=== reg_file_mp ===
reg_file_mp, close-up of the layout:
Region (329, 329) to (354, 354) um. Cells in gray, sequential cells in the stronger gray; small squares are vias.
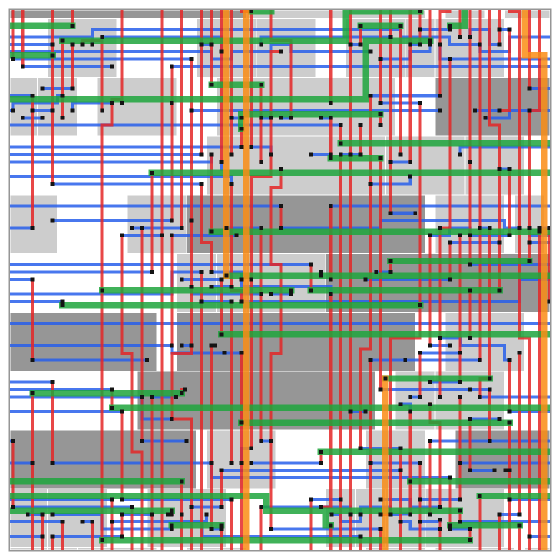
reg_file_mp, routing congestion:
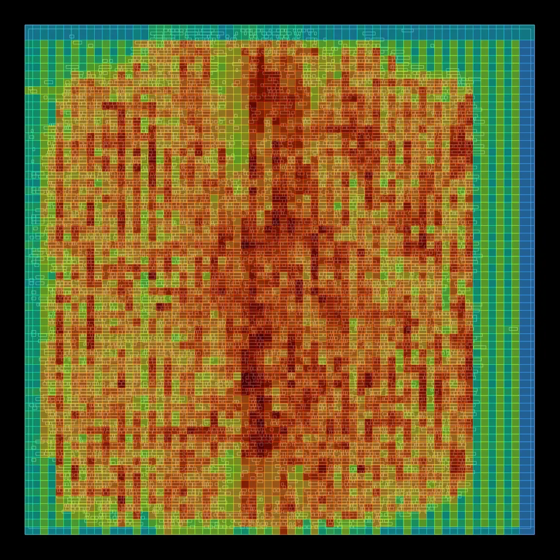
## src/rtl/regfile_pkg.sv

```systemverilog
// rtl/regfile_pkg.sv - shared types and default sizes for the multi-port register file
package regfile_pkg;

    typedef enum logic {
        RF_CLEAR = 1'b0,
        RF_IDLE  = 1'b1
    } rf_state_e;

    localparam int RF_XLEN  = 32;
    localparam int RF_NREGS = 32;

endpackage

```

## src/rtl/rf_read_port.sv

```systemverilog
// rtl/rf_read_port.sv - one combinational read port: write-bypass select plus zero/ready masking
module rf_read_port #(
    parameter int XLEN      = 32,
    parameter int AW        = 5,
    parameter int NWR       = 2,
    parameter int BYPASS    = 1,
    parameter int ZERO_REG0 = 1
) (
    input  logic [AW-1:0]       raddr,
    input  logic                ready,
    input  logic [XLEN-1:0]     arr_data,
    input  logic [NWR-1:0]      we,
    input  logic [NWR*AW-1:0]   waddr,
    input  logic [NWR*XLEN-1:0] wdata,
    output logic [XLEN-1:0]     rdata
);

    logic [XLEN-1:0] sel;

    always_comb begin
        sel = arr_data;
        // Ascending scan lets the highest-index matching write port win.
        if (BYPASS != 0) begin
            for (int p = 0; p < NWR; p++) begin
                if (we[p] && (waddr[p*AW +: AW] == raddr)) begin
                    sel = wdata[p*XLEN +: XLEN];
                end
            end
        end
        rdata = '0;
        if (ready && !((ZERO_REG0 != 0) && (raddr == '0))) begin
            rdata = sel;
        end
    end

endmodule

```

## src/rtl/reg_file_mp.sv

```systemverilog
// rtl/reg_file_mp.sv - multi-port register file with priority writes, bypass and clear sweep
module reg_file_mp
    import regfile_pkg::*;
#(
    parameter int XLEN      = RF_XLEN,
    parameter int NREGS     = RF_NREGS,
    parameter int NRD       = 2,
    parameter int NWR       = 2,
    parameter int BYPASS    = 1,
    parameter int ZERO_REG0 = 1,
    localparam int AW       = $clog2(NREGS)
) (
    input  logic                clk,
    input  logic                rst_n,
    input  logic                clr_req,
    output logic                ready,
    input  logic [NWR-1:0]      we,
    input  logic [NWR*AW-1:0]   waddr,
    input  logic [NWR*XLEN-1:0] wdata,
    input  logic [NRD*AW-1:0]   raddr,
    output logic [NRD*XLEN-1:0] rdata
);

    localparam logic [AW:0] LAST_IDX = (AW+1)'(NREGS - 1);

    rf_state_e       state_q, state_d;
    logic [AW:0]     clr_idx_q, clr_idx_d;
    logic [XLEN-1:0] mem_q [NREGS];
    logic [XLEN-1:0] mem_d [NREGS];

    assign ready = (state_q == RF_IDLE);

    always_comb begin
        state_d   = state_q;
        clr_idx_d = clr_idx_q;
        mem_d     = mem_q;
        case (state_q)
            RF_CLEAR: begin
                mem_d[clr_idx_q[AW-1:0]] = '0;
                clr_idx_d = clr_idx_q + (AW+1)'(1);
                if (clr_idx_q == LAST_IDX) begin
                    state_d = RF_IDLE;
                end
            end
            default: begin
                // Writes in the cycle that requests a clear still land; the sweep wipes them.
                for (int p = 0; p < NWR; p++) begin
                    if (we[p] && !((ZERO_REG0 != 0) && (waddr[p*AW +: AW] == '0))) begin
                        mem_d[waddr[p*AW +: AW]] = wdata[p*XLEN +: XLEN];
                    end
                end
                if (clr_req) begin
                    state_d   = RF_CLEAR;
                    clr_idx_d = '0;
                end
            end
        endcase
    end

    always_ff @(posedge clk) begin
        if (!rst_n) begin
            state_q   <= RF_CLEAR;
            clr_idx_q <= '0;
        end else begin
            state_q   <= state_d;
            clr_idx_q <= clr_idx_d;
            mem_q     <= mem_d;
        end
    end

    for (genvar r = 0; r < NRD; r++) begin : g_rd
        rf_read_port #(
            .XLEN     (XLEN),
            .AW       (AW),
            .NWR      (NWR),
            .BYPASS   (BYPASS),
            .ZERO_REG0(ZERO_REG0)
        ) u_rd (
            .raddr   (raddr[r*AW +: AW]),
            .ready   (ready),
            .arr_data(mem_q[raddr[r*AW +: AW]]),
            .we      (we),
            .waddr   (waddr),
            .wdata   (wdata),
            .rdata   (rdata[r*XLEN +: XLEN])
        );
    end

endmodule

```

## config.mk

```make
export PLATFORM = sky130hd
export DESIGN_NAME = reg_file_mp
export DESIGN_NICKNAME = d
export VERILOG_FILES = /design/src/rtl/regfile_pkg.sv /design/src/rtl/rf_read_port.sv /design/src/rtl/reg_file_mp.sv
export SDC_FILE = /design/constraint.sdc
export NUM_CORES = 2
export LEC_CHECK = 0
export CAP_MARGIN = 20
export CORE_MARGIN = 3
export CORE_UTILIZATION = 39
export CTS_CLUSTER_SIZE = 20
export DETAILED_ROUTE_END_ITERATION = 7
export PLACE_DENSITY_LB_ADDON = 0.3
export SLEW_MARGIN = 15
export SYNTH_ARGS = -nofsm -noshare
export SYNTH_HDL_FRONTEND = slang
export SYNTH_SLANG_ARGS = --single-unit
```

## constraint.sdc

```tcl
create_clock -name clk -period 2.6 [get_ports clk]
set_input_delay 0.52 -clock clk [delete_from_list [all_inputs] [get_ports clk]]
set_output_delay 0.52 -clock clk [all_outputs]
set_load 0.005 [all_outputs]
```

==> impl_metrics.env <==
# source this file to load flow results
export IMPL_status="finished with violations"
export IMPL_violations="negative setup slack"
export IMPL_wl_met3_um=52500
export IMPL_synthArstFlopShare=0
export IMPL_min_path_cells=2
export IMPL_powerComb_uw=11300
export IMPL_min_to="mem_q[7]"
export IMPL_cts_sinks=1031
export IMPL_cts_root_buf="clkbuf_16"
export IMPL_setup_slack_ns=-0.756
export IMPL_hold_path_class="in2reg"
export IMPL_cts_hold_buf=0
export IMPL_layout_top_cell="buf_4"
export IMPL_via_per_inst=6.66
export IMPL_setup_viol=66
export IMPL_netlist_area_leader_share=0.391
export IMPL_synth_compound_area_share=0.201
export IMPL_grt_pass1_vias=71300
export IMPL_grt_first_pass_wirelength_um=532000
export IMPL_endpoint="rdata[39]"
export IMPL_setup_tns_ns=-37.84
Notes on 'close-up of the layout' of reg_file_mp above:
Key: green = metal 3; orange = metal 4; blue = metal 1; red = metal 2
Netlist names of flops here include `mem_q` (6). Most frequent: buf_4 (7), mux2i_1 (6), edfxtp_1 (6). Sequential cells in the window: 6. 37 logic cells have their middle in the window.

Notes on 'routing congestion' of reg_file_mp above:
All-Layer GR Usage: 0.353
M1 GR Usage: 0.476

## state kept, by name, indices dropped and copies added, names as in the netlist
register	count
clr_idx_q	6
mem_q	1024
ready	1
## cell type report
type / count / area, sq um / area share
multi-input cells: 5139 / 45300 / 0.428
flip-flops and latches: 1031 / 30900 / 0.292
repair buffers: 2226 / 22100 / 0.209
well taps: 2656 / 3320 / 0.0314
clock buffers: 140 / 3100 / 0.0293
clock inverters: 91 / 1090 / 0.0103
inverters: 4 / 15.0 / 0.000142
diodes: 5 / 12.5 / 0.000118

=== pump_sched_multi ===
pump_sched_multi, the metal 1 layer:
Drawn at 1.5 px/um.
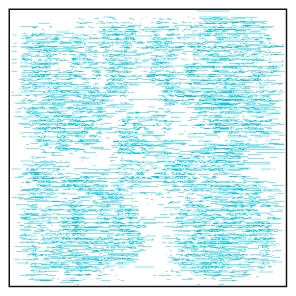
pump_sched_multi, close-up of the layout:
Region (125, 125) to (150, 150) um. Cells in gray, sequential cells in the stronger gray; small squares are vias.
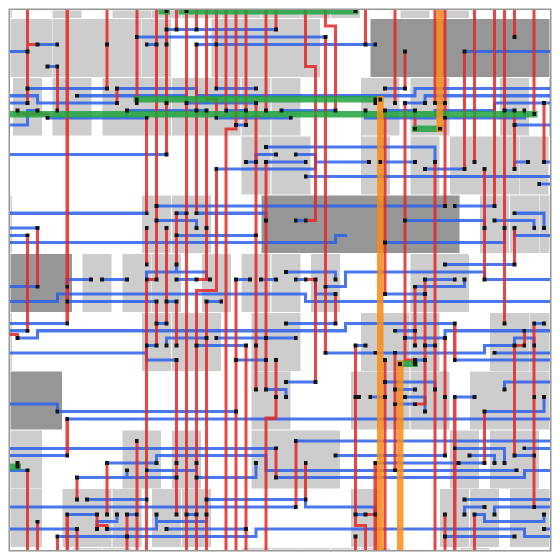
$ cat src/rtl/pump_pkg.sv
// Shared types and width defaults for the multi-channel pump scheduler.
package pump_pkg;

   typedef enum logic [1:0] {
      StIdle = 2'd0,
      StWait = 2'd1,
      StPend = 2'd2,
      StOn   = 2'd3
   } pump_state_e;

   localparam int unsigned TIME_W_DEF = 16;
   localparam int unsigned REP_W_DEF  = 8;

endpackage

$ cat src/rtl/sec_tick_gen.sv
// Free-running prescaler producing a one-cycle tick every TICK_DIV clocks.
module sec_tick_gen #(
   parameter int unsigned TICK_DIV = 1_000_000
) (
   input  logic clk,
   input  logic rst,
   output logic tick
);

   localparam int unsigned CW = $clog2(TICK_DIV);
   localparam logic [CW-1:0] LAST = CW'(TICK_DIV - 1);

   logic [CW-1:0] cnt_q;

   always_ff @(posedge clk or posedge rst) begin
      if (rst) begin
         cnt_q <= '0;
      end else if (cnt_q == LAST) begin
         cnt_q <= '0;
      end else begin
         cnt_q <= cnt_q + 1'b1;
      end
   end

   assign tick = (cnt_q == LAST);

endmodule

$ cat src/rtl/pump_sched_multi.sv
// Multi-channel periodic pump scheduler with a shared seconds tick and a
// fixed-priority arbiter capping the number of simultaneously running pumps.
module pump_sched_multi
   import pump_pkg::*;
#(
   parameter int unsigned NUM_PUMPS  = 4,
   parameter int unsigned TIME_W     = TIME_W_DEF,
   parameter int unsigned REP_W      = REP_W_DEF,
   parameter int unsigned TICK_DIV   = 1_000_000,
   parameter int unsigned MAX_ACTIVE = 2
) (
   input  logic                              clk,
   input  logic                              rst,
   input  logic [NUM_PUMPS-1:0]              start,
   input  logic [NUM_PUMPS-1:0]              stop,
   input  logic [NUM_PUMPS-1:0]              force_req,
   input  logic [NUM_PUMPS*TIME_W-1:0]       period_s,
   input  logic [NUM_PUMPS*TIME_W-1:0]       on_s,
   input  logic [NUM_PUMPS*REP_W-1:0]        repeat_n,
   output logic [NUM_PUMPS-1:0]              pump_out,
   output logic [NUM_PUMPS-1:0]              busy,
   output logic [NUM_PUMPS-1:0]              done,
   output logic [$clog2(NUM_PUMPS+1)-1:0]    active_cnt
);

   localparam int unsigned CNT_W = $clog2(NUM_PUMPS + 1);
   localparam logic [CNT_W:0] MAX_L = MAX_ACTIVE[CNT_W:0];

   logic                 tick;
   logic [NUM_PUMPS-1:0] start_prev_q, force_prev_q;
   logic [NUM_PUMPS-1:0] req, grant;
   logic [CNT_W:0]       used;

   sec_tick_gen #(
      .TICK_DIV (TICK_DIV)
   ) u_tick (
      .clk  (clk),
      .rst  (rst),
      .tick (tick)
   );

   always_ff @(posedge clk or posedge rst) begin
      if (rst) begin
         start_prev_q <= '0;
         force_prev_q <= '0;
      end else begin
         start_prev_q <= start;
         force_prev_q <= force_req;
      end
   end

   always_comb begin
      active_cnt = '0;
      for (int i = 0; i < NUM_PUMPS; i++) begin
         active_cnt = active_cnt + CNT_W'(pump_out[i]);
      end
   end

   // Slots freed by a channel leaving ON only show up in active_cnt next cycle.
   always_comb begin
      used  = {1'b0, active_cnt};
      grant = '0;
      for (int i = 0; i < NUM_PUMPS; i++) begin
         if (req[i] && (used < MAX_L)) begin
            grant[i] = 1'b1;
            used     = used + 1'b1;
         end
      end
   end

   for (genvar i = 0; i < NUM_PUMPS; i++) begin : g_ch
      pump_state_e       state_q;
      logic [TIME_W-1:0] cnt_q, period_q, on_q;
      logic [TIME_W-1:0] period_in, on_in, cnt_inc;
      logic [REP_W-1:0]  rem_q;
      logic              periodic_q, pump_q, busy_q, done_q;
      logic              start_edge, force_edge;

      assign period_in  = (period_s[i*TIME_W +: TIME_W] == '0) ? TIME_W'(1)
                                                              : period_s[i*TIME_W +: TIME_W];
      assign on_in      = (on_s[i*TIME_W +: TIME_W] == '0) ? TIME_W'(1)
                                                          : on_s[i*TIME_W +: TIME_W];
      assign cnt_inc    = cnt_q + 1'b1;
      assign start_edge = start[i] & ~start_prev_q[i];
      assign force_edge = force_req[i] & ~force_prev_q[i];
      // Channels being stopped or restarted do not compete for a slot.
      assign req[i]     = (state_q == StPend) & ~stop[i] & ~start_edge;

      always_ff @(posedge clk or posedge rst) begin
         if (rst) begin
            state_q    <= StIdle;
            cnt_q      <= '0;
            period_q   <= '0;
            on_q       <= '0;
            rem_q      <= '0;
            periodic_q <= 1'b0;
            pump_q     <= 1'b0;
            busy_q     <= 1'b0;
            done_q     <= 1'b0;
         end else begin
            done_q <= 1'b0;
            if (stop[i]) begin
               state_q    <= StIdle;
               cnt_q      <= '0;
               rem_q      <= '0;
               periodic_q <= 1'b0;
               pump_q     <= 1'b0;
               busy_q     <= 1'b0;
            end else if (start_edge) begin
               state_q    <= StWait;
               cnt_q      <= '0;
               period_q   <= period_in;
               on_q       <= on_in;
               rem_q      <= repeat_n[i*REP_W +: REP_W];
               periodic_q <= 1'b1;
               pump_q     <= 1'b0;
               busy_q     <= 1'b1;
            end else if (force_edge && (state_q == StIdle)) begin
               state_q    <= StPend;
               cnt_q      <= '0;
               period_q   <= period_in;
               on_q       <= on_in;
               periodic_q <= 1'b0;
               busy_q     <= 1'b1;
            end else if (force_edge && (state_q == StWait)) begin
               state_q <= StPend;
               cnt_q   <= '0;
            end else begin
               case (state_q)
                  StWait: begin
                     if (tick) begin
                        if (cnt_inc == period_q) begin
                           state_q <= StPend;
                           cnt_q   <= '0;
                        end else begin
                           cnt_q <= cnt_inc;
                        end
                     end
                  end
                  StPend: begin
                     if (grant[i]) begin
                        state_q <= StOn;
                        cnt_q   <= '0;
                        pump_q  <= 1'b1;
                     end
                  end
                  StOn: begin
                     if (tick) begin
                        if (cnt_inc == on_q) begin
                           pump_q <= 1'b0;
                           cnt_q  <= '0;
                           if (!periodic_q) begin
                              state_q <= StIdle;
                              busy_q  <= 1'b0;
                           end else if (rem_q == REP_W'(1)) begin
                              state_q <= StIdle;
                              busy_q  <= 1'b0;
                              done_q  <= 1'b1;
                              rem_q   <= '0;
                           end else begin
                              state_q <= StWait;
                              if (rem_q != '0) rem_q <= rem_q - 1'b1;
                           end
                        end else begin
                           cnt_q <= cnt_inc;
                        end
                     end
                  end
                  default: ;
               endcase
            end
         end
      end

      assign pump_out[i] = pump_q;
      assign busy[i]     = busy_q;
      assign done[i]     = done_q;
   end

endmodule

$ cat config.mk
export PLATFORM = sky130hd
export DESIGN_NAME = pump_sched_multi
export DESIGN_NICKNAME = d
export VERILOG_FILES = /design/src/rtl/pump_pkg.sv /design/src/rtl/sec_tick_gen.sv /design/src/rtl/pump_sched_multi.sv
export SDC_FILE = /design/constraint.sdc
export NUM_CORES = 1
export LEC_CHECK = 0
export ABC_AREA = 1
export CORE_MARGIN = 2
export CORE_UTILIZATION = 55
export CTS_CLUSTER_SIZE = 12
export DETAILED_ROUTE_END_ITERATION = 8
export GPL_TIMING_DRIVEN = 0
export PLACE_DENSITY = 0.84
export SYNTH_ARGS = -nofsm -noshare
export SYNTH_HDL_FRONTEND = slang
export SYNTH_SLANG_ARGS = --single-unit
$ cat constraint.sdc
create_clock -name clk -period 18.2 [get_ports clk]
set_input_delay 1.82 -clock clk [delete_from_list [all_inputs] [get_ports clk]]
set_output_delay 1.82 -clock clk [all_outputs]
set_load 0.01 [all_outputs]
==> impl_metrics.env <==
# source this file to load flow results
export IMPL_via_per_inst=5.55
export IMPL_logic_family="simple AND/OR/NAND/NOR gates"
export IMPL_ff_type="dfrtp_1"
export IMPL_crit_fanout=10
export IMPL_top_cell="nand2_1"
export IMPL_synth_compound_area_share=0.0862
export IMPL_ctsLongestPathBuffers=3
export IMPL_fp_nets=2729
export IMPL_netlist_instances=2536
export IMPL_ys_cells=2536
export IMPL_dp_slack_ns=12.91
export IMPL_cts_sinks=276
export IMPL_path_buffers=4
export IMPL_stdcell_count=3178
export IMPL_maxCapViolCount=0
export IMPL_rr_endpoint="g_ch[3].cnt_q[0]"
export IMPL_cts_hold_buf=0
export IMPL_avgSynthCellArea_sq_um=7.01
export IMPL_cts_root_buf="clkbuf_16"
export IMPL_synth_distinct_cells=59
export IMPL_routedLengthMet1_um=21000
export IMPL_coreArea_sq_mm=0.0317
export IMPL_yosys_warnings=0
export IMPL_status="finished, final reports clean"
export IMPL_nets=2952
export IMPL_max_slew_margin_rel=0.403
About 'the metal 1 layer' of pump_sched_multi:
The wires run mostly horizontal. 2,751 nets have wire on it.

About 'close-up of the layout' of pump_sched_multi:
Key: blue = metal 1; green = metal 3; red = metal 2; orange = metal 4
Sequential cells in the window: 2. 56 logic cells have their middle in the window. Netlist names of flops here include `g_ch.on_q` (1), `g_ch.period_q` (1). Most frequent: nand2_1 (18), inv_1 (8), nand3_1 (6).

final cells by class:
| class | instances | area share |
|---|---|---|
| multi-input combinational | 1871 | 0.436 |
| sequential | 276 | 0.325 |
| timing repair buffer | 190 | 0.0912 |
| inverter | 318 | 0.0565 |
| clock buffer | 41 | 0.0402 |
| tap | 402 | 0.0237 |
| buffer | 71 | 0.0197 |
| clock inverter | 9 | 0.00801 |
power by group:
part / internal [uW] / total (uW) / leakage [uW] / switching [uW]
Clock: 394 / 642 / 0.000504 / 248
Combinational: 348 / 894 / 0.00614 / 546
Sequential: 754 / 863 / 0.00354 / 109

=== mem_ctrl ===
<file path="config.mk">
export PLATFORM = sky130hd
export DESIGN_NAME = mem_ctrl
export DESIGN_NICKNAME = d
export VERILOG_FILES = /design/src/rtl/mem_ctrl_pkg.sv /design/src/rtl/mem_watchdog.sv /design/src/rtl/mem_ctrl.sv
export SDC_FILE = /design/constraint.sdc
export NUM_CORES = 1
export LEC_CHECK = 0
export ABC_AREA = 1
export CORE_MARGIN = 2
export CORE_UTILIZATION = 43
export DETAILED_ROUTE_END_ITERATION = 10
export GPL_TIMING_DRIVEN = 0
export PLACE_DENSITY = 0.73
export SYNTH_ARGS = -nofsm -noshare
export SYNTH_HDL_FRONTEND = slang
export SYNTH_HIERARCHICAL = 1
export SYNTH_SLANG_ARGS = --single-unit
</file>
<file path="constraint.sdc">
create_clock -name I_clk -period 1.6 [get_ports I_clk]
set_input_delay 0.16 -clock I_clk [delete_from_list [all_inputs] [get_ports I_clk]]
set_output_delay 0.16 -clock I_clk [all_outputs]
set_load 0.01 [all_outputs]
</file>
<file path="src/rtl/mem_ctrl_pkg.sv">
// mem_ctrl_pkg: shared definitions for the memory access controller.
//   mc_state_e : controller state codes (MC_IDLE, MC_LO, MC_HI, MC_DONE)
//   BUS_BYTE_W : width of the external memory data bus
package mem_ctrl_pkg;

  localparam int unsigned BUS_BYTE_W = 8;

  typedef enum logic [1:0] {
    MC_IDLE = 2'd0,
    MC_LO   = 2'd1,
    MC_HI   = 2'd2,
    MC_DONE = 2'd3
  } mc_state_e;

endpackage

</file>
<file path="src/rtl/mem_watchdog.sv">
// mem_watchdog: per-beat ack wait counter for mem_ctrl.
// Only instantiated when MEM_CTRL_TIMEOUT_EN is defined.
//   I_clk, I_reset : clock, synchronous active-high reset
//   active_i       : controller is waiting on a bus beat (LO or HI)
//   ack_i          : bus beat acknowledged this cycle
//   expired_o      : this cycle is the TIMEOUT_CYCLES-th cycle without ack
module mem_watchdog #(
  parameter int unsigned TIMEOUT_CYCLES = 255
) (
  input  logic I_clk,
  input  logic I_reset,
  input  logic active_i,
  input  logic ack_i,
  output logic expired_o
);

  localparam int unsigned CW = (TIMEOUT_CYCLES > 1) ? $clog2(TIMEOUT_CYCLES) : 1;

  logic [CW-1:0] count_q, count_d;

  // Counter sits at zero outside a beat and restarts on every ack, so it is
  // cleared on entry to both LO and HI.
  always_comb begin
    count_d = count_q;
    if (!active_i || ack_i) begin
      count_d = '0;
    end else begin
      count_d = count_q + CW'(1);
    end
  end

  always_ff @(posedge I_clk) begin
    if (I_reset) begin
      count_q <= '0;
    end else begin
      count_q <= count_d;
    end
  end

  // Fires on the cycle whose increment would reach TIMEOUT_CYCLES, so the
  // request is held for exactly TIMEOUT_CYCLES unacknowledged cycles.
  assign expired_o = active_i && !ack_i && (count_q == CW'(TIMEOUT_CYCLES - 1));

endmodule

</file>
<file path="src/rtl/mem_ctrl.sv">
// mem_ctrl: 16-bit memory access controller over an 8-bit req/ack bus.
// A one-cycle I_execute pulse starts a read or write, done as two byte beats,
// low byte first. All outputs are registered.
// Optional feature macro: MEM_CTRL_TIMEOUT_EN (per-beat ack timeout, O_error).
// Ports:
//   I_clk, I_reset            clock, synchronous active-high reset
//   I_execute, I_we           request pulse and direction (1=write)
//   I_addr, I_data            byte address (bit 0 ignored), write word
//   O_mem_ready               idle, a new request is accepted
//   O_data_ready, O_data      one-cycle read-complete pulse, read word
//   O_bus_req, O_bus_we       bus beat request, bus write strobe
//   O_bus_addr, O_bus_wdata   bus byte address, bus write byte
//   I_bus_ack, I_bus_rdata    beat complete pulse, read byte
//   O_error                   sticky timeout flag (MEM_CTRL_TIMEOUT_EN only)
// Bus handshake: a beat is offered while O_bus_req=1 with O_bus_addr,
// O_bus_we and O_bus_wdata held stable; it completes on the cycle I_bus_ack=1,
// when I_bus_rdata is sampled. I_bus_ack outside a beat is ignored.
module mem_ctrl
  import mem_ctrl_pkg::*;
#(
  parameter int unsigned ADDR_WIDTH     = 16,
  parameter int unsigned TIMEOUT_CYCLES = 255
) (
  input  logic                  I_clk,
  input  logic                  I_reset,
  input  logic                  I_execute,
  input  logic                  I_we,
  input  logic [ADDR_WIDTH-1:0] I_addr,
  input  logic [15:0]           I_data,
  output logic                  O_mem_ready,
  output logic                  O_data_ready,
  output logic [15:0]           O_data,
  output logic                  O_bus_req,
  output logic                  O_bus_we,
  output logic [ADDR_WIDTH-1:0] O_bus_addr,
  output logic [BUS_BYTE_W-1:0] O_bus_wdata,
  input  logic                  I_bus_ack,
  input  logic [BUS_BYTE_W-1:0] I_bus_rdata
`ifdef MEM_CTRL_TIMEOUT_EN
  ,
  output logic                  O_error
`endif
);

  mc_state_e             state_q, state_d;
  logic                  we_q, we_d;
  logic [ADDR_WIDTH-1:0] addr_q, addr_d;
  logic [15:0]           wdata_q, wdata_d;
  logic [BUS_BYTE_W-1:0] lo_q, lo_d;
  logic [15:0]           data_q, data_d;
  logic                  rd_ok_q, rd_ok_d;
  logic                  mem_ready_q, mem_ready_d;
  logic                  data_ready_q, data_ready_d;
  logic                  bus_req_q, bus_req_d;
  logic                  bus_we_q, bus_we_d;
  logic [ADDR_WIDTH-1:0] bus_addr_q, bus_addr_d;
  logic [BUS_BYTE_W-1:0] bus_wdata_q, bus_wdata_d;
  logic                  error_q, error_d;
  logic                  timeout;

`ifdef MEM_CTRL_TIMEOUT_EN
  mem_watchdog #(
    .TIMEOUT_CYCLES(TIMEOUT_CYCLES)
  ) u_watchdog (
    .I_clk    (I_clk),
    .I_reset  (I_reset),
    .active_i ((state_q == MC_LO) || (state_q == MC_HI)),
    .ack_i    (I_bus_ack),
    .expired_o(timeout)
  );
  assign O_error = error_q;
`else
  assign timeout = 1'b0;
`endif

  // Address bit 0 is replaced by the beat index; the parameter is only
  // consumed by the optional watchdog.
  logic unused_inputs;
  assign unused_inputs = I_addr[0] ^ (TIMEOUT_CYCLES == 0);

  always_comb begin
    state_d      = state_q;
    we_d         = we_q;
    addr_d       = addr_q;
    wdata_d      = wdata_q;
    lo_d         = lo_q;
    data_d       = data_q;
    rd_ok_d      = rd_ok_q;
    mem_ready_d  = mem_ready_q;
    data_ready_d = 1'b0;
    bus_req_d    = bus_req_q;
    bus_we_d     = bus_we_q;
    bus_addr_d   = bus_addr_q;
    bus_wdata_d  = bus_wdata_q;
    error_d      = error_q;

    unique case (state_q)
      MC_IDLE: begin
        mem_ready_d = 1'b1;
        if (I_execute) begin
          we_d        = I_we;
          addr_d      = I_addr;
          wdata_d     = I_data;
          rd_ok_d     = 1'b0;
          mem_ready_d = 1'b0;
          bus_req_d   = 1'b1;
          bus_we_d    = I_we;
          bus_addr_d  = {I_addr[ADDR_WIDTH-1:1], 1'b0};
          bus_wdata_d = I_data[7:0];
          state_d     = MC_LO;
        end
      end

      MC_LO: begin
        if (I_bus_ack) begin
          if (!we_q) begin
            lo_d = I_bus_rdata;
          end
          bus_addr_d  = {addr_q[ADDR_WIDTH-1:1], 1'b1};
          bus_wdata_d = wdata_q[15:8];
          state_d     = MC_HI;
        end else if (timeout) begin
          bus_req_d = 1'b0;
          bus_we_d  = 1'b0;
          error_d   = 1'b1;
          state_d   = MC_DONE;
        end
      end

      MC_HI: begin
        if (I_bus_ack) begin
          bus_req_d = 1'b0;
          bus_we_d  = 1'b0;
          if (!we_q) begin
            data_d  = {I_bus_rdata, lo_q};
            rd_ok_d = 1'b1;
          end
          state_d = MC_DONE;
        end else if (timeout) begin
          bus_req_d = 1'b0;
          bus_we_d  = 1'b0;
          error_d   = 1'b1;
          state_d   = MC_DONE;
        end
      end

      MC_DONE: begin
        // Only a read that finished both beats raises the data pulse.
        mem_ready_d  = 1'b1;
        data_ready_d = rd_ok_q;
        rd_ok_d      = 1'b0;
        state_d      = MC_IDLE;
      end

      default: state_d = MC_IDLE;
    endcase
  end

  always_ff @(posedge I_clk) begin
    if (I_reset) begin
      state_q      <= MC_IDLE;
      we_q         <= 1'b0;
      addr_q       <= '0;
      wdata_q      <= '0;
      lo_q         <= '0;
      data_q       <= '0;
      rd_ok_q      <= 1'b0;
      mem_ready_q  <= 1'b1;
      data_ready_q <= 1'b0;
      bus_req_q    <= 1'b0;
      bus_we_q     <= 1'b0;
      bus_addr_q   <= '0;
      bus_wdata_q  <= '0;
      error_q      <= 1'b0;
    end else begin
      state_q      <= state_d;
      we_q         <= we_d;
      addr_q       <= addr_d;
      wdata_q      <= wdata_d;
      lo_q         <= lo_d;
      data_q       <= data_d;
      rd_ok_q      <= rd_ok_d;
      mem_ready_q  <= mem_ready_d;
      data_ready_q <= data_ready_d;
      bus_req_q    <= bus_req_d;
      bus_we_q     <= bus_we_d;
      bus_addr_q   <= bus_addr_d;
      bus_wdata_q  <= bus_wdata_d;
      error_q      <= error_d;
    end
  end

  assign O_mem_ready  = mem_ready_q;
  assign O_data_ready = data_ready_q;
  assign O_data       = data_q;
  assign O_bus_req    = bus_req_q;
  assign O_bus_we     = bus_we_q;
  assign O_bus_addr   = bus_addr_q;
  assign O_bus_wdata  = bus_wdata_q;

endmodule

</file>
==> impl_metrics.env <==
# source this file to load flow results
export IMPL_fin_util=0.607
export IMPL_n_sequential_cell=79
export IMPL_comb_cells=320
export IMPL_fin_crit_ns=1.51
export IMPL_status="finished, final reports clean"
export IMPL_crit_top_cell="nor2_1"
export IMPL_wl_per_cell_um=12.2
export IMPL_ff_type="dfxtp_1"
export IMPL_crit_reg2reg_launch="state_q[1]"
export IMPL_yosysTopAreaCell="dfxtp_1"
export IMPL_nets=641
export IMPL_worstPathCellList="inv_2 > ha_4 > inv_4 > nand2_1 > nand3_1 > buf_6 > buf_4 > nor2_1 > nor2_1"
export IMPL_cts_hold_buf=0
export IMPL_yosys_area_sq_mm=0.00334
export IMPL_h_tree_depth=3
export IMPL_hold_path_class="in2reg"
export IMPL_r2r_cells=9
export IMPL_ys_cells=490
export IMPL_lay_top_cells="120 x nand2_1, 91 x nor2_1, 87 x clkdlybuf4s50_1, 77 x dfxtp_1, 62 x inv_1"
export IMPL_holdWs_ns=0.393
export IMPL_powerSeq_uw=2870
export IMPL_leakagePower_uw=0.00204
export IMPL_grt_pass1_vias=3100
export IMPL_layout_area_comb_sq_mm=0.00142
export IMPL_cts_made_buffers=9
export IMPL_rr_endpoint="O_bus_addr[6]"
export IMPL_netlist_instances=490
export IMPL_crit_start="state_q[1]"
export IMPL_min_to="addr_q[2]"
export IMPL_holdCritStartpoint="I_addr[2]"
==> stage by stage <==
| step | worst slack, ns | TNS, ns |
|---|---|---|
| floorplan | 0.0782 | 0 |
| global placement | -0.165 | -5.96 |
| detailed placement | -0.215 | -8.77 |
| CTS | -0.00211 | -0.00211 |
| global route | 0.00629 | 0 |
| finish | 0.0860 | 0 |
==> routing by layer <==
metal / vias to the layer above / part of all wire / GRT usage
li1: 1692 / - / -
met1: 1407 / 0.47 / 0.276
met2: 89 / 0.47 / 0.342
met3: 18 / 0.041 / 0.0345
met4: 0 / 0.020 / 0.0883
met5: - / 0 / 0
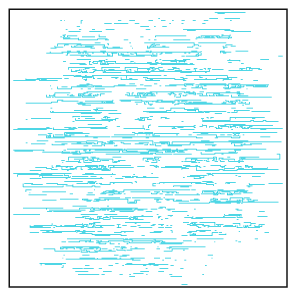
mem_ctrl: the metal 1 layer
Drawn at 3 px/um.
The layer carries 3,990 um of wire. The wires run mostly horizontal. The longest straight run is 46.5 um.

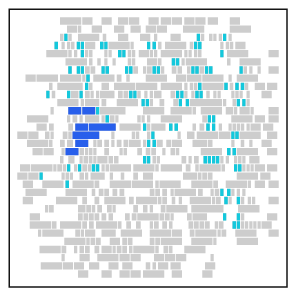
mem_ctrl: gate families picked out
Drawn at 3 px/um.
Key: cyan = NOR gates [cells 91]; blue = adder and majority cells [cells 7, where middle left]


=== pipeline_ctrl ===
pipeline_ctrl, the metal 1 layer:
Drawn at 4 px/um.
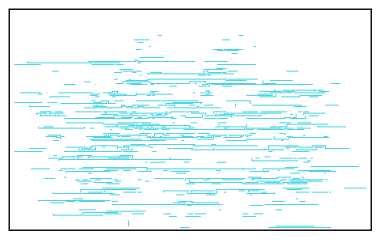
==> src/rtl/lc3b_types.sv <==
// Shared LC-3b datapath types: register specifiers and pipeline-control FSM states.
package lc3b_types;
  typedef logic [2:0] lc3b_reg;
  typedef enum logic [1:0] {RUN, WAIT_I, WAIT_D, WAIT_ID} pipe_ctrl_state_t;
endpackage

==> src/rtl/pipeline_ctrl_hazard_detect.sv <==
// Load-use hazard detector: ID sources against a load's destination in EX.
module hazard_detect
  import lc3b_types::*;
(
  input  lc3b_reg    id_sr1,
  input  lc3b_reg    id_sr2,
  input  logic       id_sr1_used,
  input  logic       id_sr2_used,
  input  lc3b_reg    ex_dest,
  input  logic       ex_is_load,
  output logic       lu
);
  logic sr1_hit, sr2_hit;

  assign sr1_hit = id_sr1_used & (id_sr1 == ex_dest);
  assign sr2_hit = id_sr2_used & (id_sr2 == ex_dest);
  assign lu      = ex_is_load & (sr1_hit | sr2_hit);
endmodule

==> src/rtl/pipeline_ctrl.sv <==
// LC-3b 5-stage pipeline control: cache wait-state freeze, load-use bubble,
// taken-branch squash and a saturating stall-cycle counter.
module pipeline_ctrl
  import lc3b_types::*;
#(
  parameter int CNT_W = 16
) (
  input  logic             clk,
  input  logic             reset_n,
  input  logic             if_req,
  input  logic             imem_resp,
  output logic             imem_read,
  output logic             ir_capture,
  input  logic             mem_rd_req,
  input  logic             mem_wr_req,
  input  logic             dmem_resp,
  output logic             dmem_read,
  output logic             dmem_write,
  input  lc3b_reg          id_sr1,
  input  lc3b_reg          id_sr2,
  input  logic             id_sr1_used,
  input  logic             id_sr2_used,
  input  lc3b_reg          ex_dest,
  input  logic             ex_is_load,
  input  logic             mem_br_taken,
  output logic             load_pc,
  output logic             load_if_id,
  output logic             load_id_ex,
  output logic             load_ex_mem,
  output logic             load_mem_wb,
  output logic             flush_if_id,
  output logic             flush_id_ex,
  output logic             flush_ex_mem,
  output logic             pc_sel_target,
  output logic [CNT_W-1:0] stall_count
);
  pipe_ctrl_state_t state, state_next, pend_state;
  logic i_done, d_done;
  logic i_pend, d_pend, freeze, lu;

  assign i_pend = if_req & ~i_done & ~imem_resp;
  assign d_pend = (mem_rd_req | mem_wr_req) & ~d_done & ~dmem_resp;
  assign freeze = i_pend | d_pend;

  hazard_detect u_hazard (
    .id_sr1      (id_sr1),
    .id_sr2      (id_sr2),
    .id_sr1_used (id_sr1_used),
    .id_sr2_used (id_sr2_used),
    .ex_dest     (ex_dest),
    .ex_is_load  (ex_is_load),
    .lu          (lu)
  );

  always_ff @(posedge clk) begin
    if (!reset_n) state <= RUN;
    else          state <= state_next;
  end

  always_comb begin
    pend_state = RUN;
    if (i_pend && d_pend) pend_state = WAIT_ID;
    else if (i_pend)      pend_state = WAIT_I;
    else if (d_pend)      pend_state = WAIT_D;
  end

  // WAIT states only narrow as responses land; the pend terms already encode that.
  always_comb begin
    state_next = state;
    unique case (state)
      RUN:            state_next = pend_state;
      WAIT_ID:        state_next = pend_state;
      WAIT_I, WAIT_D: state_next = pend_state;
      default:        state_next = RUN;
    endcase
  end

  // A response that lands while the other side still waits is remembered so the
  // satisfied request is not re-issued for the rest of the freeze.
  always_ff @(posedge clk) begin
    if (!reset_n || !freeze) begin
      i_done <= 1'b0;
      d_done <= 1'b0;
    end else begin
      if (imem_resp && d_pend) i_done <= 1'b1;
      if (dmem_resp && i_pend) d_done <= 1'b1;
    end
  end

  always_comb begin
    imem_read     = 1'b0;
    ir_capture    = 1'b0;
    dmem_read     = 1'b0;
    dmem_write    = 1'b0;
    load_pc       = 1'b1;
    load_if_id    = 1'b1;
    load_id_ex    = 1'b1;
    load_ex_mem   = 1'b1;
    load_mem_wb   = 1'b1;
    flush_if_id   = 1'b0;
    flush_id_ex   = 1'b0;
    flush_ex_mem  = 1'b0;
    pc_sel_target = 1'b0;
    if (!reset_n) begin
      flush_if_id  = 1'b1;
      flush_id_ex  = 1'b1;
      flush_ex_mem = 1'b1;
    end else begin
      imem_read  = if_req & ~i_done;
      dmem_read  = mem_rd_req & ~d_done;
      dmem_write = mem_wr_req & ~d_done;
      ir_capture = imem_resp & if_req & ~i_done;
      if (freeze) begin
        load_pc     = 1'b0;
        load_if_id  = 1'b0;
        load_id_ex  = 1'b0;
        load_ex_mem = 1'b0;
        load_mem_wb = 1'b0;
      end else if (mem_br_taken) begin
        flush_if_id   = 1'b1;
        flush_id_ex   = 1'b1;
        flush_ex_mem  = 1'b1;
        pc_sel_target = 1'b1;
      end else if (lu) begin
        load_pc     = 1'b0;
        load_if_id  = 1'b0;
        flush_id_ex = 1'b1;
      end
    end
  end

  always_ff @(posedge clk) begin
    if (!reset_n)
      stall_count <= '0;
    else if (!load_pc && (stall_count != {CNT_W{1'b1}}))
      stall_count <= stall_count + CNT_W'(1);
  end
endmodule

==> config.mk <==
export PLATFORM = sky130hd
export DESIGN_NAME = pipeline_ctrl
export DESIGN_NICKNAME = d
export VERILOG_FILES = /design/src/rtl/lc3b_types.sv /design/src/rtl/pipeline_ctrl_hazard_detect.sv /design/src/rtl/pipeline_ctrl.sv
export SDC_FILE = /design/constraint.sdc
export NUM_CORES = 1
export LEC_CHECK = 0
export CAP_MARGIN = 25
export CELL_PAD_IN_SITES_DETAIL_PLACEMENT = 1
export CELL_PAD_IN_SITES_GLOBAL_PLACEMENT = 2
export CORE_ASPECT_RATIO = 0.6
export CORE_UTILIZATION = 24
export DETAILED_ROUTE_END_ITERATION = 7
export GPL_TIMING_DRIVEN = 0
export MAX_ROUTING_LAYER = met4
export PLACE_DENSITY = 0.9
export SLEW_MARGIN = 20
export SYNTH_ARGS = -nofsm -noshare
export SYNTH_HDL_FRONTEND = slang
export SYNTH_HIERARCHICAL = 1
export SYNTH_SLANG_ARGS = --single-unit
==> constraint.sdc <==
create_clock -name clk -period 3.8 [get_ports clk]
set_input_delay 0.76 -clock clk [delete_from_list [all_inputs] [get_ports clk]]
set_output_delay 0.76 -clock clk [all_outputs]
set_load 0.005 [all_outputs]
==> impl_metrics.env <==
# source this file to load flow results
export IMPL_avgSynthCellArea_sq_um=8.29
export IMPL_syn_area_sq_mm=0.00112
export IMPL_ff_type="dfxtp_1"
export IMPL_swShare=0.248
export IMPL_synth_compound_area_share=0.155
export IMPL_powerComb_uw=93.5
export IMPL_track_usage=0.179
export IMPL_powerSeq_uw=194
export IMPL_status="finished, final reports clean"
export IMPL_p_clk_uw=134
export IMPL_max_slew_margin_rel=0.642
export IMPL_nFillCells=517
export IMPL_nets=207
export IMPL_clock_latency_ns=0.25
export IMPL_endpoint="load_pc"
export IMPL_fin_crit_ns=3.63
export IMPL_crit_fanout=20
export IMPL_yosys_area_sq_mm=0.00112
export IMPL_post_dp_cell_area_sq_mm=0.00166
export IMPL_crit_start="ex_dest[0]"
export IMPL_largest_register_ffs=16
## Picture notes: 'the metal 1 layer' of pipeline_ctrl
193 nets have wire on it. The layer carries 2,000 um of wire. The longest straight run is 33.1 um.

## layout make-up
class / count / area share
Tap cell: 60 / 0.0440
Buffer: 10 / 0.0411
Timing Repair Buffer: 47 / 0.276
Sequential cell: 18 / 0.211
Inverter: 4 / 0.0103
Clock buffer: 3 / 0.0242
Multi-Input combinational cell: 102 / 0.393
## repair_timing
action                                  in CTS  in global routing
hold endpoints to repair                     0                  0
resized                                      0                  1
gates cloned                                 0                  0
buffers inserted                             0                  0
endpoints found under the setup margin       2                  1
pin swaps                                    0                  2

=== filter_ewma_mc ===
filter_ewma_mc, the metal 1 layer:
Drawn at 2 px/um.
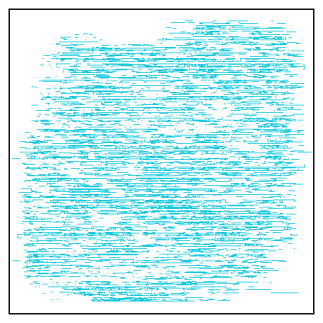
filter_ewma_mc, close-up of the layout:
Region (101, 101) to (126, 126) um. Cells in gray, sequential cells in the stronger gray; small squares are vias.
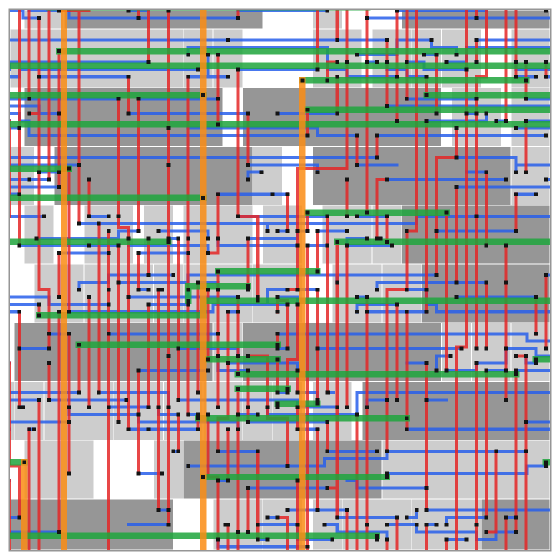
filter_ewma_mc, routing congestion:
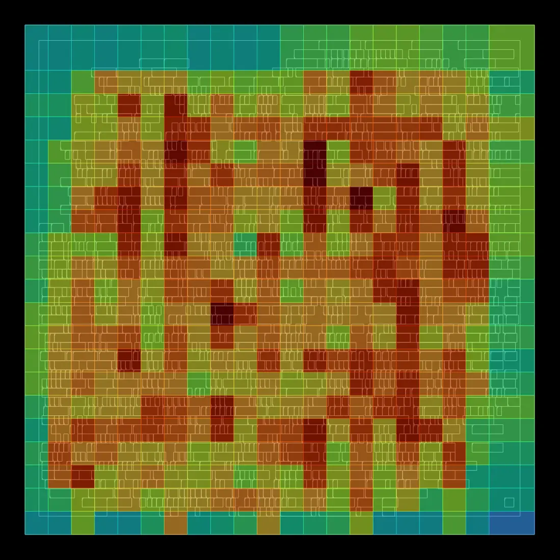
[src/rtl/filter_ewma_mc.sv]
// Multi-channel EWMA filter: CHANNELS streams share one 2-stage pipeline.
// Per-channel state and seed flags live in register arrays.
module filter_ewma_mc #(
    parameter int DATA_BITS  = 12,
    parameter int ALPHA_BITS = 8,
    parameter int CHANNELS   = 4,
    parameter int CH_BITS    = 2
) (
    input  logic                  clk,
    input  logic                  rst_n,
    input  logic                  in_valid,
    output logic                  in_ready,
    input  logic [CH_BITS-1:0]    in_ch,
    input  logic [DATA_BITS-1:0]  din,
    input  logic [ALPHA_BITS:0]   alpha,
    input  logic                  bypass,
    input  logic                  clear,
    output logic                  out_valid,
    input  logic                  out_ready,
    output logic [CH_BITS-1:0]    out_ch,
    output logic [DATA_BITS-1:0]  dout
);
    localparam int SUM_W = DATA_BITS + ALPHA_BITS + 1;
    localparam int NSLOT = 1 << CH_BITS;
    localparam logic [ALPHA_BITS:0] FULL = {1'b1, {ALPHA_BITS{1'b0}}};
    localparam logic [SUM_W-1:0] ROUND = SUM_W'(1) << (ALPHA_BITS - 1);

    logic                  stall;
    logic                  accept;
    logic                  ch_ok;
    logic                  fwd;
    logic [ALPHA_BITS:0]   a_clamp;
    logic [DATA_BITS-1:0]  prev;
    logic [DATA_BITS-1:0]  y;
    logic [SUM_W-1:0]      p1_n;
    logic [SUM_W-1:0]      p2_n;
    logic [SUM_W-1:0]      sum;
    logic                  unused_sum;

    logic                  v1;
    logic [CH_BITS-1:0]    ch1;
    logic [DATA_BITS-1:0]  din1;
    logic                  byp1;
    logic [SUM_W-1:0]      p1_q;
    logic [SUM_W-1:0]      p2_q;

    logic [DATA_BITS-1:0]  state [NSLOT];
    logic [NSLOT-1:0]      seeded;

    assign stall    = out_valid & ~out_ready;
    assign in_ready = ~stall;
    assign accept   = in_valid & in_ready;
    assign ch_ok    = int'(in_ch) < CHANNELS;

    // Weight clamp, state forwarding from stage 1, and the two products.
    always_comb begin
        a_clamp = (alpha > FULL) ? FULL : alpha;
        fwd     = v1 & (ch1 == in_ch);
        prev    = fwd ? y : state[in_ch];
        p1_n    = SUM_W'(a_clamp) * SUM_W'(din);
        p2_n    = SUM_W'(FULL - a_clamp) * SUM_W'(prev);
    end

    // Rounded blend, or the raw sample when bypassing or seeding.
    always_comb begin
        sum = p1_q + p2_q + ROUND;
        if (byp1 | ~seeded[ch1])
            y = din1;
        else
            y = sum[ALPHA_BITS +: DATA_BITS];
    end

    assign unused_sum = ^{sum[SUM_W-1], sum[ALPHA_BITS-1:0]};

    // Stage 1: capture the accepted sample and its products.
    always_ff @(posedge clk or negedge rst_n) begin
        if (!rst_n) begin
            v1   <= 1'b0;
            ch1  <= '0;
            din1 <= '0;
            byp1 <= 1'b0;
            p1_q <= '0;
            p2_q <= '0;
        end else if (clear) begin
            v1 <= 1'b0;
        end else if (!stall) begin
            v1 <= accept & ch_ok;
            if (accept) begin
                ch1  <= in_ch;
                din1 <= din;
                byp1 <= bypass;
                p1_q <= p1_n;
                p2_q <= p2_n;
            end
        end
    end

    // Stage 2: output register plus per-channel state update.
    always_ff @(posedge clk or negedge rst_n) begin
        if (!rst_n) begin
            out_valid <= 1'b0;
            out_ch    <= '0;
            dout      <= '0;
            seeded    <= '0;
            for (int i = 0; i < NSLOT; i++) state[i] <= '0;
        end else if (clear) begin
            out_valid <= 1'b0;
            seeded    <= '0;
            for (int i = 0; i < NSLOT; i++) state[i] <= '0;
        end else if (!stall) begin
            if (v1) begin
                out_valid   <= 1'b1;
                out_ch      <= ch1;
                dout        <= y;
                state[ch1]  <= y;
                seeded[ch1] <= 1'b1;
            end else begin
                out_valid <= 1'b0;
            end
        end
    end
endmodule

[config.mk]
export PLATFORM = sky130hd
export DESIGN_NAME = filter_ewma_mc
export DESIGN_NICKNAME = d
export VERILOG_FILES = /design/src/rtl/filter_ewma_mc.sv
export SDC_FILE = /design/constraint.sdc
export NUM_CORES = 1
export LEC_CHECK = 0
export ABC_AREA = 1
export CAP_MARGIN = 20
export CORE_MARGIN = 4
export CORE_UTILIZATION = 65
export DETAILED_ROUTE_END_ITERATION = 16
export HOLD_SLACK_MARGIN = 0.1
export PLACE_DENSITY = 0.84
export SLEW_MARGIN = 20
export SYNTH_ARGS = -nofsm -noshare
export SYNTH_HDL_FRONTEND = slang
export SYNTH_SLANG_ARGS = --single-unit
export TNS_END_PERCENT = 30
[constraint.sdc]
create_clock -name clk -period 14.9 [get_ports clk]
set_input_delay 4.47 -clock clk [delete_from_list [all_inputs] [get_ports clk]]
set_output_delay 4.47 -clock clk [all_outputs]
set_load 0.01 [all_outputs]
==> impl_metrics.env <==
# source this file to load flow results
export IMPL_cellPowerDensity_mw_per_mm2=179
export IMPL_status="finished, final reports clean"
export IMPL_portBuffers=44
export IMPL_crit_slowest_cell="clkdlybuf4s50_1"
export IMPL_yosys_warnings=0
export IMPL_cp_start_kind="input port"
export IMPL_critical_path_required_ns=15.22
export IMPL_clkCellAreaFrac=0.0421
export IMPL_cts_tree="built"
export IMPL_maxCapViolCount=0
export IMPL_n_antenna_cell=1
export IMPL_power_group_top="combinational logic"
export IMPL_grt_busiest_layer="met2"
export IMPL_avgSynthCellArea_sq_um=8.06
export IMPL_grt_pass1_vias=11700
export IMPL_dr_pass1_iters=5
export IMPL_bufAreaShareNonClock=0.0329
export IMPL_drive_gt1_frac=0.0699
export IMPL_n_all_buffers=50
export IMPL_ctsLongestPathBuffers=2
export IMPL_crit_top_cell="nand2_1"
export IMPL_seq_area_sq_mm=0.00308
export IMPL_worst_setup_path_type="in2reg"
export IMPL_grt_first_pass_wirelength_um=57000
## Picture notes: 'the metal 1 layer' of filter_ewma_mc
The longest straight run is 49.2 um. 1,852 nets have wire on it. The wires run mostly horizontal.

## Picture notes: 'close-up of the layout' of filter_ewma_mc
Key: red = metal 2; green = metal 3; blue = metal 1; orange = metal 4
Sequential cells in the window: 11. Most frequent: dfrtp_1 (11), o21ai_0 (10). 57 logic cells have their middle in the window. Netlist names of flops here include `state` (11).

## Picture notes: 'routing congestion' of filter_ewma_mc
GRT met3 Usage: 0.0634
final cell utilization of the core: 0.725
M1 GR Usage: 0.416
GR Util met2: 0.524
All-Layer GR Usage: 0.319

-- registers in the layout, indices dropped and copies added, names as in the netlist --
name	flops
p1_q	20
byp1	1
out_valid	1
dout	12
out_ch	2
p2_q	20
seeded	4
ch1	2
v1	1
state	48
din1	12
-- per-stage QoR --
step           total power [uW]  hold slack [ns]  worst slack [ns]  instances
6_report                   2630            0.485              3.49       1973
5_1_grt                    2890            0.503              3.08       1972
4_1_cts                    2610            0.488              3.56       1972
3_5_place_dp               2150            0.469              3.12       1940
3_3_place_gp               2090            0.460              3.34       1940
2_1_floorplan              1720            0.446              4.48       1670

=== cost_matrix_cache ===
### config.mk
export PLATFORM = sky130hd
export DESIGN_NAME = cost_matrix_cache
export DESIGN_NICKNAME = d
export VERILOG_FILES = /design/src/rtl/cost_matrix_cache_pkg.sv /design/src/rtl/cost_matrix_cache_sum_tree.sv /design/src/rtl/cost_matrix_cache.sv
export SDC_FILE = /design/constraint.sdc
export NUM_CORES = 1
export LEC_CHECK = 0
export CAP_MARGIN = 25
export CORE_AREA = 4 4 205 207
export DETAILED_ROUTE_END_ITERATION = 8
export DIE_AREA = 0 0 209 211
export MAX_ROUTING_LAYER = met4
export PLACE_DENSITY = 0.79
export SYNTH_ARGS = -nofsm -noshare
export SYNTH_HDL_FRONTEND = slang
export SYNTH_HIERARCHICAL = 1
export SYNTH_SLANG_ARGS = --single-unit
export TNS_END_PERCENT = 30
### constraint.sdc
create_clock -name clk -period 4.27 [get_ports clk]
set_clock_uncertainty 0.1 [all_clocks]
set_input_delay 0.6405 -clock clk [delete_from_list [all_inputs] [get_ports clk]]
set_output_delay 0.6405 -clock clk [all_outputs]
set_load 0.02 [all_outputs]
### src/rtl/cost_matrix_cache_pkg.sv
// ---------------------------------------------------------------------------
// cost_matrix_cache_pkg
// Shared definitions for the cost matrix cache and its adder tree.
//   N       : workers = jobs (8), each indexed by IDX_W bits
//   COST_W  : width of one cost entry
//   SUM_W   : width of a full permutation total (8 x 255 fits in 11 bits)
//   PAIR_W  : width of a pairwise partial sum
//   ADDR_W  : width of the {worker, job} sweep address
//   PERM_W  : width of a packed permutation (job for worker i at 3i+2:3i)
// ---------------------------------------------------------------------------
`timescale 1ns/1ps
package cost_matrix_cache_pkg;

    localparam int N      = 8;
    localparam int COST_W = 8;
    localparam int SUM_W  = 11;
    localparam int IDX_W  = 3;
    localparam int PAIR_W = COST_W + 1;
    localparam int ADDR_W = 2 * IDX_W;
    localparam int PERM_W = N * IDX_W;

    typedef enum logic [1:0] {
        IDLE,
        LOAD,
        READY
    } state_t;

    // Pulls the job index assigned to worker i out of a packed permutation.
    function automatic logic [IDX_W-1:0] permField(input logic [PERM_W-1:0] p,
                                                   input int i);
        return p[i*IDX_W +: IDX_W];
    endfunction

endpackage

### src/rtl/cost_matrix_cache_sum_tree.sv
// ---------------------------------------------------------------------------
// cost_sum_tree
// Two-stage registered adder tree: eight costs in, one total out.
//   clk      : rising-edge clock
//   rst      : asynchronous active-high reset
//   i_valid  : the eight costs belong to an accepted query
//   i_costs  : eight COST_W costs, one per worker
//   o_valid  : total-cost strobe, two cycles after i_valid
//   o_sum    : total cost, holds its last value while o_valid is low
// ---------------------------------------------------------------------------
`timescale 1ns/1ps
module cost_sum_tree
    import cost_matrix_cache_pkg::*;
(
    input  logic                       clk,
    input  logic                       rst,
    input  logic                       i_valid,
    input  logic [N-1:0][COST_W-1:0]   i_costs,
    output logic                       o_valid,
    output logic [SUM_W-1:0]           o_sum
);

    logic [3:0][PAIR_W-1:0] r_pair;
    logic                   r_valid1;
    logic [SUM_W-1:0]       r_sum;
    logic                   r_valid2;

    // First stage adds neighbouring workers in pairs; the pair registers only
    // move on a valid query so the tree is quiet between queries.
    always_ff @(posedge clk or posedge rst) begin
        if (rst) begin
            r_pair   <= '0;
            r_valid1 <= 1'b0;
        end else begin
            r_valid1 <= i_valid;
            if (i_valid) begin
                for (int p = 0; p < 4; p++) begin
                    r_pair[p] <= PAIR_W'(i_costs[2*p]) + PAIR_W'(i_costs[2*p+1]);
                end
            end
        end
    end

    // Second stage folds the four pairs into the final total; the total is
    // only overwritten by a valid result so it holds between results.
    always_ff @(posedge clk or posedge rst) begin
        if (rst) begin
            r_sum    <= '0;
            r_valid2 <= 1'b0;
        end else begin
            r_valid2 <= r_valid1;
            if (r_valid1) begin
                r_sum <= SUM_W'(r_pair[0]) + SUM_W'(r_pair[1]) +
                         SUM_W'(r_pair[2]) + SUM_W'(r_pair[3]);
            end
        end
    end

    assign o_valid = r_valid2;
    assign o_sum   = r_sum;

endmodule

### src/rtl/cost_matrix_cache.sv
// ---------------------------------------------------------------------------
// cost_matrix_cache
// Sweeps the external W/J -> Cost lookup once after start, keeps all 64 costs
// in a local matrix, then totals one full permutation per cycle (latency 2).
//   clk        : rising-edge clock
//   rst        : asynchronous active-high reset
//   start      : one-cycle pulse, begins a (re)load of the matrix
//   W, J       : registered worker/job of the current external request
//   Cost       : external cost for the W/J driven in the previous cycle
//   ready      : matrix loaded, queries accepted
//   perm_valid : query strobe
//   perm       : job for worker i in bits [3i+2:3i]
//   sum_valid  : total-cost strobe
//   sum        : total cost of the queried permutation
// ---------------------------------------------------------------------------
`timescale 1ns/1ps
module cost_matrix_cache
    import cost_matrix_cache_pkg::*;
(
    input  logic                clk,
    input  logic                rst,
    input  logic                start,
    output logic [IDX_W-1:0]    W,
    output logic [IDX_W-1:0]    J,
    input  logic [COST_W-1:0]   Cost,
    output logic                ready,
    input  logic                perm_valid,
    input  logic [PERM_W-1:0]   perm,
    output logic                sum_valid,
    output logic [SUM_W-1:0]    sum
);

    state_t                     r_state;
    state_t                     w_nextState;
    logic                       w_loadStart;
    logic [ADDR_W-1:0]          r_addr;
    logic                       r_sweepDone;
    logic                       r_capEn;
    logic [ADDR_W-1:0]          r_capAddr;
    logic [COST_W-1:0]          r_matrix [0:N*N-1];
    logic [N-1:0][COST_W-1:0]   w_costs;
    logic                       w_accept;

    // State register for the load/serve controller.
    always_ff @(posedge clk or posedge rst) begin
        if (rst) begin
            r_state <= IDLE;
        end else begin
            r_state <= w_nextState;
        end
    end

    // Next-state logic. start is honoured in IDLE and READY only; LOAD runs
    // to completion and leaves once the final capture cycle has happened.
    always_comb begin
        w_nextState = r_state;
        w_loadStart = 1'b0;
        case (r_state)
            IDLE: begin
                if (start) begin
                    w_nextState = LOAD;
                    w_loadStart = 1'b1;
                end
            end
            LOAD: begin
                if (r_sweepDone) begin
                    w_nextState = READY;
                end
            end
            READY: begin
                if (start) begin
                    w_nextState = LOAD;
                    w_loadStart = 1'b1;
                end
            end
            default: begin
                w_nextState = IDLE;
            end
        endcase
    end

    // Sweep address and capture pointer. The external Cost answers the address
    // of the previous cycle, so the address is delayed by one cycle before it
    // is used as the write pointer. After address 63 the counter holds and one
    // more capture cycle runs before the controller enters READY.
    always_ff @(posedge clk or posedge rst) begin
        if (rst) begin
            r_addr      <= '0;
            r_sweepDone <= 1'b0;
            r_capEn     <= 1'b0;
            r_capAddr   <= '0;
        end else begin
            r_capEn   <= (r_state == LOAD) && !r_sweepDone;
            r_capAddr <= r_addr;
            if (w_loadStart) begin
                r_addr      <= '0;
                r_sweepDone <= 1'b0;
            end else if ((r_state == LOAD) && !r_sweepDone) begin
                if (r_addr == '1) begin
                    r_sweepDone <= 1'b1;
                end else begin
                    r_addr <= r_addr + 1'b1;
                end
            end
        end
    end

    // Matrix storage has no reset; its contents are meaningless until a sweep
    // has completed, and the capture enable itself is reset.
    always_ff @(posedge clk) begin
        if (r_capEn) begin
            r_matrix[r_capAddr] <= Cost;
        end
    end

    // Row i of the matrix is indexed by the job that the permutation gives
    // worker i.
    always_comb begin
        w_costs = '0;
        for (int i = 0; i < N; i++) begin
            w_costs[i] = r_matrix[{IDX_W'(i), permField(perm, i)}];
        end
    end

    assign W        = r_addr[ADDR_W-1:IDX_W];
    assign J        = r_addr[IDX_W-1:0];
    assign ready    = (r_state == READY);
    assign w_accept = ready && perm_valid;

    cost_sum_tree u_sumTree (
        .clk     (clk),
        .rst     (rst),
        .i_valid (w_accept),
        .i_costs (w_costs),
        .o_valid (sum_valid),
        .o_sum   (sum)
    );

endmodule

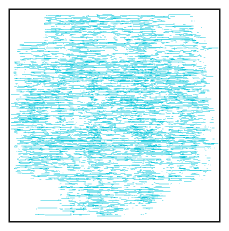
cost_matrix_cache: the metal 1 layer
Drawn at 1 px/um.
The wires run mostly horizontal. The layer holds 42% of the routed length. 1,407 nets have wire on it. The layer carries 20.3 mm of wire.

==> impl_metrics.env <==
# source this file to load flow results
export IMPL_worst_setup_path_type="reg2reg"
export IMPL_status="finished, final reports clean"
export IMPL_cp_start_kind="register"
export IMPL_swShare=0.275
export IMPL_top_cell="edfxtp_1"
export IMPL_netlist_instances=1273
export IMPL_post_dp_cell_area_sq_mm=0.0256
export IMPL_rows=74
export IMPL_coreArea_sq_mm=0.0404
export IMPL_r2r_cells=11
export IMPL_post_cts_buffers=0
export IMPL_routed_wl_um=48300
export IMPL_bufAreaShareNonClock=0.0324
export IMPL_post_route_drc_count=0
export IMPL_mux_share=0.174
export IMPL_synthArstFlopShare=0.113
export IMPL_grtUsageMet1=0.323
export IMPL_netlist_area_leader_share=0.626
export IMPL_leakagePower_uw=0.00964
export IMPL_fp_nets=1374
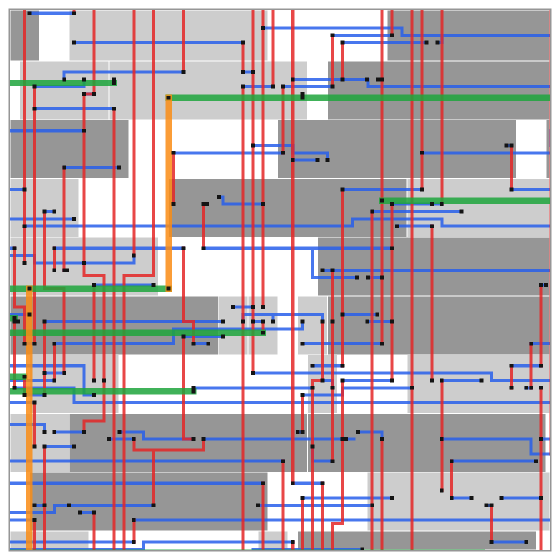
cost_matrix_cache: close-up of the layout
Region (144, 146) to (169, 171) um. Cells in gray, sequential cells in the stronger gray; small squares are vias.
Key: orange = metal 4; red = metal 2; blue = metal 1; green = metal 3
Netlist names of flops here include `r_matrix` (10). Most frequent: edfxtp_1 (10), nor2_1 (4). 24 logic cells have their middle in the window. Sequential cells in the window: 10.

## power by group through the flow
stage | logic, uW | clock network (uW) | registers, uW
finish | 2740 | 4540 | 6900
detailed placement | 2670 | 0 | 7010
CTS | 2710 | 4610 | 6900
global placement | 2580 | 0 | 6970
floorplan | 1850 | 0 | 6920
global route | 2990 | 4880 | 6940
## critical path, cell delays in order (launching register included)
cell and delay, ns:
dfrtp_1 0.35, inv_1 0.08, fa_1 0.54, inv_1 0.05, fa_1 0.43, ha_1 0.24
fa_1 0.49, a211oi_1 0.39, o21ai_0 0.19, a31oi_1 0.25, xnor2_1 0.11, mux2_2 0.26

=== serial_tx_uart ===
<file path="config.mk">
export PLATFORM = sky130hd
export DESIGN_NAME = serial_tx_uart
export DESIGN_NICKNAME = d
export VERILOG_FILES = /design/src/rtl/serial_tx_uart.sv
export SDC_FILE = /design/constraint.sdc
export NUM_CORES = 1
export LEC_CHECK = 0
export ABC_AREA = 1
export CAP_MARGIN = 10
export CORE_MARGIN = 5
export CORE_UTILIZATION = 58
export CTS_BUF_LIST = sky130_fd_sc_hd__clkbuf_8
export CTS_CLUSTER_DIAMETER = 150
export DETAILED_ROUTE_END_ITERATION = 7
export HOLD_SLACK_MARGIN = 0.12
export PLACE_DENSITY = 0.78
export SYNTH_ARGS = -nofsm -noshare
export SYNTH_HDL_FRONTEND = slang
export SYNTH_SLANG_ARGS = --single-unit
</file>
<file path="constraint.sdc">
create_clock -name clock -period 2.24 [get_ports clock]
set_clock_uncertainty 0.1 [all_clocks]
set_input_delay 0.448 -clock clock [delete_from_list [all_inputs] [get_ports clock]]
set_output_delay 0.448 -clock clock [all_outputs]
set_load 0.05 [all_outputs]
</file>
<file path="src/rtl/serial_tx_uart.sv">
// Byte-wide write port into a FIFO, drained onto an 8N1 UART line (LSB first).
// Back-pressure is given through serial_ready; overflow is sticky until reset.
module serial_tx_uart #(
    parameter int CLKS_PER_BIT = 434,
    parameter int DEPTH        = 16,
    parameter int ADDR_W       = 4
) (
    input  logic              clock,
    input  logic              reset,
    input  logic [7:0]        serial_in,
    input  logic              serial_wren_in,
    output logic              serial_ready,
    output logic              tx_out,
    output logic              tx_busy,
    output logic [ADDR_W:0]   fifo_count,
    output logic              overflow
);

    localparam int CNT_W = $clog2(CLKS_PER_BIT);
    localparam logic [CNT_W-1:0] BAUD_LAST = CNT_W'(CLKS_PER_BIT - 1);
    localparam logic [ADDR_W:0]  FULL_CNT  = (ADDR_W+1)'(DEPTH);

    typedef enum logic [1:0] {
        IDLE  = 2'd0,
        START = 2'd1,
        DATA  = 2'd2,
        STOP  = 2'd3
    } state_t;

    logic [7:0]        mem_q [DEPTH];
    logic [ADDR_W-1:0] wr_ptr_q, wr_ptr_d;
    logic [ADDR_W-1:0] rd_ptr_q, rd_ptr_d;
    logic [ADDR_W:0]   count_q, count_d;
    logic              overflow_q, overflow_d;

    state_t            state_q, state_d;
    logic [CNT_W-1:0]  baud_q, baud_d;
    logic [2:0]        bit_q, bit_d;
    logic [7:0]        shreg_q, shreg_d;
    logic              tx_q, tx_d;

    logic push;
    logic pop;

    assign serial_ready = (count_q != FULL_CNT);
    assign push         = serial_wren_in && serial_ready;
    assign pop          = (state_q == IDLE) && (count_q != '0);

    assign tx_out     = tx_q;
    assign tx_busy    = (state_q != IDLE);
    assign fifo_count = count_q;
    assign overflow   = overflow_q;

    // Storage is not reset: the pointers and count alone define what is valid.
    always_ff @(posedge clock) begin
        if (push) begin
            mem_q[wr_ptr_q] <= serial_in;
        end
    end

    always_comb begin
        wr_ptr_d   = wr_ptr_q;
        rd_ptr_d   = rd_ptr_q;
        count_d    = count_q;
        overflow_d = overflow_q | (serial_wren_in && !serial_ready);
        if (push) begin
            wr_ptr_d = wr_ptr_q + 1'b1;
        end
        if (pop) begin
            rd_ptr_d = rd_ptr_q + 1'b1;
        end
        unique case ({push, pop})
            2'b10:   count_d = count_q + 1'b1;
            2'b01:   count_d = count_q - 1'b1;
            default: count_d = count_q;
        endcase
    end

    always_comb begin
        state_d = state_q;
        baud_d  = baud_q;
        bit_d   = bit_q;
        shreg_d = shreg_q;
        tx_d    = tx_q;
        unique case (state_q)
            IDLE: begin
                tx_d = 1'b1;
                if (pop) begin
                    shreg_d = mem_q[rd_ptr_q];
                    bit_d   = '0;
                    baud_d  = '0;
                    tx_d    = 1'b0;
                    state_d = START;
                end
            end
            START: begin
                if (baud_q == BAUD_LAST) begin
                    baud_d  = '0;
                    tx_d    = shreg_q[0];
                    state_d = DATA;
                end else begin
                    baud_d = baud_q + 1'b1;
                end
            end
            DATA: begin
                if (baud_q == BAUD_LAST) begin
                    baud_d = '0;
                    if (bit_q == 3'd7) begin
                        tx_d    = 1'b1;
                        state_d = STOP;
                    end else begin
                        // tx takes the bit that becomes shreg[0] after this shift.
                        shreg_d = {1'b0, shreg_q[7:1]};
                        tx_d    = shreg_q[1];
                        bit_d   = bit_q + 1'b1;
                    end
                end else begin
                    baud_d = baud_q + 1'b1;
                end
            end
            STOP: begin
                if (baud_q == BAUD_LAST) begin
                    baud_d  = '0;
                    state_d = IDLE;
                end else begin
                    baud_d = baud_q + 1'b1;
                end
            end
            default: state_d = IDLE;
        endcase
    end

    always_ff @(posedge clock) begin
        if (reset) begin
            wr_ptr_q   <= '0;
            rd_ptr_q   <= '0;
            count_q    <= '0;
            overflow_q <= 1'b0;
            state_q    <= IDLE;
            baud_q     <= '0;
            bit_q      <= '0;
            shreg_q    <= '0;
            tx_q       <= 1'b1;
        end else begin
            wr_ptr_q   <= wr_ptr_d;
            rd_ptr_q   <= rd_ptr_d;
            count_q    <= count_d;
            overflow_q <= overflow_d;
            state_q    <= state_d;
            baud_q     <= baud_d;
            bit_q      <= bit_d;
            shreg_q    <= shreg_d;
            tx_q       <= tx_d;
        end
    end

endmodule

</file>
==> impl_metrics.env <==
# source this file to load flow results
export IMPL_sequentialPowerShare=0.390
export IMPL_comb_cells=499
export IMPL_status="finished, final reports clean"
export IMPL_regMostFlops="mem_q"
export IMPL_power_group_top="registers"
export IMPL_crit_slowest_cell="clkdlybuf4s50_1"
export IMPL_comb_share=0.290
export IMPL_rows=41
export IMPL_switchingPower_uw=3690
export IMPL_tightest_slew_ns=0.649
export IMPL_finalClockPeriodUsage=0.974
export IMPL_gp_congestion=0.876
export IMPL_sh_seq_area=0.539
export IMPL_critical_path_depth=1
export IMPL_cts_tree="built"
export IMPL_synthAdderAreaFrac=0.0280
export IMPL_dpl_cell_count=989
export IMPL_ys_sh_simple=0.234
export IMPL_portBuffers=19
export IMPL_hold_path_class="reg2reg"
export IMPL_layout_area_comb_sq_mm=0.00252
export IMPL_clkCellAreaFrac=0.0497
export IMPL_clkPwrFrac=0.236
export IMPL_via_per_inst=5.40
export IMPL_max_slew_margin_rel=0.566
export IMPL_clock_latency_ns=0.46
export IMPL_routed_wl_um=16300
==> metal layers <==
| metal | up-vias | track usage | part of all wire |
|---|---|---|---|
| met5 | - | 0 | 0 |
| met4 | 0 | 0.0928 | 0.031 |
| met2 | 207 | 0.355 | 0.49 |
| met3 | 40 | 0.0515 | 0.062 |
| li1 | 2685 | - | - |
| met1 | 2572 | 0.273 | 0.41 |
==> what timing repair did <==
action,in CTS,in global routing
resized,2,10
hold buffers,0,0
endpoints found under the setup margin,2,8
setup buffers,0,0
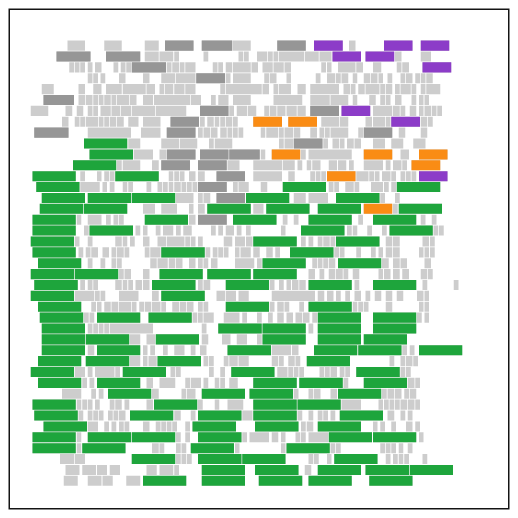
serial_tx_uart: sequential cells grouped by signal name
Drawn at 4 px/um. Other sequential cells in the stronger gray, the rest of the logic in the fainter gray.
Key: orange = `shreg_q` [placed flops 8]; green = `mem_q` [placed flops 128]; purple = `baud_q` [placed flops 9, where upper right]

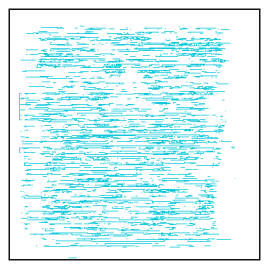
serial_tx_uart: the metal 1 layer
Drawn at 2 px/um.
The longest straight run is 61.6 um. The layer carries 6,730 um of wire. The wires run mostly horizontal. The layer holds 41% of the routed length. 826 nets have wire on it.


=== instruction_fetch_unit_flat ===
instruction_fetch_unit_flat, sequential cells grouped by signal name:
Drawn at 3 px/um. Other sequential cells in the stronger gray, the rest of the logic in the fainter gray.
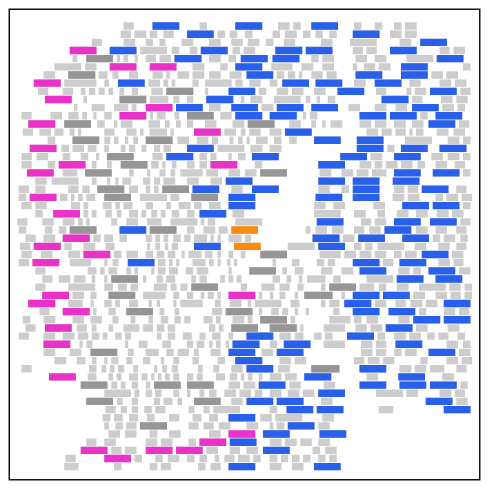
===== config.mk =====
export PLATFORM = sky130hd
export DESIGN_NAME = instruction_fetch_unit_flat
export DESIGN_NICKNAME = d
export VERILOG_FILES = /design/src/rtl/instruction_fetch_unit_pkg.sv /design/src/rtl/instruction_fetch_unit_if.sv /design/src/rtl/instruction_fetch_unit_fetch_buffer.sv /design/src/rtl/instruction_fetch_unit.sv /design/src/flat_wrapper.sv
export SDC_FILE = /design/constraint.sdc
export NUM_CORES = 1
export LEC_CHECK = 0
export CELL_PAD_IN_SITES_DETAIL_PLACEMENT = 1
export CELL_PAD_IN_SITES_GLOBAL_PLACEMENT = 1
export CORE_MARGIN = 2
export CORE_UTILIZATION = 43
export DETAILED_ROUTE_END_ITERATION = 6
export HOLD_SLACK_MARGIN = 0.06
export PLACE_DENSITY = 0.85
export SLEW_MARGIN = 5
export SYNTH_ARGS = -nofsm -noshare
export SYNTH_HDL_FRONTEND = slang
export SYNTH_SLANG_ARGS = --single-unit

===== constraint.sdc =====
create_clock -name clk -period 3 [get_ports clk]
set_clock_uncertainty 0.15 [all_clocks]
set_input_delay 0.45 -clock clk [delete_from_list [all_inputs] [get_ports clk]]
set_output_delay 0.45 -clock clk [all_outputs]
set_load 0.1 [all_outputs]

===== src/rtl/instruction_fetch_unit_pkg.sv =====
// Shared types and constants for the instruction fetch unit and its decode-side buffer.
package instruction_fetch_unit_pkg;

    localparam int unsigned ADDR_WIDTH   = 32;
    localparam int unsigned INSTR_WIDTH  = 32;
    localparam int unsigned PC_INCREMENT = 4;

    typedef enum logic [1:0] {
        IDLE    = 2'd0,
        FETCH   = 2'd1,
        DISCARD = 2'd2
    } fetch_state_e;

    typedef struct packed {
        logic [ADDR_WIDTH-1:0]  pc;
        logic [INSTR_WIDTH-1:0] instruction;
    } fetch_entry_t;

    // Instructions are word aligned; the low two address bits are always zero.
    function automatic logic [ADDR_WIDTH-1:0] align_pc(input logic [ADDR_WIDTH-1:0] addr);
        return {addr[ADDR_WIDTH-1:2], 2'b00};
    endfunction

endpackage


===== src/rtl/instruction_fetch_unit_if.sv =====
// Cache request/response, branch redirect and decode handshake signals of the fetch unit.
interface instruction_fetch_unit_if;
    import instruction_fetch_unit_pkg::*;

    logic                   branch_taken;
    logic [ADDR_WIDTH-1:0]  branch_target;
    logic [ADDR_WIDTH-1:0]  pc;
    logic                   pc_valid;
    logic                   stall_instruction_cache;
    logic [INSTR_WIDTH-1:0] instruction;
    logic                   instruction_cache_ready;
    logic [ADDR_WIDTH-1:0]  if_pc;
    logic [INSTR_WIDTH-1:0] if_instruction;
    logic                   if_valid;
    logic                   id_ready;

    modport master (
        input  branch_taken, branch_target, instruction, instruction_cache_ready, id_ready,
        output pc, pc_valid, stall_instruction_cache, if_pc, if_instruction, if_valid
    );

    modport slave (
        output branch_taken, branch_target, instruction, instruction_cache_ready, id_ready,
        input  pc, pc_valid, stall_instruction_cache, if_pc, if_instruction, if_valid
    );

endinterface


===== src/rtl/instruction_fetch_unit_fetch_buffer.sv =====
// Synchronous FIFO holding fetched {pc, instruction} entries toward decode; flush empties it in one edge.
module instruction_fetch_unit_fetch_buffer
    import instruction_fetch_unit_pkg::*;
#(
    parameter  int unsigned DEPTH = 2,
    localparam int unsigned PTR_W = $clog2(DEPTH),
    localparam int unsigned CNT_W = $clog2(DEPTH + 1)
) (
    input  logic             clk,
    input  logic             rst_n,
    input  logic             push,
    input  logic             pop,
    input  logic             flush,
    input  fetch_entry_t     wr_entry,
    output fetch_entry_t     rd_entry,
    output logic [CNT_W-1:0] count,
    output logic             full,
    output logic             empty
);

    fetch_entry_t     mem [DEPTH];
    logic [PTR_W-1:0] wr_ptr;
    logic [PTR_W-1:0] rd_ptr;
    logic [CNT_W-1:0] count_next_c;
    logic             do_push;
    logic             do_pop;

    // Flush wins over both push and pop.
    assign do_push = push && !full && !flush;
    assign do_pop  = pop && !empty && !flush;

    always_comb begin
        count_next_c = count;
        if (flush) begin
            count_next_c = '0;
        end else if (do_push && !do_pop) begin
            count_next_c = count + CNT_W'(1);
        end else if (!do_push && do_pop) begin
            count_next_c = count - CNT_W'(1);
        end
    end

    always_ff @(posedge clk or negedge rst_n) begin
        if (!rst_n) begin
            wr_ptr <= '0;
            rd_ptr <= '0;
            count  <= '0;
            full   <= 1'b0;
            empty  <= 1'b1;
        end else begin
            count <= count_next_c;
            full  <= (count_next_c == CNT_W'(DEPTH));
            empty <= (count_next_c == '0);
            if (flush) begin
                wr_ptr <= '0;
                rd_ptr <= '0;
            end else begin
                if (do_push) wr_ptr <= wr_ptr + PTR_W'(1);
                if (do_pop)  rd_ptr <= rd_ptr + PTR_W'(1);
            end
        end
    end

    // Storage is reset so the head outputs read zero out of reset.
    always_ff @(posedge clk or negedge rst_n) begin
        if (!rst_n) begin
            for (int unsigned i = 0; i < DEPTH; i++) begin
                mem[i] <= '0;
            end
        end else if (do_push) begin
            mem[wr_ptr] <= wr_entry;
        end
    end

    assign rd_entry = mem[rd_ptr];

endmodule


===== src/rtl/instruction_fetch_unit.sv =====
// Fetch initiator: drives cache requests, buffers responses toward decode and handles branch redirects.
module instruction_fetch_unit
    import instruction_fetch_unit_pkg::*;
#(
    parameter logic [ADDR_WIDTH-1:0] RESET_VECTOR = 32'h0000_0000,
    parameter int unsigned           BUFFER_DEPTH = 2
) (
    input  logic                      clk,
    input  logic                      rst_n,
    instruction_fetch_unit_if.master  bus
);

    localparam int unsigned CNT_W = $clog2(BUFFER_DEPTH + 1);

    fetch_state_e          state_q;
    fetch_state_e          state_d;
    logic [ADDR_WIDTH-1:0] pc_q;
    logic [ADDR_WIDTH-1:0] pc_d;
    logic [ADDR_WIDTH-1:0] target_q;
    logic [ADDR_WIDTH-1:0] target_d;
    logic [ADDR_WIDTH-1:0] branch_pc;
    logic                  pc_valid_q;
    logic                  push;
    logic                  pop;
    logic                  flush;
    logic [CNT_W-1:0]      count;
    logic                  full;
    logic                  empty;
    fetch_entry_t          wr_entry;
    fetch_entry_t          rd_entry;

    assign branch_pc = align_pc(bus.branch_target);

    always_ff @(posedge clk or negedge rst_n) begin
        if (!rst_n) begin
            state_q    <= IDLE;
            pc_q       <= align_pc(RESET_VECTOR);
            target_q   <= '0;
            pc_valid_q <= 1'b0;
        end else begin
            state_q    <= state_d;
            pc_q       <= pc_d;
            target_q   <= target_d;
            pc_valid_q <= (state_d != IDLE);
        end
    end

    always_comb begin
        state_d  = state_q;
        pc_d     = pc_q;
        target_d = target_q;
        push     = 1'b0;
        flush    = 1'b0;
        unique case (state_q)
            IDLE: begin
                state_d = FETCH;
                if (bus.branch_taken) begin
                    flush = 1'b1;
                    pc_d  = branch_pc;
                end
            end
            FETCH: begin
                if (bus.branch_taken) begin
                    flush = 1'b1;
                    // A response arriving with the redirect is dropped; a pending miss must be drained first.
                    if (bus.instruction_cache_ready) begin
                        pc_d = branch_pc;
                    end else begin
                        target_d = branch_pc;
                        state_d  = DISCARD;
                    end
                end else if (bus.instruction_cache_ready && (count != CNT_W'(BUFFER_DEPTH))) begin
                    push = 1'b1;
                    pc_d = pc_q + ADDR_WIDTH'(PC_INCREMENT);
                end
            end
            DISCARD: begin
                if (bus.branch_taken) begin
                    flush    = 1'b1;
                    target_d = branch_pc;
                end
                if (bus.instruction_cache_ready) begin
                    pc_d    = bus.branch_taken ? branch_pc : target_q;
                    state_d = FETCH;
                end
            end
            default: begin
                state_d = IDLE;
            end
        endcase
    end

    assign pop      = !empty && bus.id_ready;
    assign wr_entry = '{pc: pc_q, instruction: bus.instruction};

    instruction_fetch_unit_fetch_buffer #(
        .DEPTH (BUFFER_DEPTH)
    ) u_fetch_buffer (
        .clk      (clk),
        .rst_n    (rst_n),
        .push     (push),
        .pop      (pop),
        .flush    (flush),
        .wr_entry (wr_entry),
        .rd_entry (rd_entry),
        .count    (count),
        .full     (full),
        .empty    (empty)
    );

    // The buffer is only ever non-empty in FETCH (flushed on entry to DISCARD), so full is the stall.
    assign bus.pc                      = pc_q;
    assign bus.pc_valid                = pc_valid_q;
    assign bus.stall_instruction_cache = full;
    assign bus.if_pc                   = rd_entry.pc;
    assign bus.if_instruction          = rd_entry.instruction;
    assign bus.if_valid                = !empty;

endmodule

===== src/flat_wrapper.sv =====
// flat-port wrapper written by rule: the top's interface ports become plain ports
module instruction_fetch_unit_flat import instruction_fetch_unit_pkg::*;
#(
    parameter logic [ADDR_WIDTH-1:0] RESET_VECTOR = 32'h0000_0000,
    parameter int unsigned           BUFFER_DEPTH = 2
)
  (clk, rst_n, bus_branch_taken, bus_branch_target, bus_instruction, bus_instruction_cache_ready, bus_id_ready, bus_pc, bus_pc_valid, bus_stall_instruction_cache, bus_if_pc, bus_if_instruction, bus_if_valid);
  instruction_fetch_unit_if bus_i ();
  input  logic clk;
  input  logic rst_n;
  input wire logic [$bits(bus_i.branch_taken)-1:0] bus_branch_taken;
  input wire logic [$bits(bus_i.branch_target)-1:0] bus_branch_target;
  input wire logic [$bits(bus_i.instruction)-1:0] bus_instruction;
  input wire logic [$bits(bus_i.instruction_cache_ready)-1:0] bus_instruction_cache_ready;
  input wire logic [$bits(bus_i.id_ready)-1:0] bus_id_ready;
  output wire logic [$bits(bus_i.pc)-1:0] bus_pc;
  output wire logic [$bits(bus_i.pc_valid)-1:0] bus_pc_valid;
  output wire logic [$bits(bus_i.stall_instruction_cache)-1:0] bus_stall_instruction_cache;
  output wire logic [$bits(bus_i.if_pc)-1:0] bus_if_pc;
  output wire logic [$bits(bus_i.if_instruction)-1:0] bus_if_instruction;
  output wire logic [$bits(bus_i.if_valid)-1:0] bus_if_valid;
  assign bus_i.branch_taken = bus_branch_taken;
  assign bus_i.branch_target = bus_branch_target;
  assign bus_i.instruction = bus_instruction;
  assign bus_i.instruction_cache_ready = bus_instruction_cache_ready;
  assign bus_i.id_ready = bus_id_ready;
  assign bus_pc = bus_i.pc;
  assign bus_pc_valid = bus_i.pc_valid;
  assign bus_stall_instruction_cache = bus_i.stall_instruction_cache;
  assign bus_if_pc = bus_i.if_pc;
  assign bus_if_instruction = bus_i.if_instruction;
  assign bus_if_valid = bus_i.if_valid;
  instruction_fetch_unit #(.RESET_VECTOR(RESET_VECTOR), .BUFFER_DEPTH(BUFFER_DEPTH)) u_core (.clk(clk), .rst_n(rst_n), .bus(bus_i));
endmodule

==> impl_metrics.env <==
# source this file to load flow results
export IMPL_status="finished, final reports clean"
export IMPL_routed_wl_met2_um=14000
export IMPL_cts_tree="built"
export IMPL_ant_nets=0
export IMPL_crit_fanout=53
export IMPL_rr_endpoint="u_core.bus.pc[13]"
export IMPL_wl_met3_um=1280
export IMPL_synth_area_top_cells="dfrtp_1 50%, mux2_2 25%, o21ai_0 2.7%, clkbuf_1 1.2%, nor2_1 1.2%"
export IMPL_h_tree_depth=1
export IMPL_mux_share=0.259
export IMPL_yosys_warnings=0
export IMPL_netlist_instances=817
export IMPL_grt_first_pass_wirelength_um=45200
export IMPL_yosysSeqAreaShare=0.504
export IMPL_layout_top_cell="mux2_2"
export IMPL_lay_top_cells="221 x mux2_2, 199 x dfrtp_1, 129 x buf_4, 65 x clkdlybuf4s50_1, 53 x o21ai_0"
export IMPL_post_dp_cell_area_sq_mm=0.0119
export IMPL_setup_tns_ns=0
export IMPL_gp_congestion=0.868
export IMPL_nets=1065
export IMPL_yosysTopAreaCell="dfrtp_1"
export IMPL_synth_cellmix_xorXnorShare=0.00263
export IMPL_syn_area_sq_mm=0.00997
export IMPL_synth_distinct_cells=70
export IMPL_dpl_cell_count=1249
export IMPL_die_h_um=156
About 'sequential cells grouped by signal name' of instruction_fetch_unit_flat:
Key: orange = `u_core.state_q` [placed flops 2]; blue = `u_core.u_fetch_buffer.mem` [placed flops 128]; magenta = `u_core.target_q` [placed flops 32]
Another 39 sequential cells are not colored.

==> critical path, cell delays in order (launching register included) <==
cell	delay [ns]
dfrtp_2	0.57
buf_12	0.32
mux2_2	0.40
buf_4	0.24
==> final cells by class <==
class	count	area (sq um)	area share
well taps	285	357	0.0282
clock buffers	35	701	0.0554
inverters	14	52.6	0.00416
flip-flops and latches	201	5030	0.398
clock inverters	7	63.8	0.00505
repair buffers	202	1760	0.140
multi-input cells	548	4670	0.369

=== scramble_sequencer ===
scramble_sequencer, gate families picked out:
Drawn at 2 px/um.
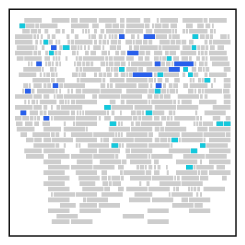
scramble_sequencer, routing congestion:
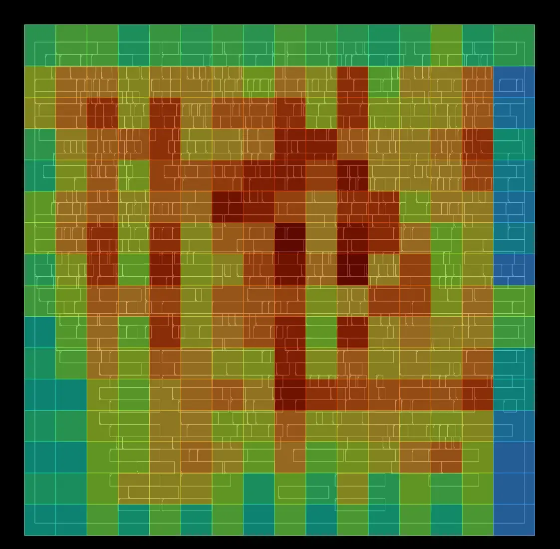
**src/rtl/cube_pkg.sv**
```systemverilog
// Shared cube move encodings, move payload and FSM state type for the scramble path.
package cube_pkg;

  localparam int unsigned NUM_FACES = 6;
  localparam int unsigned FACE_W    = 3;
  localparam int unsigned DIR_W     = 2;
  localparam int unsigned IDX_W     = 6;

  localparam logic [FACE_W-1:0] FACE_U = 3'd0;
  localparam logic [FACE_W-1:0] FACE_D = 3'd1;
  localparam logic [FACE_W-1:0] FACE_L = 3'd2;
  localparam logic [FACE_W-1:0] FACE_R = 3'd3;
  localparam logic [FACE_W-1:0] FACE_F = 3'd4;
  localparam logic [FACE_W-1:0] FACE_B = 3'd5;

  localparam logic [DIR_W-1:0] DIR_CW  = 2'd0;
  localparam logic [DIR_W-1:0] DIR_CCW = 2'd1;
  localparam logic [DIR_W-1:0] DIR_DBL = 2'd2;

  // One stored move: face in the upper bits, turn direction in the lower bits.
  typedef struct packed {
    logic [FACE_W-1:0] face;
    logic [DIR_W-1:0]  dir;
  } move_t;

  typedef enum logic [2:0] {
    S_IDLE,
    S_REQ_F,
    S_SMP_F,
    S_REQ_D,
    S_SMP_D,
    S_STORE,
    S_EMIT,
    S_FIN
  } state_t;

  // Undoing a quarter turn needs the opposite quarter turn; a half turn undoes itself.
  function automatic logic [DIR_W-1:0] inv_dir(input logic [DIR_W-1:0] d);
    case (d)
      DIR_CW:  inv_dir = DIR_CCW;
      DIR_CCW: inv_dir = DIR_CW;
      default: inv_dir = d;
    endcase
  endfunction

endpackage

```
**src/rtl/scramble_buffer.sv**
```systemverilog
// LEN-entry move store: synchronous write, asynchronous read, indexed by move number.
module scramble_buffer
  import cube_pkg::*;
#(
  parameter int unsigned LEN = 20
) (
  input  logic             clk,
  input  logic             we,
  input  logic [IDX_W-1:0] waddr,
  input  move_t            wdata,
  input  logic [IDX_W-1:0] raddr,
  output move_t            rdata_c
);

  localparam int unsigned ADDR_W = (LEN > 1) ? $clog2(LEN) : 1;
  localparam logic [IDX_W-1:0] DEPTH = IDX_W'(LEN);

  move_t mem [LEN];

  // Write port; out-of-range addresses are dropped.
  always_ff @(posedge clk) begin
    if (we && (waddr < DEPTH)) begin
      mem[ADDR_W'(waddr)] <= wdata;
    end
  end

  // Read port; out-of-range addresses read as zero.
  always_comb begin
    rdata_c = '0;
    if (raddr < DEPTH) begin
      rdata_c = mem[ADDR_W'(raddr)];
    end
  end

endmodule

```
**src/rtl/scramble_sequencer.sv**
```systemverilog
// Builds a legal random scramble from generator draws, stores it, and streams it
// (or its inverse on replay) to the move engine over valid/ready.
module scramble_sequencer
  import cube_pkg::*;
#(
  parameter int unsigned LEN       = 20,
  parameter int unsigned MAX_RETRY = 15
) (
  input  logic              clk,
  input  logic              reset,
  input  logic              start,
  input  logic              replay,
  output logic              rand_req,
  input  logic [3:0]        rand_value,
  output logic              move_valid,
  input  logic              move_ready,
  output logic [FACE_W-1:0] move_face,
  output logic [DIR_W-1:0]  move_dir,
  output logic [IDX_W-1:0]  move_index,
  output logic              busy,
  output logic              done,
  output logic              error,
  output logic              seq_valid
);

  localparam int unsigned RETRY_W = (MAX_RETRY > 0) ? $clog2(MAX_RETRY + 1) : 1;
  localparam logic [IDX_W-1:0]   LAST_IDX  = IDX_W'(LEN - 1);
  localparam logic [RETRY_W-1:0] RETRY_LIM = RETRY_W'(MAX_RETRY);

  state_t             state;
  logic [IDX_W-1:0]   widx;
  logic [RETRY_W-1:0] retry;
  logic [FACE_W-1:0]  cur_face;
  logic [DIR_W-1:0]   cur_dir;
  logic               reverse;

  logic               face_ok_c;
  logic               dir_ok_c;
  logic               retry_out_c;
  logic               buf_we_c;
  logic [IDX_W-1:0]   rd_addr_c;
  move_t              wr_move_c;
  move_t              rd_raw_c;
  move_t              rd_move_c;

  // Draw acceptance; cur_face still holds the previous move's face while sampling a new one.
  always_comb begin
    face_ok_c   = (rand_value < 4'(NUM_FACES)) &&
                  ((widx == '0) || (rand_value[FACE_W-1:0] != cur_face));
    dir_ok_c    = (rand_value <= 4'(DIR_DBL));
    retry_out_c = (retry == RETRY_LIM);
  end

  // Address of the move to present next: first/last entry on entry, else the following one.
  always_comb begin
    rd_addr_c = '0;
    case (state)
      S_IDLE:  rd_addr_c = LAST_IDX;
      S_STORE: rd_addr_c = '0;
      S_EMIT:  rd_addr_c = reverse ? (LAST_IDX - move_index - IDX_W'(1))
                                   : (move_index + IDX_W'(1));
      default: rd_addr_c = '0;
    endcase
  end

  // Write data, and bypass for the entry being written in the same cycle it is first read.
  always_comb begin
    buf_we_c  = (state == S_STORE);
    wr_move_c = '{face: cur_face, dir: cur_dir};
    rd_move_c = rd_raw_c;
    if (buf_we_c && (rd_addr_c == widx)) begin
      rd_move_c = wr_move_c;
    end
  end

  scramble_buffer #(
    .LEN (LEN)
  ) u_buffer (
    .clk     (clk),
    .we      (buf_we_c),
    .waddr   (widx),
    .wdata   (wr_move_c),
    .raddr   (rd_addr_c),
    .rdata_c (rd_raw_c)
  );

  // Sequencer FSM with all outputs registered.
  always_ff @(posedge clk or posedge reset) begin
    if (reset) begin
      state      <= S_IDLE;
      widx       <= '0;
      retry      <= '0;
      cur_face   <= '0;
      cur_dir    <= '0;
      reverse    <= 1'b0;
      rand_req   <= 1'b0;
      move_valid <= 1'b0;
      move_face  <= '0;
      move_dir   <= '0;
      move_index <= '0;
      busy       <= 1'b0;
      done       <= 1'b0;
      error      <= 1'b0;
      seq_valid  <= 1'b0;
    end else begin
      rand_req <= 1'b0;
      done     <= 1'b0;
      case (state)
        S_IDLE: begin
          if (start) begin
            state     <= S_REQ_F;
            rand_req  <= 1'b1;
            busy      <= 1'b1;
            error     <= 1'b0;
            seq_valid <= 1'b0;
            widx      <= '0;
            retry     <= '0;
          end else if (replay && seq_valid) begin
            state      <= S_EMIT;
            busy       <= 1'b1;
            reverse    <= 1'b1;
            move_valid <= 1'b1;
            move_index <= '0;
            move_face  <= rd_move_c.face;
            move_dir   <= inv_dir(rd_move_c.dir);
          end
        end
        S_REQ_F: state <= S_SMP_F;
        S_SMP_F: begin
          if (face_ok_c) begin
            cur_face <= rand_value[FACE_W-1:0];
            retry    <= '0;
            state    <= S_REQ_D;
            rand_req <= 1'b1;
          end else if (retry_out_c) begin
            error <= 1'b1;
            busy  <= 1'b0;
            retry <= '0;
            state <= S_IDLE;
          end else begin
            retry    <= retry + RETRY_W'(1);
            state    <= S_REQ_F;
            rand_req <= 1'b1;
          end
        end
        S_REQ_D: state <= S_SMP_D;
        S_SMP_D: begin
          if (dir_ok_c) begin
            cur_dir <= rand_value[DIR_W-1:0];
            retry   <= '0;
            state   <= S_STORE;
          end else if (retry_out_c) begin
            error <= 1'b1;
            busy  <= 1'b0;
            retry <= '0;
            state <= S_IDLE;
          end else begin
            retry    <= retry + RETRY_W'(1);
            state    <= S_REQ_D;
            rand_req <= 1'b1;
          end
        end
        S_STORE: begin
          if (widx != LAST_IDX) begin
            widx     <= widx + IDX_W'(1);
            state    <= S_REQ_F;
            rand_req <= 1'b1;
          end else begin
            seq_valid  <= 1'b1;
            reverse    <= 1'b0;
            move_valid <= 1'b1;
            move_index <= '0;
            move_face  <= rd_move_c.face;
            move_dir   <= rd_move_c.dir;
            state      <= S_EMIT;
          end
        end
        S_EMIT: begin
          if (move_ready) begin
            if (move_index == LAST_IDX) begin
              move_valid <= 1'b0;
              move_index <= '0;
              move_face  <= '0;
              move_dir   <= '0;
              done       <= 1'b1;
              state      <= S_FIN;
            end else begin
              move_index <= move_index + IDX_W'(1);
              move_face  <= rd_move_c.face;
              move_dir   <= reverse ? inv_dir(rd_move_c.dir) : rd_move_c.dir;
            end
          end
        end
        S_FIN: begin
          busy  <= 1'b0;
          state <= S_IDLE;
        end
        default: state <= S_IDLE;
      endcase
    end
  end

endmodule

```
**config.mk**
```make
export PLATFORM = sky130hd
export DESIGN_NAME = scramble_sequencer
export DESIGN_NICKNAME = d
export VERILOG_FILES = /design/src/rtl/cube_pkg.sv /design/src/rtl/scramble_buffer.sv /design/src/rtl/scramble_sequencer.sv
export SDC_FILE = /design/constraint.sdc
export NUM_CORES = 1
export LEC_CHECK = 0
export CORE_MARGIN = 2
export CORE_UTILIZATION = 55
export DETAILED_ROUTE_END_ITERATION = 6
export GPL_TIMING_DRIVEN = 0
export PLACE_DENSITY = 0.76
export SLEW_MARGIN = 20
export SYNTH_ARGS = -nofsm -noshare
export SYNTH_HDL_FRONTEND = slang
export SYNTH_SLANG_ARGS = --single-unit
```
**constraint.sdc**
```tcl
create_clock -name clk -period 2.8 [get_ports clk]
set_input_delay 0.42 -clock clk [delete_from_list [all_inputs] [get_ports clk]]
set_output_delay 0.42 -clock clk [all_outputs]
set_load 0.05 [all_outputs]
```
==> impl_metrics.env <==
# source this file to load flow results
export IMPL_setup_viol=5
export IMPL_top_cell="edfxtp_1"
export IMPL_drtIter0Drc=590
export IMPL_yosys_area_sq_mm=0.00649
export IMPL_die_area_sq_mm=0.0127
export IMPL_crit_reg2reg_launch="move_index[1]"
export IMPL_syn_to_final_growth_pct=22.5
export IMPL_setup_slack_ns=-0.328
export IMPL_clock_latency_ns=0.43
export IMPL_worst_setup_path_type="reg2reg"
export IMPL_stdcell_count=770
export IMPL_finalClockSkew_ns=0.00918
export IMPL_grt_pass1_vias=4996
export IMPL_cts_tree="built"
export IMPL_die_h_um=113
export IMPL_fp_nets=566
export IMPL_ant_nets=0
export IMPL_violations="negative setup slack"
export IMPL_gp_congestion=0.912
export IMPL_p_total_uw=8980
export IMPL_avgSynthCellArea_sq_um=11.8
export IMPL_status="finished with violations"
export IMPL_holdWs_ns=0.438
export IMPL_layout_top_cell="edfxtp_1"
export IMPL_common_cells="100 x edfxtp_1, 60 x nand2_1, 48 x nor2_1, 36 x dfrtp_1, 27 x a21oi_1"
export IMPL_netlist_area_leader_share=0.463
export IMPL_crit_start="move_index[1]"
export IMPL_yosys_warnings=0
export IMPL_cts_sinks=136
export IMPL_power_internal_uw=5520
About 'gate families picked out' of scramble_sequencer:
Key: cyan = AND-OR and OR-AND gates [cells 23]; blue = XOR/XNOR gates [cells 14]

About 'routing congestion' of scramble_sequencer:
mean routed wirelength per cell: 22.4 um
All-Layer GR Usage: 0.280
M1 GR Usage: 0.366
GR Util met2: 0.445
GRT met3 Usage: 0.0707

## logic make-up after synthesis
family                     Yosys count  share of synthesized area
muxes                               14                     0.0287
AOI/OAI and AO/OA                  143                      0.156
DFF                                136                      0.602
and+or+nand+nor                    195                      0.153
adders and majority gates            7                     0.0135
xor gates and xnor gates            14                     0.0189
buffers and inverters               41                     0.0283
## critical path: stages, from the launching register on
cell and delay [ns]:
dfrtp_4 0.50, ha_4 0.26, and4b_1 0.19, or4_4 0.51
buf_8 0.15, buf_12 0.12, a22o_1 0.23, o32a_1 0.33
nand3_1 0.10, o311ai_1 0.20, xnor2_1 0.21, a221oi_2 0.23

=== io_hub ===
io_hub, routing congestion:
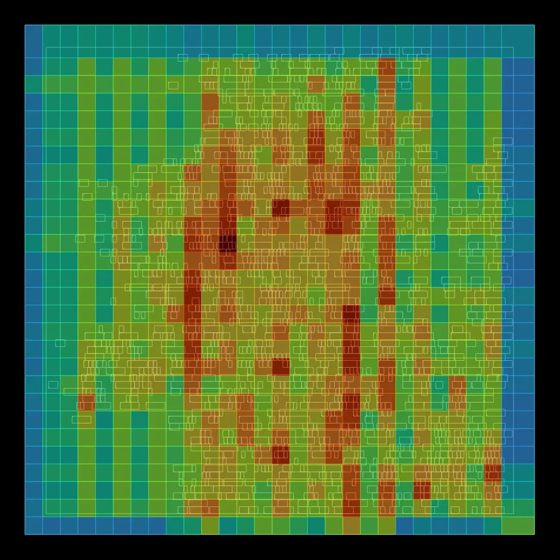
`src/rtl/io_hub.sv`:
```
// CPU-side address decode and I/O register block: RAM pass-through, UART byte port,
// millisecond tick counter with compare interrupt, GPIO out (set/clear) and synchronised GPIO in.
module io_hub #(
    parameter int unsigned RAM_WORDS = 8192,
    parameter logic [29:0] IO_BASE   = 30'h4000,
    parameter int unsigned GPIO_W    = 8,
    parameter int unsigned TICK_DIV  = 12000
) (
    input  logic              clk,
    input  logic              reset,
    input  logic [29:0]       addr,
    input  logic              re,
    input  logic [3:0]        we,
    input  logic [31:0]       wdata,
    output logic [31:0]       rdata,
    output logic              ram_re,
    output logic [3:0]        ram_we,
    input  logic [31:0]       ram_rdata,
    output logic              uart_wr,
    output logic [7:0]        uart_wdata,
    output logic              uart_rd,
    input  logic [7:0]        uart_rdata,
    input  logic              uart_rx_empty,
    input  logic              uart_tx_full,
    input  logic [GPIO_W-1:0] gpio_in,
    output logic [GPIO_W-1:0] gpio_out,
    output logic              irq
);

    localparam int PW = (TICK_DIV > 2) ? $clog2(TICK_DIV) : 1;

    localparam logic [3:0] REG_UART_TX  = 4'd0;
    localparam logic [3:0] REG_UART_RX  = 4'd1;
    localparam logic [3:0] REG_TICKS    = 4'd2;
    localparam logic [3:0] REG_CMP      = 4'd3;
    localparam logic [3:0] REG_STATUS   = 4'd4;
    localparam logic [3:0] REG_GPIO_OUT = 4'd5;
    localparam logic [3:0] REG_GPIO_SET = 4'd6;
    localparam logic [3:0] REG_GPIO_CLR = 4'd7;
    localparam logic [3:0] REG_GPIO_IN  = 4'd8;

    logic              ram_hit;
    logic              io_hit;
    logic [29:0]       io_off;
    logic [3:0]        io_idx;
    logic              wr_any;
    logic              wr_full;
    logic              io_wr;

    logic [PW-1:0]     presc;
    logic [31:0]       ticks;
    logic [31:0]       cmp;
    logic [1:0]        status;
    logic [GPIO_W-1:0] gpio_s1;
    logic [GPIO_W-1:0] gpio_s2;
    logic              rd_ram;
    logic [31:0]       rd_io;

    logic [31:0]       io_rdata;
    logic              presc_wrap;
    logic              ticks_clr;
    logic              ticks_inc;
    logic [31:0]       ticks_nxt;
    logic              match_set;
    logic              err_set;
    logic [1:0]        status_clr;

    assign ram_hit = ({2'b00, addr} < RAM_WORDS);
    assign io_off  = addr - IO_BASE;
    assign io_hit  = !ram_hit && (io_off <= 30'd8);
    assign io_idx  = io_off[3:0];
    assign wr_any  = |we;
    assign wr_full = &we;
    assign io_wr   = io_hit && wr_full;

    assign ram_re     = re && ram_hit;
    assign ram_we     = ram_hit ? we : 4'b0000;
    assign uart_wdata = wdata[7:0];
    assign rdata      = rd_ram ? ram_rdata : rd_io;
    assign irq        = status[0];

    always_comb begin
        io_rdata = '0;
        case (io_idx)
            REG_UART_TX:  io_rdata = {31'b0, uart_tx_full};
            REG_UART_RX:  io_rdata = {23'b0, uart_rx_empty, uart_rdata};
            REG_TICKS:    io_rdata = ticks;
            REG_CMP:      io_rdata = cmp;
            REG_STATUS:   io_rdata = {30'b0, status};
            REG_GPIO_OUT: io_rdata = 32'(gpio_out);
            REG_GPIO_IN:  io_rdata = 32'(gpio_s2);
            default:      io_rdata = '0;
        endcase
    end

    // A TICKS write takes priority over a prescaler wrap in the same cycle.
    assign presc_wrap = (presc == PW'(TICK_DIV - 1));
    assign ticks_clr  = io_wr && (io_idx == REG_TICKS);
    assign ticks_inc  = presc_wrap && !ticks_clr;
    assign ticks_nxt  = ticks + 32'd1;
    assign match_set  = ticks_inc && (ticks_nxt == cmp);

    assign err_set = (!ram_hit && !io_hit && (re || wr_any))
                   || (io_hit && wr_any && !wr_full)
                   || (io_wr && (io_idx == REG_UART_TX) && uart_tx_full);
    assign status_clr = (io_wr && (io_idx == REG_STATUS)) ? wdata[1:0] : 2'b00;

    always_ff @(posedge clk) begin
        if (reset) begin
            rd_ram   <= 1'b0;
            rd_io    <= '0;
            uart_wr  <= 1'b0;
            uart_rd  <= 1'b0;
            presc    <= '0;
            ticks    <= '0;
            cmp      <= 32'hFFFF_FFFF;
            status   <= 2'b00;
            gpio_out <= '0;
            gpio_s1  <= '0;
            gpio_s2  <= '0;
        end else begin
            if (re) begin
                rd_ram <= ram_hit;
                rd_io  <= io_hit ? io_rdata : 32'd0;
            end

            uart_wr <= io_wr && (io_idx == REG_UART_TX) && !uart_tx_full;
            uart_rd <= re && io_hit && (io_idx == REG_UART_RX) && !uart_rx_empty;

            if (ticks_clr || presc_wrap) begin
                presc <= '0;
            end else begin
                presc <= presc + PW'(1);
            end
            if (ticks_clr) begin
                ticks <= '0;
            end else if (ticks_inc) begin
                ticks <= ticks_nxt;
            end

            if (io_wr && (io_idx == REG_CMP)) begin
                cmp <= wdata;
            end

            // Hardware sets win over a write-1-clear in the same cycle.
            status <= (status & ~status_clr) | {err_set, match_set};

            if (io_wr) begin
                case (io_idx)
                    REG_GPIO_OUT: gpio_out <= wdata[GPIO_W-1:0];
                    REG_GPIO_SET: gpio_out <= gpio_out | wdata[GPIO_W-1:0];
                    REG_GPIO_CLR: gpio_out <= gpio_out & ~wdata[GPIO_W-1:0];
                    default:      gpio_out <= gpio_out;
                endcase
            end

            gpio_s1 <= gpio_in;
            gpio_s2 <= gpio_s1;
        end
    end

endmodule

```
`config.mk`:
```
export PLATFORM = sky130hd
export DESIGN_NAME = io_hub
export DESIGN_NICKNAME = d
export VERILOG_FILES = /design/src/rtl/io_hub.sv
export SDC_FILE = /design/constraint.sdc
export NUM_CORES = 1
export LEC_CHECK = 0
export ABC_AREA = 1
export CORE_MARGIN = 8
export CORE_UTILIZATION = 25
export DETAILED_ROUTE_END_ITERATION = 8
export PLACE_DENSITY = 0.49
export SYNTH_ARGS = -nofsm -noshare
export SYNTH_HDL_FRONTEND = slang
export SYNTH_SLANG_ARGS = --single-unit
```
`constraint.sdc`:
```
create_clock -name clk -period 2.6 [get_ports clk]
set_input_delay 0.65 -clock clk [delete_from_list [all_inputs] [get_ports clk]]
set_output_delay 0.65 -clock clk [all_outputs]
set_load 0.05 [all_outputs]
```
==> impl_metrics.env <==
# source this file to load flow results
export IMPL_wl_met3_um=1750
export IMPL_dpl_cell_count=1964
export IMPL_top_layer="met4"
export IMPL_ys_cells=1277
export IMPL_yosysSeqAreaShare=0.332
export IMPL_post_route_drc_count=0
export IMPL_grt_max_degree=53
export IMPL_via_per_inst=4.54
export IMPL_setup_tns_ns=0
export IMPL_warnings=29
export IMPL_die_h_um=199
export IMPL_setup_viol=0
export IMPL_leakagePower_uw=0.00542
export IMPL_seq_area_sq_mm=0.00278
export IMPL_lay_top_cells="341 x nand2_1, 153 x nor2_1, 142 x inv_1, 139 x dfxtp_1"
export IMPL_status="finished, final reports clean"
About 'routing congestion' of io_hub:
final cell utilization of the core: 0.383
GRT met3 Usage: 0.0261
GR Util met2: 0.255
mean routed wirelength per cell: 15.4 um

[worst register-to-register path, cell delays in order (launching register included)]
cell     delay, ns
dfxtp_1       0.41
nand2_1       0.13
nor2_2        0.23
nand2_1       0.13
nor2_1        0.26
nand2_1       0.15
nand2_1       0.08
nand2_1       0.04
nand2_1       0.05
nand3_1       0.08
nor2_1        0.22
nand3_1       0.12
nor2_1        0.13
nand3_1       0.10
a21oi_1       0.13
[sequential cells by signal, indices dropped and copies added (netlist names)]
register and count:
cmp 32, rd_io 32, ticks 32, presc 14
gpio_out 8, gpio_s1 8, gpio_s2 8, status 2
rd_ram 1, uart_rd 1, uart_wr 1

=== id_ex_decode ===
id_ex_decode, the metal 1 layer:
Drawn at 2 px/um.
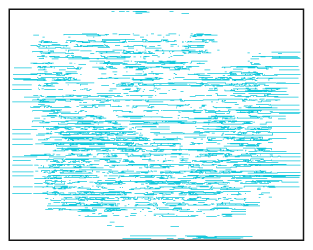
$ cat config.mk
export PLATFORM = sky130hd
export DESIGN_NAME = id_ex_decode
export DESIGN_NICKNAME = d
export VERILOG_FILES = /design/src/rtl/id_ex_decode.sv
export SDC_FILE = /design/constraint.sdc
export NUM_CORES = 1
export LEC_CHECK = 0
export ABC_AREA = 1
export ABC_CLOCK_PERIOD_IN_PS = 2050
export CAP_MARGIN = 20
export CORE_ASPECT_RATIO = 0.75
export CORE_MARGIN = 10
export CORE_UTILIZATION = 43
export DETAILED_ROUTE_END_ITERATION = 10
export GPL_TIMING_DRIVEN = 1
export HOLD_SLACK_MARGIN = 0.08
export PLACE_DENSITY = 0.8
export SLEW_MARGIN = 20
export SYNTH_ARGS = -nofsm -noshare
export SYNTH_HDL_FRONTEND = slang
export SYNTH_SLANG_ARGS = --single-unit
$ cat constraint.sdc
create_clock -name clock -period 2.05 [get_ports clock]
set_input_delay 0.5125 -clock clock [delete_from_list [all_inputs] [get_ports clock]]
set_output_delay 0.5125 -clock clock [all_outputs]
set_load 0.01 [all_outputs]
$ cat src/rtl/id_ex_decode.sv
// ID/EX stage: decodes a MIPS instruction into ALU code, operands and controls; one-cycle registered latency.
// Backpressure: stall holds the whole register, flush (or in_valid=0) loads a bubble; reset wins over both.
module id_ex_decode (
  input  logic        clock,
  input  logic        reset,
  input  logic        in_valid,
  input  logic [31:0] instr,
  input  logic [31:0] rs_data,
  input  logic [31:0] rt_data,
  input  logic        stall,
  input  logic        flush,
  output logic        valid,
  output logic [3:0]  alu_ctrl,
  output logic [31:0] op1,
  output logic [31:0] op2,
  output logic [31:0] store_data,
  output logic [4:0]  dest_reg,
  output logic        reg_write,
  output logic        mem_read,
  output logic        mem_write,
  output logic        branch_eq,
  output logic        branch_ne,
  output logic        illegal
);

  localparam logic [3:0] ALU_ADD  = 4'd0,  ALU_ADDU = 4'd1,  ALU_SUB  = 4'd2,
                         ALU_SUBU = 4'd3,  ALU_AND  = 4'd4,  ALU_NOR  = 4'd5,
                         ALU_OR   = 4'd6,  ALU_XOR  = 4'd7,  ALU_SLL  = 4'd8,
                         ALU_SLLV = 4'd9,  ALU_SRL  = 4'd10, ALU_SRLV = 4'd11,
                         ALU_SRA  = 4'd12, ALU_SRAV = 4'd13, ALU_SLT  = 4'd14;

  typedef struct packed {
    logic        valid;
    logic        illegal;
    logic [3:0]  alu_ctrl;
    logic [31:0] op1;
    logic [31:0] op2;
    logic [31:0] store_data;
    logic [4:0]  dest_reg;
    logic        reg_write;
    logic        mem_read;
    logic        mem_write;
    logic        branch_eq;
    logic        branch_ne;
  } ex_reg_t;

  ex_reg_t     dec;
  ex_reg_t     ex_q;
  logic        legal;

  logic [5:0]  opcode;
  logic [5:0]  funct;
  logic [4:0]  rt;
  logic [4:0]  rd;
  logic [31:0] sext;
  logic [31:0] zext;
  logic [31:0] shamt;

  assign opcode = instr[31:26];
  assign funct  = instr[5:0];
  assign rt     = instr[20:16];
  assign rd     = instr[15:11];
  assign sext   = {{16{instr[15]}}, instr[15:0]};
  assign zext   = {16'b0, instr[15:0]};
  assign shamt  = {27'b0, instr[10:6]};

  always_comb begin
    dec   = '0;
    legal = 1'b1;
    if (in_valid) begin
      dec.valid = 1'b1;
      case (opcode)
        6'h00: begin
          dec.dest_reg  = rd;
          dec.reg_write = 1'b1;
          dec.op1       = rs_data;
          dec.op2       = rt_data;
          case (funct)
            6'h20: dec.alu_ctrl = ALU_ADD;
            6'h21: dec.alu_ctrl = ALU_ADDU;
            6'h22: dec.alu_ctrl = ALU_SUB;
            6'h23: dec.alu_ctrl = ALU_SUBU;
            6'h24: dec.alu_ctrl = ALU_AND;
            6'h25: dec.alu_ctrl = ALU_OR;
            6'h26: dec.alu_ctrl = ALU_XOR;
            6'h27: dec.alu_ctrl = ALU_NOR;
            6'h2A: dec.alu_ctrl = ALU_SLT;
            6'h00: begin dec.alu_ctrl = ALU_SLL; dec.op1 = shamt; end
            6'h02: begin dec.alu_ctrl = ALU_SRL; dec.op1 = shamt; end
            6'h03: begin dec.alu_ctrl = ALU_SRA; dec.op1 = shamt; end
            6'h04: dec.alu_ctrl = ALU_SLLV;
            6'h06: dec.alu_ctrl = ALU_SRLV;
            6'h07: dec.alu_ctrl = ALU_SRAV;
            default: legal = 1'b0;
          endcase
        end
        6'h08, 6'h09, 6'h0A, 6'h0C, 6'h0D, 6'h0E: begin
          dec.dest_reg  = rt;
          dec.reg_write = 1'b1;
          dec.op1       = rs_data;
          case (opcode)
            6'h08:   begin dec.alu_ctrl = ALU_ADD;  dec.op2 = sext; end
            6'h09:   begin dec.alu_ctrl = ALU_ADDU; dec.op2 = sext; end
            6'h0A:   begin dec.alu_ctrl = ALU_SLT;  dec.op2 = sext; end
            6'h0C:   begin dec.alu_ctrl = ALU_AND;  dec.op2 = zext; end
            6'h0D:   begin dec.alu_ctrl = ALU_OR;   dec.op2 = zext; end
            default: begin dec.alu_ctrl = ALU_XOR;  dec.op2 = zext; end
          endcase
        end
        6'h0F: begin
          // lui is done in the ALU as imm << 16
          dec.dest_reg  = rt;
          dec.reg_write = 1'b1;
          dec.alu_ctrl  = ALU_SLL;
          dec.op1       = 32'd16;
          dec.op2       = zext;
        end
        6'h23: begin
          dec.dest_reg  = rt;
          dec.reg_write = 1'b1;
          dec.mem_read  = 1'b1;
          dec.alu_ctrl  = ALU_ADDU;
          dec.op1       = rs_data;
          dec.op2       = sext;
        end
        6'h2B: begin
          dec.dest_reg   = rt;
          dec.mem_write  = 1'b1;
          dec.alu_ctrl   = ALU_ADDU;
          dec.op1        = rs_data;
          dec.op2        = sext;
          dec.store_data = rt_data;
        end
        6'h04, 6'h05: begin
          dec.dest_reg  = rt;
          dec.alu_ctrl  = ALU_SUB;
          dec.op1       = rs_data;
          dec.op2       = rt_data;
          dec.branch_eq = (opcode == 6'h04);
          dec.branch_ne = (opcode == 6'h05);
        end
        default: legal = 1'b0;
      endcase
      if (!legal) begin
        dec         = '0;
        dec.valid   = 1'b1;
        dec.illegal = 1'b1;
      end
      // $0 is hardwired, so writes to it are dropped here rather than in WB
      if (dec.dest_reg == 5'd0) dec.reg_write = 1'b0;
    end
  end

  always_ff @(posedge clock) begin
    if (reset || flush) ex_q <= '0;
    else if (!stall)    ex_q <= dec;
  end

  assign valid      = ex_q.valid;
  assign illegal    = ex_q.illegal;
  assign alu_ctrl   = ex_q.alu_ctrl;
  assign op1        = ex_q.op1;
  assign op2        = ex_q.op2;
  assign store_data = ex_q.store_data;
  assign dest_reg   = ex_q.dest_reg;
  assign reg_write  = ex_q.reg_write;
  assign mem_read   = ex_q.mem_read;
  assign mem_write  = ex_q.mem_write;
  assign branch_eq  = ex_q.branch_eq;
  assign branch_ne  = ex_q.branch_ne;

endmodule
==> impl_metrics.env <==
# source this file to load flow results
export IMPL_fp_nets=819
export IMPL_rows=34
export IMPL_tightest_slew_ns=0.495
export IMPL_status="finished, final reports clean"
export IMPL_dp_slack_ns=-0.532
export IMPL_synthAdderAreaFrac=0
export IMPL_maxCapViolCount=0
export IMPL_avgSynthCellArea_sq_um=7.17
export IMPL_endpoint="reg_write"
export IMPL_p_clk_uw=1670
export IMPL_ctsLongestPathBuffers=2
export IMPL_portBuffers=207
export IMPL_fp_dieW_um=146
export IMPL_ios=213
export IMPL_drtIter0Drc=468
export IMPL_synth_compound_area_share=0.165
export IMPL_grt_max_degree=113
export IMPL_synth_cellmix_xorXnorShare=0
export IMPL_finalHoldViolCount=0
export IMPL_crit_start="instr[30]"
export IMPL_synthArstFlopShare=0
export IMPL_drive_gt1_frac=0.180
export IMPL_power_group_top="registers"
export IMPL_nFillCells=988
export IMPL_grtUsageMet1=0.281
export IMPL_crit_reg2reg_launch="mem_write"
export IMPL_min_path_cells=2
export IMPL_clk_pin_slew_ns=0.08
export IMPL_via_per_inst=5.17
export IMPL_grt_pass1_vias=5514
About 'the metal 1 layer' of id_ex_decode:
The layer carries 8,540 um of wire. The wires run mostly horizontal.

==> layout make-up <==
| type | count | area, sq um | area share |
|---|---|---|---|
| multi-input combinational | 523 | 2660 | 0.322 |
| timing repair buffer | 278 | 2740 | 0.332 |
| tap | 162 | 203 | 0.0246 |
| sequential | 112 | 2240 | 0.272 |
| inverter | 34 | 133 | 0.0161 |
| clock inverter | 5 | 41.3 | 0.00501 |
| clock buffer | 11 | 233 | 0.0282 |
==> cell usage after synthesis (all sizes together), types with 3 or more instances <==
cell type  count
nand3         71
buf           20
nor2          37
nand4         29
o21ai         31
a21oi        112
inv           32
dfxtp        112
clkbuf        30
or2            3
nand2        228

=== uart_tx_chan ===
uart_tx_chan, gate families picked out:
Drawn at 2 px/um.
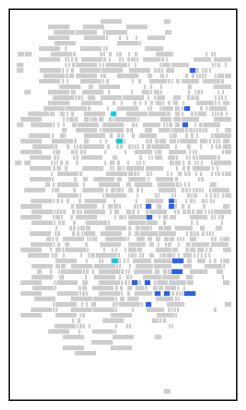
uart_tx_chan, routing congestion:
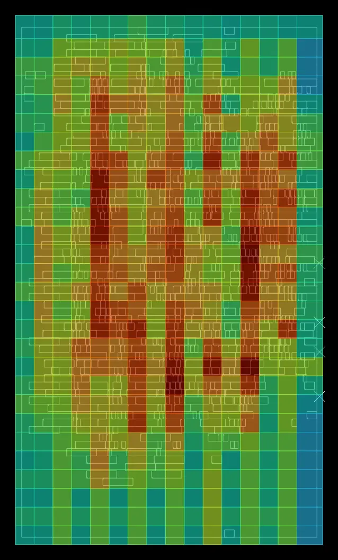
## src/rtl/uart_pkg.sv

```systemverilog
// Shared types and constants for the UART transmit channel.
package uart_pkg;

  localparam int unsigned DATA_BITS = 8;
  localparam int unsigned BAUD_W    = 16;
  localparam int unsigned BIT_IDX_W = 3;

  typedef enum logic [2:0] {
    IDLE,
    START,
    DATA,
    PARITY,
    STOP
  } tx_state_t;

endpackage

```

## src/rtl/tx_fifo.sv

```systemverilog
// Transmit byte FIFO: CPU write side, serializer read side, combinational read data.
module tx_fifo
  import uart_pkg::*;
#(
  parameter int unsigned DEPTH      = 16,
  parameter int unsigned ADDR_WIDTH = $clog2(DEPTH)
) (
  input  logic                 clk,
  input  logic                 rst_n,
  input  logic                 push,
  input  logic [DATA_BITS-1:0] wdata,
  input  logic                 pop,
  output logic [DATA_BITS-1:0] rdata,
  output logic [ADDR_WIDTH:0]  count,
  output logic                 full,
  output logic                 empty
);

  localparam int unsigned PTR_W = ADDR_WIDTH + 1;

  logic [DATA_BITS-1:0] mem_q [DEPTH];
  logic [PTR_W-1:0]     wr_q, wr_d;
  logic [PTR_W-1:0]     rd_q, rd_d;
  logic                 push_ok_c;
  logic                 pop_ok_c;

  // Occupancy flags and next pointers; a push while full is dropped even alongside a pop.
  always_comb begin
    count     = wr_q - rd_q;
    empty     = (wr_q == rd_q);
    full      = (count == PTR_W'(DEPTH));
    push_ok_c = push && !full;
    pop_ok_c  = pop && !empty;
    wr_d      = wr_q + PTR_W'(push_ok_c);
    rd_d      = rd_q + PTR_W'(pop_ok_c);
    rdata     = mem_q[rd_q[ADDR_WIDTH-1:0]];
  end

  // Pointer registers; reset empties the FIFO.
  always_ff @(posedge clk or negedge rst_n) begin
    if (!rst_n) begin
      wr_q <= '0;
      rd_q <= '0;
    end else begin
      wr_q <= wr_d;
      rd_q <= rd_d;
    end
  end

  // Storage array, left unreset.
  always_ff @(posedge clk) begin
    if (push_ok_c) mem_q[wr_q[ADDR_WIDTH-1:0]] <= wdata;
  end

endmodule

```

## src/rtl/uart_tx_chan.sv

```systemverilog
// UART transmit channel: TX FIFO plus 8-bit LSB-first serializer.
// Optional even parity bit enabled by defining UART_TX_PARITY_EN.
module uart_tx_chan
  import uart_pkg::*;
#(
  parameter int unsigned DEPTH      = 16,
  parameter int unsigned ADDR_WIDTH = $clog2(DEPTH)
) (
  input  logic                 clk,
  input  logic                 rst_n,
  input  logic                 cpu_write,
  input  logic [7:0]           cpu_data,
  input  logic [15:0]          baud_div,
  input  logic                 tx_enable,
  output logic                 txd,
  output logic                 tx_busy,
  output logic                 tx_full,
  output logic                 tx_empty,
  output logic [ADDR_WIDTH:0]  tx_count
);

  tx_state_t              state_q, state_d;
  logic [DATA_BITS-1:0]   shift_q, shift_d;
  logic [BAUD_W-1:0]      baud_lat_q, baud_lat_d;
  logic [BAUD_W-1:0]      baud_cnt_q, baud_cnt_d;
  logic [BIT_IDX_W-1:0]   bit_idx_q, bit_idx_d;
  logic                   txd_q, txd_d;
  logic                   busy_q, busy_d;
  logic                   pop_c;
  logic                   bit_end_c;
  logic [DATA_BITS-1:0]   fifo_rdata;
`ifdef UART_TX_PARITY_EN
  logic                   parity_q, parity_d;
`endif

  tx_fifo #(
    .DEPTH      (DEPTH),
    .ADDR_WIDTH (ADDR_WIDTH)
  ) u_fifo (
    .clk   (clk),
    .rst_n (rst_n),
    .push  (cpu_write),
    .wdata (cpu_data),
    .pop   (pop_c),
    .rdata (fifo_rdata),
    .count (tx_count),
    .full  (tx_full),
    .empty (tx_empty)
  );

  // Serializer next state; txd/busy are derived from the next state so they register with it.
  always_comb begin
    state_d    = state_q;
    shift_d    = shift_q;
    baud_lat_d = baud_lat_q;
    baud_cnt_d = baud_cnt_q;
    bit_idx_d  = bit_idx_q;
    pop_c      = 1'b0;
    bit_end_c  = (baud_cnt_q == baud_lat_q);
`ifdef UART_TX_PARITY_EN
    parity_d   = parity_q;
`endif
    case (state_q)
      IDLE: begin
        if (tx_enable && !tx_empty) begin
          pop_c      = 1'b1;
          shift_d    = fifo_rdata;
          baud_lat_d = baud_div;
          baud_cnt_d = '0;
          bit_idx_d  = '0;
`ifdef UART_TX_PARITY_EN
          parity_d   = ^fifo_rdata;
`endif
          state_d    = START;
        end
      end
      START: begin
        baud_cnt_d = bit_end_c ? '0 : baud_cnt_q + BAUD_W'(1);
        if (bit_end_c) state_d = DATA;
      end
      DATA: begin
        baud_cnt_d = bit_end_c ? '0 : baud_cnt_q + BAUD_W'(1);
        if (bit_end_c) begin
          shift_d = shift_q >> 1;
          if (bit_idx_q == BIT_IDX_W'(DATA_BITS - 1)) begin
`ifdef UART_TX_PARITY_EN
            state_d = PARITY;
`else
            state_d = STOP;
`endif
          end else begin
            bit_idx_d = bit_idx_q + BIT_IDX_W'(1);
          end
        end
      end
`ifdef UART_TX_PARITY_EN
      PARITY: begin
        baud_cnt_d = bit_end_c ? '0 : baud_cnt_q + BAUD_W'(1);
        if (bit_end_c) state_d = STOP;
      end
`endif
      STOP: begin
        baud_cnt_d = bit_end_c ? '0 : baud_cnt_q + BAUD_W'(1);
        if (bit_end_c) state_d = IDLE;
      end
      default: state_d = IDLE;
    endcase

    case (state_d)
      START:   txd_d = 1'b0;
      DATA:    txd_d = shift_d[0];
`ifdef UART_TX_PARITY_EN
      PARITY:  txd_d = parity_d;
`endif
      default: txd_d = 1'b1;
    endcase
    busy_d = (state_d != IDLE);
  end

  // Serializer registers; reset aborts any frame and idles the line high.
  always_ff @(posedge clk or negedge rst_n) begin
    if (!rst_n) begin
      state_q    <= IDLE;
      shift_q    <= '0;
      baud_lat_q <= '0;
      baud_cnt_q <= '0;
      bit_idx_q  <= '0;
      txd_q      <= 1'b1;
      busy_q     <= 1'b0;
`ifdef UART_TX_PARITY_EN
      parity_q   <= 1'b0;
`endif
    end else begin
      state_q    <= state_d;
      shift_q    <= shift_d;
      baud_lat_q <= baud_lat_d;
      baud_cnt_q <= baud_cnt_d;
      bit_idx_q  <= bit_idx_d;
      txd_q      <= txd_d;
      busy_q     <= busy_d;
`ifdef UART_TX_PARITY_EN
      parity_q   <= parity_d;
`endif
    end
  end

  assign txd     = txd_q;
  assign tx_busy = busy_q;

endmodule

```

## config.mk

```make
export PLATFORM = sky130hd
export DESIGN_NAME = uart_tx_chan
export DESIGN_NICKNAME = d
export VERILOG_FILES = /design/src/rtl/uart_pkg.sv /design/src/rtl/tx_fifo.sv /design/src/rtl/uart_tx_chan.sv
export SDC_FILE = /design/constraint.sdc
export NUM_CORES = 1
export LEC_CHECK = 0
export ABC_AREA = 1
export CORE_ASPECT_RATIO = 1.75
export CORE_MARGIN = 2
export CORE_UTILIZATION = 40
export CTS_BUF_LIST = sky130_fd_sc_hd__clkbuf_4
export CTS_CLUSTER_DIAMETER = 120
export DETAILED_ROUTE_END_ITERATION = 6
export GPL_TIMING_DRIVEN = 1
export PLACE_DENSITY = 0.65
export SLEW_MARGIN = 20
export SYNTH_ARGS = -nofsm -noshare
export SYNTH_HDL_FRONTEND = slang
export SYNTH_SLANG_ARGS = --single-unit
```

## constraint.sdc

```tcl
create_clock -name clk -period 3.05 [get_ports clk]
set_clock_uncertainty 0.1 [all_clocks]
set_input_delay 0.61 -clock clk [delete_from_list [all_inputs] [get_ports clk]]
set_output_delay 0.61 -clock clk [all_outputs]
set_load 0.005 [all_outputs]
```

==> impl_metrics.env <==
# source this file to load flow results
export IMPL_coreArea_sq_mm=0.0204
export IMPL_ant_nets=0
export IMPL_n_sequential_cell=186
export IMPL_violations="design-rule violations"
export IMPL_cts_made_buffers=17
export IMPL_synthArstFlopShare=0.312
export IMPL_worstPathCellList="ha_4 > fa_2 > inv_1 > nor3_2 > and3_1 > buf_2"
export IMPL_synthAdderAreaFrac=0.0190
export IMPL_synth_compound_area_share=0.0650
export IMPL_portBuffers=36
export IMPL_synth_cellmix_xorXnorShare=0.0158
export IMPL_status="finished with violations"
export IMPL_fmax_ghz=0.334
export IMPL_edf_count=128
export IMPL_tightest_slew_ns=0.812
export IMPL_setup_viol=0
export IMPL_swShare=0.409
export IMPL_post_route_drc_count=4
About 'gate families picked out' of uart_tx_chan:
Key: blue = XOR/XNOR gates [cells 15]; cyan = AND-OR and OR-AND gates [cells 3]

About 'routing congestion' of uart_tx_chan:
GR Util met2: 0.360
final cell utilization of the core: 0.469

-- what timing repair did --
item / 4_1_cts / 5_1_grt
pin swaps: 5 / 2
resized: 20 / 11
endpoints found under the setup margin: 5 / 6
hold buffers: 1 / 0
hold endpoints to repair: 13 / 0
buffers inserted: 3 / 3
-- metrics by stage --
| stage | power, uW | hold slack, ns | std cells |
|---|---|---|---|
| after floorplan | 5430 | 0.214 | 811 |
| after global placement | 6540 | 0.368 | 1099 |
| after detailed placement | 6600 | 0.369 | 1099 |
| final | 8240 | 0.343 | 1139 |
| after CTS | 8150 | 0.314 | 1135 |
| after global routing | 8780 | 0.329 | 1139 |

=== vga_timing_gen ===
**src/rtl/vga_timing_gen.sv**
```systemverilog
`default_nettype none
// ============================================================================
// Module   : vga_timing_gen
// Purpose  : Parametrised video timing generator. Produces sync, active-video,
//            pixel coordinates, line/frame strobes and a frame counter from a
//            single system clock using an internal pixel clock-enable.
// Revision : 1.0 - initial release
// ============================================================================
module vga_timing_gen #(
  parameter int PIX_DIV  = 4,
  parameter int H_SYNC   = 96,
  parameter int H_BP     = 48,
  parameter int H_ACTIVE = 640,
  parameter int H_FP     = 16,
  parameter int V_SYNC   = 2,
  parameter int V_BP     = 33,
  parameter int V_ACTIVE = 480,
  parameter int V_FP     = 10,
  parameter int HS_POL   = 0,
  parameter int VS_POL   = 0,
  parameter int FCW      = 8,
  parameter int XW       = 11
) (
  input  logic           clk,
  input  logic           rst,
  input  logic           en,
  output logic           pix_ce,
  output logic           hs,
  output logic           vs,
  output logic           active,
  output logic [XW-1:0]  x,
  output logic [XW-1:0]  y,
  output logic           line_start,
  output logic           frame_start,
  output logic [FCW-1:0] frame_count
);

  localparam int C_H_TOT   = H_SYNC + H_BP + H_ACTIVE + H_FP;
  localparam int C_V_TOT   = V_SYNC + V_BP + V_ACTIVE + V_FP;
  localparam int C_HW      = (C_H_TOT > 1) ? $clog2(C_H_TOT) : 1;
  localparam int C_VW      = (C_V_TOT > 1) ? $clog2(C_V_TOT) : 1;
  localparam int C_DW      = (PIX_DIV > 1) ? $clog2(PIX_DIV) : 1;
  localparam int C_MAX_ACT = (H_ACTIVE > V_ACTIVE) ? H_ACTIVE : V_ACTIVE;
  localparam int C_H_ACT_B = H_SYNC + H_BP;
  localparam int C_H_ACT_E = H_SYNC + H_BP + H_ACTIVE;
  localparam int C_V_ACT_B = V_SYNC + V_BP;
  localparam int C_V_ACT_E = V_SYNC + V_BP + V_ACTIVE;

  localparam logic [C_DW-1:0] C_DIV_LAST = C_DW'(PIX_DIV - 1);
  localparam logic [C_HW-1:0] C_H_LAST   = C_HW'(C_H_TOT - 1);
  localparam logic [C_VW-1:0] C_V_LAST   = C_VW'(C_V_TOT - 1);
  localparam logic            C_HS_ON    = (HS_POL != 0);
  localparam logic            C_VS_ON    = (VS_POL != 0);

  // Coordinates must be wide enough for the larger visible dimension.
  if (XW < $clog2(C_MAX_ACT)) begin : g_xw_check
    $fatal(1, "vga_timing_gen: XW too narrow for the active area");
  end

  logic [C_DW-1:0] div_q, div_d;
  logic [C_HW-1:0] h_q, h_d;
  logic [C_VW-1:0] v_q, v_d;
  logic            pix_ce_q, pix_ce_d;
  logic            hs_q, hs_d;
  logic            vs_q, vs_d;
  logic            active_q, active_d;
  logic [XW-1:0]   x_q, x_d;
  logic [XW-1:0]   y_q, y_d;
  logic            line_q, line_d;
  logic            frame_q, frame_d;
  logic [FCW-1:0]  fc_q, fc_d;

  logic            w_wrap;
  logic            w_h_act;
  logic            w_v_act;
  int              w_h_int;
  int              w_v_int;

  // Divider and position counters advance; outputs are decoded from the
  // next counter values so they line up with the counters themselves.
  always_comb begin
    div_d    = div_q;
    h_d      = h_q;
    v_d      = v_q;
    w_wrap   = en && (div_q == C_DIV_LAST);

    if (en) begin
      div_d = w_wrap ? '0 : div_q + C_DW'(1);
    end
    if (w_wrap) begin
      if (h_q == C_H_LAST) begin
        h_d = '0;
        v_d = (v_q == C_V_LAST) ? '0 : v_q + C_VW'(1);
      end else begin
        h_d = h_q + C_HW'(1);
      end
    end

    w_h_int  = 32'(h_d);
    w_v_int  = 32'(v_d);
    w_h_act  = (w_h_int >= C_H_ACT_B) && (w_h_int < C_H_ACT_E);
    w_v_act  = (w_v_int >= C_V_ACT_B) && (w_v_int < C_V_ACT_E);

    pix_ce_d = w_wrap;
    hs_d     = (w_h_int < H_SYNC) ? C_HS_ON : ~C_HS_ON;
    vs_d     = (w_v_int < V_SYNC) ? C_VS_ON : ~C_VS_ON;
    active_d = w_h_act && w_v_act;
    x_d      = w_h_act ? XW'(w_h_int - C_H_ACT_B) : '0;
    y_d      = w_v_act ? XW'(w_v_int - C_V_ACT_B) : '0;
    line_d   = w_wrap && (h_q == C_H_LAST);
    frame_d  = line_d && (v_q == C_V_LAST);
    fc_d     = frame_d ? fc_q + FCW'(1) : fc_q;
  end

  // State and output registers; reset lands on position (0,0) in sync.
  always_ff @(posedge clk or posedge rst) begin
    if (rst) begin
      div_q    <= '0;
      h_q      <= '0;
      v_q      <= '0;
      pix_ce_q <= 1'b0;
      hs_q     <= C_HS_ON;
      vs_q     <= C_VS_ON;
      active_q <= 1'b0;
      x_q      <= '0;
      y_q      <= '0;
      line_q   <= 1'b0;
      frame_q  <= 1'b0;
      fc_q     <= '0;
    end else begin
      div_q    <= div_d;
      h_q      <= h_d;
      v_q      <= v_d;
      pix_ce_q <= pix_ce_d;
      hs_q     <= hs_d;
      vs_q     <= vs_d;
      active_q <= active_d;
      x_q      <= x_d;
      y_q      <= y_d;
      line_q   <= line_d;
      frame_q  <= frame_d;
      fc_q     <= fc_d;
    end
  end

  assign pix_ce      = pix_ce_q;
  assign hs          = hs_q;
  assign vs          = vs_q;
  assign active      = active_q;
  assign x           = x_q;
  assign y           = y_q;
  assign line_start  = line_q;
  assign frame_start = frame_q;
  assign frame_count = fc_q;

endmodule
`default_nettype wire
```
**config.mk**
```make
export PLATFORM = sky130hd
export DESIGN_NAME = vga_timing_gen
export DESIGN_NICKNAME = d
export VERILOG_FILES = /design/src/rtl/vga_timing_gen.sv
export SDC_FILE = /design/constraint.sdc
export NUM_CORES = 1
export LEC_CHECK = 0
export ABC_AREA = 1
export CAP_MARGIN = 25
export CORE_ASPECT_RATIO = 1.5
export CORE_MARGIN = 2
export CORE_UTILIZATION = 40
export CTS_CLUSTER_SIZE = 40
export DETAILED_ROUTE_END_ITERATION = 7
export SLEW_MARGIN = 0
export SYNTH_ARGS = -nofsm -noshare
export SYNTH_HDL_FRONTEND = slang
export SYNTH_SLANG_ARGS = --single-unit
```
**constraint.sdc**
```tcl
create_clock -name clk -period 2.92 [get_ports clk]
set_input_delay 0.438 -clock clk [delete_from_list [all_inputs] [get_ports clk]]
set_output_delay 0.438 -clock clk [all_outputs]
set_load 0.05 [all_outputs]
```
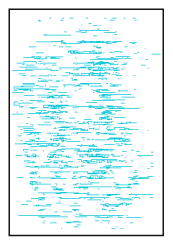
vga_timing_gen: the metal 1 layer
Drawn at 2 px/um.
404 nets have wire on it. The wires run mostly horizontal. The longest straight run is 22.1 um.

==> impl_metrics.env <==
# source this file to load flow results
export IMPL_status="finished, final reports clean"
export IMPL_warnings=28
export IMPL_synth_area_top_cells="dfrtp_1 46%, nand2_1 11%, inv_1 6.6%, nor2_1 4.6%, nand3_1 4.3%"
export IMPL_max_slew_margin_rel=0.551
export IMPL_p_comb_frac=0.260
export IMPL_post_dp_cell_area_sq_mm=0.00369
export IMPL_layout_area_comb_sq_mm=0.00142
export IMPL_gp_congestion=0.862
export IMPL_critical_path_required_ns=3.16
export IMPL_p_total_uw=2770
export IMPL_crit_reg2reg_launch="h_q[0]"
export IMPL_dp_slack_ns=0.0797
export IMPL_post_route_drc_count=0
export IMPL_nets=442
export IMPL_worst_setup_path_type="in2reg"
export IMPL_wl_met3_um=175
export IMPL_stdcell_count=538
export IMPL_cts_tree="built"
export IMPL_use_met2=0.336
export IMPL_ys_sh_simple=0.345
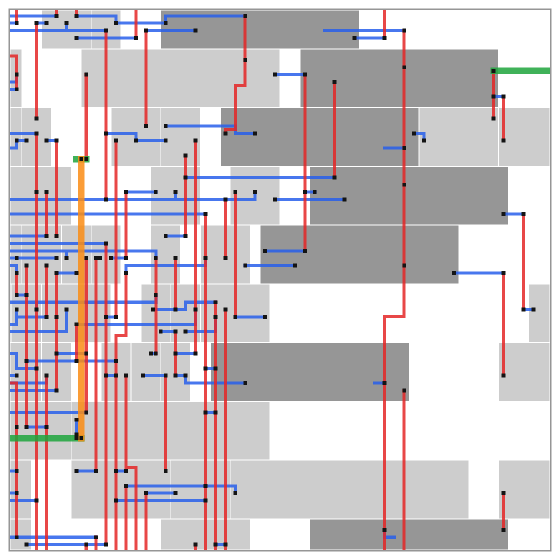
vga_timing_gen: close-up of the layout
Region (45, 72) to (70, 97) um. Cells in gray, sequential cells in the stronger gray; small squares are vias.
Key: red = metal 2; blue = metal 1; green = metal 3; orange = metal 4
Sequential cells in the window: 7. Netlist names of flops here include `y` (5). 42 logic cells have their middle in the window. Most frequent: dfrtp_1 (7), nand2_1 (6), nor2_2 (6).

==> worst max-delay path by stage <==
stage               endpoint  slack [ns]
finish                  y[9]        0.39
global route            y[2]        0.05
CTS                     y[9]        0.36
detailed placement      y[9]        0.08
global placement        y[9]        0.11
floorplan               x[3]        0.75
==> layout make-up <==
| type | instances | share of cell area |
|---|---|---|
| Clock inverter | 4 | 0.0125 |
| Multi-Input combinational cell | 255 | 0.354 |
| Sequential cell | 58 | 0.363 |
| Inverter | 60 | 0.0563 |
| Clock buffer | 12 | 0.0641 |
| Timing Repair Buffer | 47 | 0.118 |
| Tap cell | 102 | 0.0319 |

=== fifo_wr_ptr_full ===
--- config.mk ---
export PLATFORM = sky130hd
export DESIGN_NAME = fifo_wr_ptr_full
export DESIGN_NICKNAME = d
export VERILOG_FILES = /design/src/rtl/fifo_wr_ptr_full.sv
export SDC_FILE = /design/constraint.sdc
export NUM_CORES = 1
export LEC_CHECK = 0
export CAP_MARGIN = 10
export CORE_AREA = 2 2 45 47
export CTS_CLUSTER_SIZE = 14
export DETAILED_ROUTE_END_ITERATION = 10
export DIE_AREA = 0 0 47 49
export GPL_TIMING_DRIVEN = 0
export PLACE_DENSITY = 0.55
export SLEW_MARGIN = 0
export SYNTH_ARGS = -nofsm -noshare
export SYNTH_HDL_FRONTEND = slang
export SYNTH_SLANG_ARGS = --single-unit
--- constraint.sdc ---
create_clock -name CLK -period 2.12 [get_ports CLK]
set_input_delay 0.212 -clock CLK [delete_from_list [all_inputs] [get_ports CLK]]
set_output_delay 0.212 -clock CLK [all_outputs]
set_load 0.01 [all_outputs]
--- src/rtl/fifo_wr_ptr_full.sv ---
// -----------------------------------------------------------------------------
// fifo_wr_ptr_full
//
// Write-side pointer and full-flag generator for an asynchronous FIFO. The
// whole block runs in the write clock domain. It keeps a binary write pointer
// that advances on accepted writes, drives the memory write address from the
// low bits of that pointer, and publishes a registered Gray-coded pointer for
// the read-domain synchronizer. Full is registered and is raised by comparing
// the next Gray write pointer against the read-domain Gray pointer.
//
// Parameters:
//   Addr_width    pointer width including the wrap bit (>= 3). The FIFO
//                 depth is 2**(Addr_width-1).
//
// Ports:
//   CLK           write-domain clock, rising edge
//   RST           asynchronous active-high reset
//   W_INC         write request
//   Rd_gray_ptr   read-domain Gray pointer (already synchronized, or raw
//                 when RD_PTR_SYNC_EN is defined)
//   W_addr        memory write address, low bits of the binary pointer
//   Wr_gray_ptr   registered Gray write pointer, to the read domain
//   Full          registered full flag
//
// Build option:
//   RD_PTR_SYNC_EN  when defined, Rd_gray_ptr passes through an internal
//                   two-flop synchronizer clocked by CLK. When undefined,
//                   Rd_gray_ptr is used directly and the synchronizer lives
//                   outside this block.
//
// Handshake: W_INC acts as valid and !Full as ready; a write is accepted on a
// rising CLK edge exactly when W_INC && !Full. A write presented while Full
// is dropped silently and the pointers hold.
// -----------------------------------------------------------------------------
module fifo_wr_ptr_full #(
    parameter int Addr_width = 5
) (
    input  logic                  CLK,
    input  logic                  RST,
    input  logic                  W_INC,
    input  logic [Addr_width-1:0] Rd_gray_ptr,
    output logic [Addr_width-2:0] W_addr,
    output logic [Addr_width-1:0] Wr_gray_ptr,
    output logic                  Full
);

    logic [Addr_width-1:0] wbin;
    logic [Addr_width-1:0] wbin_next;
    logic [Addr_width-1:0] wgray_next;
    logic [Addr_width-1:0] rq;
    logic [Addr_width-1:0] rq_full;
    logic                  accept;

`ifdef RD_PTR_SYNC_EN
    // Two-flop synchronizer for the raw cross-domain read pointer. Only one
    // bit of a Gray pointer changes per read step, so a late-captured bit
    // resolves to either the old or the new pointer value.
    logic [Addr_width-1:0] rq1;
    logic [Addr_width-1:0] rq2;

    always_ff @(posedge CLK or posedge RST) begin
        if (RST) begin
            rq1 <= '0;
            rq2 <= '0;
        end else begin
            rq1 <= Rd_gray_ptr;
            rq2 <= rq1;
        end
    end

    assign rq = rq2;
`else
    assign rq = Rd_gray_ptr;
`endif

    always_comb begin
        accept     = W_INC & ~Full;
        wbin_next  = wbin + {{(Addr_width-1){1'b0}}, accept};
        wgray_next = wbin_next ^ (wbin_next >> 1);
        // In Gray code, "one full lap ahead" means the two MSBs differ and
        // every lower bit matches.
        rq_full    = {~rq[Addr_width-1], ~rq[Addr_width-2], rq[Addr_width-3:0]};
    end

    always_ff @(posedge CLK or posedge RST) begin
        if (RST) begin
            wbin        <= '0;
            Wr_gray_ptr <= '0;
            Full        <= 1'b0;
        end else begin
            wbin        <= wbin_next;
            Wr_gray_ptr <= wgray_next;
            Full        <= (wgray_next == rq_full);
        end
    end

    assign W_addr = wbin[Addr_width-2:0];

endmodule

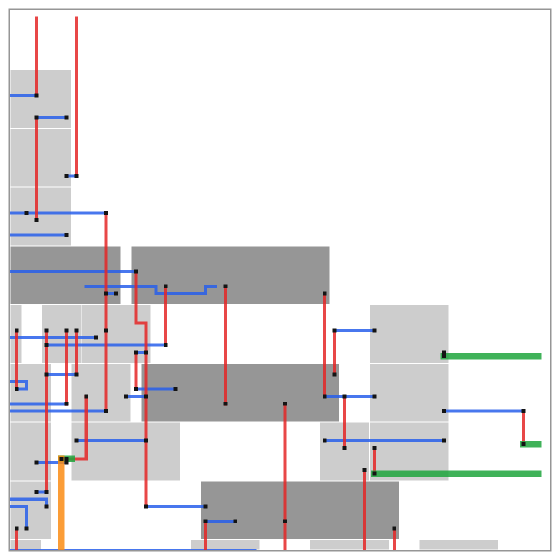
fifo_wr_ptr_full: close-up of the layout
Region (22, 24) to (47, 49) um. Cells in gray, sequential cells in the stronger gray; small squares are vias.
Key: orange = metal 4; green = metal 3; blue = metal 1; red = metal 2
Netlist names of flops here include `Wr_gray_ptr` (2). Sequential cells in the window: 4. 18 logic cells have their middle in the window. Most frequent: clkdlybuf4s50_1 (5), dfrtp_1 (4).

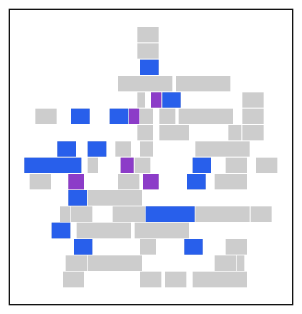
fifo_wr_ptr_full: gate families picked out
Drawn at 6 px/um.
Key: purple = inverting AOI/OAI gates [cells 5, where center]; blue = XOR/XNOR gates [cells 14]

==> impl_metrics.env <==
# source this file to load flow results
export IMPL_drtIter0Drc=2
export IMPL_nWellTaps=27
export IMPL_finalClockSkew_ns=0.00531
export IMPL_status="finished, final reports clean"
export IMPL_top_cell="dfrtp_1"
export IMPL_fin_crit_ns=1.98
export IMPL_via_per_inst=4.10
export IMPL_dr_pass1_iters=2
export IMPL_p_comb_frac=0.570
export IMPL_critPathArrivalTime_ns=2.16
export IMPL_layout_top_cell="clkdlybuf4s50_1"
export IMPL_ant_nets=0
export IMPL_edf_count=0
export IMPL_synth_distinct_cells=18
export IMPL_grt_overflow_total=0
export IMPL_wl_met3_um=41
export IMPL_nets=73
export IMPL_common_cells="10 x dfrtp_1, 8 x xor2_1, 4 x xnor2_1"
export IMPL_die_h_um=49
==> worst max-delay path, cell delays in order <==
cell	delay, ns
clkdlybuf4s50_1	0.45
nor2b_1	0.14
ha_2	0.23
ha_2	0.23
and4b_1	0.20
o21a_1	0.19
or3_1	0.37
a21oi_1	0.15
==> through the flow <==
stage           util  cell area [sq um]  power [uW]
6_report       0.416                767        1280
5_1_grt        0.416                767        1380
3_5_place_dp   0.390                718        1110
2_1_floorplan      -                514         834
3_3_place_gp   0.390                718        1110
4_1_cts        0.410                754        1290
==> registers in the layout, indices dropped and copies added (netlist names) <==
signal / cells
Wr_gray_ptr: 5
Full: 1
wbin: 4

=== lu_serial_arbiter ===
===== src/rtl/lu_serial_arbiter.sv =====
// ============================================================================
// Module   : lu_serial_arbiter
// Brief    : Round-robin shared bit-serial AND/NAND/OR/NOR unit for two
//            requesters; LSB-first, result presented with a tagged done pulse.
// Revision : 1.0 - initial release
// ============================================================================
`default_nettype none

module lu_serial_arbiter #(
    parameter int WIDTH = 8
) (
    input  logic             clk,
    input  logic             rst,
    input  logic             req0,
    input  logic [WIDTH-1:0] a0,
    input  logic [WIDTH-1:0] b0,
    input  logic [1:0]       op0,
    input  logic             req1,
    input  logic [WIDTH-1:0] a1,
    input  logic [WIDTH-1:0] b1,
    input  logic [1:0]       op1,
    output logic             gnt0,
    output logic             gnt1,
    output logic             busy,
    output logic             done,
    output logic             done_id,
    output logic [WIDTH-1:0] result
);

    localparam int         c_CNT_W = $clog2(WIDTH + 1);
    localparam logic [1:0] c_IDLE  = 2'd0;
    localparam logic [1:0] c_RUN   = 2'd1;
    localparam logic [1:0] c_DONE  = 2'd2;

    logic [1:0]         r_state;
    logic               r_ptr;
    logic               r_id;
    logic [1:0]         r_op;
    logic [WIDTH-1:0]   r_a;
    logic [WIDTH-1:0]   r_b;
    logic [WIDTH-1:0]   r_shift;
    logic [c_CNT_W-1:0] r_cnt;

    logic               w_pick1;
    logic               w_base;
    logic               w_bit;
    logic [WIDTH-1:0]   w_shift_next;

    // Requester 1 wins when alone, or when both request and the pointer favours it.
    assign w_pick1      = req1 & (~req0 | r_ptr);
    // op[1] picks OR vs AND; op[0] inverts for the N-variants.
    assign w_base       = r_op[1] ? (r_a[0] | r_b[0]) : (r_a[0] & r_b[0]);
    assign w_bit        = w_base ^ r_op[0];
    assign w_shift_next = {w_bit, r_shift[WIDTH-1:1]};

    always_ff @(posedge clk) begin
        if (rst) begin
            r_state <= c_IDLE;
            r_ptr   <= 1'b0;
            r_id    <= 1'b0;
            r_op    <= '0;
            r_a     <= '0;
            r_b     <= '0;
            r_shift <= '0;
            r_cnt   <= '0;
            gnt0    <= 1'b0;
            gnt1    <= 1'b0;
            busy    <= 1'b0;
            done    <= 1'b0;
            done_id <= 1'b0;
            result  <= '0;
        end else begin
            gnt0 <= 1'b0;
            gnt1 <= 1'b0;
            done <= 1'b0;
            case (r_state)
                c_IDLE: begin
                    if (req0 | req1) begin
                        r_a     <= w_pick1 ? a1 : a0;
                        r_b     <= w_pick1 ? b1 : b0;
                        r_op    <= w_pick1 ? op1 : op0;
                        r_id    <= w_pick1;
                        r_ptr   <= ~w_pick1;
                        gnt0    <= ~w_pick1;
                        gnt1    <= w_pick1;
                        busy    <= 1'b1;
                        r_cnt   <= c_CNT_W'(WIDTH);
                        r_state <= c_RUN;
                    end
                end
                c_RUN: begin
                    r_a     <= r_a >> 1;
                    r_b     <= r_b >> 1;
                    r_shift <= w_shift_next;
                    r_cnt   <= r_cnt - c_CNT_W'(1);
                    if (r_cnt == c_CNT_W'(1)) begin
                        result  <= w_shift_next;
                        done_id <= r_id;
                        done    <= 1'b1;
                        r_state <= c_DONE;
                    end
                end
                c_DONE: begin
                    busy    <= 1'b0;
                    r_state <= c_IDLE;
                end
                default: begin
                    busy    <= 1'b0;
                    r_state <= c_IDLE;
                end
            endcase
        end
    end

endmodule

`default_nettype wire


===== config.mk =====
export PLATFORM = sky130hd
export DESIGN_NAME = lu_serial_arbiter
export DESIGN_NICKNAME = d
export VERILOG_FILES = /design/src/rtl/lu_serial_arbiter.sv
export SDC_FILE = /design/constraint.sdc
export NUM_CORES = 1
export LEC_CHECK = 0
export CAP_MARGIN = 10
export CORE_MARGIN = 4
export CORE_UTILIZATION = 62
export CTS_BUF_LIST = sky130_fd_sc_hd__clkbuf_16
export CTS_CLUSTER_DIAMETER = 40
export DETAILED_ROUTE_END_ITERATION = 10
export DONT_BUFFER_PORTS = 1
export PLACE_DENSITY = 0.9
export SLEW_MARGIN = 20
export SYNTH_ARGS = -nofsm -noshare
export SYNTH_HDL_FRONTEND = slang
export SYNTH_SLANG_ARGS = --single-unit

===== constraint.sdc =====
create_clock -name clk -period 1.71 [get_ports clk]
set_input_delay 0.2565 -clock clk [delete_from_list [all_inputs] [get_ports clk]]
set_output_delay 0.2565 -clock clk [all_outputs]
set_load 0.1 [all_outputs]

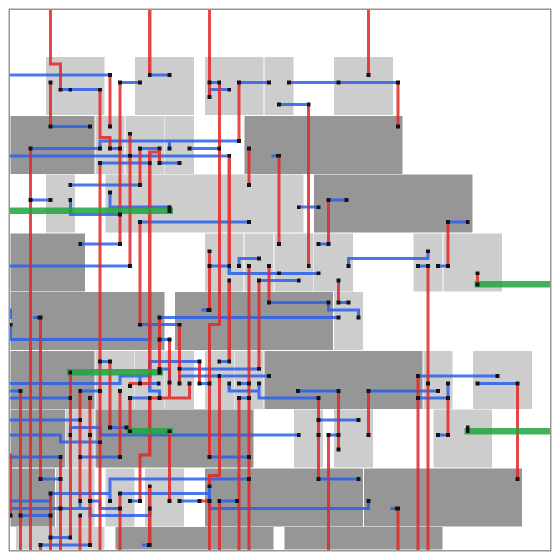
lu_serial_arbiter: close-up of the layout
Region (37, 37) to (62, 62) um. Cells in gray, sequential cells in the stronger gray; small squares are vias.
Key: red = metal 2; blue = metal 1; green = metal 3
Sequential cells in the window: 10. Netlist names of flops here include `result` (6), `r_shift` (4). 41 logic cells have their middle in the window. Most frequent: nand2_1 (15), dfxtp_1 (10), a21oi_1 (8).

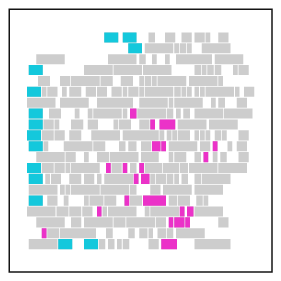
lu_serial_arbiter: gate families picked out
Drawn at 4 px/um.
Key: cyan = multiplexers [cells 14]; magenta = NOR gates [cells 22]

==> impl_metrics.env <==
# source this file to load flow results
export IMPL_status="finished, final reports clean"
export IMPL_wl_met3_um=246
export IMPL_track_usage=0.203
export IMPL_top_cell="nand2_1"
export IMPL_critPathArrivalTime_ns=1.74
export IMPL_wl_per_cell_um=14.8
export IMPL_fin_util=0.725
export IMPL_p_comb_frac=0.138
export IMPL_num_vias=1650
export IMPL_crit_start="r_state[0]"
export IMPL_clock_latency_ns=0.29
export IMPL_lay_top_cells="49 x nand2_1, 46 x dfxtp_1, 21 x a21oi_1, 16 x buf_4"
export IMPL_cts_hold_buf=0
export IMPL_logic_family="simple AND/OR/NAND/NOR gates"
export IMPL_routed_wl_um=4110
export IMPL_die_area_sq_mm=0.00427
export IMPL_rows=20
export IMPL_edf_count=0
export IMPL_cp_start_kind="register"
export IMPL_gp_congestion=0.739
export IMPL_post_route_drc_count=0
export IMPL_power_internal_uw=1820
## final cells by class
cell class              count  area (sq um)
multi-input cells         161           997
flip-flops and latches     46           921
fillers                   247           853
clock buffers               5           125
repair buffers             16           120
well taps                  44          55.1
clock inverters             3          20.0
inverters                   3          11.3
## through the flow
step	area [sq um]	setup WS, ns	power [uW]
3_3_place_gp	2100	0.171	1550
5_1_grt	2250	0.0640	2590
3_5_place_dp	2100	0.118	1560
4_1_cts	2250	0.103	2500
2_1_floorplan	2040	0.211	1520
6_report	2250	0.183	2490

=== tft_spi_tx_flat ===
[src/rtl/tft_spi_tx_if.sv]
`default_nettype none
// ============================================================================
// Module   : tft_spi_tx_if
// Purpose  : Producer-side byte stream and flow-control bundle for tft_spi_tx.
// Revision : 1.0 - initial release
// ============================================================================
interface tft_spi_tx_if #(
    parameter int FIFO_DEPTH = 4
) ();
    logic                          tft_transmit;
    logic                          tft_dc;
    logic [7:0]                    tft_data;
    logic                          tft_busy;
    logic                          overflow;
    logic [$clog2(FIFO_DEPTH):0]   fifo_level;

    modport master (
        output tft_transmit, tft_dc, tft_data,
        input  tft_busy, overflow, fifo_level
    );

    modport slave (
        input  tft_transmit, tft_dc, tft_data,
        output tft_busy, overflow, fifo_level
    );
endinterface
`default_nettype wire

[src/rtl/tft_spi_tx.sv]
`default_nettype none
// ============================================================================
// Module   : tft_spi_tx
// Purpose  : FIFO-buffered {dc,data} byte sink serialised to a TFT panel over
//            4-wire SPI mode 0, with busy/overflow flow control.
// Revision : 1.0 - initial release
// ============================================================================
module tft_spi_tx #(
    parameter int CLK_DIV        = 2,
    parameter int FIFO_DEPTH     = 4,
    parameter int CS_IDLE_CYCLES = 16
) (
    input  wire logic    clk,
    input  wire logic    rst,
    tft_spi_tx_if.slave  bus,
    output logic         spi_sck_o,
    output logic         spi_mosi_o,
    output logic         spi_dc_o,
    output logic         spi_cs_n_o
);
    localparam int c_AW = $clog2(FIFO_DEPTH);
    localparam int c_LW = c_AW + 1;
    localparam int c_DW = $clog2(CLK_DIV + 1);
    localparam int c_IW = $clog2(CS_IDLE_CYCLES + 1);

    localparam logic [c_LW-1:0] c_FULL      = c_LW'(FIFO_DEPTH);
    localparam logic [c_DW-1:0] c_DIV_LAST  = c_DW'(CLK_DIV - 1);
    localparam logic [c_IW-1:0] c_IDLE_LAST = c_IW'(CS_IDLE_CYCLES - 1);

    localparam logic [1:0] c_ST_IDLE  = 2'd0;
    localparam logic [1:0] c_ST_SETUP = 2'd1;
    localparam logic [1:0] c_ST_SHIFT = 2'd2;
    localparam logic [1:0] c_ST_HOLD  = 2'd3;

    logic [8:0]      mem_q [FIFO_DEPTH];
    logic [c_AW-1:0] wr_ptr_q, rd_ptr_q;
    logic [c_LW-1:0] level_q, level_d;
    logic            busy_q, ovf_q;

    logic [1:0]      state_q, state_d;
    logic [c_DW-1:0] div_q, div_d;
    logic [c_IW-1:0] idle_q, idle_d;
    logic [2:0]      bit_q, bit_d;
    logic [7:0]      shreg_q, shreg_d;
    logic            sck_q, sck_d;
    logic            dc_q, dc_d;
    logic            cs_n_q, cs_n_d;

    logic            w_empty, w_full, w_push, w_pop, w_phase_end;
    logic [8:0]      w_head;

    assign w_empty     = (level_q == '0);
    assign w_full      = (level_q == c_FULL);
    // A write at full is still accepted when the serializer frees a slot that same cycle.
    assign w_push      = bus.tft_transmit & (~w_full | w_pop);
    assign w_head      = mem_q[rd_ptr_q];
    assign w_phase_end = (div_q == c_DIV_LAST);
    assign level_d     = level_q + c_LW'(w_push) - c_LW'(w_pop);

    always_ff @(posedge clk) begin
        if (!rst) begin
            state_q <= c_ST_IDLE;
        end else begin
            state_q <= state_d;
        end
    end

    always_comb begin
        state_d = state_q;
        case (state_q)
            c_ST_IDLE:  if (!w_empty) state_d = c_ST_SETUP;
            c_ST_SETUP: if (w_phase_end) state_d = c_ST_SHIFT;
            c_ST_SHIFT: if (w_phase_end && sck_q && bit_q == 3'd7 && w_empty) state_d = c_ST_HOLD;
            c_ST_HOLD: begin
                if (!w_empty)                  state_d = c_ST_SETUP;
                else if (idle_q == c_IDLE_LAST) state_d = c_ST_IDLE;
            end
            default:    state_d = c_ST_IDLE;
        endcase
    end

    always_comb begin
        w_pop   = 1'b0;
        div_d   = div_q;
        idle_d  = idle_q;
        bit_d   = bit_q;
        shreg_d = shreg_q;
        sck_d   = sck_q;
        dc_d    = dc_q;
        cs_n_d  = cs_n_q;
        case (state_q)
            c_ST_IDLE: begin
                sck_d  = 1'b0;
                cs_n_d = 1'b1;
                div_d  = '0;
                idle_d = '0;
                if (!w_empty) begin
                    w_pop   = 1'b1;
                    shreg_d = w_head[7:0];
                    dc_d    = w_head[8];
                    bit_d   = 3'd0;
                    cs_n_d  = 1'b0;
                end
            end
            c_ST_SETUP: begin
                if (w_phase_end) begin
                    div_d = '0;
                    sck_d = 1'b1;
                end else begin
                    div_d = div_q + c_DW'(1);
                end
            end
            c_ST_SHIFT: begin
                if (!w_phase_end) begin
                    div_d = div_q + c_DW'(1);
                end else begin
                    div_d = '0;
                    sck_d = ~sck_q;
                    // Falling edge: advance the bit, or chain the next byte without a gap.
                    if (sck_q) begin
                        if (bit_q != 3'd7) begin
                            bit_d   = bit_q + 3'd1;
                            shreg_d = {shreg_q[6:0], 1'b0};
                        end else if (!w_empty) begin
                            w_pop   = 1'b1;
                            shreg_d = w_head[7:0];
                            dc_d    = w_head[8];
                            bit_d   = 3'd0;
                        end else begin
                            idle_d = '0;
                        end
                    end
                end
            end
            c_ST_HOLD: begin
                sck_d = 1'b0;
                if (!w_empty) begin
                    w_pop   = 1'b1;
                    shreg_d = w_head[7:0];
                    dc_d    = w_head[8];
                    bit_d   = 3'd0;
                    div_d   = '0;
                    idle_d  = '0;
                end else if (idle_q == c_IDLE_LAST) begin
                    cs_n_d = 1'b1;
                    idle_d = '0;
                end else begin
                    idle_d = idle_q + c_IW'(1);
                end
            end
            default: begin
                sck_d  = 1'b0;
                cs_n_d = 1'b1;
            end
        endcase
    end

    always_ff @(posedge clk) begin
        if (!rst) begin
            div_q    <= '0;
            idle_q   <= '0;
            bit_q    <= '0;
            shreg_q  <= '0;
            sck_q    <= 1'b0;
            dc_q     <= 1'b0;
            cs_n_q   <= 1'b1;
            wr_ptr_q <= '0;
            rd_ptr_q <= '0;
            level_q  <= '0;
            busy_q   <= 1'b0;
            ovf_q    <= 1'b0;
        end else begin
            div_q    <= div_d;
            idle_q   <= idle_d;
            bit_q    <= bit_d;
            shreg_q  <= shreg_d;
            sck_q    <= sck_d;
            dc_q     <= dc_d;
            cs_n_q   <= cs_n_d;
            level_q  <= level_d;
            busy_q   <= (level_d == c_FULL);
            ovf_q    <= ovf_q | (bus.tft_transmit & ~w_push);
            if (w_push) wr_ptr_q <= wr_ptr_q + c_AW'(1);
            if (w_pop)  rd_ptr_q <= rd_ptr_q + c_AW'(1);
        end
    end

    always_ff @(posedge clk) begin
        if (rst && w_push) mem_q[wr_ptr_q] <= {bus.tft_dc, bus.tft_data};
    end

    assign spi_sck_o      = sck_q;
    assign spi_mosi_o     = shreg_q[7];
    assign spi_dc_o       = dc_q;
    assign spi_cs_n_o     = cs_n_q;
    assign bus.tft_busy   = busy_q;
    assign bus.overflow   = ovf_q;
    assign bus.fifo_level = level_q;
endmodule
`default_nettype wire

[src/flat_wrapper.sv]
// flat-port wrapper written by rule: the top's interface ports become plain ports
module tft_spi_tx_flat 
#(
    parameter int CLK_DIV        = 2,
    parameter int FIFO_DEPTH     = 4,
    parameter int CS_IDLE_CYCLES = 16
)
  (clk, rst, spi_sck_o, spi_mosi_o, spi_dc_o, spi_cs_n_o, bus_tft_transmit, bus_tft_dc, bus_tft_data, bus_tft_busy, bus_overflow, bus_fifo_level);
  tft_spi_tx_if #(.FIFO_DEPTH(FIFO_DEPTH)) bus_i ();
  input  wire logic clk;
  input  wire logic rst;
  output logic spi_sck_o;
  output logic spi_mosi_o;
  output logic spi_dc_o;
  output logic spi_cs_n_o;
  input wire logic [$bits(bus_i.tft_transmit)-1:0] bus_tft_transmit;
  input wire logic [$bits(bus_i.tft_dc)-1:0] bus_tft_dc;
  input wire logic [$bits(bus_i.tft_data)-1:0] bus_tft_data;
  output wire logic [$bits(bus_i.tft_busy)-1:0] bus_tft_busy;
  output wire logic [$bits(bus_i.overflow)-1:0] bus_overflow;
  output wire logic [$bits(bus_i.fifo_level)-1:0] bus_fifo_level;
  assign bus_i.tft_transmit = bus_tft_transmit;
  assign bus_i.tft_dc = bus_tft_dc;
  assign bus_i.tft_data = bus_tft_data;
  assign bus_tft_busy = bus_i.tft_busy;
  assign bus_overflow = bus_i.overflow;
  assign bus_fifo_level = bus_i.fifo_level;
  tft_spi_tx #(.CLK_DIV(CLK_DIV), .FIFO_DEPTH(FIFO_DEPTH), .CS_IDLE_CYCLES(CS_IDLE_CYCLES)) u_core (.clk(clk), .rst(rst), .bus(bus_i), .spi_sck_o(spi_sck_o), .spi_mosi_o(spi_mosi_o), .spi_dc_o(spi_dc_o), .spi_cs_n_o(spi_cs_n_o));
endmodule
[config.mk]
export PLATFORM = sky130hd
export DESIGN_NAME = tft_spi_tx_flat
export DESIGN_NICKNAME = d
export VERILOG_FILES = /design/src/rtl/tft_spi_tx_if.sv /design/src/rtl/tft_spi_tx.sv /design/src/flat_wrapper.sv
export SDC_FILE = /design/constraint.sdc
export NUM_CORES = 1
export LEC_CHECK = 0
export CAP_MARGIN = 10
export CELL_PAD_IN_SITES_DETAIL_PLACEMENT = 1
export CELL_PAD_IN_SITES_GLOBAL_PLACEMENT = 2
export CORE_MARGIN = 2
export CORE_UTILIZATION = 44
export DETAILED_ROUTE_END_ITERATION = 7
export GPL_TIMING_DRIVEN = 0
export MAX_ROUTING_LAYER = met4
export PLACE_DENSITY = 0.88
export SLEW_MARGIN = 25
export SYNTH_ARGS = -nofsm -noshare
export SYNTH_HDL_FRONTEND = slang
export SYNTH_SLANG_ARGS = --single-unit
[constraint.sdc]
create_clock -name clk -period 7.8 [get_ports clk]
set_input_delay 1.95 -clock clk [delete_from_list [all_inputs] [get_ports clk]]
set_output_delay 1.95 -clock clk [all_outputs]
set_load 0.1 [all_outputs]
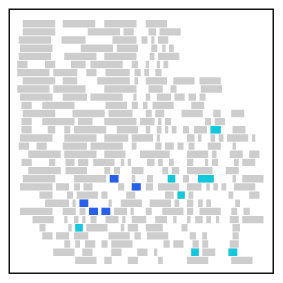
tft_spi_tx_flat: gate families picked out
Drawn at 3 px/um.
Key: blue = XOR/XNOR gates [cells 5]; cyan = AND-OR and OR-AND gates [cells 7]

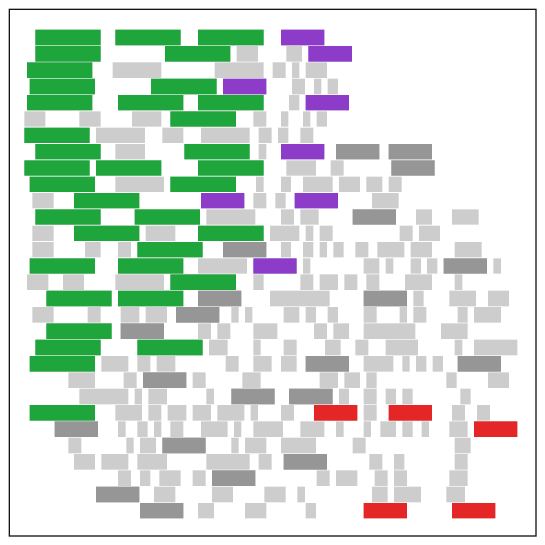
tft_spi_tx_flat: sequential cells grouped by signal name
Drawn at 6 px/um. Other sequential cells in the stronger gray, the rest of the logic in the fainter gray.
Key: red = `u_core.idle_q` [placed flops 5, where lower right]; purple = `u_core.shreg_q` [placed flops 8, where top center]; green = `u_core.mem_q` [placed flops 36]

area by class of cell:
cell class | count | area [sq um]
fillers | 693 | 3210
flip-flops and latches | 70 | 1760
multi-input cells | 148 | 1240
repair buffers | 19 | 190
clock buffers | 9 | 124
well taps | 80 | 100
clock inverters | 7 | 61.3
plain buffers | 8 | 41.3
inverters | 8 | 30.0
metrics by stage:
stage | total power [uW] | area (sq um) | utilization
floorplan | 882 | 3070 | -
global placement | 982 | 3360 | 0.497
detailed placement | 999 | 3360 | 0.497
CTS | 1280 | 3550 | 0.525
global route | 1350 | 3550 | 0.525
finish | 1270 | 3550 | 0.525
==> impl_metrics.env <==
# source this file to load flow results
export IMPL_status="finished, final reports clean"
export IMPL_power_internal_uw=757
export IMPL_top_layer="met4"
export IMPL_critical_path_required_ns=5.85
export IMPL_dr_pass1_iters=4
export IMPL_drive_gt1_frac=0.138
export IMPL_finalClockSkew_ns=0.00841
export IMPL_grt_overflow_total=0
export IMPL_die_area_sq_mm=0.00766
export IMPL_stdcell_count=349
export IMPL_grt_busiest_layer="met2"
export IMPL_yosysTopAreaCell="edfxtp_1"
export IMPL_nets=292
export IMPL_met3_usage=0.0471
export IMPL_synth_distinct_cells=45
export IMPL_ys_cells=234
export IMPL_crit_slowest_cell="clkdlybuf4s50_1"
export IMPL_clk_pin_slew_ns=0.09
export IMPL_netlist_instances=234
export IMPL_cts_tree="built"
export IMPL_coreArea_sq_mm=0.00676
export IMPL_synth_cellmix_xorXnorShare=0.0143
export IMPL_cts_resized=0

=== elevator_car_ctrl_flat ===
File: src/rtl/elevator_pkg.sv
// Shared codes for the elevator car controller. The floor and direction codes
// are the contract with binary_to_segment; keep them defined only here.
package elevator_pkg;

    // Floor digit codes
    localparam logic [3:0] FLOOR_1 = 4'd1;
    localparam logic [3:0] FLOOR_2 = 4'd2;
    localparam logic [3:0] FLOOR_3 = 4'd3;

    // Direction digit codes
    localparam logic [3:0] DIR_UP   = 4'd4;
    localparam logic [3:0] DIR_DOWN = 4'd8;
    localparam logic [3:0] DIR_IDLE = 4'd12;

    // Controller state encoding
    localparam logic [1:0] ST_IDLE      = 2'd0;
    localparam logic [1:0] ST_MOVE_UP   = 2'd1;
    localparam logic [1:0] ST_MOVE_DOWN = 2'd2;
    localparam logic [1:0] ST_DOOR      = 2'd3;

    // One-hot call mask of a floor number (1..3); out-of-range gives no bit.
    function automatic logic [2:0] floor_onehot(input logic [1:0] floor);
        logic [2:0] mask;
        mask = 3'b000;
        case (floor)
            2'd1:    mask = 3'b001;
            2'd2:    mask = 3'b010;
            2'd3:    mask = 3'b100;
            default: mask = 3'b000;
        endcase
        return mask;
    endfunction

    // True when a call exists strictly above (up=1) or below (up=0) a floor.
    function automatic logic calls_dir(input logic [1:0] floor, input logic [2:0] pend,
                                       input logic up);
        logic hit;
        hit = 1'b0;
        case (floor)
            2'd1:    hit = up ? (pend[1] | pend[2]) : 1'b0;
            2'd2:    hit = up ? pend[2] : pend[0];
            2'd3:    hit = up ? 1'b0 : (pend[0] | pend[1]);
            default: hit = 1'b0;
        endcase
        return hit;
    endfunction

    // Floor number to display code.
    function automatic logic [3:0] floor_to_code(input logic [1:0] floor);
        logic [3:0] code;
        code = FLOOR_1;
        case (floor)
            2'd2:    code = FLOOR_2;
            2'd3:    code = FLOOR_3;
            default: code = FLOOR_1;
        endcase
        return code;
    endfunction

endpackage

File: src/rtl/elevator_car_ctrl_if.sv
// Car-controller signal bundle. There is no valid/ready handshake here: req is a
// level input sampled on every clock edge, and every output is a registered
// level that may change only on a clock edge (or on asynchronous reset).
// state_dbg exposes the controller state for checkers.
interface elevator_car_ctrl_if;
    logic [2:0] req;
    logic [2:0] pending;
    logic [3:0] floor_code;
    logic [3:0] dir_code;
    logic       door_open;
    logic       moving;
    logic [1:0] state_dbg;

    modport master (output req,
                    input  pending, floor_code, dir_code, door_open, moving, state_dbg);
    modport slave  (input  req,
                    output pending, floor_code, dir_code, door_open, moving, state_dbg);
endinterface

File: src/rtl/elev_timer.sv
// Loadable down-counter shared by travel and door timing. Holds at zero.
module elev_timer #(
    parameter int CNT_W = 28
) (
    input  logic             clk,
    input  logic             rst_n,
    input  logic             i_load,
    input  logic [CNT_W-1:0] i_load_val,
    output logic             o_zero
);
    logic [CNT_W-1:0] r_cnt;

    // Load has priority; otherwise count down and stop at zero.
    always_ff @(posedge clk or negedge rst_n) begin
        if (!rst_n) begin
            r_cnt <= '0;
        end else if (i_load) begin
            r_cnt <= i_load_val;
        end else if (r_cnt != '0) begin
            r_cnt <= r_cnt - CNT_W'(1);
        end
    end

    assign o_zero = (r_cnt == '0);
endmodule

File: src/rtl/elevator_car_ctrl.sv
// Three-floor elevator car controller: latches calls, schedules timed moves and
// holds the door. All outputs are decoded from next-state and registered.
module elevator_car_ctrl
    import elevator_pkg::*;
#(
    parameter int TRAVEL_CYCLES = 100000000,
    parameter int DOOR_CYCLES   = 200000000,
    parameter int CNT_W         = 28
) (
    input  logic                clk,
    input  logic                rst_n,
    elevator_car_ctrl_if.slave  bus
);
    localparam logic [CNT_W-1:0] TRAVEL_LOAD = CNT_W'(TRAVEL_CYCLES - 1);
    localparam logic [CNT_W-1:0] DOOR_LOAD   = CNT_W'(DOOR_CYCLES - 1);

    logic [1:0]       r_state;
    logic [1:0]       r_floor;
    logic             r_last_up;
    logic [2:0]       r_pending;
    logic [3:0]       r_floor_code;
    logic [3:0]       r_dir_code;
    logic             r_door_open;
    logic             r_moving;

    logic [1:0]       w_state_nx;
    logic [1:0]       w_floor_nx;
    logic             w_last_up_nx;
    logic             w_load;
    logic [CNT_W-1:0] w_load_val;
    logic             w_zero;
    logic [1:0]       w_step_up;
    logic [1:0]       w_step_dn;
    logic [2:0]       w_clr;
    logic [2:0]       w_pending_nx;
    logic [3:0]       w_dir_nx;

    elev_timer #(.CNT_W(CNT_W)) u_timer (
        .clk        (clk),
        .rst_n      (rst_n),
        .i_load     (w_load),
        .i_load_val (w_load_val),
        .o_zero     (w_zero)
    );

    // Neighbouring floors, clamped to 1..3 so a corrupted FSM cannot leave the shaft.
    assign w_step_up = (r_floor >= 2'd3) ? 2'd3 : r_floor + 2'd1;
    assign w_step_dn = (r_floor <= 2'd1) ? 2'd1 : r_floor - 2'd1;

    // Next-state, floor, direction memory and timer load decisions.
    always_comb begin
        w_state_nx   = r_state;
        w_floor_nx   = r_floor;
        w_last_up_nx = r_last_up;
        w_load       = 1'b0;
        w_load_val   = '0;
        case (r_state)
            ST_IDLE: begin
                if ((r_pending & floor_onehot(r_floor)) != 3'b000) begin
                    w_state_nx = ST_DOOR;
                    w_load     = 1'b1;
                    w_load_val = DOOR_LOAD;
                end else if (calls_dir(r_floor, r_pending, r_last_up)) begin
                    w_state_nx = r_last_up ? ST_MOVE_UP : ST_MOVE_DOWN;
                    w_load     = 1'b1;
                    w_load_val = TRAVEL_LOAD;
                end else if (calls_dir(r_floor, r_pending, !r_last_up)) begin
                    w_state_nx   = r_last_up ? ST_MOVE_DOWN : ST_MOVE_UP;
                    w_last_up_nx = !r_last_up;
                    w_load       = 1'b1;
                    w_load_val   = TRAVEL_LOAD;
                end
            end
            ST_MOVE_UP, ST_MOVE_DOWN: begin
                if (w_zero) begin
                    w_floor_nx = (r_state == ST_MOVE_UP) ? w_step_up : w_step_dn;
                    if ((r_pending & floor_onehot(w_floor_nx)) != 3'b000) begin
                        w_state_nx = ST_DOOR;
                        w_load     = 1'b1;
                        w_load_val = DOOR_LOAD;
                    end else if (calls_dir(w_floor_nx, r_pending, r_state == ST_MOVE_UP)) begin
                        w_load     = 1'b1;
                        w_load_val = TRAVEL_LOAD;
                    end else begin
                        w_state_nx = ST_IDLE;
                    end
                end
            end
            ST_DOOR: begin
                // A press at this floor re-opens the door instead of queueing a call.
                if ((bus.req & floor_onehot(r_floor)) != 3'b000) begin
                    w_load     = 1'b1;
                    w_load_val = DOOR_LOAD;
                end else if (w_zero) begin
                    w_state_nx = ST_IDLE;
                end
            end
            default: w_state_nx = ST_IDLE;
        endcase
        if (w_floor_nx == 2'd0) begin
            w_floor_nx = 2'd1;
        end
    end

    // Call latching; the current floor's call is cleared while the door is (or is about to be) open.
    always_comb begin
        w_clr = 3'b000;
        if (w_state_nx == ST_DOOR) begin
            w_clr = floor_onehot(w_floor_nx);
        end
        w_pending_nx = (r_pending | bus.req) & ~w_clr;
        case (w_state_nx)
            ST_MOVE_UP:   w_dir_nx = DIR_UP;
            ST_MOVE_DOWN: w_dir_nx = DIR_DOWN;
            default:      w_dir_nx = DIR_IDLE;
        endcase
    end

    // State and registered outputs, all updated from next-state on the same edge.
    always_ff @(posedge clk or negedge rst_n) begin
        if (!rst_n) begin
            r_state      <= ST_IDLE;
            r_floor      <= 2'd1;
            r_last_up    <= 1'b1;
            r_pending    <= 3'b000;
            r_floor_code <= FLOOR_1;
            r_dir_code   <= DIR_IDLE;
            r_door_open  <= 1'b0;
            r_moving     <= 1'b0;
        end else begin
            r_state      <= w_state_nx;
            r_floor      <= w_floor_nx;
            r_last_up    <= w_last_up_nx;
            r_pending    <= w_pending_nx;
            r_floor_code <= floor_to_code(w_floor_nx);
            r_dir_code   <= w_dir_nx;
            r_door_open  <= (w_state_nx == ST_DOOR);
            r_moving     <= (w_state_nx == ST_MOVE_UP) || (w_state_nx == ST_MOVE_DOWN);
        end
    end

    assign bus.pending    = r_pending;
    assign bus.floor_code = r_floor_code;
    assign bus.dir_code   = r_dir_code;
    assign bus.door_open  = r_door_open;
    assign bus.moving     = r_moving;
    assign bus.state_dbg  = r_state;
endmodule

File: src/flat_wrapper.sv
// flat-port wrapper written by rule: the top's interface ports become plain ports
module elevator_car_ctrl_flat import elevator_pkg::*;
#(
    parameter int TRAVEL_CYCLES = 100000000,
    parameter int DOOR_CYCLES   = 200000000,
    parameter int CNT_W         = 28
)
  (clk, rst_n, bus_req, bus_pending, bus_floor_code, bus_dir_code, bus_door_open, bus_moving, bus_state_dbg);
  elevator_car_ctrl_if bus_i ();
  input  logic clk;
  input  logic rst_n;
  input wire logic [$bits(bus_i.req)-1:0] bus_req;
  output wire logic [$bits(bus_i.pending)-1:0] bus_pending;
  output wire logic [$bits(bus_i.floor_code)-1:0] bus_floor_code;
  output wire logic [$bits(bus_i.dir_code)-1:0] bus_dir_code;
  output wire logic [$bits(bus_i.door_open)-1:0] bus_door_open;
  output wire logic [$bits(bus_i.moving)-1:0] bus_moving;
  output wire logic [$bits(bus_i.state_dbg)-1:0] bus_state_dbg;
  assign bus_i.req = bus_req;
  assign bus_pending = bus_i.pending;
  assign bus_floor_code = bus_i.floor_code;
  assign bus_dir_code = bus_i.dir_code;
  assign bus_door_open = bus_i.door_open;
  assign bus_moving = bus_i.moving;
  assign bus_state_dbg = bus_i.state_dbg;
  elevator_car_ctrl #(.TRAVEL_CYCLES(TRAVEL_CYCLES), .DOOR_CYCLES(DOOR_CYCLES), .CNT_W(CNT_W)) u_core (.clk(clk), .rst_n(rst_n), .bus(bus_i));
endmodule
File: config.mk
export PLATFORM = sky130hd
export DESIGN_NAME = elevator_car_ctrl_flat
export DESIGN_NICKNAME = d
export VERILOG_FILES = /design/src/rtl/elevator_pkg.sv /design/src/rtl/elevator_car_ctrl_if.sv /design/src/rtl/elev_timer.sv /design/src/rtl/elevator_car_ctrl.sv /design/src/flat_wrapper.sv
export SDC_FILE = /design/constraint.sdc
export NUM_CORES = 1
export LEC_CHECK = 0
export CAP_MARGIN = 10
export CORE_ASPECT_RATIO = 0.6
export CORE_MARGIN = 2
export CORE_UTILIZATION = 55
export DETAILED_ROUTE_END_ITERATION = 8
export MAX_ROUTING_LAYER = met4
export PLACE_DENSITY = 0.74
export SETUP_SLACK_MARGIN = 0.2
export SYNTH_ARGS = -nofsm -noshare
export SYNTH_HDL_FRONTEND = slang
export SYNTH_SLANG_ARGS = --single-unit
File: constraint.sdc
create_clock -name clk -period 3.6 [get_ports clk]
set_input_delay 0.54 -clock clk [delete_from_list [all_inputs] [get_ports clk]]
set_output_delay 0.54 -clock clk [all_outputs]
set_load 0.1 [all_outputs]
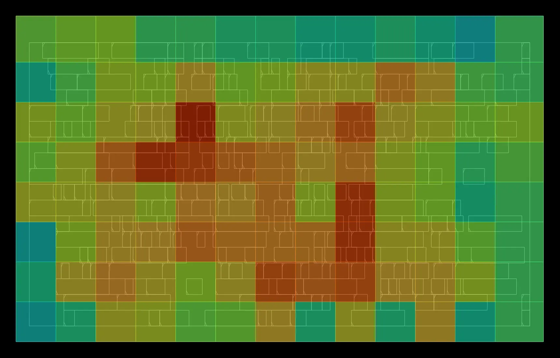
elevator_car_ctrl_flat: routing congestion
Top Usage Layer GRT: met1
mean routed wirelength per cell: 16.1 um
GR Util met2: 0.279

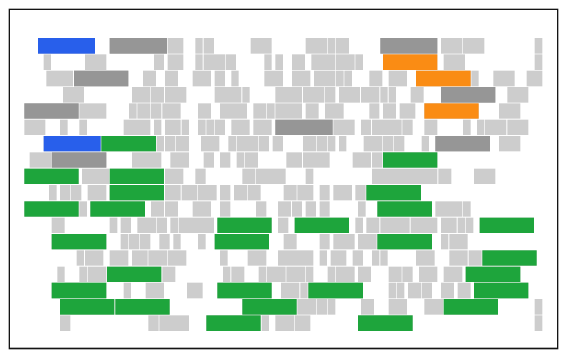
elevator_car_ctrl_flat: sequential cells grouped by signal name
Drawn at 6 px/um. Other sequential cells in the stronger gray, the rest of the logic in the fainter gray.
Key: orange = `u_core.bus.pending` [placed flops 3]; blue = `u_core.bus.dir_code` [placed flops 2]; green = `u_core.u_timer.r_cnt` [placed flops 28]

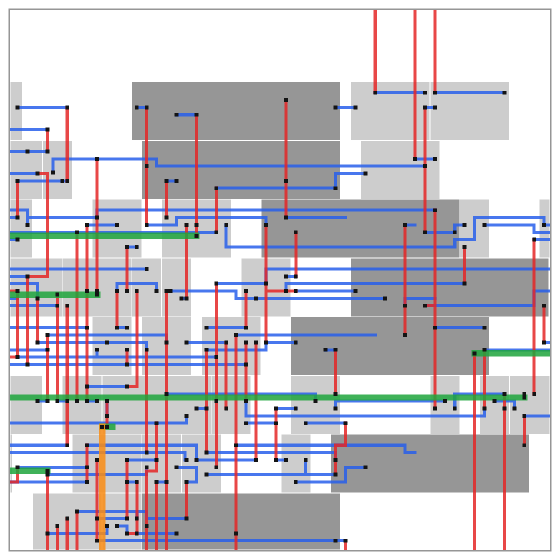
elevator_car_ctrl_flat: close-up of the layout
Region (56, 30) to (81, 55) um. Cells in gray, sequential cells in the stronger gray; small squares are vias.
Key: green = metal 3; blue = metal 1; orange = metal 4; red = metal 2
Netlist names of flops here include `u_core.bus.pending` (3). Sequential cells in the window: 7. Most frequent: o21ai_0 (6), dfrtp_1 (6), nand2_1 (4). 36 logic cells have their middle in the window.

==> impl_metrics.env <==
# source this file to load flow results
export IMPL_top_cell="dfrtp_1"
export IMPL_largest_register_ffs=28
export IMPL_cts_sinks=41
export IMPL_netlist_instances=271
export IMPL_synth_compound_area_share=0.116
export IMPL_hold_path_class="in2async"
export IMPL_track_usage=0.237
export IMPL_holdWs_ns=0.372
export IMPL_yosys_area_sq_mm=0.00251
export IMPL_status="finished, final reports clean"
export IMPL_cts_made_buffers=5
export IMPL_n_antenna_cell=0
export IMPL_routed_wl_um=5540
export IMPL_regMostFlops="u_core.u_timer.r_cnt"
export IMPL_dpl_cell_count=337
export IMPL_fp_dieW_um=91.1
export IMPL_grt_first_pass_wirelength_um=9260
export IMPL_die_area_sq_mm=0.00513
export IMPL_netlist_area_leader_share=0.359
export IMPL_fp_util=0.592
export IMPL_p_comb_frac=0.038
export IMPL_inverters=12
## layer usage
layer | up-vias | GRT usage | share of wire
met5 | - | - | 0
met4 | 0 | 0.0649 | 0.0061
met3 | 6 | 0.0497 | 0.083
met2 | 74 | 0.279 | 0.38
met1 | 970 | 0.393 | 0.53
li1 | 965 | - | -
## worst max-delay path, stage by stage (launching register included)
cell     delay (ns)
dfrtp_1        0.43
or4_1          0.67
nor3_4         0.33
and4_1         0.39
a21oi_2        0.12
and4_1         0.20
nor3_2         0.27
ha_1           0.34
inv_1          0.07
o22a_1         0.17

=== approx_err_acc ===
approx_err_acc, gate families picked out:
Drawn at 4 px/um.
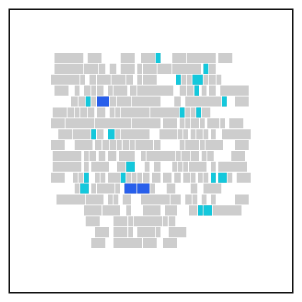
approx_err_acc, close-up of the layout:
Region (40, 40) to (65, 65) um. Cells in gray, sequential cells in the stronger gray; small squares are vias.
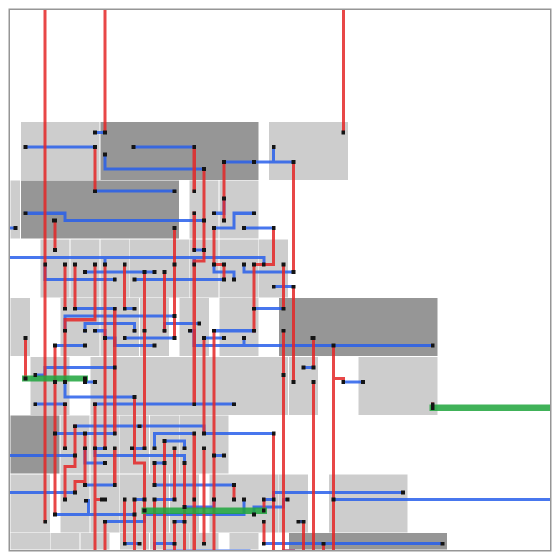
### src/rtl/approx_chk_pkg.sv
// Shared types and width helpers for the approximate-adder sweep checker.
// Used by the interface, the error accumulator and the top.
package approx_chk_pkg;

  typedef enum logic [1:0] {
    IDLE,
    SWEEP,
    DRAIN,
    DONE
  } state_t;

  function automatic int sum_w(input int opw);
    return opw + 1;
  endfunction

  function automatic int vec_w(input int opw);
    return 2 * opw;
  endfunction

endpackage

### src/rtl/approx_err_acc.sv
// Exact-sum compare and error statistics (max, violation count, sum,
// first violating index) for one checked vector per cycle.
module approx_err_acc
  import approx_chk_pkg::*;
#(
  parameter int OPW = 2,
  parameter int ET  = 1
) (
  input  logic                    clk,
  input  logic                    rst,
  input  logic                    clr,
  input  logic                    v,
  input  logic [vec_w(OPW)-1:0]   idx,
  input  logic [OPW-1:0]          a,
  input  logic [OPW-1:0]          b,
  input  logic [sum_w(OPW)-1:0]   approx,
  output logic                    viol,
  output logic [sum_w(OPW)-1:0]   max_err,
  output logic [2*OPW:0]          viol_cnt,
  output logic [3*OPW:0]          err_sum,
  output logic [vec_w(OPW)-1:0]   first_viol_idx
);

  localparam int SW = sum_w(OPW);
  localparam int EW = 3 * OPW + 1;
  localparam int CW = 2 * OPW + 1;

  logic [SW-1:0] exact;
  logic [SW-1:0] err;
  logic          over;

  always_comb begin
    exact = SW'(a) + SW'(b);
    err   = (approx >= exact) ? approx - exact
                              : exact - approx;
    over  = int'(err) > ET;
    viol  = v && over;
  end

  always_ff @(posedge clk) begin
    if (rst || clr) begin
      max_err        <= '0;
      viol_cnt       <= '0;
      err_sum        <= '0;
      first_viol_idx <= '1;
    end else if (v) begin
      err_sum <= err_sum + EW'(err);
      if (err > max_err)
        max_err <= err;
      if (over) begin
        viol_cnt <= viol_cnt + CW'(1);
        // only the earliest violation is recorded
        if (viol_cnt == '0)
          first_viol_idx <= idx;
      end
    end
  end

endmodule

### config.mk
export PLATFORM = sky130hd
export DESIGN_NAME = approx_err_acc
export DESIGN_NICKNAME = d
export VERILOG_FILES = /design/src/rtl/approx_chk_pkg.sv /design/src/rtl/approx_err_acc.sv
export SDC_FILE = /design/constraint.sdc
export NUM_CORES = 1
export LEC_CHECK = 0
export ABC_AREA = 1
export CORE_MARGIN = 10
export CORE_UTILIZATION = 51
export CTS_BUF_LIST = sky130_fd_sc_hd__clkbuf_16
export CTS_CLUSTER_SIZE = 24
export DETAILED_ROUTE_END_ITERATION = 8
export GPL_ROUTABILITY_DRIVEN = 0
export PLACE_DENSITY = 0.87
export SYNTH_ARGS = -nofsm -noshare
export SYNTH_HDL_FRONTEND = slang
export SYNTH_SLANG_ARGS = --single-unit
### constraint.sdc
create_clock -name clk -period 9.8 [get_ports clk]
set_input_delay 2.45 -clock clk [delete_from_list [all_inputs] [get_ports clk]]
set_output_delay 2.45 -clock clk [all_outputs]
set_load 0.02 [all_outputs]
==> impl_metrics.env <==
# source this file to load flow results
export IMPL_holdWs_ns=0.467
export IMPL_die_area_sq_mm=0.00497
export IMPL_dpl_cell_count=242
export IMPL_cellPowerDensity_mw_per_mm2=157
export IMPL_crit_path_end_kind="output port"
export IMPL_cp_start_kind="input port"
export IMPL_ios=35
export IMPL_critPathArrivalTime_ns=5.35
export IMPL_stdcell_count=246
export IMPL_p_total_uw=276
export IMPL_status="finished, final reports clean"
export IMPL_top_cell="nand2_1"
export IMPL_synth_distinct_cells=25
export IMPL_h_tree_depth=1
export IMPL_min_to="first_viol_idx[0]"
export IMPL_grt_busiest_layer="met2"
export IMPL_crit_slowest_cell="clkdlybuf4s50_1"
export IMPL_common_cells="34 x nand2_1, 30 x inv_1, 20 x nand3_1, 19 x dfxtp_1, 15 x ha_1"
export IMPL_nFillCells=189
About 'gate families picked out' of approx_err_acc:
Key: cyan = NOR gates [cells 19]; blue = XOR/XNOR gates [cells 3]

About 'close-up of the layout' of approx_err_acc:
Key: green = metal 3; red = metal 2; blue = metal 1
Most frequent: nand2_1 (7), nor2_1 (6), clkdlybuf4s50_1 (5). Netlist names of flops here include `err_sum` (3). 36 logic cells have their middle in the window. Sequential cells in the window: 3.

-- layer usage --
| metal | up-vias | routed length, um | part of all wire |
|---|---|---|---|
| li1 | 644 | - | - |
| met1 | 533 | 1230 | 0.44 |
| met2 | 30 | 1390 | 0.49 |
| met3 | 2 | 188 | 0.067 |
| met4 | 0 | 8 | 0.0028 |
| met5 | - | 0 | 0 |
-- layout make-up --
cell class,count,area (sq um),share of cell area
clock inverters,1,3.75,0.00214
multi-input cells,127,792,0.452
well taps,30,37.5,0.0214
inverters,32,123,0.0700
repair buffers,34,340,0.194
clock buffers,3,75.1,0.0429
flip-flops and latches,19,380,0.217

=== tile_pick_ctrl ===
tile_pick_ctrl, the metal 1 layer:
Drawn at 4 px/um.
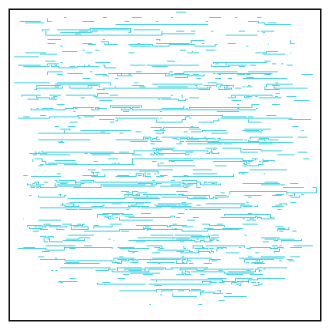
tile_pick_ctrl, gate families picked out:
Drawn at 4 px/um.
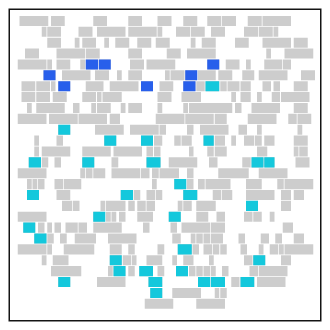
tile_pick_ctrl, routing congestion:
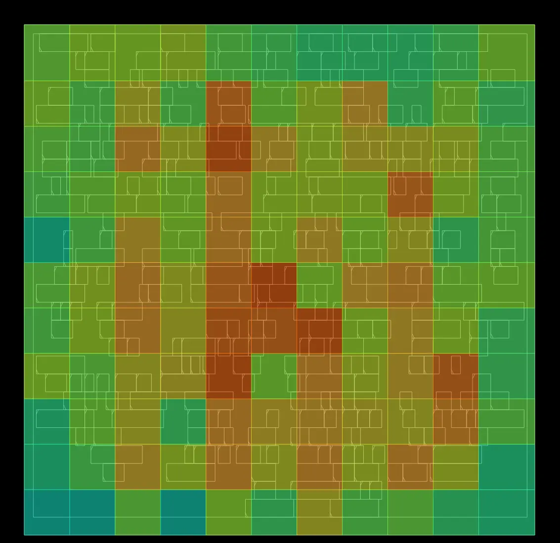
$ cat src/rtl/tile_pick_ctrl.sv
// tile_pick_ctrl
//   Turns single-cycle left-click pulses plus block coordinates from the mouse
//   interface into a two-click move request for game logic: the first click
//   picks a source tile, the second picks a destination. The source is held
//   with a highlight and expires if no second click arrives in time. A move is
//   presented on move_req/dst_* until game logic acknowledges it.
//
// Parameters
//   COLS         number of valid block columns (block_x >= COLS is off-board)
//   ROWS         number of valid block rows    (block_y >= ROWS is off-board)
//   TIMEOUT_CYC  cycles a held source survives without a second click
//
// Ports
//   clk             system clock
//   rst             synchronous active-high reset
//   interboard_rst  synchronous active-high reset from the peer board
//   my_turn         level, high while this board may act
//   l_click         one-cycle left-click pulse
//   cheat_activate  one-cycle cheat gesture pulse
//   mouse_inblock   pointer is over a tile block
//   mouse_block_x   pointer column
//   mouse_block_y   pointer row
//   move_ack        game logic consumed the move (pulse or level)
//   sel_valid       a source tile is held (highlight enable)
//   sel_x, sel_y    held source tile
//   move_req        move request pending
//   dst_x, dst_y    destination tile, valid while move_req is high
//   cheat_req       registered one-cycle copy of cheat_activate
//
// All outputs are registered; nothing combinational reaches a port.

module tile_pick_ctrl #(
   parameter int unsigned COLS        = 18,
   parameter int unsigned ROWS        = 8,
   parameter int unsigned TIMEOUT_CYC = 100_000_000
) (
   input  logic       clk,
   input  logic       rst,
   input  logic       interboard_rst,
   input  logic       my_turn,
   input  logic       l_click,
   input  logic       cheat_activate,
   input  logic       mouse_inblock,
   input  logic [4:0] mouse_block_x,
   input  logic [2:0] mouse_block_y,
   input  logic       move_ack,
   output logic       sel_valid,
   output logic [4:0] sel_x,
   output logic [2:0] sel_y,
   output logic       move_req,
   output logic [4:0] dst_x,
   output logic [2:0] dst_y,
   output logic       cheat_req
);

   // Guard against a zero-width counter for degenerate timeouts.
   localparam int unsigned CNT_W = (TIMEOUT_CYC > 1) ? $clog2(TIMEOUT_CYC) : 1;
   localparam logic [CNT_W-1:0] CNT_LAST = CNT_W'(TIMEOUT_CYC - 1);

   typedef enum logic [1:0] {
      ST_IDLE = 2'd0,
      ST_HELD = 2'd1,
      ST_REQ  = 2'd2
   } state_t;

   state_t           state_r;
   state_t           state_nxt_s;
   logic [CNT_W-1:0] cnt_r;
   logic [CNT_W-1:0] cnt_nxt_s;
   logic [4:0]       sel_x_nxt_s;
   logic [2:0]       sel_y_nxt_s;
   logic [4:0]       dst_x_nxt_s;
   logic [2:0]       dst_y_nxt_s;

   logic all_rst_s;
   logic on_board_s;
   logic hit_s;
   logic miss_s;
   logic same_blk_s;
   logic timeout_s;

   assign all_rst_s  = rst | interboard_rst;
   // Widen coordinates so the bound compares are done at parameter width.
   assign on_board_s = ({27'd0, mouse_block_x} < COLS) & ({29'd0, mouse_block_y} < ROWS);
   assign hit_s      = l_click & mouse_inblock & on_board_s;
   assign miss_s     = l_click & ~hit_s;
   assign same_blk_s = (mouse_block_x == sel_x) & (mouse_block_y == sel_y);
   assign timeout_s  = (cnt_r == CNT_LAST);

   // Next-state, coordinate latching and timeout counter update.
   always_comb begin
      state_nxt_s = state_r;
      cnt_nxt_s   = cnt_r;
      sel_x_nxt_s = sel_x;
      sel_y_nxt_s = sel_y;
      dst_x_nxt_s = dst_x;
      dst_y_nxt_s = dst_y;
      case (state_r)
         ST_IDLE: begin
            if (hit_s && my_turn) begin
               sel_x_nxt_s = mouse_block_x;
               sel_y_nxt_s = mouse_block_y;
               cnt_nxt_s   = {CNT_W{1'b0}};
               state_nxt_s = ST_HELD;
            end else begin
               state_nxt_s = ST_IDLE;
            end
         end
         ST_HELD: begin
            // Priority: turn loss, deselect, destination pick, cancel, expiry.
            if (!my_turn) begin
               state_nxt_s = ST_IDLE;
            end else if (hit_s && same_blk_s) begin
               state_nxt_s = ST_IDLE;
            end else if (hit_s) begin
               dst_x_nxt_s = mouse_block_x;
               dst_y_nxt_s = mouse_block_y;
               state_nxt_s = ST_REQ;
            end else if (miss_s) begin
               state_nxt_s = ST_IDLE;
            end else if (timeout_s) begin
               state_nxt_s = ST_IDLE;
            end else begin
               cnt_nxt_s = cnt_r + CNT_W'(1);
            end
         end
         ST_REQ: begin
            // Clicks and my_turn are deliberately ignored until the ack.
            if (move_ack) begin
               state_nxt_s = ST_IDLE;
            end else begin
               state_nxt_s = ST_REQ;
            end
         end
         default: begin
            state_nxt_s = ST_IDLE;
         end
      endcase
   end

   // State, counter and output registers; outputs decode from next state so they are registered.
   always_ff @(posedge clk) begin
      if (all_rst_s) begin
         state_r   <= ST_IDLE;
         cnt_r     <= {CNT_W{1'b0}};
         sel_valid <= 1'b0;
         sel_x     <= 5'd0;
         sel_y     <= 3'd0;
         move_req  <= 1'b0;
         dst_x     <= 5'd0;
         dst_y     <= 3'd0;
         cheat_req <= 1'b0;
      end else begin
         state_r   <= state_nxt_s;
         cnt_r     <= cnt_nxt_s;
         sel_valid <= (state_nxt_s == ST_HELD) || (state_nxt_s == ST_REQ);
         sel_x     <= sel_x_nxt_s;
         sel_y     <= sel_y_nxt_s;
         move_req  <= (state_nxt_s == ST_REQ);
         dst_x     <= dst_x_nxt_s;
         dst_y     <= dst_y_nxt_s;
         cheat_req <= cheat_activate;
      end
   end

endmodule

$ cat config.mk
export PLATFORM = sky130hd
export DESIGN_NAME = tile_pick_ctrl
export DESIGN_NICKNAME = d
export VERILOG_FILES = /design/src/rtl/tile_pick_ctrl.sv
export SDC_FILE = /design/constraint.sdc
export NUM_CORES = 1
export LEC_CHECK = 0
export CELL_PAD_IN_SITES_DETAIL_PLACEMENT = 0
export CELL_PAD_IN_SITES_GLOBAL_PLACEMENT = 1
export CORE_UTILIZATION = 42
export CTS_BUF_LIST = sky130_fd_sc_hd__clkbuf_8
export DETAILED_ROUTE_END_ITERATION = 12
export GPL_ROUTABILITY_DRIVEN = 0
export GPL_TIMING_DRIVEN = 0
export PLACE_DENSITY_LB_ADDON = 0.1
export SLEW_MARGIN = 0
export SYNTH_ARGS = -nofsm -noshare
export SYNTH_HDL_FRONTEND = slang
export SYNTH_SLANG_ARGS = --single-unit
$ cat constraint.sdc
create_clock -name clk -period 2.4 [get_ports clk]
set_clock_uncertainty 0.05 [all_clocks]
set_input_delay 0.48 -clock clk [delete_from_list [all_inputs] [get_ports clk]]
set_output_delay 0.48 -clock clk [all_outputs]
set_load 0.05 [all_outputs]
==> impl_metrics.env <==
# source this file to load flow results
export IMPL_via_per_inst=5.71
export IMPL_routed_wl_um=6030
export IMPL_synth_area_top_cells="dfxtp_1 40%, mux2i_1 6.7%, o22a_1 5.5%, nand3_1 4.4%, nor2_1 3.8%"
export IMPL_stdcell_count=382
export IMPL_ys_cells=268
export IMPL_power_group_top="registers"
export IMPL_yosysSeqAreaShare=0.401
export IMPL_powerSeq_uw=800
export IMPL_cts_root_buf="clkbuf_8"
export IMPL_nClkBuffers=5
export IMPL_crit_fanout=10
export IMPL_cts_hold_buf=0
export IMPL_layout_top_cell="dfxtp_1"
export IMPL_clock_latency_ns=0.31
export IMPL_syn_to_final_growth_pct=24.9
export IMPL_setup_viol=0
export IMPL_largest_register_ffs=27
export IMPL_worst_setup_path_type="in2reg"
export IMPL_status="finished, final reports clean"
export IMPL_grtUsageMet1=0.283
export IMPL_max_slew_margin_rel=0.623
export IMPL_critical_path_required_ns=2.56
About 'the metal 1 layer' of tile_pick_ctrl:
309 nets have wire on it. The layer carries 2,950 um of wire. The longest straight run is 36.3 um. The wires run mostly horizontal.

About 'gate families picked out' of tile_pick_ctrl:
Key: cyan = AND-OR and OR-AND gates [cells 31]; blue = XOR/XNOR gates [cells 8]

About 'routing congestion' of tile_pick_ctrl:
final cell utilization of the core: 0.544
GRT met3 Usage: 0.0388
Top Usage Layer GRT: met2

## how the worst max path moves through the flow
| stage | startpoint | to | slack, ns | depth (start not counted) |
|---|---|---|---|---|
| final | mouse_block_x[2] | cnt_r[25] | 0.13 | 8 |
| after CTS | cnt_r[1] | sel_valid | 0.01 | 9 |
| after floorplan | sel_y[2] | sel_valid | 0.14 | 7 |
| after global placement | mouse_block_x[1] | sel_valid | -0.70 | 8 |
| after detailed placement | mouse_block_x[1] | sel_valid | -0.67 | 8 |
| after global routing | cnt_r[12] | sel_valid | 0.02 | 8 |

=== id_ex_stage ===
id_ex_stage, routing congestion:
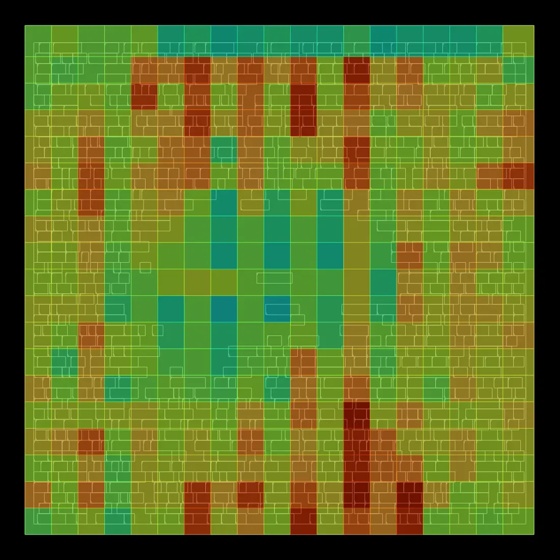
id_ex_stage, gate families picked out:
Drawn at 2 px/um.
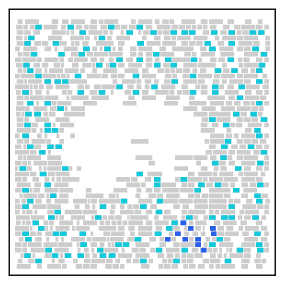
id_ex_stage, clock wires, drivers and flops:
Drawn at 2 px/um.
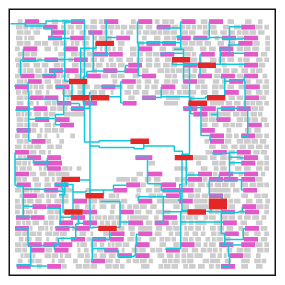
==> config.mk <==
export PLATFORM = sky130hd
export DESIGN_NAME = id_ex_stage
export DESIGN_NICKNAME = d
export VERILOG_FILES = /design/src/rtl/rv_pipe_pkg.sv /design/src/rtl/hazard_detect.sv /design/src/rtl/id_ex_stage.sv
export SDC_FILE = /design/constraint.sdc
export NUM_CORES = 1
export LEC_CHECK = 0
export CORE_MARGIN = 2
export CORE_UTILIZATION = 41
export CTS_CLUSTER_SIZE = 20
export DETAILED_ROUTE_END_ITERATION = 6
export PLACE_DENSITY = 0.84
export SLEW_MARGIN = 15
export SYNTH_ARGS = -nofsm -noshare
export SYNTH_HDL_FRONTEND = slang
export SYNTH_HIERARCHICAL = 1
export SYNTH_SLANG_ARGS = --single-unit
==> constraint.sdc <==
create_clock -name clk -period 2.3 [get_ports clk]
set_input_delay 0.345 -clock clk [delete_from_list [all_inputs] [get_ports clk]]
set_output_delay 0.345 -clock clk [all_outputs]
set_load 0.1 [all_outputs]
==> src/rtl/rv_pipe_pkg.sv <==
// Shared RV pipeline definitions: opcodes, the NOP word, the control bundle and
// the operand-usage helpers used for hazard detection.
package rv_pipe_pkg;

    localparam logic [6:0] MATHr  = 7'b0110011;
    localparam logic [6:0] MATHWr = 7'b0111011;
    localparam logic [6:0] JAL    = 7'b1101111;
    localparam logic [6:0] BRANCH = 7'b1100011;
    localparam logic [6:0] LUI    = 7'b0110111;
    localparam logic [6:0] AUIPC  = 7'b0010111;
    localparam logic [6:0] SW     = 7'b0100011;
    localparam logic [6:0] LW     = 7'b0000011;

    localparam logic [31:0] RV_NOP_INST = 32'h00000013;

    typedef struct packed {
        logic we_reg;
        logic re_mem;
        logic we_mem;
    } ctrl_t;

    function automatic logic uses_rs1(input logic [6:0] opcode);
        return !((opcode == JAL) || (opcode == LUI) || (opcode == AUIPC));
    endfunction

    function automatic logic uses_rs2(input logic [6:0] opcode);
        return (opcode == MATHr) || (opcode == MATHWr) || (opcode == BRANCH) || (opcode == SW);
    endfunction

endpackage

==> src/rtl/hazard_detect.sv <==
// Combinational load-use hazard detector: flags an ID instruction that reads
// the destination of a load currently in EX.
module hazard_detect
    import rv_pipe_pkg::*;
#(
    parameter bit LOAD_USE_STALL = 1'b1
) (
    input  logic [31:0] id_inst,
    input  logic        id_valid,
    input  logic [4:0]  ex_rd,
    input  logic        ex_valid,
    input  logic        ex_re_mem,
    output logic        hz
);

    logic [6:0] opcode_s;
    logic [4:0] rs1_s;
    logic [4:0] rs2_s;
    logic       reads_rd_s;

    assign opcode_s = id_inst[6:0];
    assign rs1_s    = id_inst[19:15];
    assign rs2_s    = id_inst[24:20];

    // Hazard only when a valid load to a non-zero rd feeds a real source operand
    always_comb begin
        reads_rd_s = 1'b0;
        hz         = 1'b0;
        if ((uses_rs1(opcode_s) && (rs1_s == ex_rd)) || (uses_rs2(opcode_s) && (rs2_s == ex_rd))) begin
            reads_rd_s = 1'b1;
        end else begin
            reads_rd_s = 1'b0;
        end
        if (LOAD_USE_STALL && id_valid && ex_valid && ex_re_mem && (ex_rd != 5'd0) && reads_rd_s) begin
            hz = 1'b1;
        end else begin
            hz = 1'b0;
        end
    end

endmodule

==> src/rtl/id_ex_stage.sv <==
// ID/EX pipeline register with load-use bubble insertion and flush handling.
// Optional bubble counters are enabled by defining ID_EX_PERF_CNT_EN.
module id_ex_stage
    import rv_pipe_pkg::*;
#(
    parameter bit          LOAD_USE_STALL = 1'b1,
    parameter logic [31:0] NOP_INST       = RV_NOP_INST
) (
    input  logic        clk,
    input  logic        rst,
    input  logic        id_valid,
    input  logic [31:0] id_pc,
    input  logic [31:0] id_inst,
    input  logic [31:0] id_rs1_data,
    input  logic [31:0] id_rs2_data,
    input  logic [31:0] id_imm,
    input  logic        id_we_reg,
    input  logic        id_re_mem,
    input  logic        id_we_mem,
    input  logic        ex_flush,
    input  logic        mem_stall,
    output logic        ex_valid,
    output logic [31:0] ex_pc,
    output logic [31:0] ex_inst,
    output logic [31:0] ex_rs1_data,
    output logic [31:0] ex_rs2_data,
    output logic [31:0] ex_imm,
    output logic        ex_we_reg,
    output logic        ex_re_mem,
    output logic        ex_we_mem,
    output logic        id_stall
`ifdef ID_EX_PERF_CNT_EN
    ,
    output logic [31:0] perf_luse_bubbles,
    output logic [31:0] perf_flush_bubbles
`endif
);

    logic        valid_r;
    logic [31:0] pc_r;
    logic [31:0] inst_r;
    logic [31:0] rs1_data_r;
    logic [31:0] rs2_data_r;
    logic [31:0] imm_r;
    ctrl_t       ctrl_r;
    ctrl_t       id_ctrl_s;
    logic        hz_s;

    hazard_detect #(
        .LOAD_USE_STALL (LOAD_USE_STALL)
    ) u_hazard_detect (
        .id_inst   (id_inst),
        .id_valid  (id_valid),
        .ex_rd     (inst_r[11:7]),
        .ex_valid  (valid_r),
        .ex_re_mem (ctrl_r.re_mem),
        .hz        (hz_s)
    );

    // Control bits of an invalid ID slot are forced off so they never reach EX
    always_comb begin
        id_ctrl_s = '0;
        if (id_valid) begin
            id_ctrl_s.we_reg = id_we_reg;
            id_ctrl_s.re_mem = id_re_mem;
            id_ctrl_s.we_mem = id_we_mem;
        end else begin
            id_ctrl_s = '0;
        end
    end

    // Pipeline register: reset, freeze, flush bubble, load-use bubble, advance
    always_ff @(posedge clk) begin
        if (rst || (!mem_stall && (ex_flush || hz_s))) begin
            valid_r    <= 1'b0;
            pc_r       <= 32'd0;
            inst_r     <= NOP_INST;
            rs1_data_r <= 32'd0;
            rs2_data_r <= 32'd0;
            imm_r      <= 32'd0;
            ctrl_r     <= '0;
        end else if (mem_stall) begin
            valid_r    <= valid_r;
            pc_r       <= pc_r;
            inst_r     <= inst_r;
            rs1_data_r <= rs1_data_r;
            rs2_data_r <= rs2_data_r;
            imm_r      <= imm_r;
            ctrl_r     <= ctrl_r;
        end else begin
            valid_r    <= id_valid;
            pc_r       <= id_pc;
            inst_r     <= id_inst;
            rs1_data_r <= id_rs1_data;
            rs2_data_r <= id_rs2_data;
            imm_r      <= id_imm;
            ctrl_r     <= id_ctrl_s;
        end
    end

`ifdef ID_EX_PERF_CNT_EN
    logic [31:0] luse_cnt_r;
    logic [31:0] flush_cnt_r;

    // A flush takes precedence, so a coincident hazard is not counted as load-use
    always_ff @(posedge clk) begin
        if (rst) begin
            luse_cnt_r  <= 32'd0;
            flush_cnt_r <= 32'd0;
        end else if (mem_stall) begin
            luse_cnt_r  <= luse_cnt_r;
            flush_cnt_r <= flush_cnt_r;
        end else if (ex_flush) begin
            flush_cnt_r <= flush_cnt_r + 32'd1;
        end else if (hz_s) begin
            luse_cnt_r  <= luse_cnt_r + 32'd1;
        end else begin
            luse_cnt_r  <= luse_cnt_r;
            flush_cnt_r <= flush_cnt_r;
        end
    end

    assign perf_luse_bubbles  = luse_cnt_r;
    assign perf_flush_bubbles = flush_cnt_r;
`endif

    assign id_stall    = mem_stall | (hz_s & ~ex_flush);
    assign ex_valid    = valid_r;
    assign ex_pc       = pc_r;
    assign ex_inst     = inst_r;
    assign ex_rs1_data = rs1_data_r;
    assign ex_rs2_data = rs2_data_r;
    assign ex_imm      = imm_r;
    assign ex_we_reg   = ctrl_r.we_reg;
    assign ex_re_mem   = ctrl_r.re_mem;
    assign ex_we_mem   = ctrl_r.we_mem;

endmodule

==> impl_metrics.env <==
# source this file to load flow results
export IMPL_finalHoldViolCount=0
export IMPL_lay_top_cells="190 x buf_4, 163 x clkdlybuf4s50_1, 162 x mux2i_1, 159 x dfxtp_1, 90 x nor3_2"
export IMPL_cts_hold_buf=0
export IMPL_n_antenna_cell=1
export IMPL_grt_overflow_total=0
export IMPL_largest_cell_class="buffers"
export IMPL_powerComb_uw=2180
export IMPL_p_clk_uw=3170
export IMPL_p_total_uw=8420
export IMPL_setup_slack_ns=-0.0235
export IMPL_cts_tree="built"
export IMPL_fp_util=0.422
export IMPL_setup_viol=1
export IMPL_finalClockPeriodUsage=1.01
export IMPL_status="finished with violations"
export IMPL_violations="negative setup slack"
export IMPL_layout_area_comb_sq_mm=0.00317
export IMPL_nClkBuffers=18
export IMPL_leakagePower_uw=0.00481
export IMPL_num_vias=5648
export IMPL_netlist_instances=577
export IMPL_yosysTopAreaCell="dfxtp_1"
export IMPL_grt_pass1_vias=5781
## Picture notes: 'routing congestion' of id_ex_stage
M1 GR Usage: 0.250
GRT met3 Usage: 0.0711
final cell utilization of the core: 0.675
GR Util met2: 0.374

## Picture notes: 'gate families picked out' of id_ex_stage
Key: blue = XOR/XNOR gates [cells 10]; cyan = multiplexers [cells 162, where widely spread]

## Picture notes: 'clock wires, drivers and flops' of id_ex_stage
Key: cyan = clock wires [length 1,990 um]; red = clock drivers [count 17]; magenta = flip-flops [count 164]
Position of the flops: widely spread. There are 18 routed clock nets.

[through the flow]
| stage | setup TNS (ns) | utilization | hold slack (ns) |
|---|---|---|---|
| finish | -0.0235 | 0.675 | 0.277 |
| global route | -0.0857 | 0.675 | 0.314 |
| CTS | -0.0758 | 0.673 | 0.367 |
| detailed placement | -26.16 | 0.629 | 0.478 |
| global placement | -19.98 | 0.629 | 0.463 |
| floorplan | 0 | - | 0.486 |

=== spi_slave_core ===
spi_slave_core, sequential cells grouped by signal name:
Drawn at 6 px/um. Other sequential cells in the stronger gray, the rest of the logic in the fainter gray.
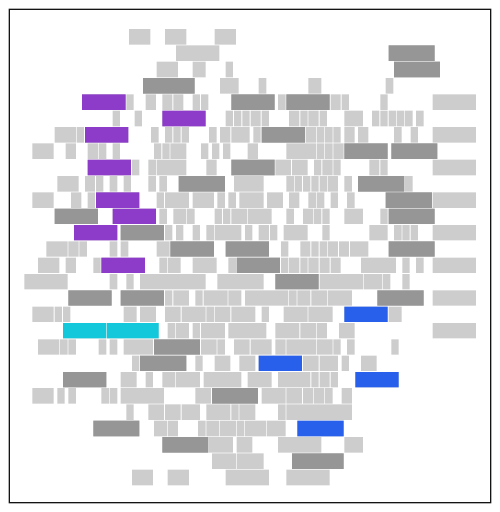
spi_slave_core, the metal 1 layer:
Drawn at 3 px/um.
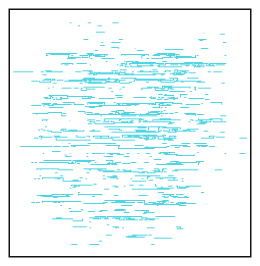
$ cat config.mk
export PLATFORM = sky130hd
export DESIGN_NAME = spi_slave_core
export DESIGN_NICKNAME = d
export VERILOG_FILES = /design/src/rtl/spi_slave_core.sv
export SDC_FILE = /design/constraint.sdc
export NUM_CORES = 1
export LEC_CHECK = 0
export ABC_AREA = 1
export CAP_MARGIN = 30
export CORE_AREA = 2 2 78 80
export DETAILED_ROUTE_END_ITERATION = 6
export DIE_AREA = 0 0 80 82
export GPL_ROUTABILITY_DRIVEN = 0
export PLACE_DENSITY = 0.67
export SETUP_SLACK_MARGIN = 0.2
export SLEW_MARGIN = 25
export SYNTH_ARGS = -nofsm -noshare
export SYNTH_HDL_FRONTEND = slang
export SYNTH_SLANG_ARGS = --single-unit
$ cat constraint.sdc
create_clock -name wb_clk -period 1.18 [get_ports wb_clk]
set_input_delay 0.118 -clock wb_clk [delete_from_list [all_inputs] [get_ports wb_clk]]
set_output_delay 0.118 -clock wb_clk [all_outputs]
set_load 0.05 [all_outputs]
$ cat src/rtl/spi_slave_core.sv
// SPI responder shifter: synchronises sclk/ss_n/mosi into wb_clk, supports all CPOL/CPHA modes.
// Define SPI_SLAVE_STATUS_EN to add the sticky tx_underrun / frame_abort flags and status_clr.
module spi_slave_core #(
    parameter int unsigned CHAR_LEN    = 8,
    parameter int unsigned SYNC_STAGES = 2
) (
    input  logic                wb_clk,
    input  logic                wb_reset,
    input  logic                cpol,
    input  logic                cpha,
    input  logic                lsb_first,
    input  logic [CHAR_LEN-1:0] tx_data,
    input  logic                tx_valid,
    output logic                tx_ready,
    output logic [CHAR_LEN-1:0] rx_data,
    output logic                rx_valid,
    output logic                busy,
    input  logic                sclk_i,
    input  logic                ss_n_i,
    input  logic                mosi_i,
    output logic                miso_o,
    output logic                miso_oe
`ifdef SPI_SLAVE_STATUS_EN
    ,
    input  logic                status_clr,
    output logic                tx_underrun,
    output logic                frame_abort
`endif
);

    localparam int unsigned CW = $clog2(CHAR_LEN + 1);

    typedef enum logic {IDLE, ACTIVE} state_t;

    state_t                  state, state_next;
    logic [SYNC_STAGES-1:0]  sclk_sync, ss_sync, mosi_sync;
    logic                    sclk_prev, ss_prev;
    logic                    cpol_q, cpha_q, lsb_q;
    logic [CHAR_LEN-1:0]     shreg, buf_data, ld_val, shift_in;
    logic [CW-1:0]           bit_cnt;

    logic sclk_s, ss_s, mosi_s;
    logic sclk_rise, sclk_fall, ss_fall;
    logic sample_edge, shift_edge;
    logic do_load, do_sample, do_shift, do_end;
    logic char_done, reload, wr, miso_bit;

    assign sclk_s    = sclk_sync[SYNC_STAGES-1];
    assign ss_s      = ss_sync[SYNC_STAGES-1];
    assign mosi_s    = mosi_sync[SYNC_STAGES-1];
    assign sclk_rise = sclk_s & ~sclk_prev;
    assign sclk_fall = ~sclk_s & sclk_prev;
    assign ss_fall   = ss_prev & ~ss_s;

    // Sample on the rising edge when cpol==cpha, shift on the other one.
    assign sample_edge = (cpol_q == cpha_q) ? sclk_rise : sclk_fall;
    assign shift_edge  = (cpol_q == cpha_q) ? sclk_fall : sclk_rise;

    assign char_done = do_sample && (bit_cnt == CW'(CHAR_LEN - 1));
    assign reload    = do_load | char_done;
    assign ld_val    = tx_ready ? '0 : buf_data;
    assign wr        = tx_valid & tx_ready;
    assign shift_in  = lsb_q ? {mosi_s, shreg[CHAR_LEN-1:1]} : {shreg[CHAR_LEN-2:0], mosi_s};
    assign miso_bit  = lsb_q ? shreg[0] : shreg[CHAR_LEN-1];

    always_ff @(posedge wb_clk) begin
        if (wb_reset) state <= IDLE;
        else          state <= state_next;
    end

    always_comb begin
        state_next = state;
        do_load    = 1'b0;
        do_sample  = 1'b0;
        do_shift   = 1'b0;
        do_end     = 1'b0;
        case (state)
            IDLE: begin
                if (ss_fall) begin
                    do_load    = 1'b1;
                    state_next = ACTIVE;
                end
            end
            ACTIVE: begin
                if (ss_s) begin
                    do_end     = 1'b1;
                    state_next = IDLE;
                end else begin
                    do_sample = sample_edge;
                    do_shift  = shift_edge;
                end
            end
            default: state_next = IDLE;
        endcase
    end

    // ss_n chain resets low so a frame only starts after ss_n has been seen high.
    always_ff @(posedge wb_clk) begin
        if (wb_reset) begin
            sclk_sync <= '0;
            ss_sync   <= '0;
            mosi_sync <= '0;
            sclk_prev <= 1'b0;
            ss_prev   <= 1'b0;
        end else begin
            sclk_sync <= {sclk_sync[SYNC_STAGES-2:0], sclk_i};
            ss_sync   <= {ss_sync[SYNC_STAGES-2:0], ss_n_i};
            mosi_sync <= {mosi_sync[SYNC_STAGES-2:0], mosi_i};
            sclk_prev <= sclk_s;
            ss_prev   <= ss_s;
        end
    end

    always_ff @(posedge wb_clk) begin
        if (wb_reset) begin
            cpol_q   <= 1'b0;
            cpha_q   <= 1'b0;
            lsb_q    <= 1'b0;
            shreg    <= '0;
            bit_cnt  <= '0;
            rx_data  <= '0;
            rx_valid <= 1'b0;
            busy     <= 1'b0;
            miso_o   <= 1'b0;
            miso_oe  <= 1'b0;
        end else begin
            rx_valid <= 1'b0;
            if (do_load) begin
                cpol_q  <= cpol;
                cpha_q  <= cpha;
                lsb_q   <= lsb_first;
                shreg   <= ld_val;
                bit_cnt <= '0;
                busy    <= 1'b1;
                miso_oe <= 1'b1;
                miso_o  <= cpha ? 1'b0 : (lsb_first ? ld_val[0] : ld_val[CHAR_LEN-1]);
            end
            if (do_end) begin
                bit_cnt <= '0;
                busy    <= 1'b0;
                miso_oe <= 1'b0;
            end
            if (do_sample) begin
                if (char_done) begin
                    rx_data  <= shift_in;
                    rx_valid <= 1'b1;
                    bit_cnt  <= '0;
                    shreg    <= ld_val;
                end else begin
                    shreg   <= shift_in;
                    bit_cnt <= bit_cnt + CW'(1);
                end
            end
            if (do_shift) miso_o <= miso_bit;
        end
    end

    // One-entry holding buffer; tx_ready doubles as the "empty" flag.
    always_ff @(posedge wb_clk) begin
        if (wb_reset) begin
            buf_data <= '0;
            tx_ready <= 1'b1;
        end else if (wr) begin
            buf_data <= tx_data;
            tx_ready <= 1'b0;
        end else if (reload && !tx_ready) begin
            tx_ready <= 1'b1;
        end
    end

`ifdef SPI_SLAVE_STATUS_EN
    always_ff @(posedge wb_clk) begin
        if (wb_reset) begin
            tx_underrun <= 1'b0;
            frame_abort <= 1'b0;
        end else begin
            if (reload && tx_ready)              tx_underrun <= 1'b1;
            else if (status_clr)                 tx_underrun <= 1'b0;
            if (do_end && (bit_cnt != '0))       frame_abort <= 1'b1;
            else if (status_clr)                 frame_abort <= 1'b0;
        end
    end
`endif

endmodule
==> impl_metrics.env <==
# source this file to load flow results
export IMPL_synth_cellmix_xorXnorShare=0.00435
export IMPL_violations="negative setup slack"
export IMPL_sh_seq_area=0.298
export IMPL_min_to="mosi_sync[0]"
export IMPL_common_cells="60 x nand2_1, 58 x nor2_1, 44 x dfxtp_1, 24 x inv_1, 24 x o21ai_0"
export IMPL_critical_path_depth=8
export IMPL_syn_area_sq_mm=0.00201
export IMPL_status="finished with violations"
export IMPL_hpwlAfterDp_um=3320
export IMPL_synthAdderAreaFrac=0.00621
export IMPL_path_buffers=2
export IMPL_setup_slack_ns=-0.109
export IMPL_setup_viol=25
export IMPL_cts_resized=11
export IMPL_tightest_slew_ns=0.329
export IMPL_cts_root_buf="clkbuf_8"
export IMPL_synthArstFlopShare=0
export IMPL_clkPwrFrac=0.409
export IMPL_dr_pass1_iters=4
export IMPL_grtUsageMet1=0.174
export IMPL_yosys_area_sq_mm=0.00201
About 'sequential cells grouped by signal name' of spi_slave_core:
Key: cyan = `ss_sync` [placed flops 2]; purple = `buf_data` [placed flops 8]; blue = `bit_cnt` [placed flops 4]

About 'the metal 1 layer' of spi_slave_core:
317 nets have wire on it. The layer holds 42% of the routed length. The wires run mostly horizontal. The layer carries 1,900 um of wire. The longest straight run is 17.5 um.

[stage by stage]
stage / cells / util / cell area (sq um) / worst slack [ns] / power, uW
after floorplan: 276 / - / 2050 / -0.0357 / 1800
after global placement: 397 / 0.474 / 2720 / -0.0776 / 1940
after detailed placement: 397 / 0.474 / 2720 / -0.119 / 1950
after CTS: 409 / 0.506 / 2910 / -0.101 / 3300
after global routing: 414 / 0.532 / 3060 / -0.214 / 3440
final: 414 / 0.532 / 3060 / -0.109 / 3300
[routing by layer]
layer,vias up,wire (um)
met5,-,0
met4,0,117
met3,8,217
met2,47,2310
met1,836,1900
li1,989,-

=== ram_access_ctrl ===
ram_access_ctrl, gate families picked out:
Drawn at 4 px/um.
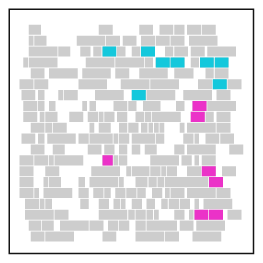
ram_access_ctrl, sequential cells grouped by signal name:
Drawn at 8 px/um. Other sequential cells in the stronger gray, the rest of the logic in the fainter gray.
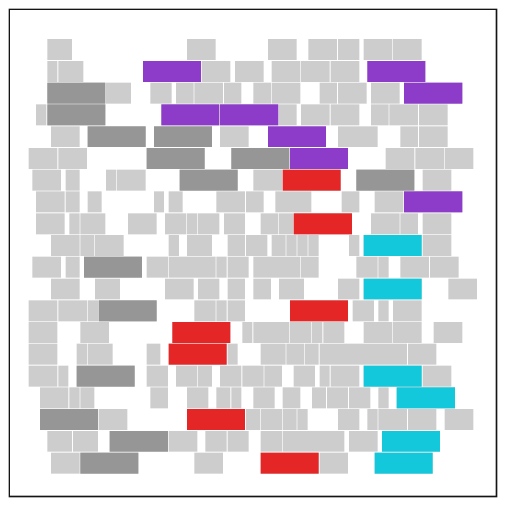
File: src/rtl/ram_access_ctrl.sv
// Request/response front-end and bulk-clear sequencer for a single-port synchronous RAM.
// Optional access counters are enabled by defining RAM_ACCESS_CTRL_STATS_EN.
module ram_access_ctrl #(
  parameter int unsigned    AW        = 6,
  parameter int unsigned    DW        = 8,
  parameter int unsigned    RD_LAT    = 1,
  parameter logic [DW-1:0]  CLEAR_VAL = '0
) (
  input  logic          clk,
  input  logic          rst_n,
  input  logic          req_valid,
  output logic          req_ready,
  input  logic          req_we,
  input  logic [AW-1:0] req_addr,
  input  logic [DW-1:0] req_wdata,
  output logic          rsp_valid,
  output logic [DW-1:0] rsp_rdata,
  input  logic          clear_start,
  output logic          clear_busy,
  output logic          ram_we,
  output logic [AW-1:0] ram_addr,
  output logic [DW-1:0] ram_din,
  input  logic [DW-1:0] ram_dout
`ifdef RAM_ACCESS_CTRL_STATS_EN
  ,
  output logic [15:0]   wr_count,
  output logic [15:0]   rd_count
`endif
);

  // Clear counter carries one extra bit so the terminal count 2**AW is exact.
  localparam int unsigned   CW       = AW + 1;
  localparam logic [CW-1:0] LAST_CNT = {1'b1, {AW{1'b0}}};
  // Read tag stages: one for the RAM address cycle plus RD_LAT for the RAM latency.
  localparam int unsigned   PD       = RD_LAT + 1;

  localparam logic [0:0] S_IDLE  = 1'b0;
  localparam logic [0:0] S_CLEAR = 1'b1;

  logic [0:0]    state;
  logic [0:0]    state_nxt;
  logic [CW-1:0] clr_cnt;
  logic [CW-1:0] clr_cnt_nxt;
  logic          clear_busy_nxt;
  logic          ram_we_nxt;
  logic [AW-1:0] ram_addr_nxt;
  logic [DW-1:0] ram_din_nxt;
  logic [PD-1:0] rd_pipe;
  logic [PD-1:0] rd_pipe_nxt;
  logic          accept_c;
  logic          rd_issue_c;

  assign req_ready  = rst_n && (state == S_IDLE) && !clear_start;
  assign accept_c   = req_valid && req_ready;
  assign rd_issue_c = accept_c && !req_we;

  // Next-state and RAM port decode.
  always_comb begin
    state_nxt      = state;
    clr_cnt_nxt    = clr_cnt;
    clear_busy_nxt = clear_busy;
    ram_we_nxt     = 1'b0;
    ram_addr_nxt   = ram_addr;
    ram_din_nxt    = ram_din;
    case (state)
      S_IDLE: begin
        if (clear_start) begin
          state_nxt      = S_CLEAR;
          clear_busy_nxt = 1'b1;
          ram_we_nxt     = 1'b1;
          ram_addr_nxt   = '0;
          ram_din_nxt    = CLEAR_VAL;
          clr_cnt_nxt    = CW'(1);
        end else if (accept_c) begin
          ram_we_nxt   = req_we;
          ram_addr_nxt = req_addr;
          if (req_we) begin
            ram_din_nxt = req_wdata;
          end
        end
      end
      S_CLEAR: begin
        if (clr_cnt == LAST_CNT) begin
          state_nxt      = S_IDLE;
          clear_busy_nxt = 1'b0;
          clr_cnt_nxt    = '0;
        end else begin
          ram_we_nxt   = 1'b1;
          ram_addr_nxt = clr_cnt[AW-1:0];
          ram_din_nxt  = CLEAR_VAL;
          clr_cnt_nxt  = clr_cnt + CW'(1);
        end
      end
      default: begin
        state_nxt      = S_IDLE;
        clear_busy_nxt = 1'b0;
        clr_cnt_nxt    = '0;
      end
    endcase
  end

  // Read tags shift once per cycle; the oldest stage marks valid ram_dout.
  always_comb begin
    rd_pipe_nxt = {rd_pipe[PD-2:0], rd_issue_c};
  end

  always_ff @(posedge clk) begin
    if (!rst_n) begin
      state      <= S_IDLE;
      clr_cnt    <= '0;
      clear_busy <= 1'b0;
      ram_we     <= 1'b0;
      ram_addr   <= '0;
      ram_din    <= '0;
      rd_pipe    <= '0;
    end else begin
      state      <= state_nxt;
      clr_cnt    <= clr_cnt_nxt;
      clear_busy <= clear_busy_nxt;
      ram_we     <= ram_we_nxt;
      ram_addr   <= ram_addr_nxt;
      ram_din    <= ram_din_nxt;
      rd_pipe    <= rd_pipe_nxt;
    end
  end

  // Response capture; rsp_rdata holds between strobes.
  always_ff @(posedge clk) begin
    if (!rst_n) begin
      rsp_valid <= 1'b0;
      rsp_rdata <= '0;
    end else begin
      rsp_valid <= rd_pipe[PD-1];
      if (rd_pipe[PD-1]) begin
        rsp_rdata <= ram_dout;
      end
    end
  end

`ifdef RAM_ACCESS_CTRL_STATS_EN
  localparam logic [15:0] CNT_MAX = 16'hFFFF;

  // Saturating counters of accepted requests; clear writes never pass through accept_c.
  always_ff @(posedge clk) begin
    if (!rst_n) begin
      wr_count <= '0;
      rd_count <= '0;
    end else if (clear_start) begin
      wr_count <= '0;
      rd_count <= '0;
    end else if (accept_c) begin
      if (req_we) begin
        if (wr_count != CNT_MAX) begin
          wr_count <= wr_count + 16'd1;
        end
      end else if (rd_count != CNT_MAX) begin
        rd_count <= rd_count + 16'd1;
      end
    end
  end
`endif

endmodule

File: config.mk
export PLATFORM = sky130hd
export DESIGN_NAME = ram_access_ctrl
export DESIGN_NICKNAME = d
export VERILOG_FILES = /design/src/rtl/ram_access_ctrl.sv
export SDC_FILE = /design/constraint.sdc
export NUM_CORES = 1
export LEC_CHECK = 0
export CORE_MARGIN = 2
export CORE_UTILIZATION = 48
export CTS_CLUSTER_SIZE = 16
export DETAILED_ROUTE_END_ITERATION = 12
export GPL_ROUTABILITY_DRIVEN = 0
export HOLD_SLACK_MARGIN = 0.05
export PLACE_DENSITY = 0.84
export SLEW_MARGIN = 15
export SYNTH_ARGS = -nofsm -noshare
export SYNTH_HDL_FRONTEND = slang
export SYNTH_SLANG_ARGS = --single-unit
export TNS_END_PERCENT = 10
File: constraint.sdc
create_clock -name clk -period 3.1 [get_ports clk]
set_clock_uncertainty 0.15 [all_clocks]
set_input_delay 0.62 -clock clk [delete_from_list [all_inputs] [get_ports clk]]
set_output_delay 0.62 -clock clk [all_outputs]
set_load 0.02 [all_outputs]
==> impl_metrics.env <==
# source this file to load flow results
export IMPL_power_internal_uw=747
export IMPL_post_cts_buffers=0
export IMPL_grt_busiest_layer="met2"
export IMPL_routed_wl_um=3530
export IMPL_setup_tns_ns=0
export IMPL_irDropWorstVdd_mv=0.322
export IMPL_rsz0062_at_grt="no"
export IMPL_synthArstFlopShare=0
export IMPL_netlist_area_leader_share=0.454
export IMPL_drive_gt1_frac=0.131
export IMPL_grt_max_degree=37
export IMPL_cts_resized=0
export IMPL_yosys_warnings=0
export IMPL_p_total_uw=995
export IMPL_grt_overflow_total=0
export IMPL_met3_usage=0.0810
export IMPL_ys_sh_simple=0.229
export IMPL_largest_cell_class="logic gates"
export IMPL_n_all_buffers=57
export IMPL_nWellTaps=44
export IMPL_common_cells="35 x dfxtp_1, 19 x nand2_1, 12 x nor2b_1"
export IMPL_netlist_instances=160
export IMPL_clkCellAreaFrac=0.0394
export IMPL_cellPowerDensity_mw_per_mm2=454
export IMPL_grt_first_pass_wirelength_um=5830
export IMPL_tightest_slew_ns=0.527
export IMPL_critPathArrivalTime_ns=1.96
export IMPL_status="finished, final reports clean"
export IMPL_critical_path_required_ns=2.33
export IMPL_ff_type="dfxtp_1"
Notes on 'gate families picked out' of ram_access_ctrl above:
Key: magenta = AND-OR and OR-AND gates [cells 7]; cyan = multiplexers [cells 8]

Notes on 'sequential cells grouped by signal name' of ram_access_ctrl above:
Key: red = `clr_cnt` [placed flops 7]; cyan = `ram_addr` [placed flops 6]; purple = `rsp_rdata` [placed flops 8]
Another 14 sequential cells are not colored.

-- worst paths after layout --
path	start	endpoint	slack (ns)	cells past startpoint
worst min register to register	rd_pipe[0]	rd_pipe[1]	0.30	1
worst max-delay path	clear_start	req_ready	0.37	4
worst max register to register	clr_cnt[0]	ram_addr[4]	1.26	5
worst min-delay path	rd_pipe[0]	rd_pipe[1]	0.30	1
-- flip-flops by register name, summed over array words and instances (netlist names) --
signal	count
ram_we	1
ram_addr	6
clear_busy	1
rsp_valid	1
ram_din	8
rsp_rdata	8
rd_pipe	2
clr_cnt	7
state	1

=== rsa_avalon_arbiter ===
**src/rtl/rsa_avalon_arbiter.sv**
```systemverilog
// rsa_avalon_arbiter: round-robin arbiter sharing one Avalon-MM slave port
// between the RSA core master (r0) and the host-side master (r1), with a
// waitrequest watchdog that force-completes transfers stuck on a hung slave.
module rsa_avalon_arbiter #(
    parameter int ADDR_W  = 32,
    parameter int DATA_W  = 8,
    parameter int TIMEOUT = 1024
) (
    input  logic              clk,
    input  logic              reset,
    input  logic [ADDR_W-1:0] r0_address,
    input  logic              r0_read,
    input  logic              r0_write,
    input  logic [DATA_W-1:0] r0_writedata,
    output logic [DATA_W-1:0] r0_readdata,
    output logic              r0_waitrequest,
    input  logic [ADDR_W-1:0] r1_address,
    input  logic              r1_read,
    input  logic              r1_write,
    input  logic [DATA_W-1:0] r1_writedata,
    output logic [DATA_W-1:0] r1_readdata,
    output logic              r1_waitrequest,
    output logic [ADDR_W-1:0] s_address,
    output logic              s_read,
    output logic              s_write,
    output logic [DATA_W-1:0] s_writedata,
    input  logic [DATA_W-1:0] s_readdata,
    input  logic              s_waitrequest,
    input  logic              err_clear,
    output logic              timeout_err
);

    // A zero TIMEOUT still gets a 1-bit counter so the logic stays legal;
    // the comparison against TIMEOUT is then disabled.
    localparam int CNT_W = (TIMEOUT > 0) ? $clog2(TIMEOUT + 1) : 1;

    typedef enum logic [1:0] {
        IDLE = 2'd0,
        GNT0 = 2'd1,
        GNT1 = 2'd2
    } state_t;

    state_t             state;
    state_t             state_next;
    logic               last_grant;
    logic               last_grant_next;
    logic [CNT_W-1:0]   wd_cnt;
    logic [CNT_W-1:0]   wd_cnt_next;
    logic               set_err;

    logic               req0;
    logic               req1;
    logic               granted;
    logic               sel1;
    logic               cur_read;
    logic               cur_write;
    logic               cur_req;
    logic [ADDR_W-1:0]  cur_address;
    logic [DATA_W-1:0]  cur_writedata;
    logic               forced;
    logic               completion;

    assign req0    = r0_read | r0_write;
    assign req1    = r1_read | r1_write;
    assign granted = (state == GNT0) || (state == GNT1);
    assign sel1    = (state == GNT1);

    // Select the granted requester's command; forced completion depends only
    // on the registered counter and requester inputs, never on s_waitrequest.
    always_comb begin
        cur_read      = sel1 ? r1_read      : r0_read;
        cur_write     = sel1 ? r1_write     : r0_write;
        cur_address   = sel1 ? r1_address   : r0_address;
        cur_writedata = sel1 ? r1_writedata : r0_writedata;
        cur_req       = cur_read | cur_write;
        forced        = (TIMEOUT > 0) && granted && cur_req &&
                        (wd_cnt == CNT_W'(TIMEOUT));
    end

    // Slave-side and requester-side outputs; idle drives a quiet bus.
    always_comb begin
        s_address      = '0;
        s_writedata    = '0;
        s_read         = 1'b0;
        s_write        = 1'b0;
        r0_waitrequest = 1'b1;
        r1_waitrequest = 1'b1;
        r0_readdata    = s_readdata;
        r1_readdata    = s_readdata;
        if (granted) begin
            s_address   = cur_address;
            s_writedata = cur_writedata;
            s_write     = cur_write & ~forced;
            s_read      = cur_read & ~cur_write & ~forced;
            if (sel1) begin
                r1_waitrequest = forced ? 1'b0 : s_waitrequest;
                if (forced) begin
                    r1_readdata = '0;
                end
            end else begin
                r0_waitrequest = forced ? 1'b0 : s_waitrequest;
                if (forced) begin
                    r0_readdata = '0;
                end
            end
        end
    end

    assign completion = (s_read | s_write) & ~s_waitrequest;

    // Arbitration, transfer completion and watchdog counting.
    always_comb begin
        state_next      = state;
        last_grant_next = last_grant;
        wd_cnt_next     = wd_cnt;
        set_err         = 1'b0;
        case (state)
            IDLE: begin
                wd_cnt_next = '0;
                if (req0 && req1) begin
                    state_next = last_grant ? GNT0 : GNT1;
                end else if (req0) begin
                    state_next = GNT0;
                end else if (req1) begin
                    state_next = GNT1;
                end
            end
            GNT0, GNT1: begin
                if (!cur_req) begin
                    state_next  = IDLE;
                    wd_cnt_next = '0;
                end else if (forced) begin
                    state_next      = IDLE;
                    last_grant_next = sel1;
                    wd_cnt_next     = '0;
                    set_err         = 1'b1;
                end else if (completion) begin
                    state_next      = IDLE;
                    last_grant_next = sel1;
                    wd_cnt_next     = '0;
                end else if (s_waitrequest) begin
                    wd_cnt_next = wd_cnt + CNT_W'(1);
                end
            end
            default: begin
                state_next  = IDLE;
                wd_cnt_next = '0;
            end
        endcase
    end

    // State, round-robin pointer and watchdog registers; r0 wins the first tie.
    always_ff @(posedge clk) begin
        if (reset) begin
            state      <= IDLE;
            last_grant <= 1'b1;
            wd_cnt     <= '0;
        end else begin
            state      <= state_next;
            last_grant <= last_grant_next;
            wd_cnt     <= wd_cnt_next;
        end
    end

    // Sticky timeout flag; a new timeout beats a simultaneous clear.
    always_ff @(posedge clk) begin
        if (reset) begin
            timeout_err <= 1'b0;
        end else if (set_err) begin
            timeout_err <= 1'b1;
        end else if (err_clear) begin
            timeout_err <= 1'b0;
        end
    end

endmodule

```
**config.mk**
```make
export PLATFORM = sky130hd
export DESIGN_NAME = rsa_avalon_arbiter
export DESIGN_NICKNAME = d
export VERILOG_FILES = /design/src/rtl/rsa_avalon_arbiter.sv
export SDC_FILE = /design/constraint.sdc
export NUM_CORES = 1
export LEC_CHECK = 0
export CAP_MARGIN = 20
export CORE_MARGIN = 1.5
export CORE_UTILIZATION = 44
export CTS_CLUSTER_SIZE = 12
export DETAILED_ROUTE_END_ITERATION = 12
export DONT_BUFFER_PORTS = 1
export SYNTH_ARGS = -nofsm -noshare
export SYNTH_HDL_FRONTEND = slang
export SYNTH_SLANG_ARGS = --single-unit
export TNS_END_PERCENT = 10
```
**constraint.sdc**
```tcl
create_clock -name clk -period 3.3 [get_ports clk]
set_clock_uncertainty 0.15 [all_clocks]
set_input_delay 0.99 -clock clk [delete_from_list [all_inputs] [get_ports clk]]
set_output_delay 0.99 -clock clk [all_outputs]
set_load 0.01 [all_outputs]
```
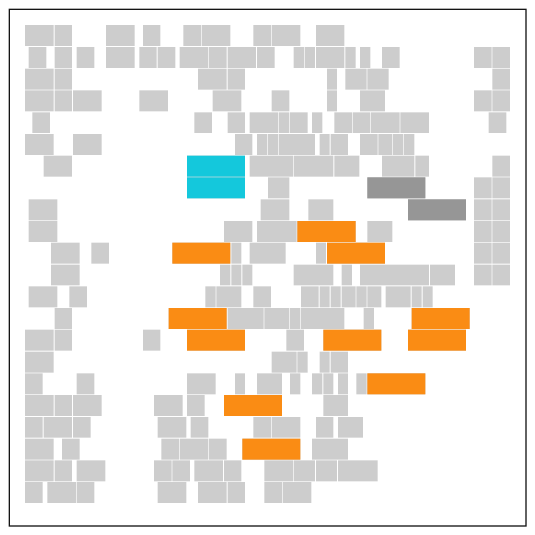
rsa_avalon_arbiter: sequential cells grouped by signal name
Drawn at 8 px/um. Other sequential cells in the stronger gray, the rest of the logic in the fainter gray.
Key: orange = `wd_cnt` [placed flops 11]; cyan = `state` [placed flops 2]

==> impl_metrics.env <==
# source this file to load flow results
export IMPL_p_comb_frac=0.540
export IMPL_die_area_sq_mm=0.00415
export IMPL_cts_tree="built"
export IMPL_portBuffers=0
export IMPL_nClkBuffers=4
export IMPL_post_route_drc_count=0
export IMPL_n_antenna_cell=0
export IMPL_via_per_inst=5.55
export IMPL_die_h_um=64.4
export IMPL_status="finished, final reports clean"
export IMPL_synth_distinct_cells=30
export IMPL_maxCapViolCount=0
export IMPL_yosys_warnings=0
export IMPL_layout_area_comb_sq_mm=0.00129
export IMPL_synthAdderAreaFrac=0.0302
export IMPL_routedLengthMet1_um=1560
export IMPL_irDropWorstVdd_mv=0.187
export IMPL_crit_reg2reg_launch="state[1]"
export IMPL_warnings=28
worst max path at each step:
| stage | slack (ns) | start | end |
|---|---|---|---|
| final | 0.13 | state[1] | r0_readdata[4] |
| after global routing | 0.03 | state[1] | r0_readdata[5] |
| after CTS | 0.12 | state[1] | r0_readdata[1] |
| after detailed placement | 0.28 | r0_read | r0_readdata[1] |
| after global placement | 0.28 | r0_read | r0_readdata[7] |
| after floorplan | 0.32 | r0_read | r0_readdata[0] |
flip-flops by register name, indices dropped and copies added, names as in the netlist:
register	cells
wd_cnt	11
state	2
timeout_err	1
last_grant	1

=== ha_array_accumulator ===
ha_array_accumulator, gate families picked out:
Drawn at 2 px/um.
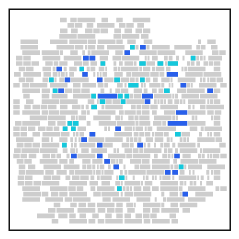
ha_array_accumulator, routing congestion:
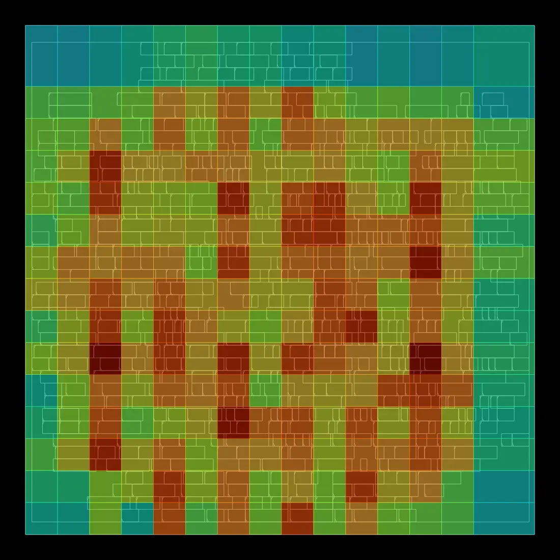
==> src/rtl/ha_array_accumulator.sv <==
// Final-summation stage for the 8x8 approximate multiplier: folds the four
// half-adder-array rows, weighted by 4^k, into a 17-bit accumulator.
module ha_array_accumulator #(
    parameter int ROWS_PER_CYCLE = 1
) (
    input  logic        clk,
    input  logic        rst,
    input  logic        in_valid,
    output logic        in_ready,
    input  logic [6:0]  ha_array_0_b,
    input  logic [8:0]  ha_array_0_t,
    input  logic [6:0]  ha_array_1_b,
    input  logic [8:0]  ha_array_1_t,
    input  logic [6:0]  ha_array_2_b,
    input  logic [8:0]  ha_array_2_t,
    input  logic [6:0]  ha_array_3_b,
    input  logic [8:0]  ha_array_3_t,
    output logic        out_valid,
    input  logic        out_ready,
    output logic [15:0] product,
    output logic        overflow
);

    localparam int R = ROWS_PER_CYCLE;

    generate
        if (!(R == 1 || R == 2 || R == 4)) begin : g_bad_rows_per_cycle
            $error("ha_array_accumulator: ROWS_PER_CYCLE must be 1, 2 or 4");
        end
    endgenerate

    localparam logic [1:0] IDLE  = 2'd0;
    localparam logic [1:0] ACCUM = 2'd1;
    localparam logic [1:0] DONE  = 2'd2;

    logic [1:0]  state_reg, state_next;
    logic [1:0]  idx_reg;
    logic [16:0] acc_reg, acc_next;
    logic [15:0] product_reg;
    logic        overflow_reg;
    logic [6:0]  b_in [4];
    logic [8:0]  t_in [4];
    logic [6:0]  b_reg [4];
    logic [8:0]  t_reg [4];
    logic [16:0] row_shift [4];
    logic [16:0] term [R];
    logic [2:0]  idx_end;
    logic        last_step;
    logic        accept;

    assign b_in[0] = ha_array_0_b;
    assign b_in[1] = ha_array_1_b;
    assign b_in[2] = ha_array_2_b;
    assign b_in[3] = ha_array_3_b;
    assign t_in[0] = ha_array_0_t;
    assign t_in[1] = ha_array_1_t;
    assign t_in[2] = ha_array_2_t;
    assign t_in[3] = ha_array_3_t;

    // Row value t + 4b fits in 10 bits; row k is then weighted by 4^k.
    genvar gi;
    generate
        for (gi = 0; gi < 4; gi++) begin : g_row
            logic [9:0] row_val;
            assign row_val       = {1'b0, t_reg[gi]} + {1'b0, b_reg[gi], 2'b00};
            assign row_shift[gi] = {7'b0, row_val} << (2 * gi);
        end
        // idx_reg is always a multiple of R, so idx+gi never wraps past row 3.
        for (gi = 0; gi < R; gi++) begin : g_term
            assign term[gi] = row_shift[idx_reg + 2'(gi)];
        end
    endgenerate

    always_comb begin
        acc_next = acc_reg;
        for (int i = 0; i < R; i++) begin
            acc_next = acc_next + term[i];
        end
    end

    assign idx_end   = {1'b0, idx_reg} + 3'(R);
    assign last_step = (idx_end == 3'd4);
    assign in_ready  = (state_reg == IDLE) || ((state_reg == DONE) && out_ready);
    assign accept    = in_valid && in_ready;
    assign out_valid = (state_reg == DONE);
    assign product   = product_reg;
    assign overflow  = overflow_reg;

    always_comb begin
        state_next = state_reg;
        case (state_reg)
            IDLE:    if (accept) state_next = ACCUM;
            ACCUM:   if (last_step) state_next = DONE;
            DONE:    if (out_ready) state_next = in_valid ? ACCUM : IDLE;
            default: state_next = IDLE;
        endcase
    end

    always_ff @(posedge clk or posedge rst) begin
        if (rst) begin
            state_reg    <= IDLE;
            idx_reg      <= '0;
            acc_reg      <= '0;
            product_reg  <= '0;
            overflow_reg <= 1'b0;
            for (int i = 0; i < 4; i++) begin
                b_reg[i] <= '0;
                t_reg[i] <= '0;
            end
        end else begin
            state_reg <= state_next;
            if (accept) begin
                acc_reg <= '0;
                idx_reg <= '0;
                for (int i = 0; i < 4; i++) begin
                    b_reg[i] <= b_in[i];
                    t_reg[i] <= t_in[i];
                end
            end else if (state_reg == ACCUM) begin
                acc_reg <= acc_next;
                idx_reg <= idx_end[1:0];
                if (last_step) begin
                    product_reg  <= acc_next[15:0];
                    overflow_reg <= acc_next[16];
                end
            end
        end
    end

endmodule

==> config.mk <==
export PLATFORM = sky130hd
export DESIGN_NAME = ha_array_accumulator
export DESIGN_NICKNAME = d
export VERILOG_FILES = /design/src/rtl/ha_array_accumulator.sv
export SDC_FILE = /design/constraint.sdc
export NUM_CORES = 1
export LEC_CHECK = 0
export CORE_UTILIZATION = 50
export DETAILED_ROUTE_END_ITERATION = 10
export PLACE_DENSITY = 0.78
export SYNTH_ARGS = -nofsm -noshare
export SYNTH_HDL_FRONTEND = slang
export SYNTH_SLANG_ARGS = --single-unit
==> constraint.sdc <==
create_clock -name clk -period 3.3 [get_ports clk]
set_input_delay 0.495 -clock clk [delete_from_list [all_inputs] [get_ports clk]]
set_output_delay 0.495 -clock clk [all_outputs]
set_load 0.005 [all_outputs]
==> impl_metrics.env <==
# source this file to load flow results
export IMPL_top_layer="met4"
export IMPL_routed_wl_um=13800
export IMPL_wl_met3_um=688
export IMPL_grt_pass1_vias=4613
export IMPL_setup_viol=12
export IMPL_status="finished with violations"
export IMPL_violations="negative setup slack"
export IMPL_antenna_found_initial=0
export IMPL_max_slew_margin_rel=0.352
export IMPL_largest_register_ffs=36
export IMPL_n_sequential_cell=102
export IMPL_critPathArrivalTime_ns=3.67
export IMPL_nFillCells=767
export IMPL_fmax_ghz=0.288
export IMPL_setup_slack_ns=-0.167
export IMPL_path_buffers=3
export IMPL_finish_instance_area_sq_mm=0.00784
About 'gate families picked out' of ha_array_accumulator:
Key: cyan = AND-OR and OR-AND gates [cells 28]; blue = XOR/XNOR gates [cells 30]

About 'routing congestion' of ha_array_accumulator:
All-Layer GR Usage: 0.244
final cell utilization of the core: 0.707
Top Usage Layer GRT: met2
M1 GR Usage: 0.315

[layout by cell type (no fill, tap or decap), types with 14 or more instances in the layout]
cell / n
dfrtp_1: 102
clkdlybuf4s50_1: 86
mux2_2: 64
nand2_1: 49
ha_1: 36
buf_4: 36
o21ai_0: 30
nor2_1: 24
a21oi_1: 22
o21ai_1: 20
xor2_1: 15
a21o_1: 14
[kinds of logic (layout without fill, tap and decap cells)]
group,count (synthesis),after routing,synth area share
compound gates,144,144,0.151
buf+inv,32,159,0.0222
fa+ha+maj,51,51,0.116
flops,102,102,0.440
xor+xnor,30,30,0.0453
simple gates,109,109,0.0861
mux,69,69,0.139

=== key_expansion ===
key_expansion, sequential cells grouped by signal name:
Drawn at 1 px/um. Other sequential cells in the stronger gray, the rest of the logic in the fainter gray.
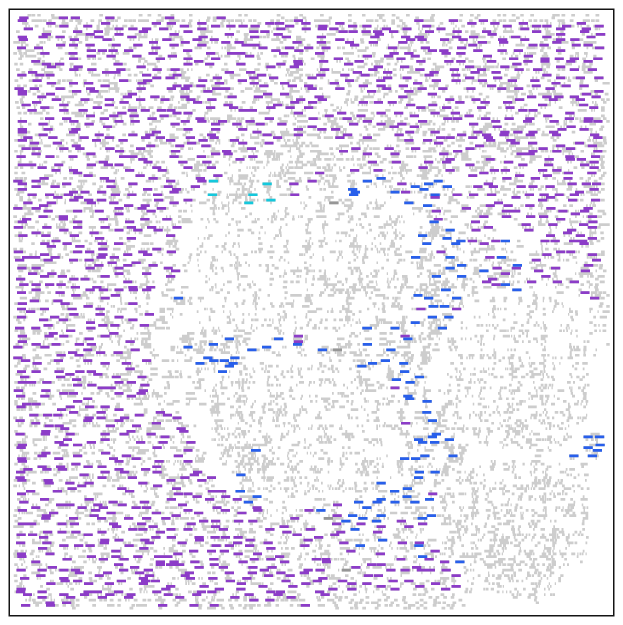
key_expansion, close-up of the layout:
Region (440, 441) to (465, 466) um. Cells in gray, sequential cells in the stronger gray; small squares are vias.
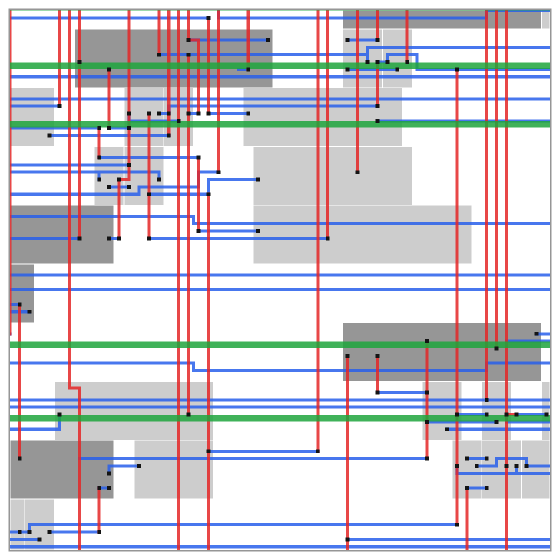
[src/rtl/key_expansion.sv]
// AES-128 key schedule: expands a 128-bit cipher key into 44 words, one word per clock,
// and presents all 11 round keys on a single bus with round key r at [128*r+127:128*r].
module key_expansion (
   input  logic          clk,
   input  logic          rst,
   input  logic          start,
   input  logic [127:0]  key_in,
   output logic [1407:0] round_keys,
   output logic          busy,
   output logic          key_valid
);

   localparam logic [1:0] S_IDLE   = 2'd0;
   localparam logic [1:0] S_EXPAND = 2'd1;
   localparam logic [1:0] S_DONE   = 2'd2;

   // Forward S-box, entry 0 in the most significant byte.
   localparam logic [2047:0] SBOX = {
      128'h637c777bf26b6fc53001672bfed7ab76,
      128'hca82c97dfa5947f0add4a2af9ca472c0,
      128'hb7fd9326363ff7cc34a5e5f171d83115,
      128'h04c723c31896059a071280e2eb27b275,
      128'h09832c1a1b6e5aa0523bd6b329e32f84,
      128'h53d100ed20fcb15b6acbbe394a4c58cf,
      128'hd0efaafb434d338545f9027f503c9fa8,
      128'h51a3408f929d38f5bcb6da2110fff3d2,
      128'hcd0c13ec5f974417c4a77e3d645d1973,
      128'h60814fdc222a908846eeb814de5e0bdb,
      128'he0323a0a4906245cc2d3ac629195e479,
      128'he7c8376d8dd54ea96c56f4ea657aae08,
      128'hba78252e1ca6b4c6e8dd741f4bbd8b8a,
      128'h703eb5664803f60e613557b986c11d9e,
      128'he1f8981169d98e949b1e87e9ce5528df,
      128'h8ca1890dbfe6426841992d0fb054bb16
   };

   function automatic logic [7:0] sbox(input logic [7:0] x);
      return SBOX[{~x, 3'b000} +: 8];
   endfunction

   logic [1:0]    r_state;
   logic [5:0]    r_cnt;
   logic [127:0]  r_win;
   logic [1407:0] r_keys;
   logic          r_busy;
   logic          r_valid;

   logic [31:0]   w_prev;
   logic [31:0]   w_rot;
   logic [31:0]   w_sub;
   logic [31:0]   w_temp;
   logic [31:0]   w_new;
   logic [7:0]    w_rcon;
   logic [10:0]   w_base;

   always_comb begin
      w_rcon = 8'h00;
      case (r_cnt[5:2])
         4'd1:    w_rcon = 8'h01;
         4'd2:    w_rcon = 8'h02;
         4'd3:    w_rcon = 8'h04;
         4'd4:    w_rcon = 8'h08;
         4'd5:    w_rcon = 8'h10;
         4'd6:    w_rcon = 8'h20;
         4'd7:    w_rcon = 8'h40;
         4'd8:    w_rcon = 8'h80;
         4'd9:    w_rcon = 8'h1b;
         4'd10:   w_rcon = 8'h36;
         default: w_rcon = 8'h00;
      endcase
   end

   // r_win holds w[i-4]..w[i-1], so the recurrence never needs a read mux on the big bus.
   always_comb begin
      w_prev = r_win[31:0];
      w_rot  = {w_prev[23:0], w_prev[31:24]};
      w_sub  = {sbox(w_rot[31:24]), sbox(w_rot[23:16]), sbox(w_rot[15:8]), sbox(w_rot[7:0])};
      w_temp = (r_cnt[1:0] == 2'b00) ? (w_sub ^ {w_rcon, 24'h000000}) : w_prev;
      w_new  = r_win[127:96] ^ w_temp;
      w_base = {r_cnt[5:2], ~r_cnt[1:0], 5'b00000};
   end

   always_ff @(posedge clk or negedge rst) begin
      if (!rst) begin
         r_state <= S_IDLE;
         r_cnt   <= 6'd0;
         r_win   <= 128'h0;
         r_keys  <= '0;
         r_busy  <= 1'b0;
         r_valid <= 1'b0;
      end else begin
         case (r_state)
            S_IDLE, S_DONE: begin
               if (start) begin
                  r_keys[127:0] <= key_in;
                  r_win         <= key_in;
                  r_cnt         <= 6'd4;
                  r_busy        <= 1'b1;
                  r_valid       <= 1'b0;
                  r_state       <= S_EXPAND;
               end
            end
            S_EXPAND: begin
               r_keys[w_base +: 32] <= w_new;
               r_win                <= {r_win[95:0], w_new};
               if (r_cnt == 6'd43) begin
                  r_busy  <= 1'b0;
                  r_valid <= 1'b1;
                  r_state <= S_DONE;
               end else begin
                  r_cnt <= r_cnt + 6'd1;
               end
            end
            default: r_state <= S_IDLE;
         endcase
      end
   end

   assign round_keys = r_keys;
   assign busy       = r_busy;
   assign key_valid  = r_valid;

endmodule

[config.mk]
export PLATFORM = sky130hd
export DESIGN_NAME = key_expansion
export DESIGN_NICKNAME = d
export VERILOG_FILES = /design/src/rtl/key_expansion.sv
export SDC_FILE = /design/constraint.sdc
export NUM_CORES = 2
export LEC_CHECK = 0
export ABC_AREA = 1
export CELL_PAD_IN_SITES_DETAIL_PLACEMENT = 0
export CELL_PAD_IN_SITES_GLOBAL_PLACEMENT = 2
export CORE_AREA = 3 3 600 602
export DETAILED_ROUTE_END_ITERATION = 16
export DIE_AREA = 0 0 603 605
export PLACE_DENSITY_LB_ADDON = 0.1
export SETUP_SLACK_MARGIN = 0.4
export SYNTH_ARGS = -nofsm -noshare
export SYNTH_HDL_FRONTEND = slang
export SYNTH_SLANG_ARGS = --single-unit
export TNS_END_PERCENT = 100
[constraint.sdc]
create_clock -name clk -period 3.2 [get_ports clk]
set_input_delay 0.64 -clock clk [delete_from_list [all_inputs] [get_ports clk]]
set_output_delay 0.64 -clock clk [all_outputs]
set_load 0.01 [all_outputs]
==> impl_metrics.env <==
# source this file to load flow results
export IMPL_status="finished with violations"
export IMPL_violations="negative setup slack"
export IMPL_grt_pass1_vias=73000
export IMPL_setup_slack_ns=-0.139
export IMPL_hold_path_class="in2reg"
export IMPL_n_sequential_cell=1546
export IMPL_setup_viol=303
export IMPL_cp_start_kind="register"
export IMPL_nets=10900
export IMPL_drive_gt1_frac=0.217
export IMPL_gp_congestion=0.911
export IMPL_ys_ff=1546
export IMPL_finalClockPeriodUsage=1.04
export IMPL_endpoint="round_keys[104]"
export IMPL_max_stage_delay_ns=0.45
export IMPL_r2r_cells=18
export IMPL_min_path_cells=3
export IMPL_lay_top_cells="1,539 x dfrtp_1, 1,539 x clkdlybuf4s50_1, 1,532 x nand2_1, 1,068 x buf_4, 717 x nor2_1"
export IMPL_switchingPower_uw=91100
export IMPL_worst_setup_path_type="reg2reg"
export IMPL_tightest_slew_ns=1.12
export IMPL_holdWs_ns=0.399
export IMPL_warnings=80
export IMPL_cts_tree="built"
export IMPL_crit_fanout=7
Notes on 'sequential cells grouped by signal name' of key_expansion above:
Key: cyan = `r_cnt` [placed flops 6]; purple = `round_keys` [placed flops 1,408, where widely spread]; blue = `r_win` [placed flops 128]

Notes on 'close-up of the layout' of key_expansion above:
Key: blue = metal 1; green = metal 3; red = metal 2
Sequential cells in the window: 4. Netlist names of flops here include `round_keys` (4). 21 logic cells have their middle in the window. Most frequent: nor2_1 (6), a21oi_1 (5), dfrtp_1 (4).

[registers in the layout (all words and copies together) (netlist names)]
signal	flops
r_win	128
r_state	2
round_keys	1408
r_cnt	6
busy	1
key_valid	1
[power groups by stage]
stage	Clock, uW	Sequential (uW)	Combinational (uW)
global placement	0	34700	112000
finish	23400	34800	121000
detailed placement	0	34800	111000
floorplan	0	37000	33300
global route	24700	35800	126000
CTS	24000	34700	117000

=== main_pipe_req_arb ===
main_pipe_req_arb, routing congestion:
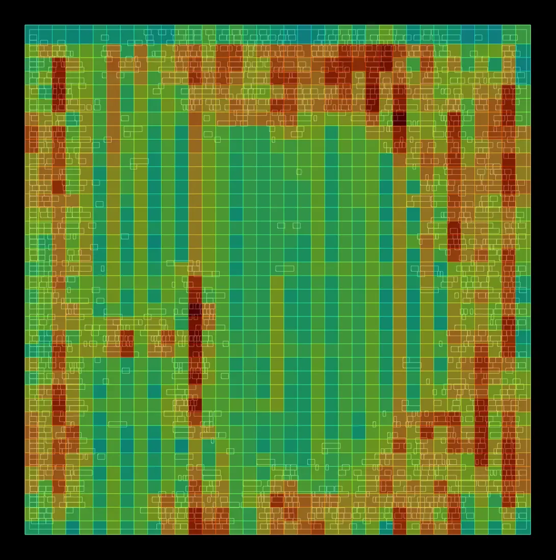
main_pipe_req_arb, sequential cells grouped by signal name:
Drawn at 2 px/um. Other sequential cells in the stronger gray, the rest of the logic in the fainter gray.
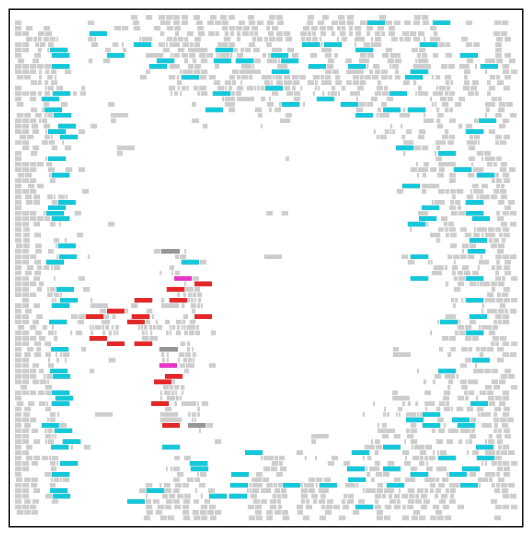
`config.mk`:
```
export PLATFORM = sky130hd
export DESIGN_NAME = main_pipe_req_arb
export DESIGN_NICKNAME = d
export VERILOG_FILES = /design/src/rtl/main_pipe_req_arb.sv
export SDC_FILE = /design/constraint.sdc
export NUM_CORES = 1
export LEC_CHECK = 0
export CAP_MARGIN = 20
export CORE_AREA = 2 2 254 256
export DETAILED_ROUTE_END_ITERATION = 7
export DIE_AREA = 0 0 256 258
export GPL_TIMING_DRIVEN = 0
export SETUP_SLACK_MARGIN = 0.1
export SLEW_MARGIN = 20
export SYNTH_ARGS = -nofsm -noshare
export SYNTH_HDL_FRONTEND = slang
export SYNTH_SLANG_ARGS = --single-unit
export TNS_END_PERCENT = 50
```
`constraint.sdc`:
```
create_clock -name clock -period 6.09 [get_ports clock]
set_input_delay 0.609 -clock clock [delete_from_list [all_inputs] [get_ports clock]]
set_output_delay 0.609 -clock clock [all_outputs]
set_load 0.01 [all_outputs]
```
`src/rtl/main_pipe_req_arb.sv`:
```
// N-way request arbiter feeding a single registered output stage.
// Fixed-priority or round-robin selection, with a per-channel starvation override.
module main_pipe_req_arb #(
  parameter int N_IN       = 4,
  parameter int DATA_W     = 128,
  parameter int STARVE_MAX = 15
) (
  input  logic                      clock,
  input  logic                      reset,
  input  logic                      io_rr_mode,
  input  logic [N_IN-1:0]           io_in_valid,
  output logic [N_IN-1:0]           io_in_ready,
  input  logic [N_IN*DATA_W-1:0]    io_in_bits,
  output logic                      io_out_valid,
  input  logic                      io_out_ready,
  output logic [DATA_W-1:0]         io_out_bits,
  output logic [$clog2(N_IN)-1:0]   io_out_chosen
);

  localparam int IDX_W = $clog2(N_IN);
  localparam int CNT_W = $clog2(STARVE_MAX + 1);
  localparam logic [CNT_W-1:0] CNT_MAX = CNT_W'(STARVE_MAX);

  logic [IDX_W-1:0]  rr_ptr;
  logic [CNT_W-1:0]  wait_cnt [N_IN];

  logic              load_en;
  logic              starve_hit, low_hit, hi_hit;
  logic [IDX_W-1:0]  starve_idx, low_idx, hi_idx;
  logic              grant_vld;
  logic [IDX_W-1:0]  grant_idx;
  logic [DATA_W-1:0] sel_bits;

  assign load_en = !io_out_valid || io_out_ready;

  // Round-robin order from rr_ptr+1 equals: lowest valid above rr_ptr,
  // otherwise lowest valid overall (everything valid is then at or below rr_ptr).
  always_comb begin
    starve_hit = 1'b0;
    starve_idx = '0;
    low_hit    = 1'b0;
    low_idx    = '0;
    hi_hit     = 1'b0;
    hi_idx     = '0;
    for (int i = N_IN - 1; i >= 0; i--) begin
      if (io_in_valid[i] && (wait_cnt[i] == CNT_MAX)) begin
        starve_hit = 1'b1;
        starve_idx = IDX_W'(i);
      end
      if (io_in_valid[i]) begin
        low_hit = 1'b1;
        low_idx = IDX_W'(i);
      end
      if (io_in_valid[i] && (IDX_W'(i) > rr_ptr)) begin
        hi_hit = 1'b1;
        hi_idx = IDX_W'(i);
      end
    end
    grant_vld = low_hit;
    if (starve_hit)
      grant_idx = starve_idx;
    else if (io_rr_mode && hi_hit)
      grant_idx = hi_idx;
    else
      grant_idx = low_idx;
  end

  always_comb begin
    sel_bits    = '0;
    io_in_ready = '0;
    for (int i = 0; i < N_IN; i++) begin
      if (grant_idx == IDX_W'(i)) begin
        sel_bits       = io_in_bits[i*DATA_W +: DATA_W];
        io_in_ready[i] = reset && load_en && grant_vld;
      end
    end
  end

  always_ff @(posedge clock or negedge reset) begin
    if (!reset) begin
      io_out_valid  <= 1'b0;
      io_out_bits   <= '0;
      io_out_chosen <= '0;
      rr_ptr        <= IDX_W'(N_IN - 1);
    end else if (load_en) begin
      io_out_valid <= grant_vld;
      if (grant_vld) begin
        io_out_bits   <= sel_bits;
        io_out_chosen <= grant_idx;
        rr_ptr        <= grant_idx;
      end
    end
  end

  always_ff @(posedge clock or negedge reset) begin
    if (!reset) begin
      for (int i = 0; i < N_IN; i++) wait_cnt[i] <= '0;
    end else begin
      for (int i = 0; i < N_IN; i++) begin
        if (!io_in_valid[i] || io_in_ready[i])
          wait_cnt[i] <= '0;
        else if (wait_cnt[i] != CNT_MAX)
          wait_cnt[i] <= wait_cnt[i] + 1'b1;
      end
    end
  end

endmodule

```
==> impl_metrics.env <==
# source this file to load flow results
export IMPL_grt_pass1_vias=12800
export IMPL_status="finished, final reports clean"
export IMPL_cts_made_buffers=17
export IMPL_fin_util=0.297
export IMPL_hold_path_class="in2async"
export IMPL_nWellTaps=855
export IMPL_post_route_drc_count=0
export IMPL_fmax_ghz=0.225
export IMPL_synth_cellmix_xorXnorShare=0.00247
export IMPL_grt_first_pass_wirelength_um=89700
export IMPL_fp_dieW_um=256
export IMPL_power_internal_uw=2860
export IMPL_rr_endpoint="io_out_bits[102]"
export IMPL_coreArea_sq_mm=0.0636
export IMPL_via_per_inst=4.61
export IMPL_n_all_buffers=767
export IMPL_holdWs_ns=0.0830
export IMPL_irDropWorstVdd_mv=0.178
export IMPL_routedLengthMet1_um=23800
## Picture notes: 'routing congestion' of main_pipe_req_arb
Top Usage Layer GRT: met2
GRT met3 Usage: 0.0542

## Picture notes: 'sequential cells grouped by signal name' of main_pipe_req_arb
Key: magenta = `io_out_chosen` [placed flops 2]; red = `wait_cnt` [placed flops 16, where middle left]; cyan = `io_out_bits` [placed flops 128, where widely spread]
Another 3 sequential cells are not colored.

==> sequential cells by signal, summed over array words and instances (netlist names) <==
register / cells
wait_cnt: 16
io_out_bits: 128
io_out_valid: 1
io_out_chosen: 2
rr_ptr: 2
==> per-stage QoR <==
step / instance area (sq um) / setup slack, ns / power [uW]
floorplan: 10600 / 3.50 / 2200
global placement: 18200 / -7.41 / 3350
detailed placement: 18300 / 1.62 / 3380
CTS: 18900 / 1.53 / 4540
global route: 18900 / 1.52 / 4700
finish: 18900 / 1.66 / 4470

=== reg_file ===
<file path="src/rtl/reg_file.sv">
// rtl/reg_file.sv - MIPS register file, two async read ports, one sync write port
// Optional write-through forwarding to the read ports: `define REGFILE_BYPASS_EN
module reg_file #(
    parameter int WIDTH = 32,
    parameter int NREGS = 32,
    parameter int AW    = $clog2(NREGS)
) (
    input  logic             clk,
    input  logic             rst,
    input  logic             we3,
    input  logic [AW-1:0]    wa3,
    input  logic [WIDTH-1:0] wd3,
    input  logic [AW-1:0]    ra1,
    input  logic [AW-1:0]    ra2,
    output logic [WIDTH-1:0] rd1,
    output logic [WIDTH-1:0] rd2
);

    logic [WIDTH-1:0] regs [NREGS];
    logic             wr_active;

    assign wr_active = we3 && (wa3 != '0);

    // Entry 0 is cleared by reset but never written; reads of address 0 are forced to zero anyway.
    always_ff @(posedge clk) begin
        if (rst) begin
            for (int i = 0; i < NREGS; i++) begin
                regs[i] <= '0;
            end
        end else if (wr_active) begin
            regs[wa3] <= wd3;
        end
    end

    logic [WIDTH-1:0] stored1;
    logic [WIDTH-1:0] stored2;

    assign stored1 = (ra1 == '0) ? '0 : regs[ra1];
    assign stored2 = (ra2 == '0) ? '0 : regs[ra2];

`ifdef REGFILE_BYPASS_EN
    // wr_active already excludes address 0, so a match here never forwards to ra==0.
    logic byp1;
    logic byp2;

    assign byp1 = !rst && wr_active && (ra1 == wa3);
    assign byp2 = !rst && wr_active && (ra2 == wa3);
    assign rd1  = byp1 ? wd3 : stored1;
    assign rd2  = byp2 ? wd3 : stored2;
`else
    assign rd1  = stored1;
    assign rd2  = stored2;
`endif

endmodule

</file>
<file path="config.mk">
export PLATFORM = sky130hd
export DESIGN_NAME = reg_file
export DESIGN_NICKNAME = d
export VERILOG_FILES = /design/src/rtl/reg_file.sv
export SDC_FILE = /design/constraint.sdc
export NUM_CORES = 2
export LEC_CHECK = 0
export ABC_AREA = 1
export CAP_MARGIN = 30
export CORE_AREA = 2 2 340 342
export DETAILED_ROUTE_END_ITERATION = 8
export DIE_AREA = 0 0 342 344
export PLACE_DENSITY = 0.65
export SLEW_MARGIN = 0
export SYNTH_ARGS = -nofsm -noshare
export SYNTH_HDL_FRONTEND = slang
export SYNTH_SLANG_ARGS = --single-unit
</file>
<file path="constraint.sdc">
create_clock -name clk -period 5.85 [get_ports clk]
set_input_delay 1.4625 -clock clk [delete_from_list [all_inputs] [get_ports clk]]
set_output_delay 1.4625 -clock clk [all_outputs]
set_load 0.005 [all_outputs]
</file>
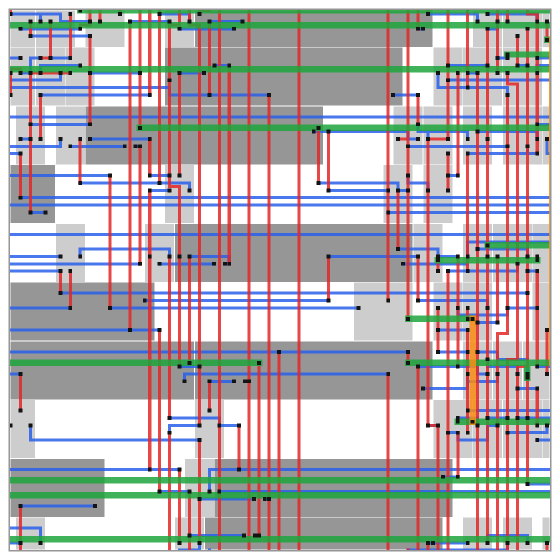
reg_file: close-up of the layout
Region (244, 246) to (269, 271) um. Cells in gray, sequential cells in the stronger gray; small squares are vias.
Key: blue = metal 1; orange = metal 4; green = metal 3; red = metal 2
53 logic cells have their middle in the window. Sequential cells in the window: 9. Netlist names of flops here include `regs` (9). Most frequent: nand2_1 (19), nor2_1 (13), edfxtp_1 (9).

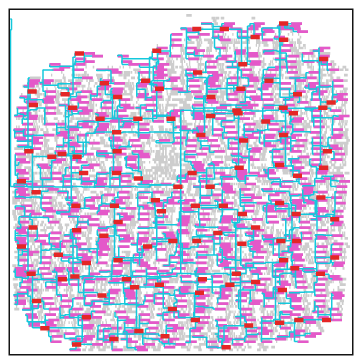
reg_file: clock wires, drivers and flops
Drawn at 1 px/um.
Key: cyan = clock wires [length 13,100 um]; red = clock drivers [count 113]; magenta = flip-flops [count 1,024]
Position of the flops: widely spread.

## per-stage QoR
step | area, sq um | setup WS (ns) | cells | hold slack (ns) | utilization
after floorplan | 56700 | 1.73 | 7286 | 1.70 | -
after global placement | 59700 | 0.562 | 8482 | 2.27 | 0.524
after detailed placement | 60200 | 0.569 | 8500 | 2.26 | 0.528
after CTS | 63500 | 0.558 | 8705 | 1.51 | 0.558
after global routing | 63500 | 0.144 | 8707 | 1.54 | 0.558
final | 63500 | 0.183 | 8707 | 1.53 | 0.558
==> impl_metrics.env <==
# source this file to load flow results
export IMPL_syn_area_sq_mm=0.0566
export IMPL_nClkBuffers=145
export IMPL_status="finished, final reports clean"
export IMPL_post_route_drc_count=0
export IMPL_cts_sinks=1024
export IMPL_sequentialPowerShare=0.482
export IMPL_setup_viol=0
export IMPL_sh_seq_area=0.484
export IMPL_tightest_slew_ns=1.04
export IMPL_switchingPower_uw=5020
export IMPL_cts_hold_buf=0
export IMPL_seq_area_sq_mm=0.0307
export IMPL_critical_path_required_ns=4.39
export IMPL_crit_path_end_kind="output port"
export IMPL_common_cells="2,084 x nand2_1, 1,790 x nor2_1, 1,024 x edfxtp_1, 984 x nand3_1, 407 x o21ai_0"
export IMPL_clk_pin_slew_ns=0.05
export IMPL_crit_fanout=30
export IMPL_grt_pass1_vias=50000


==> gallery <==
Close-up of the layout.
picture 1
Region (72, 134) to (97, 159) um. Cells in gray, sequential cells in the stronger gray; small squares are vias.
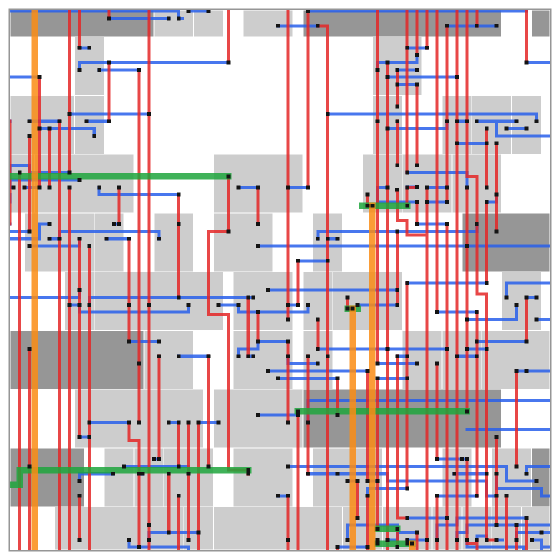
picture 2
Region (87, 87) to (112, 112) um. Cells in gray, sequential cells in the stronger gray; small squares are vias.
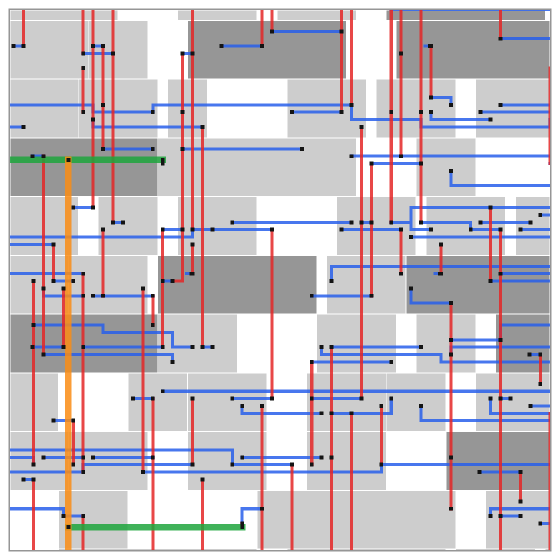
picture 3
Region (57, 57) to (82, 82) um. Cells in gray, sequential cells in the stronger gray; small squares are vias.
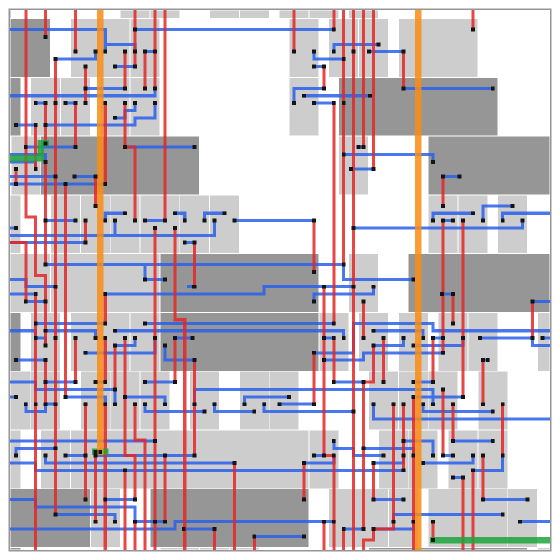
picture 4
Region (72, 72) to (97, 97) um. Cells in gray, sequential cells in the stronger gray; small squares are vias.
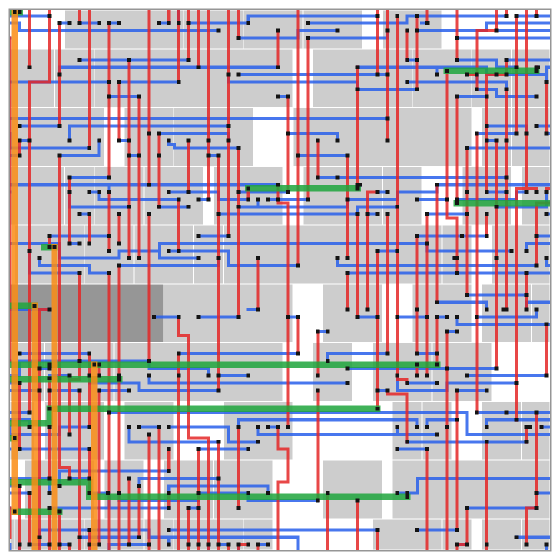
picture 5
Region (180, 181) to (205, 206) um. Cells in gray, sequential cells in the stronger gray; small squares are vias.
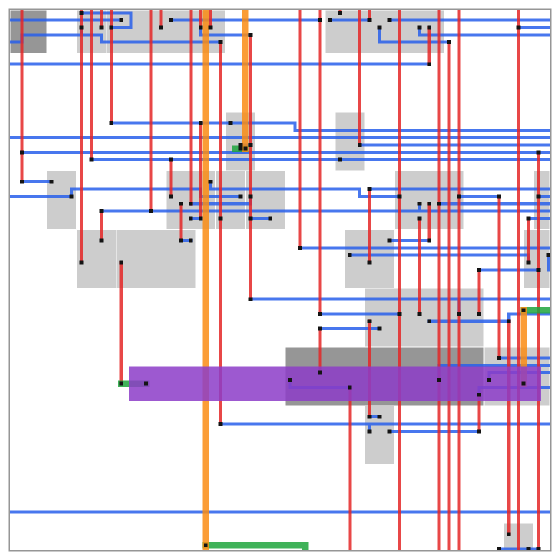
picture 6
Region (70, 70) to (95, 95) um. Cells in gray, sequential cells in the stronger gray; small squares are vias.
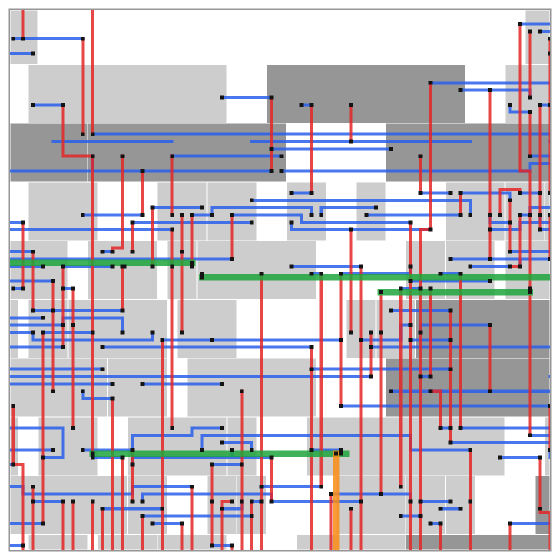
picture 3 -> mem_ctrl
picture 1 -> uart_tx_chan
picture 2 -> id_ex_stage
picture 5 -> main_pipe_req_arb
picture 4 -> scramble_sequencer
picture 6 -> ha_array_accumulator

Key to picture 1:
Key: orange = metal 4; green = metal 3; red = metal 2; blue = metal 1
Most frequent: nand2_1 (10), inv_1 (7), nand3_1 (4). 51 logic cells have their middle in the window. Netlist names of flops here include `baud_cnt_q` (1), `state_q` (1). Sequential cells in the window: 2.


==> gallery <==
Gate families picked out.
image #1
Drawn at 2 px/um.
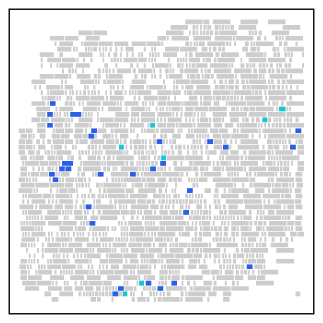
image #2
Drawn at 4 px/um.
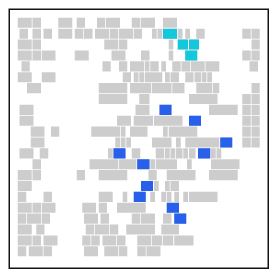
image #3
Drawn at 2 px/um.
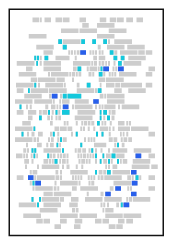
image #4
Drawn at 4 px/um.
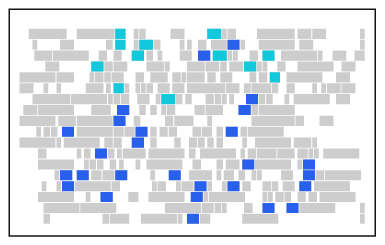
image #5
Drawn at 4 px/um.
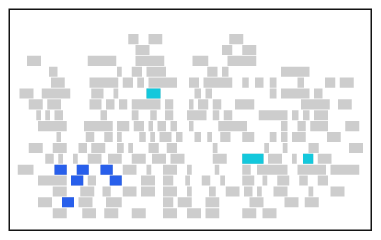
image #6
Drawn at 1.5 px/um.
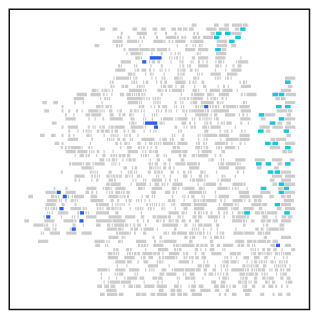
| from | picture |
|---|---|
| pipeline_ctrl | image #5 |
| vga_timing_gen | image #3 |
| filter_ewma_mc | image #1 |
| rsa_avalon_arbiter | image #2 |
| elevator_car_ctrl_flat | image #4 |
| io_hub | image #6 |

Power figures rest on the tool's default switching activity, not on a simulated workload.
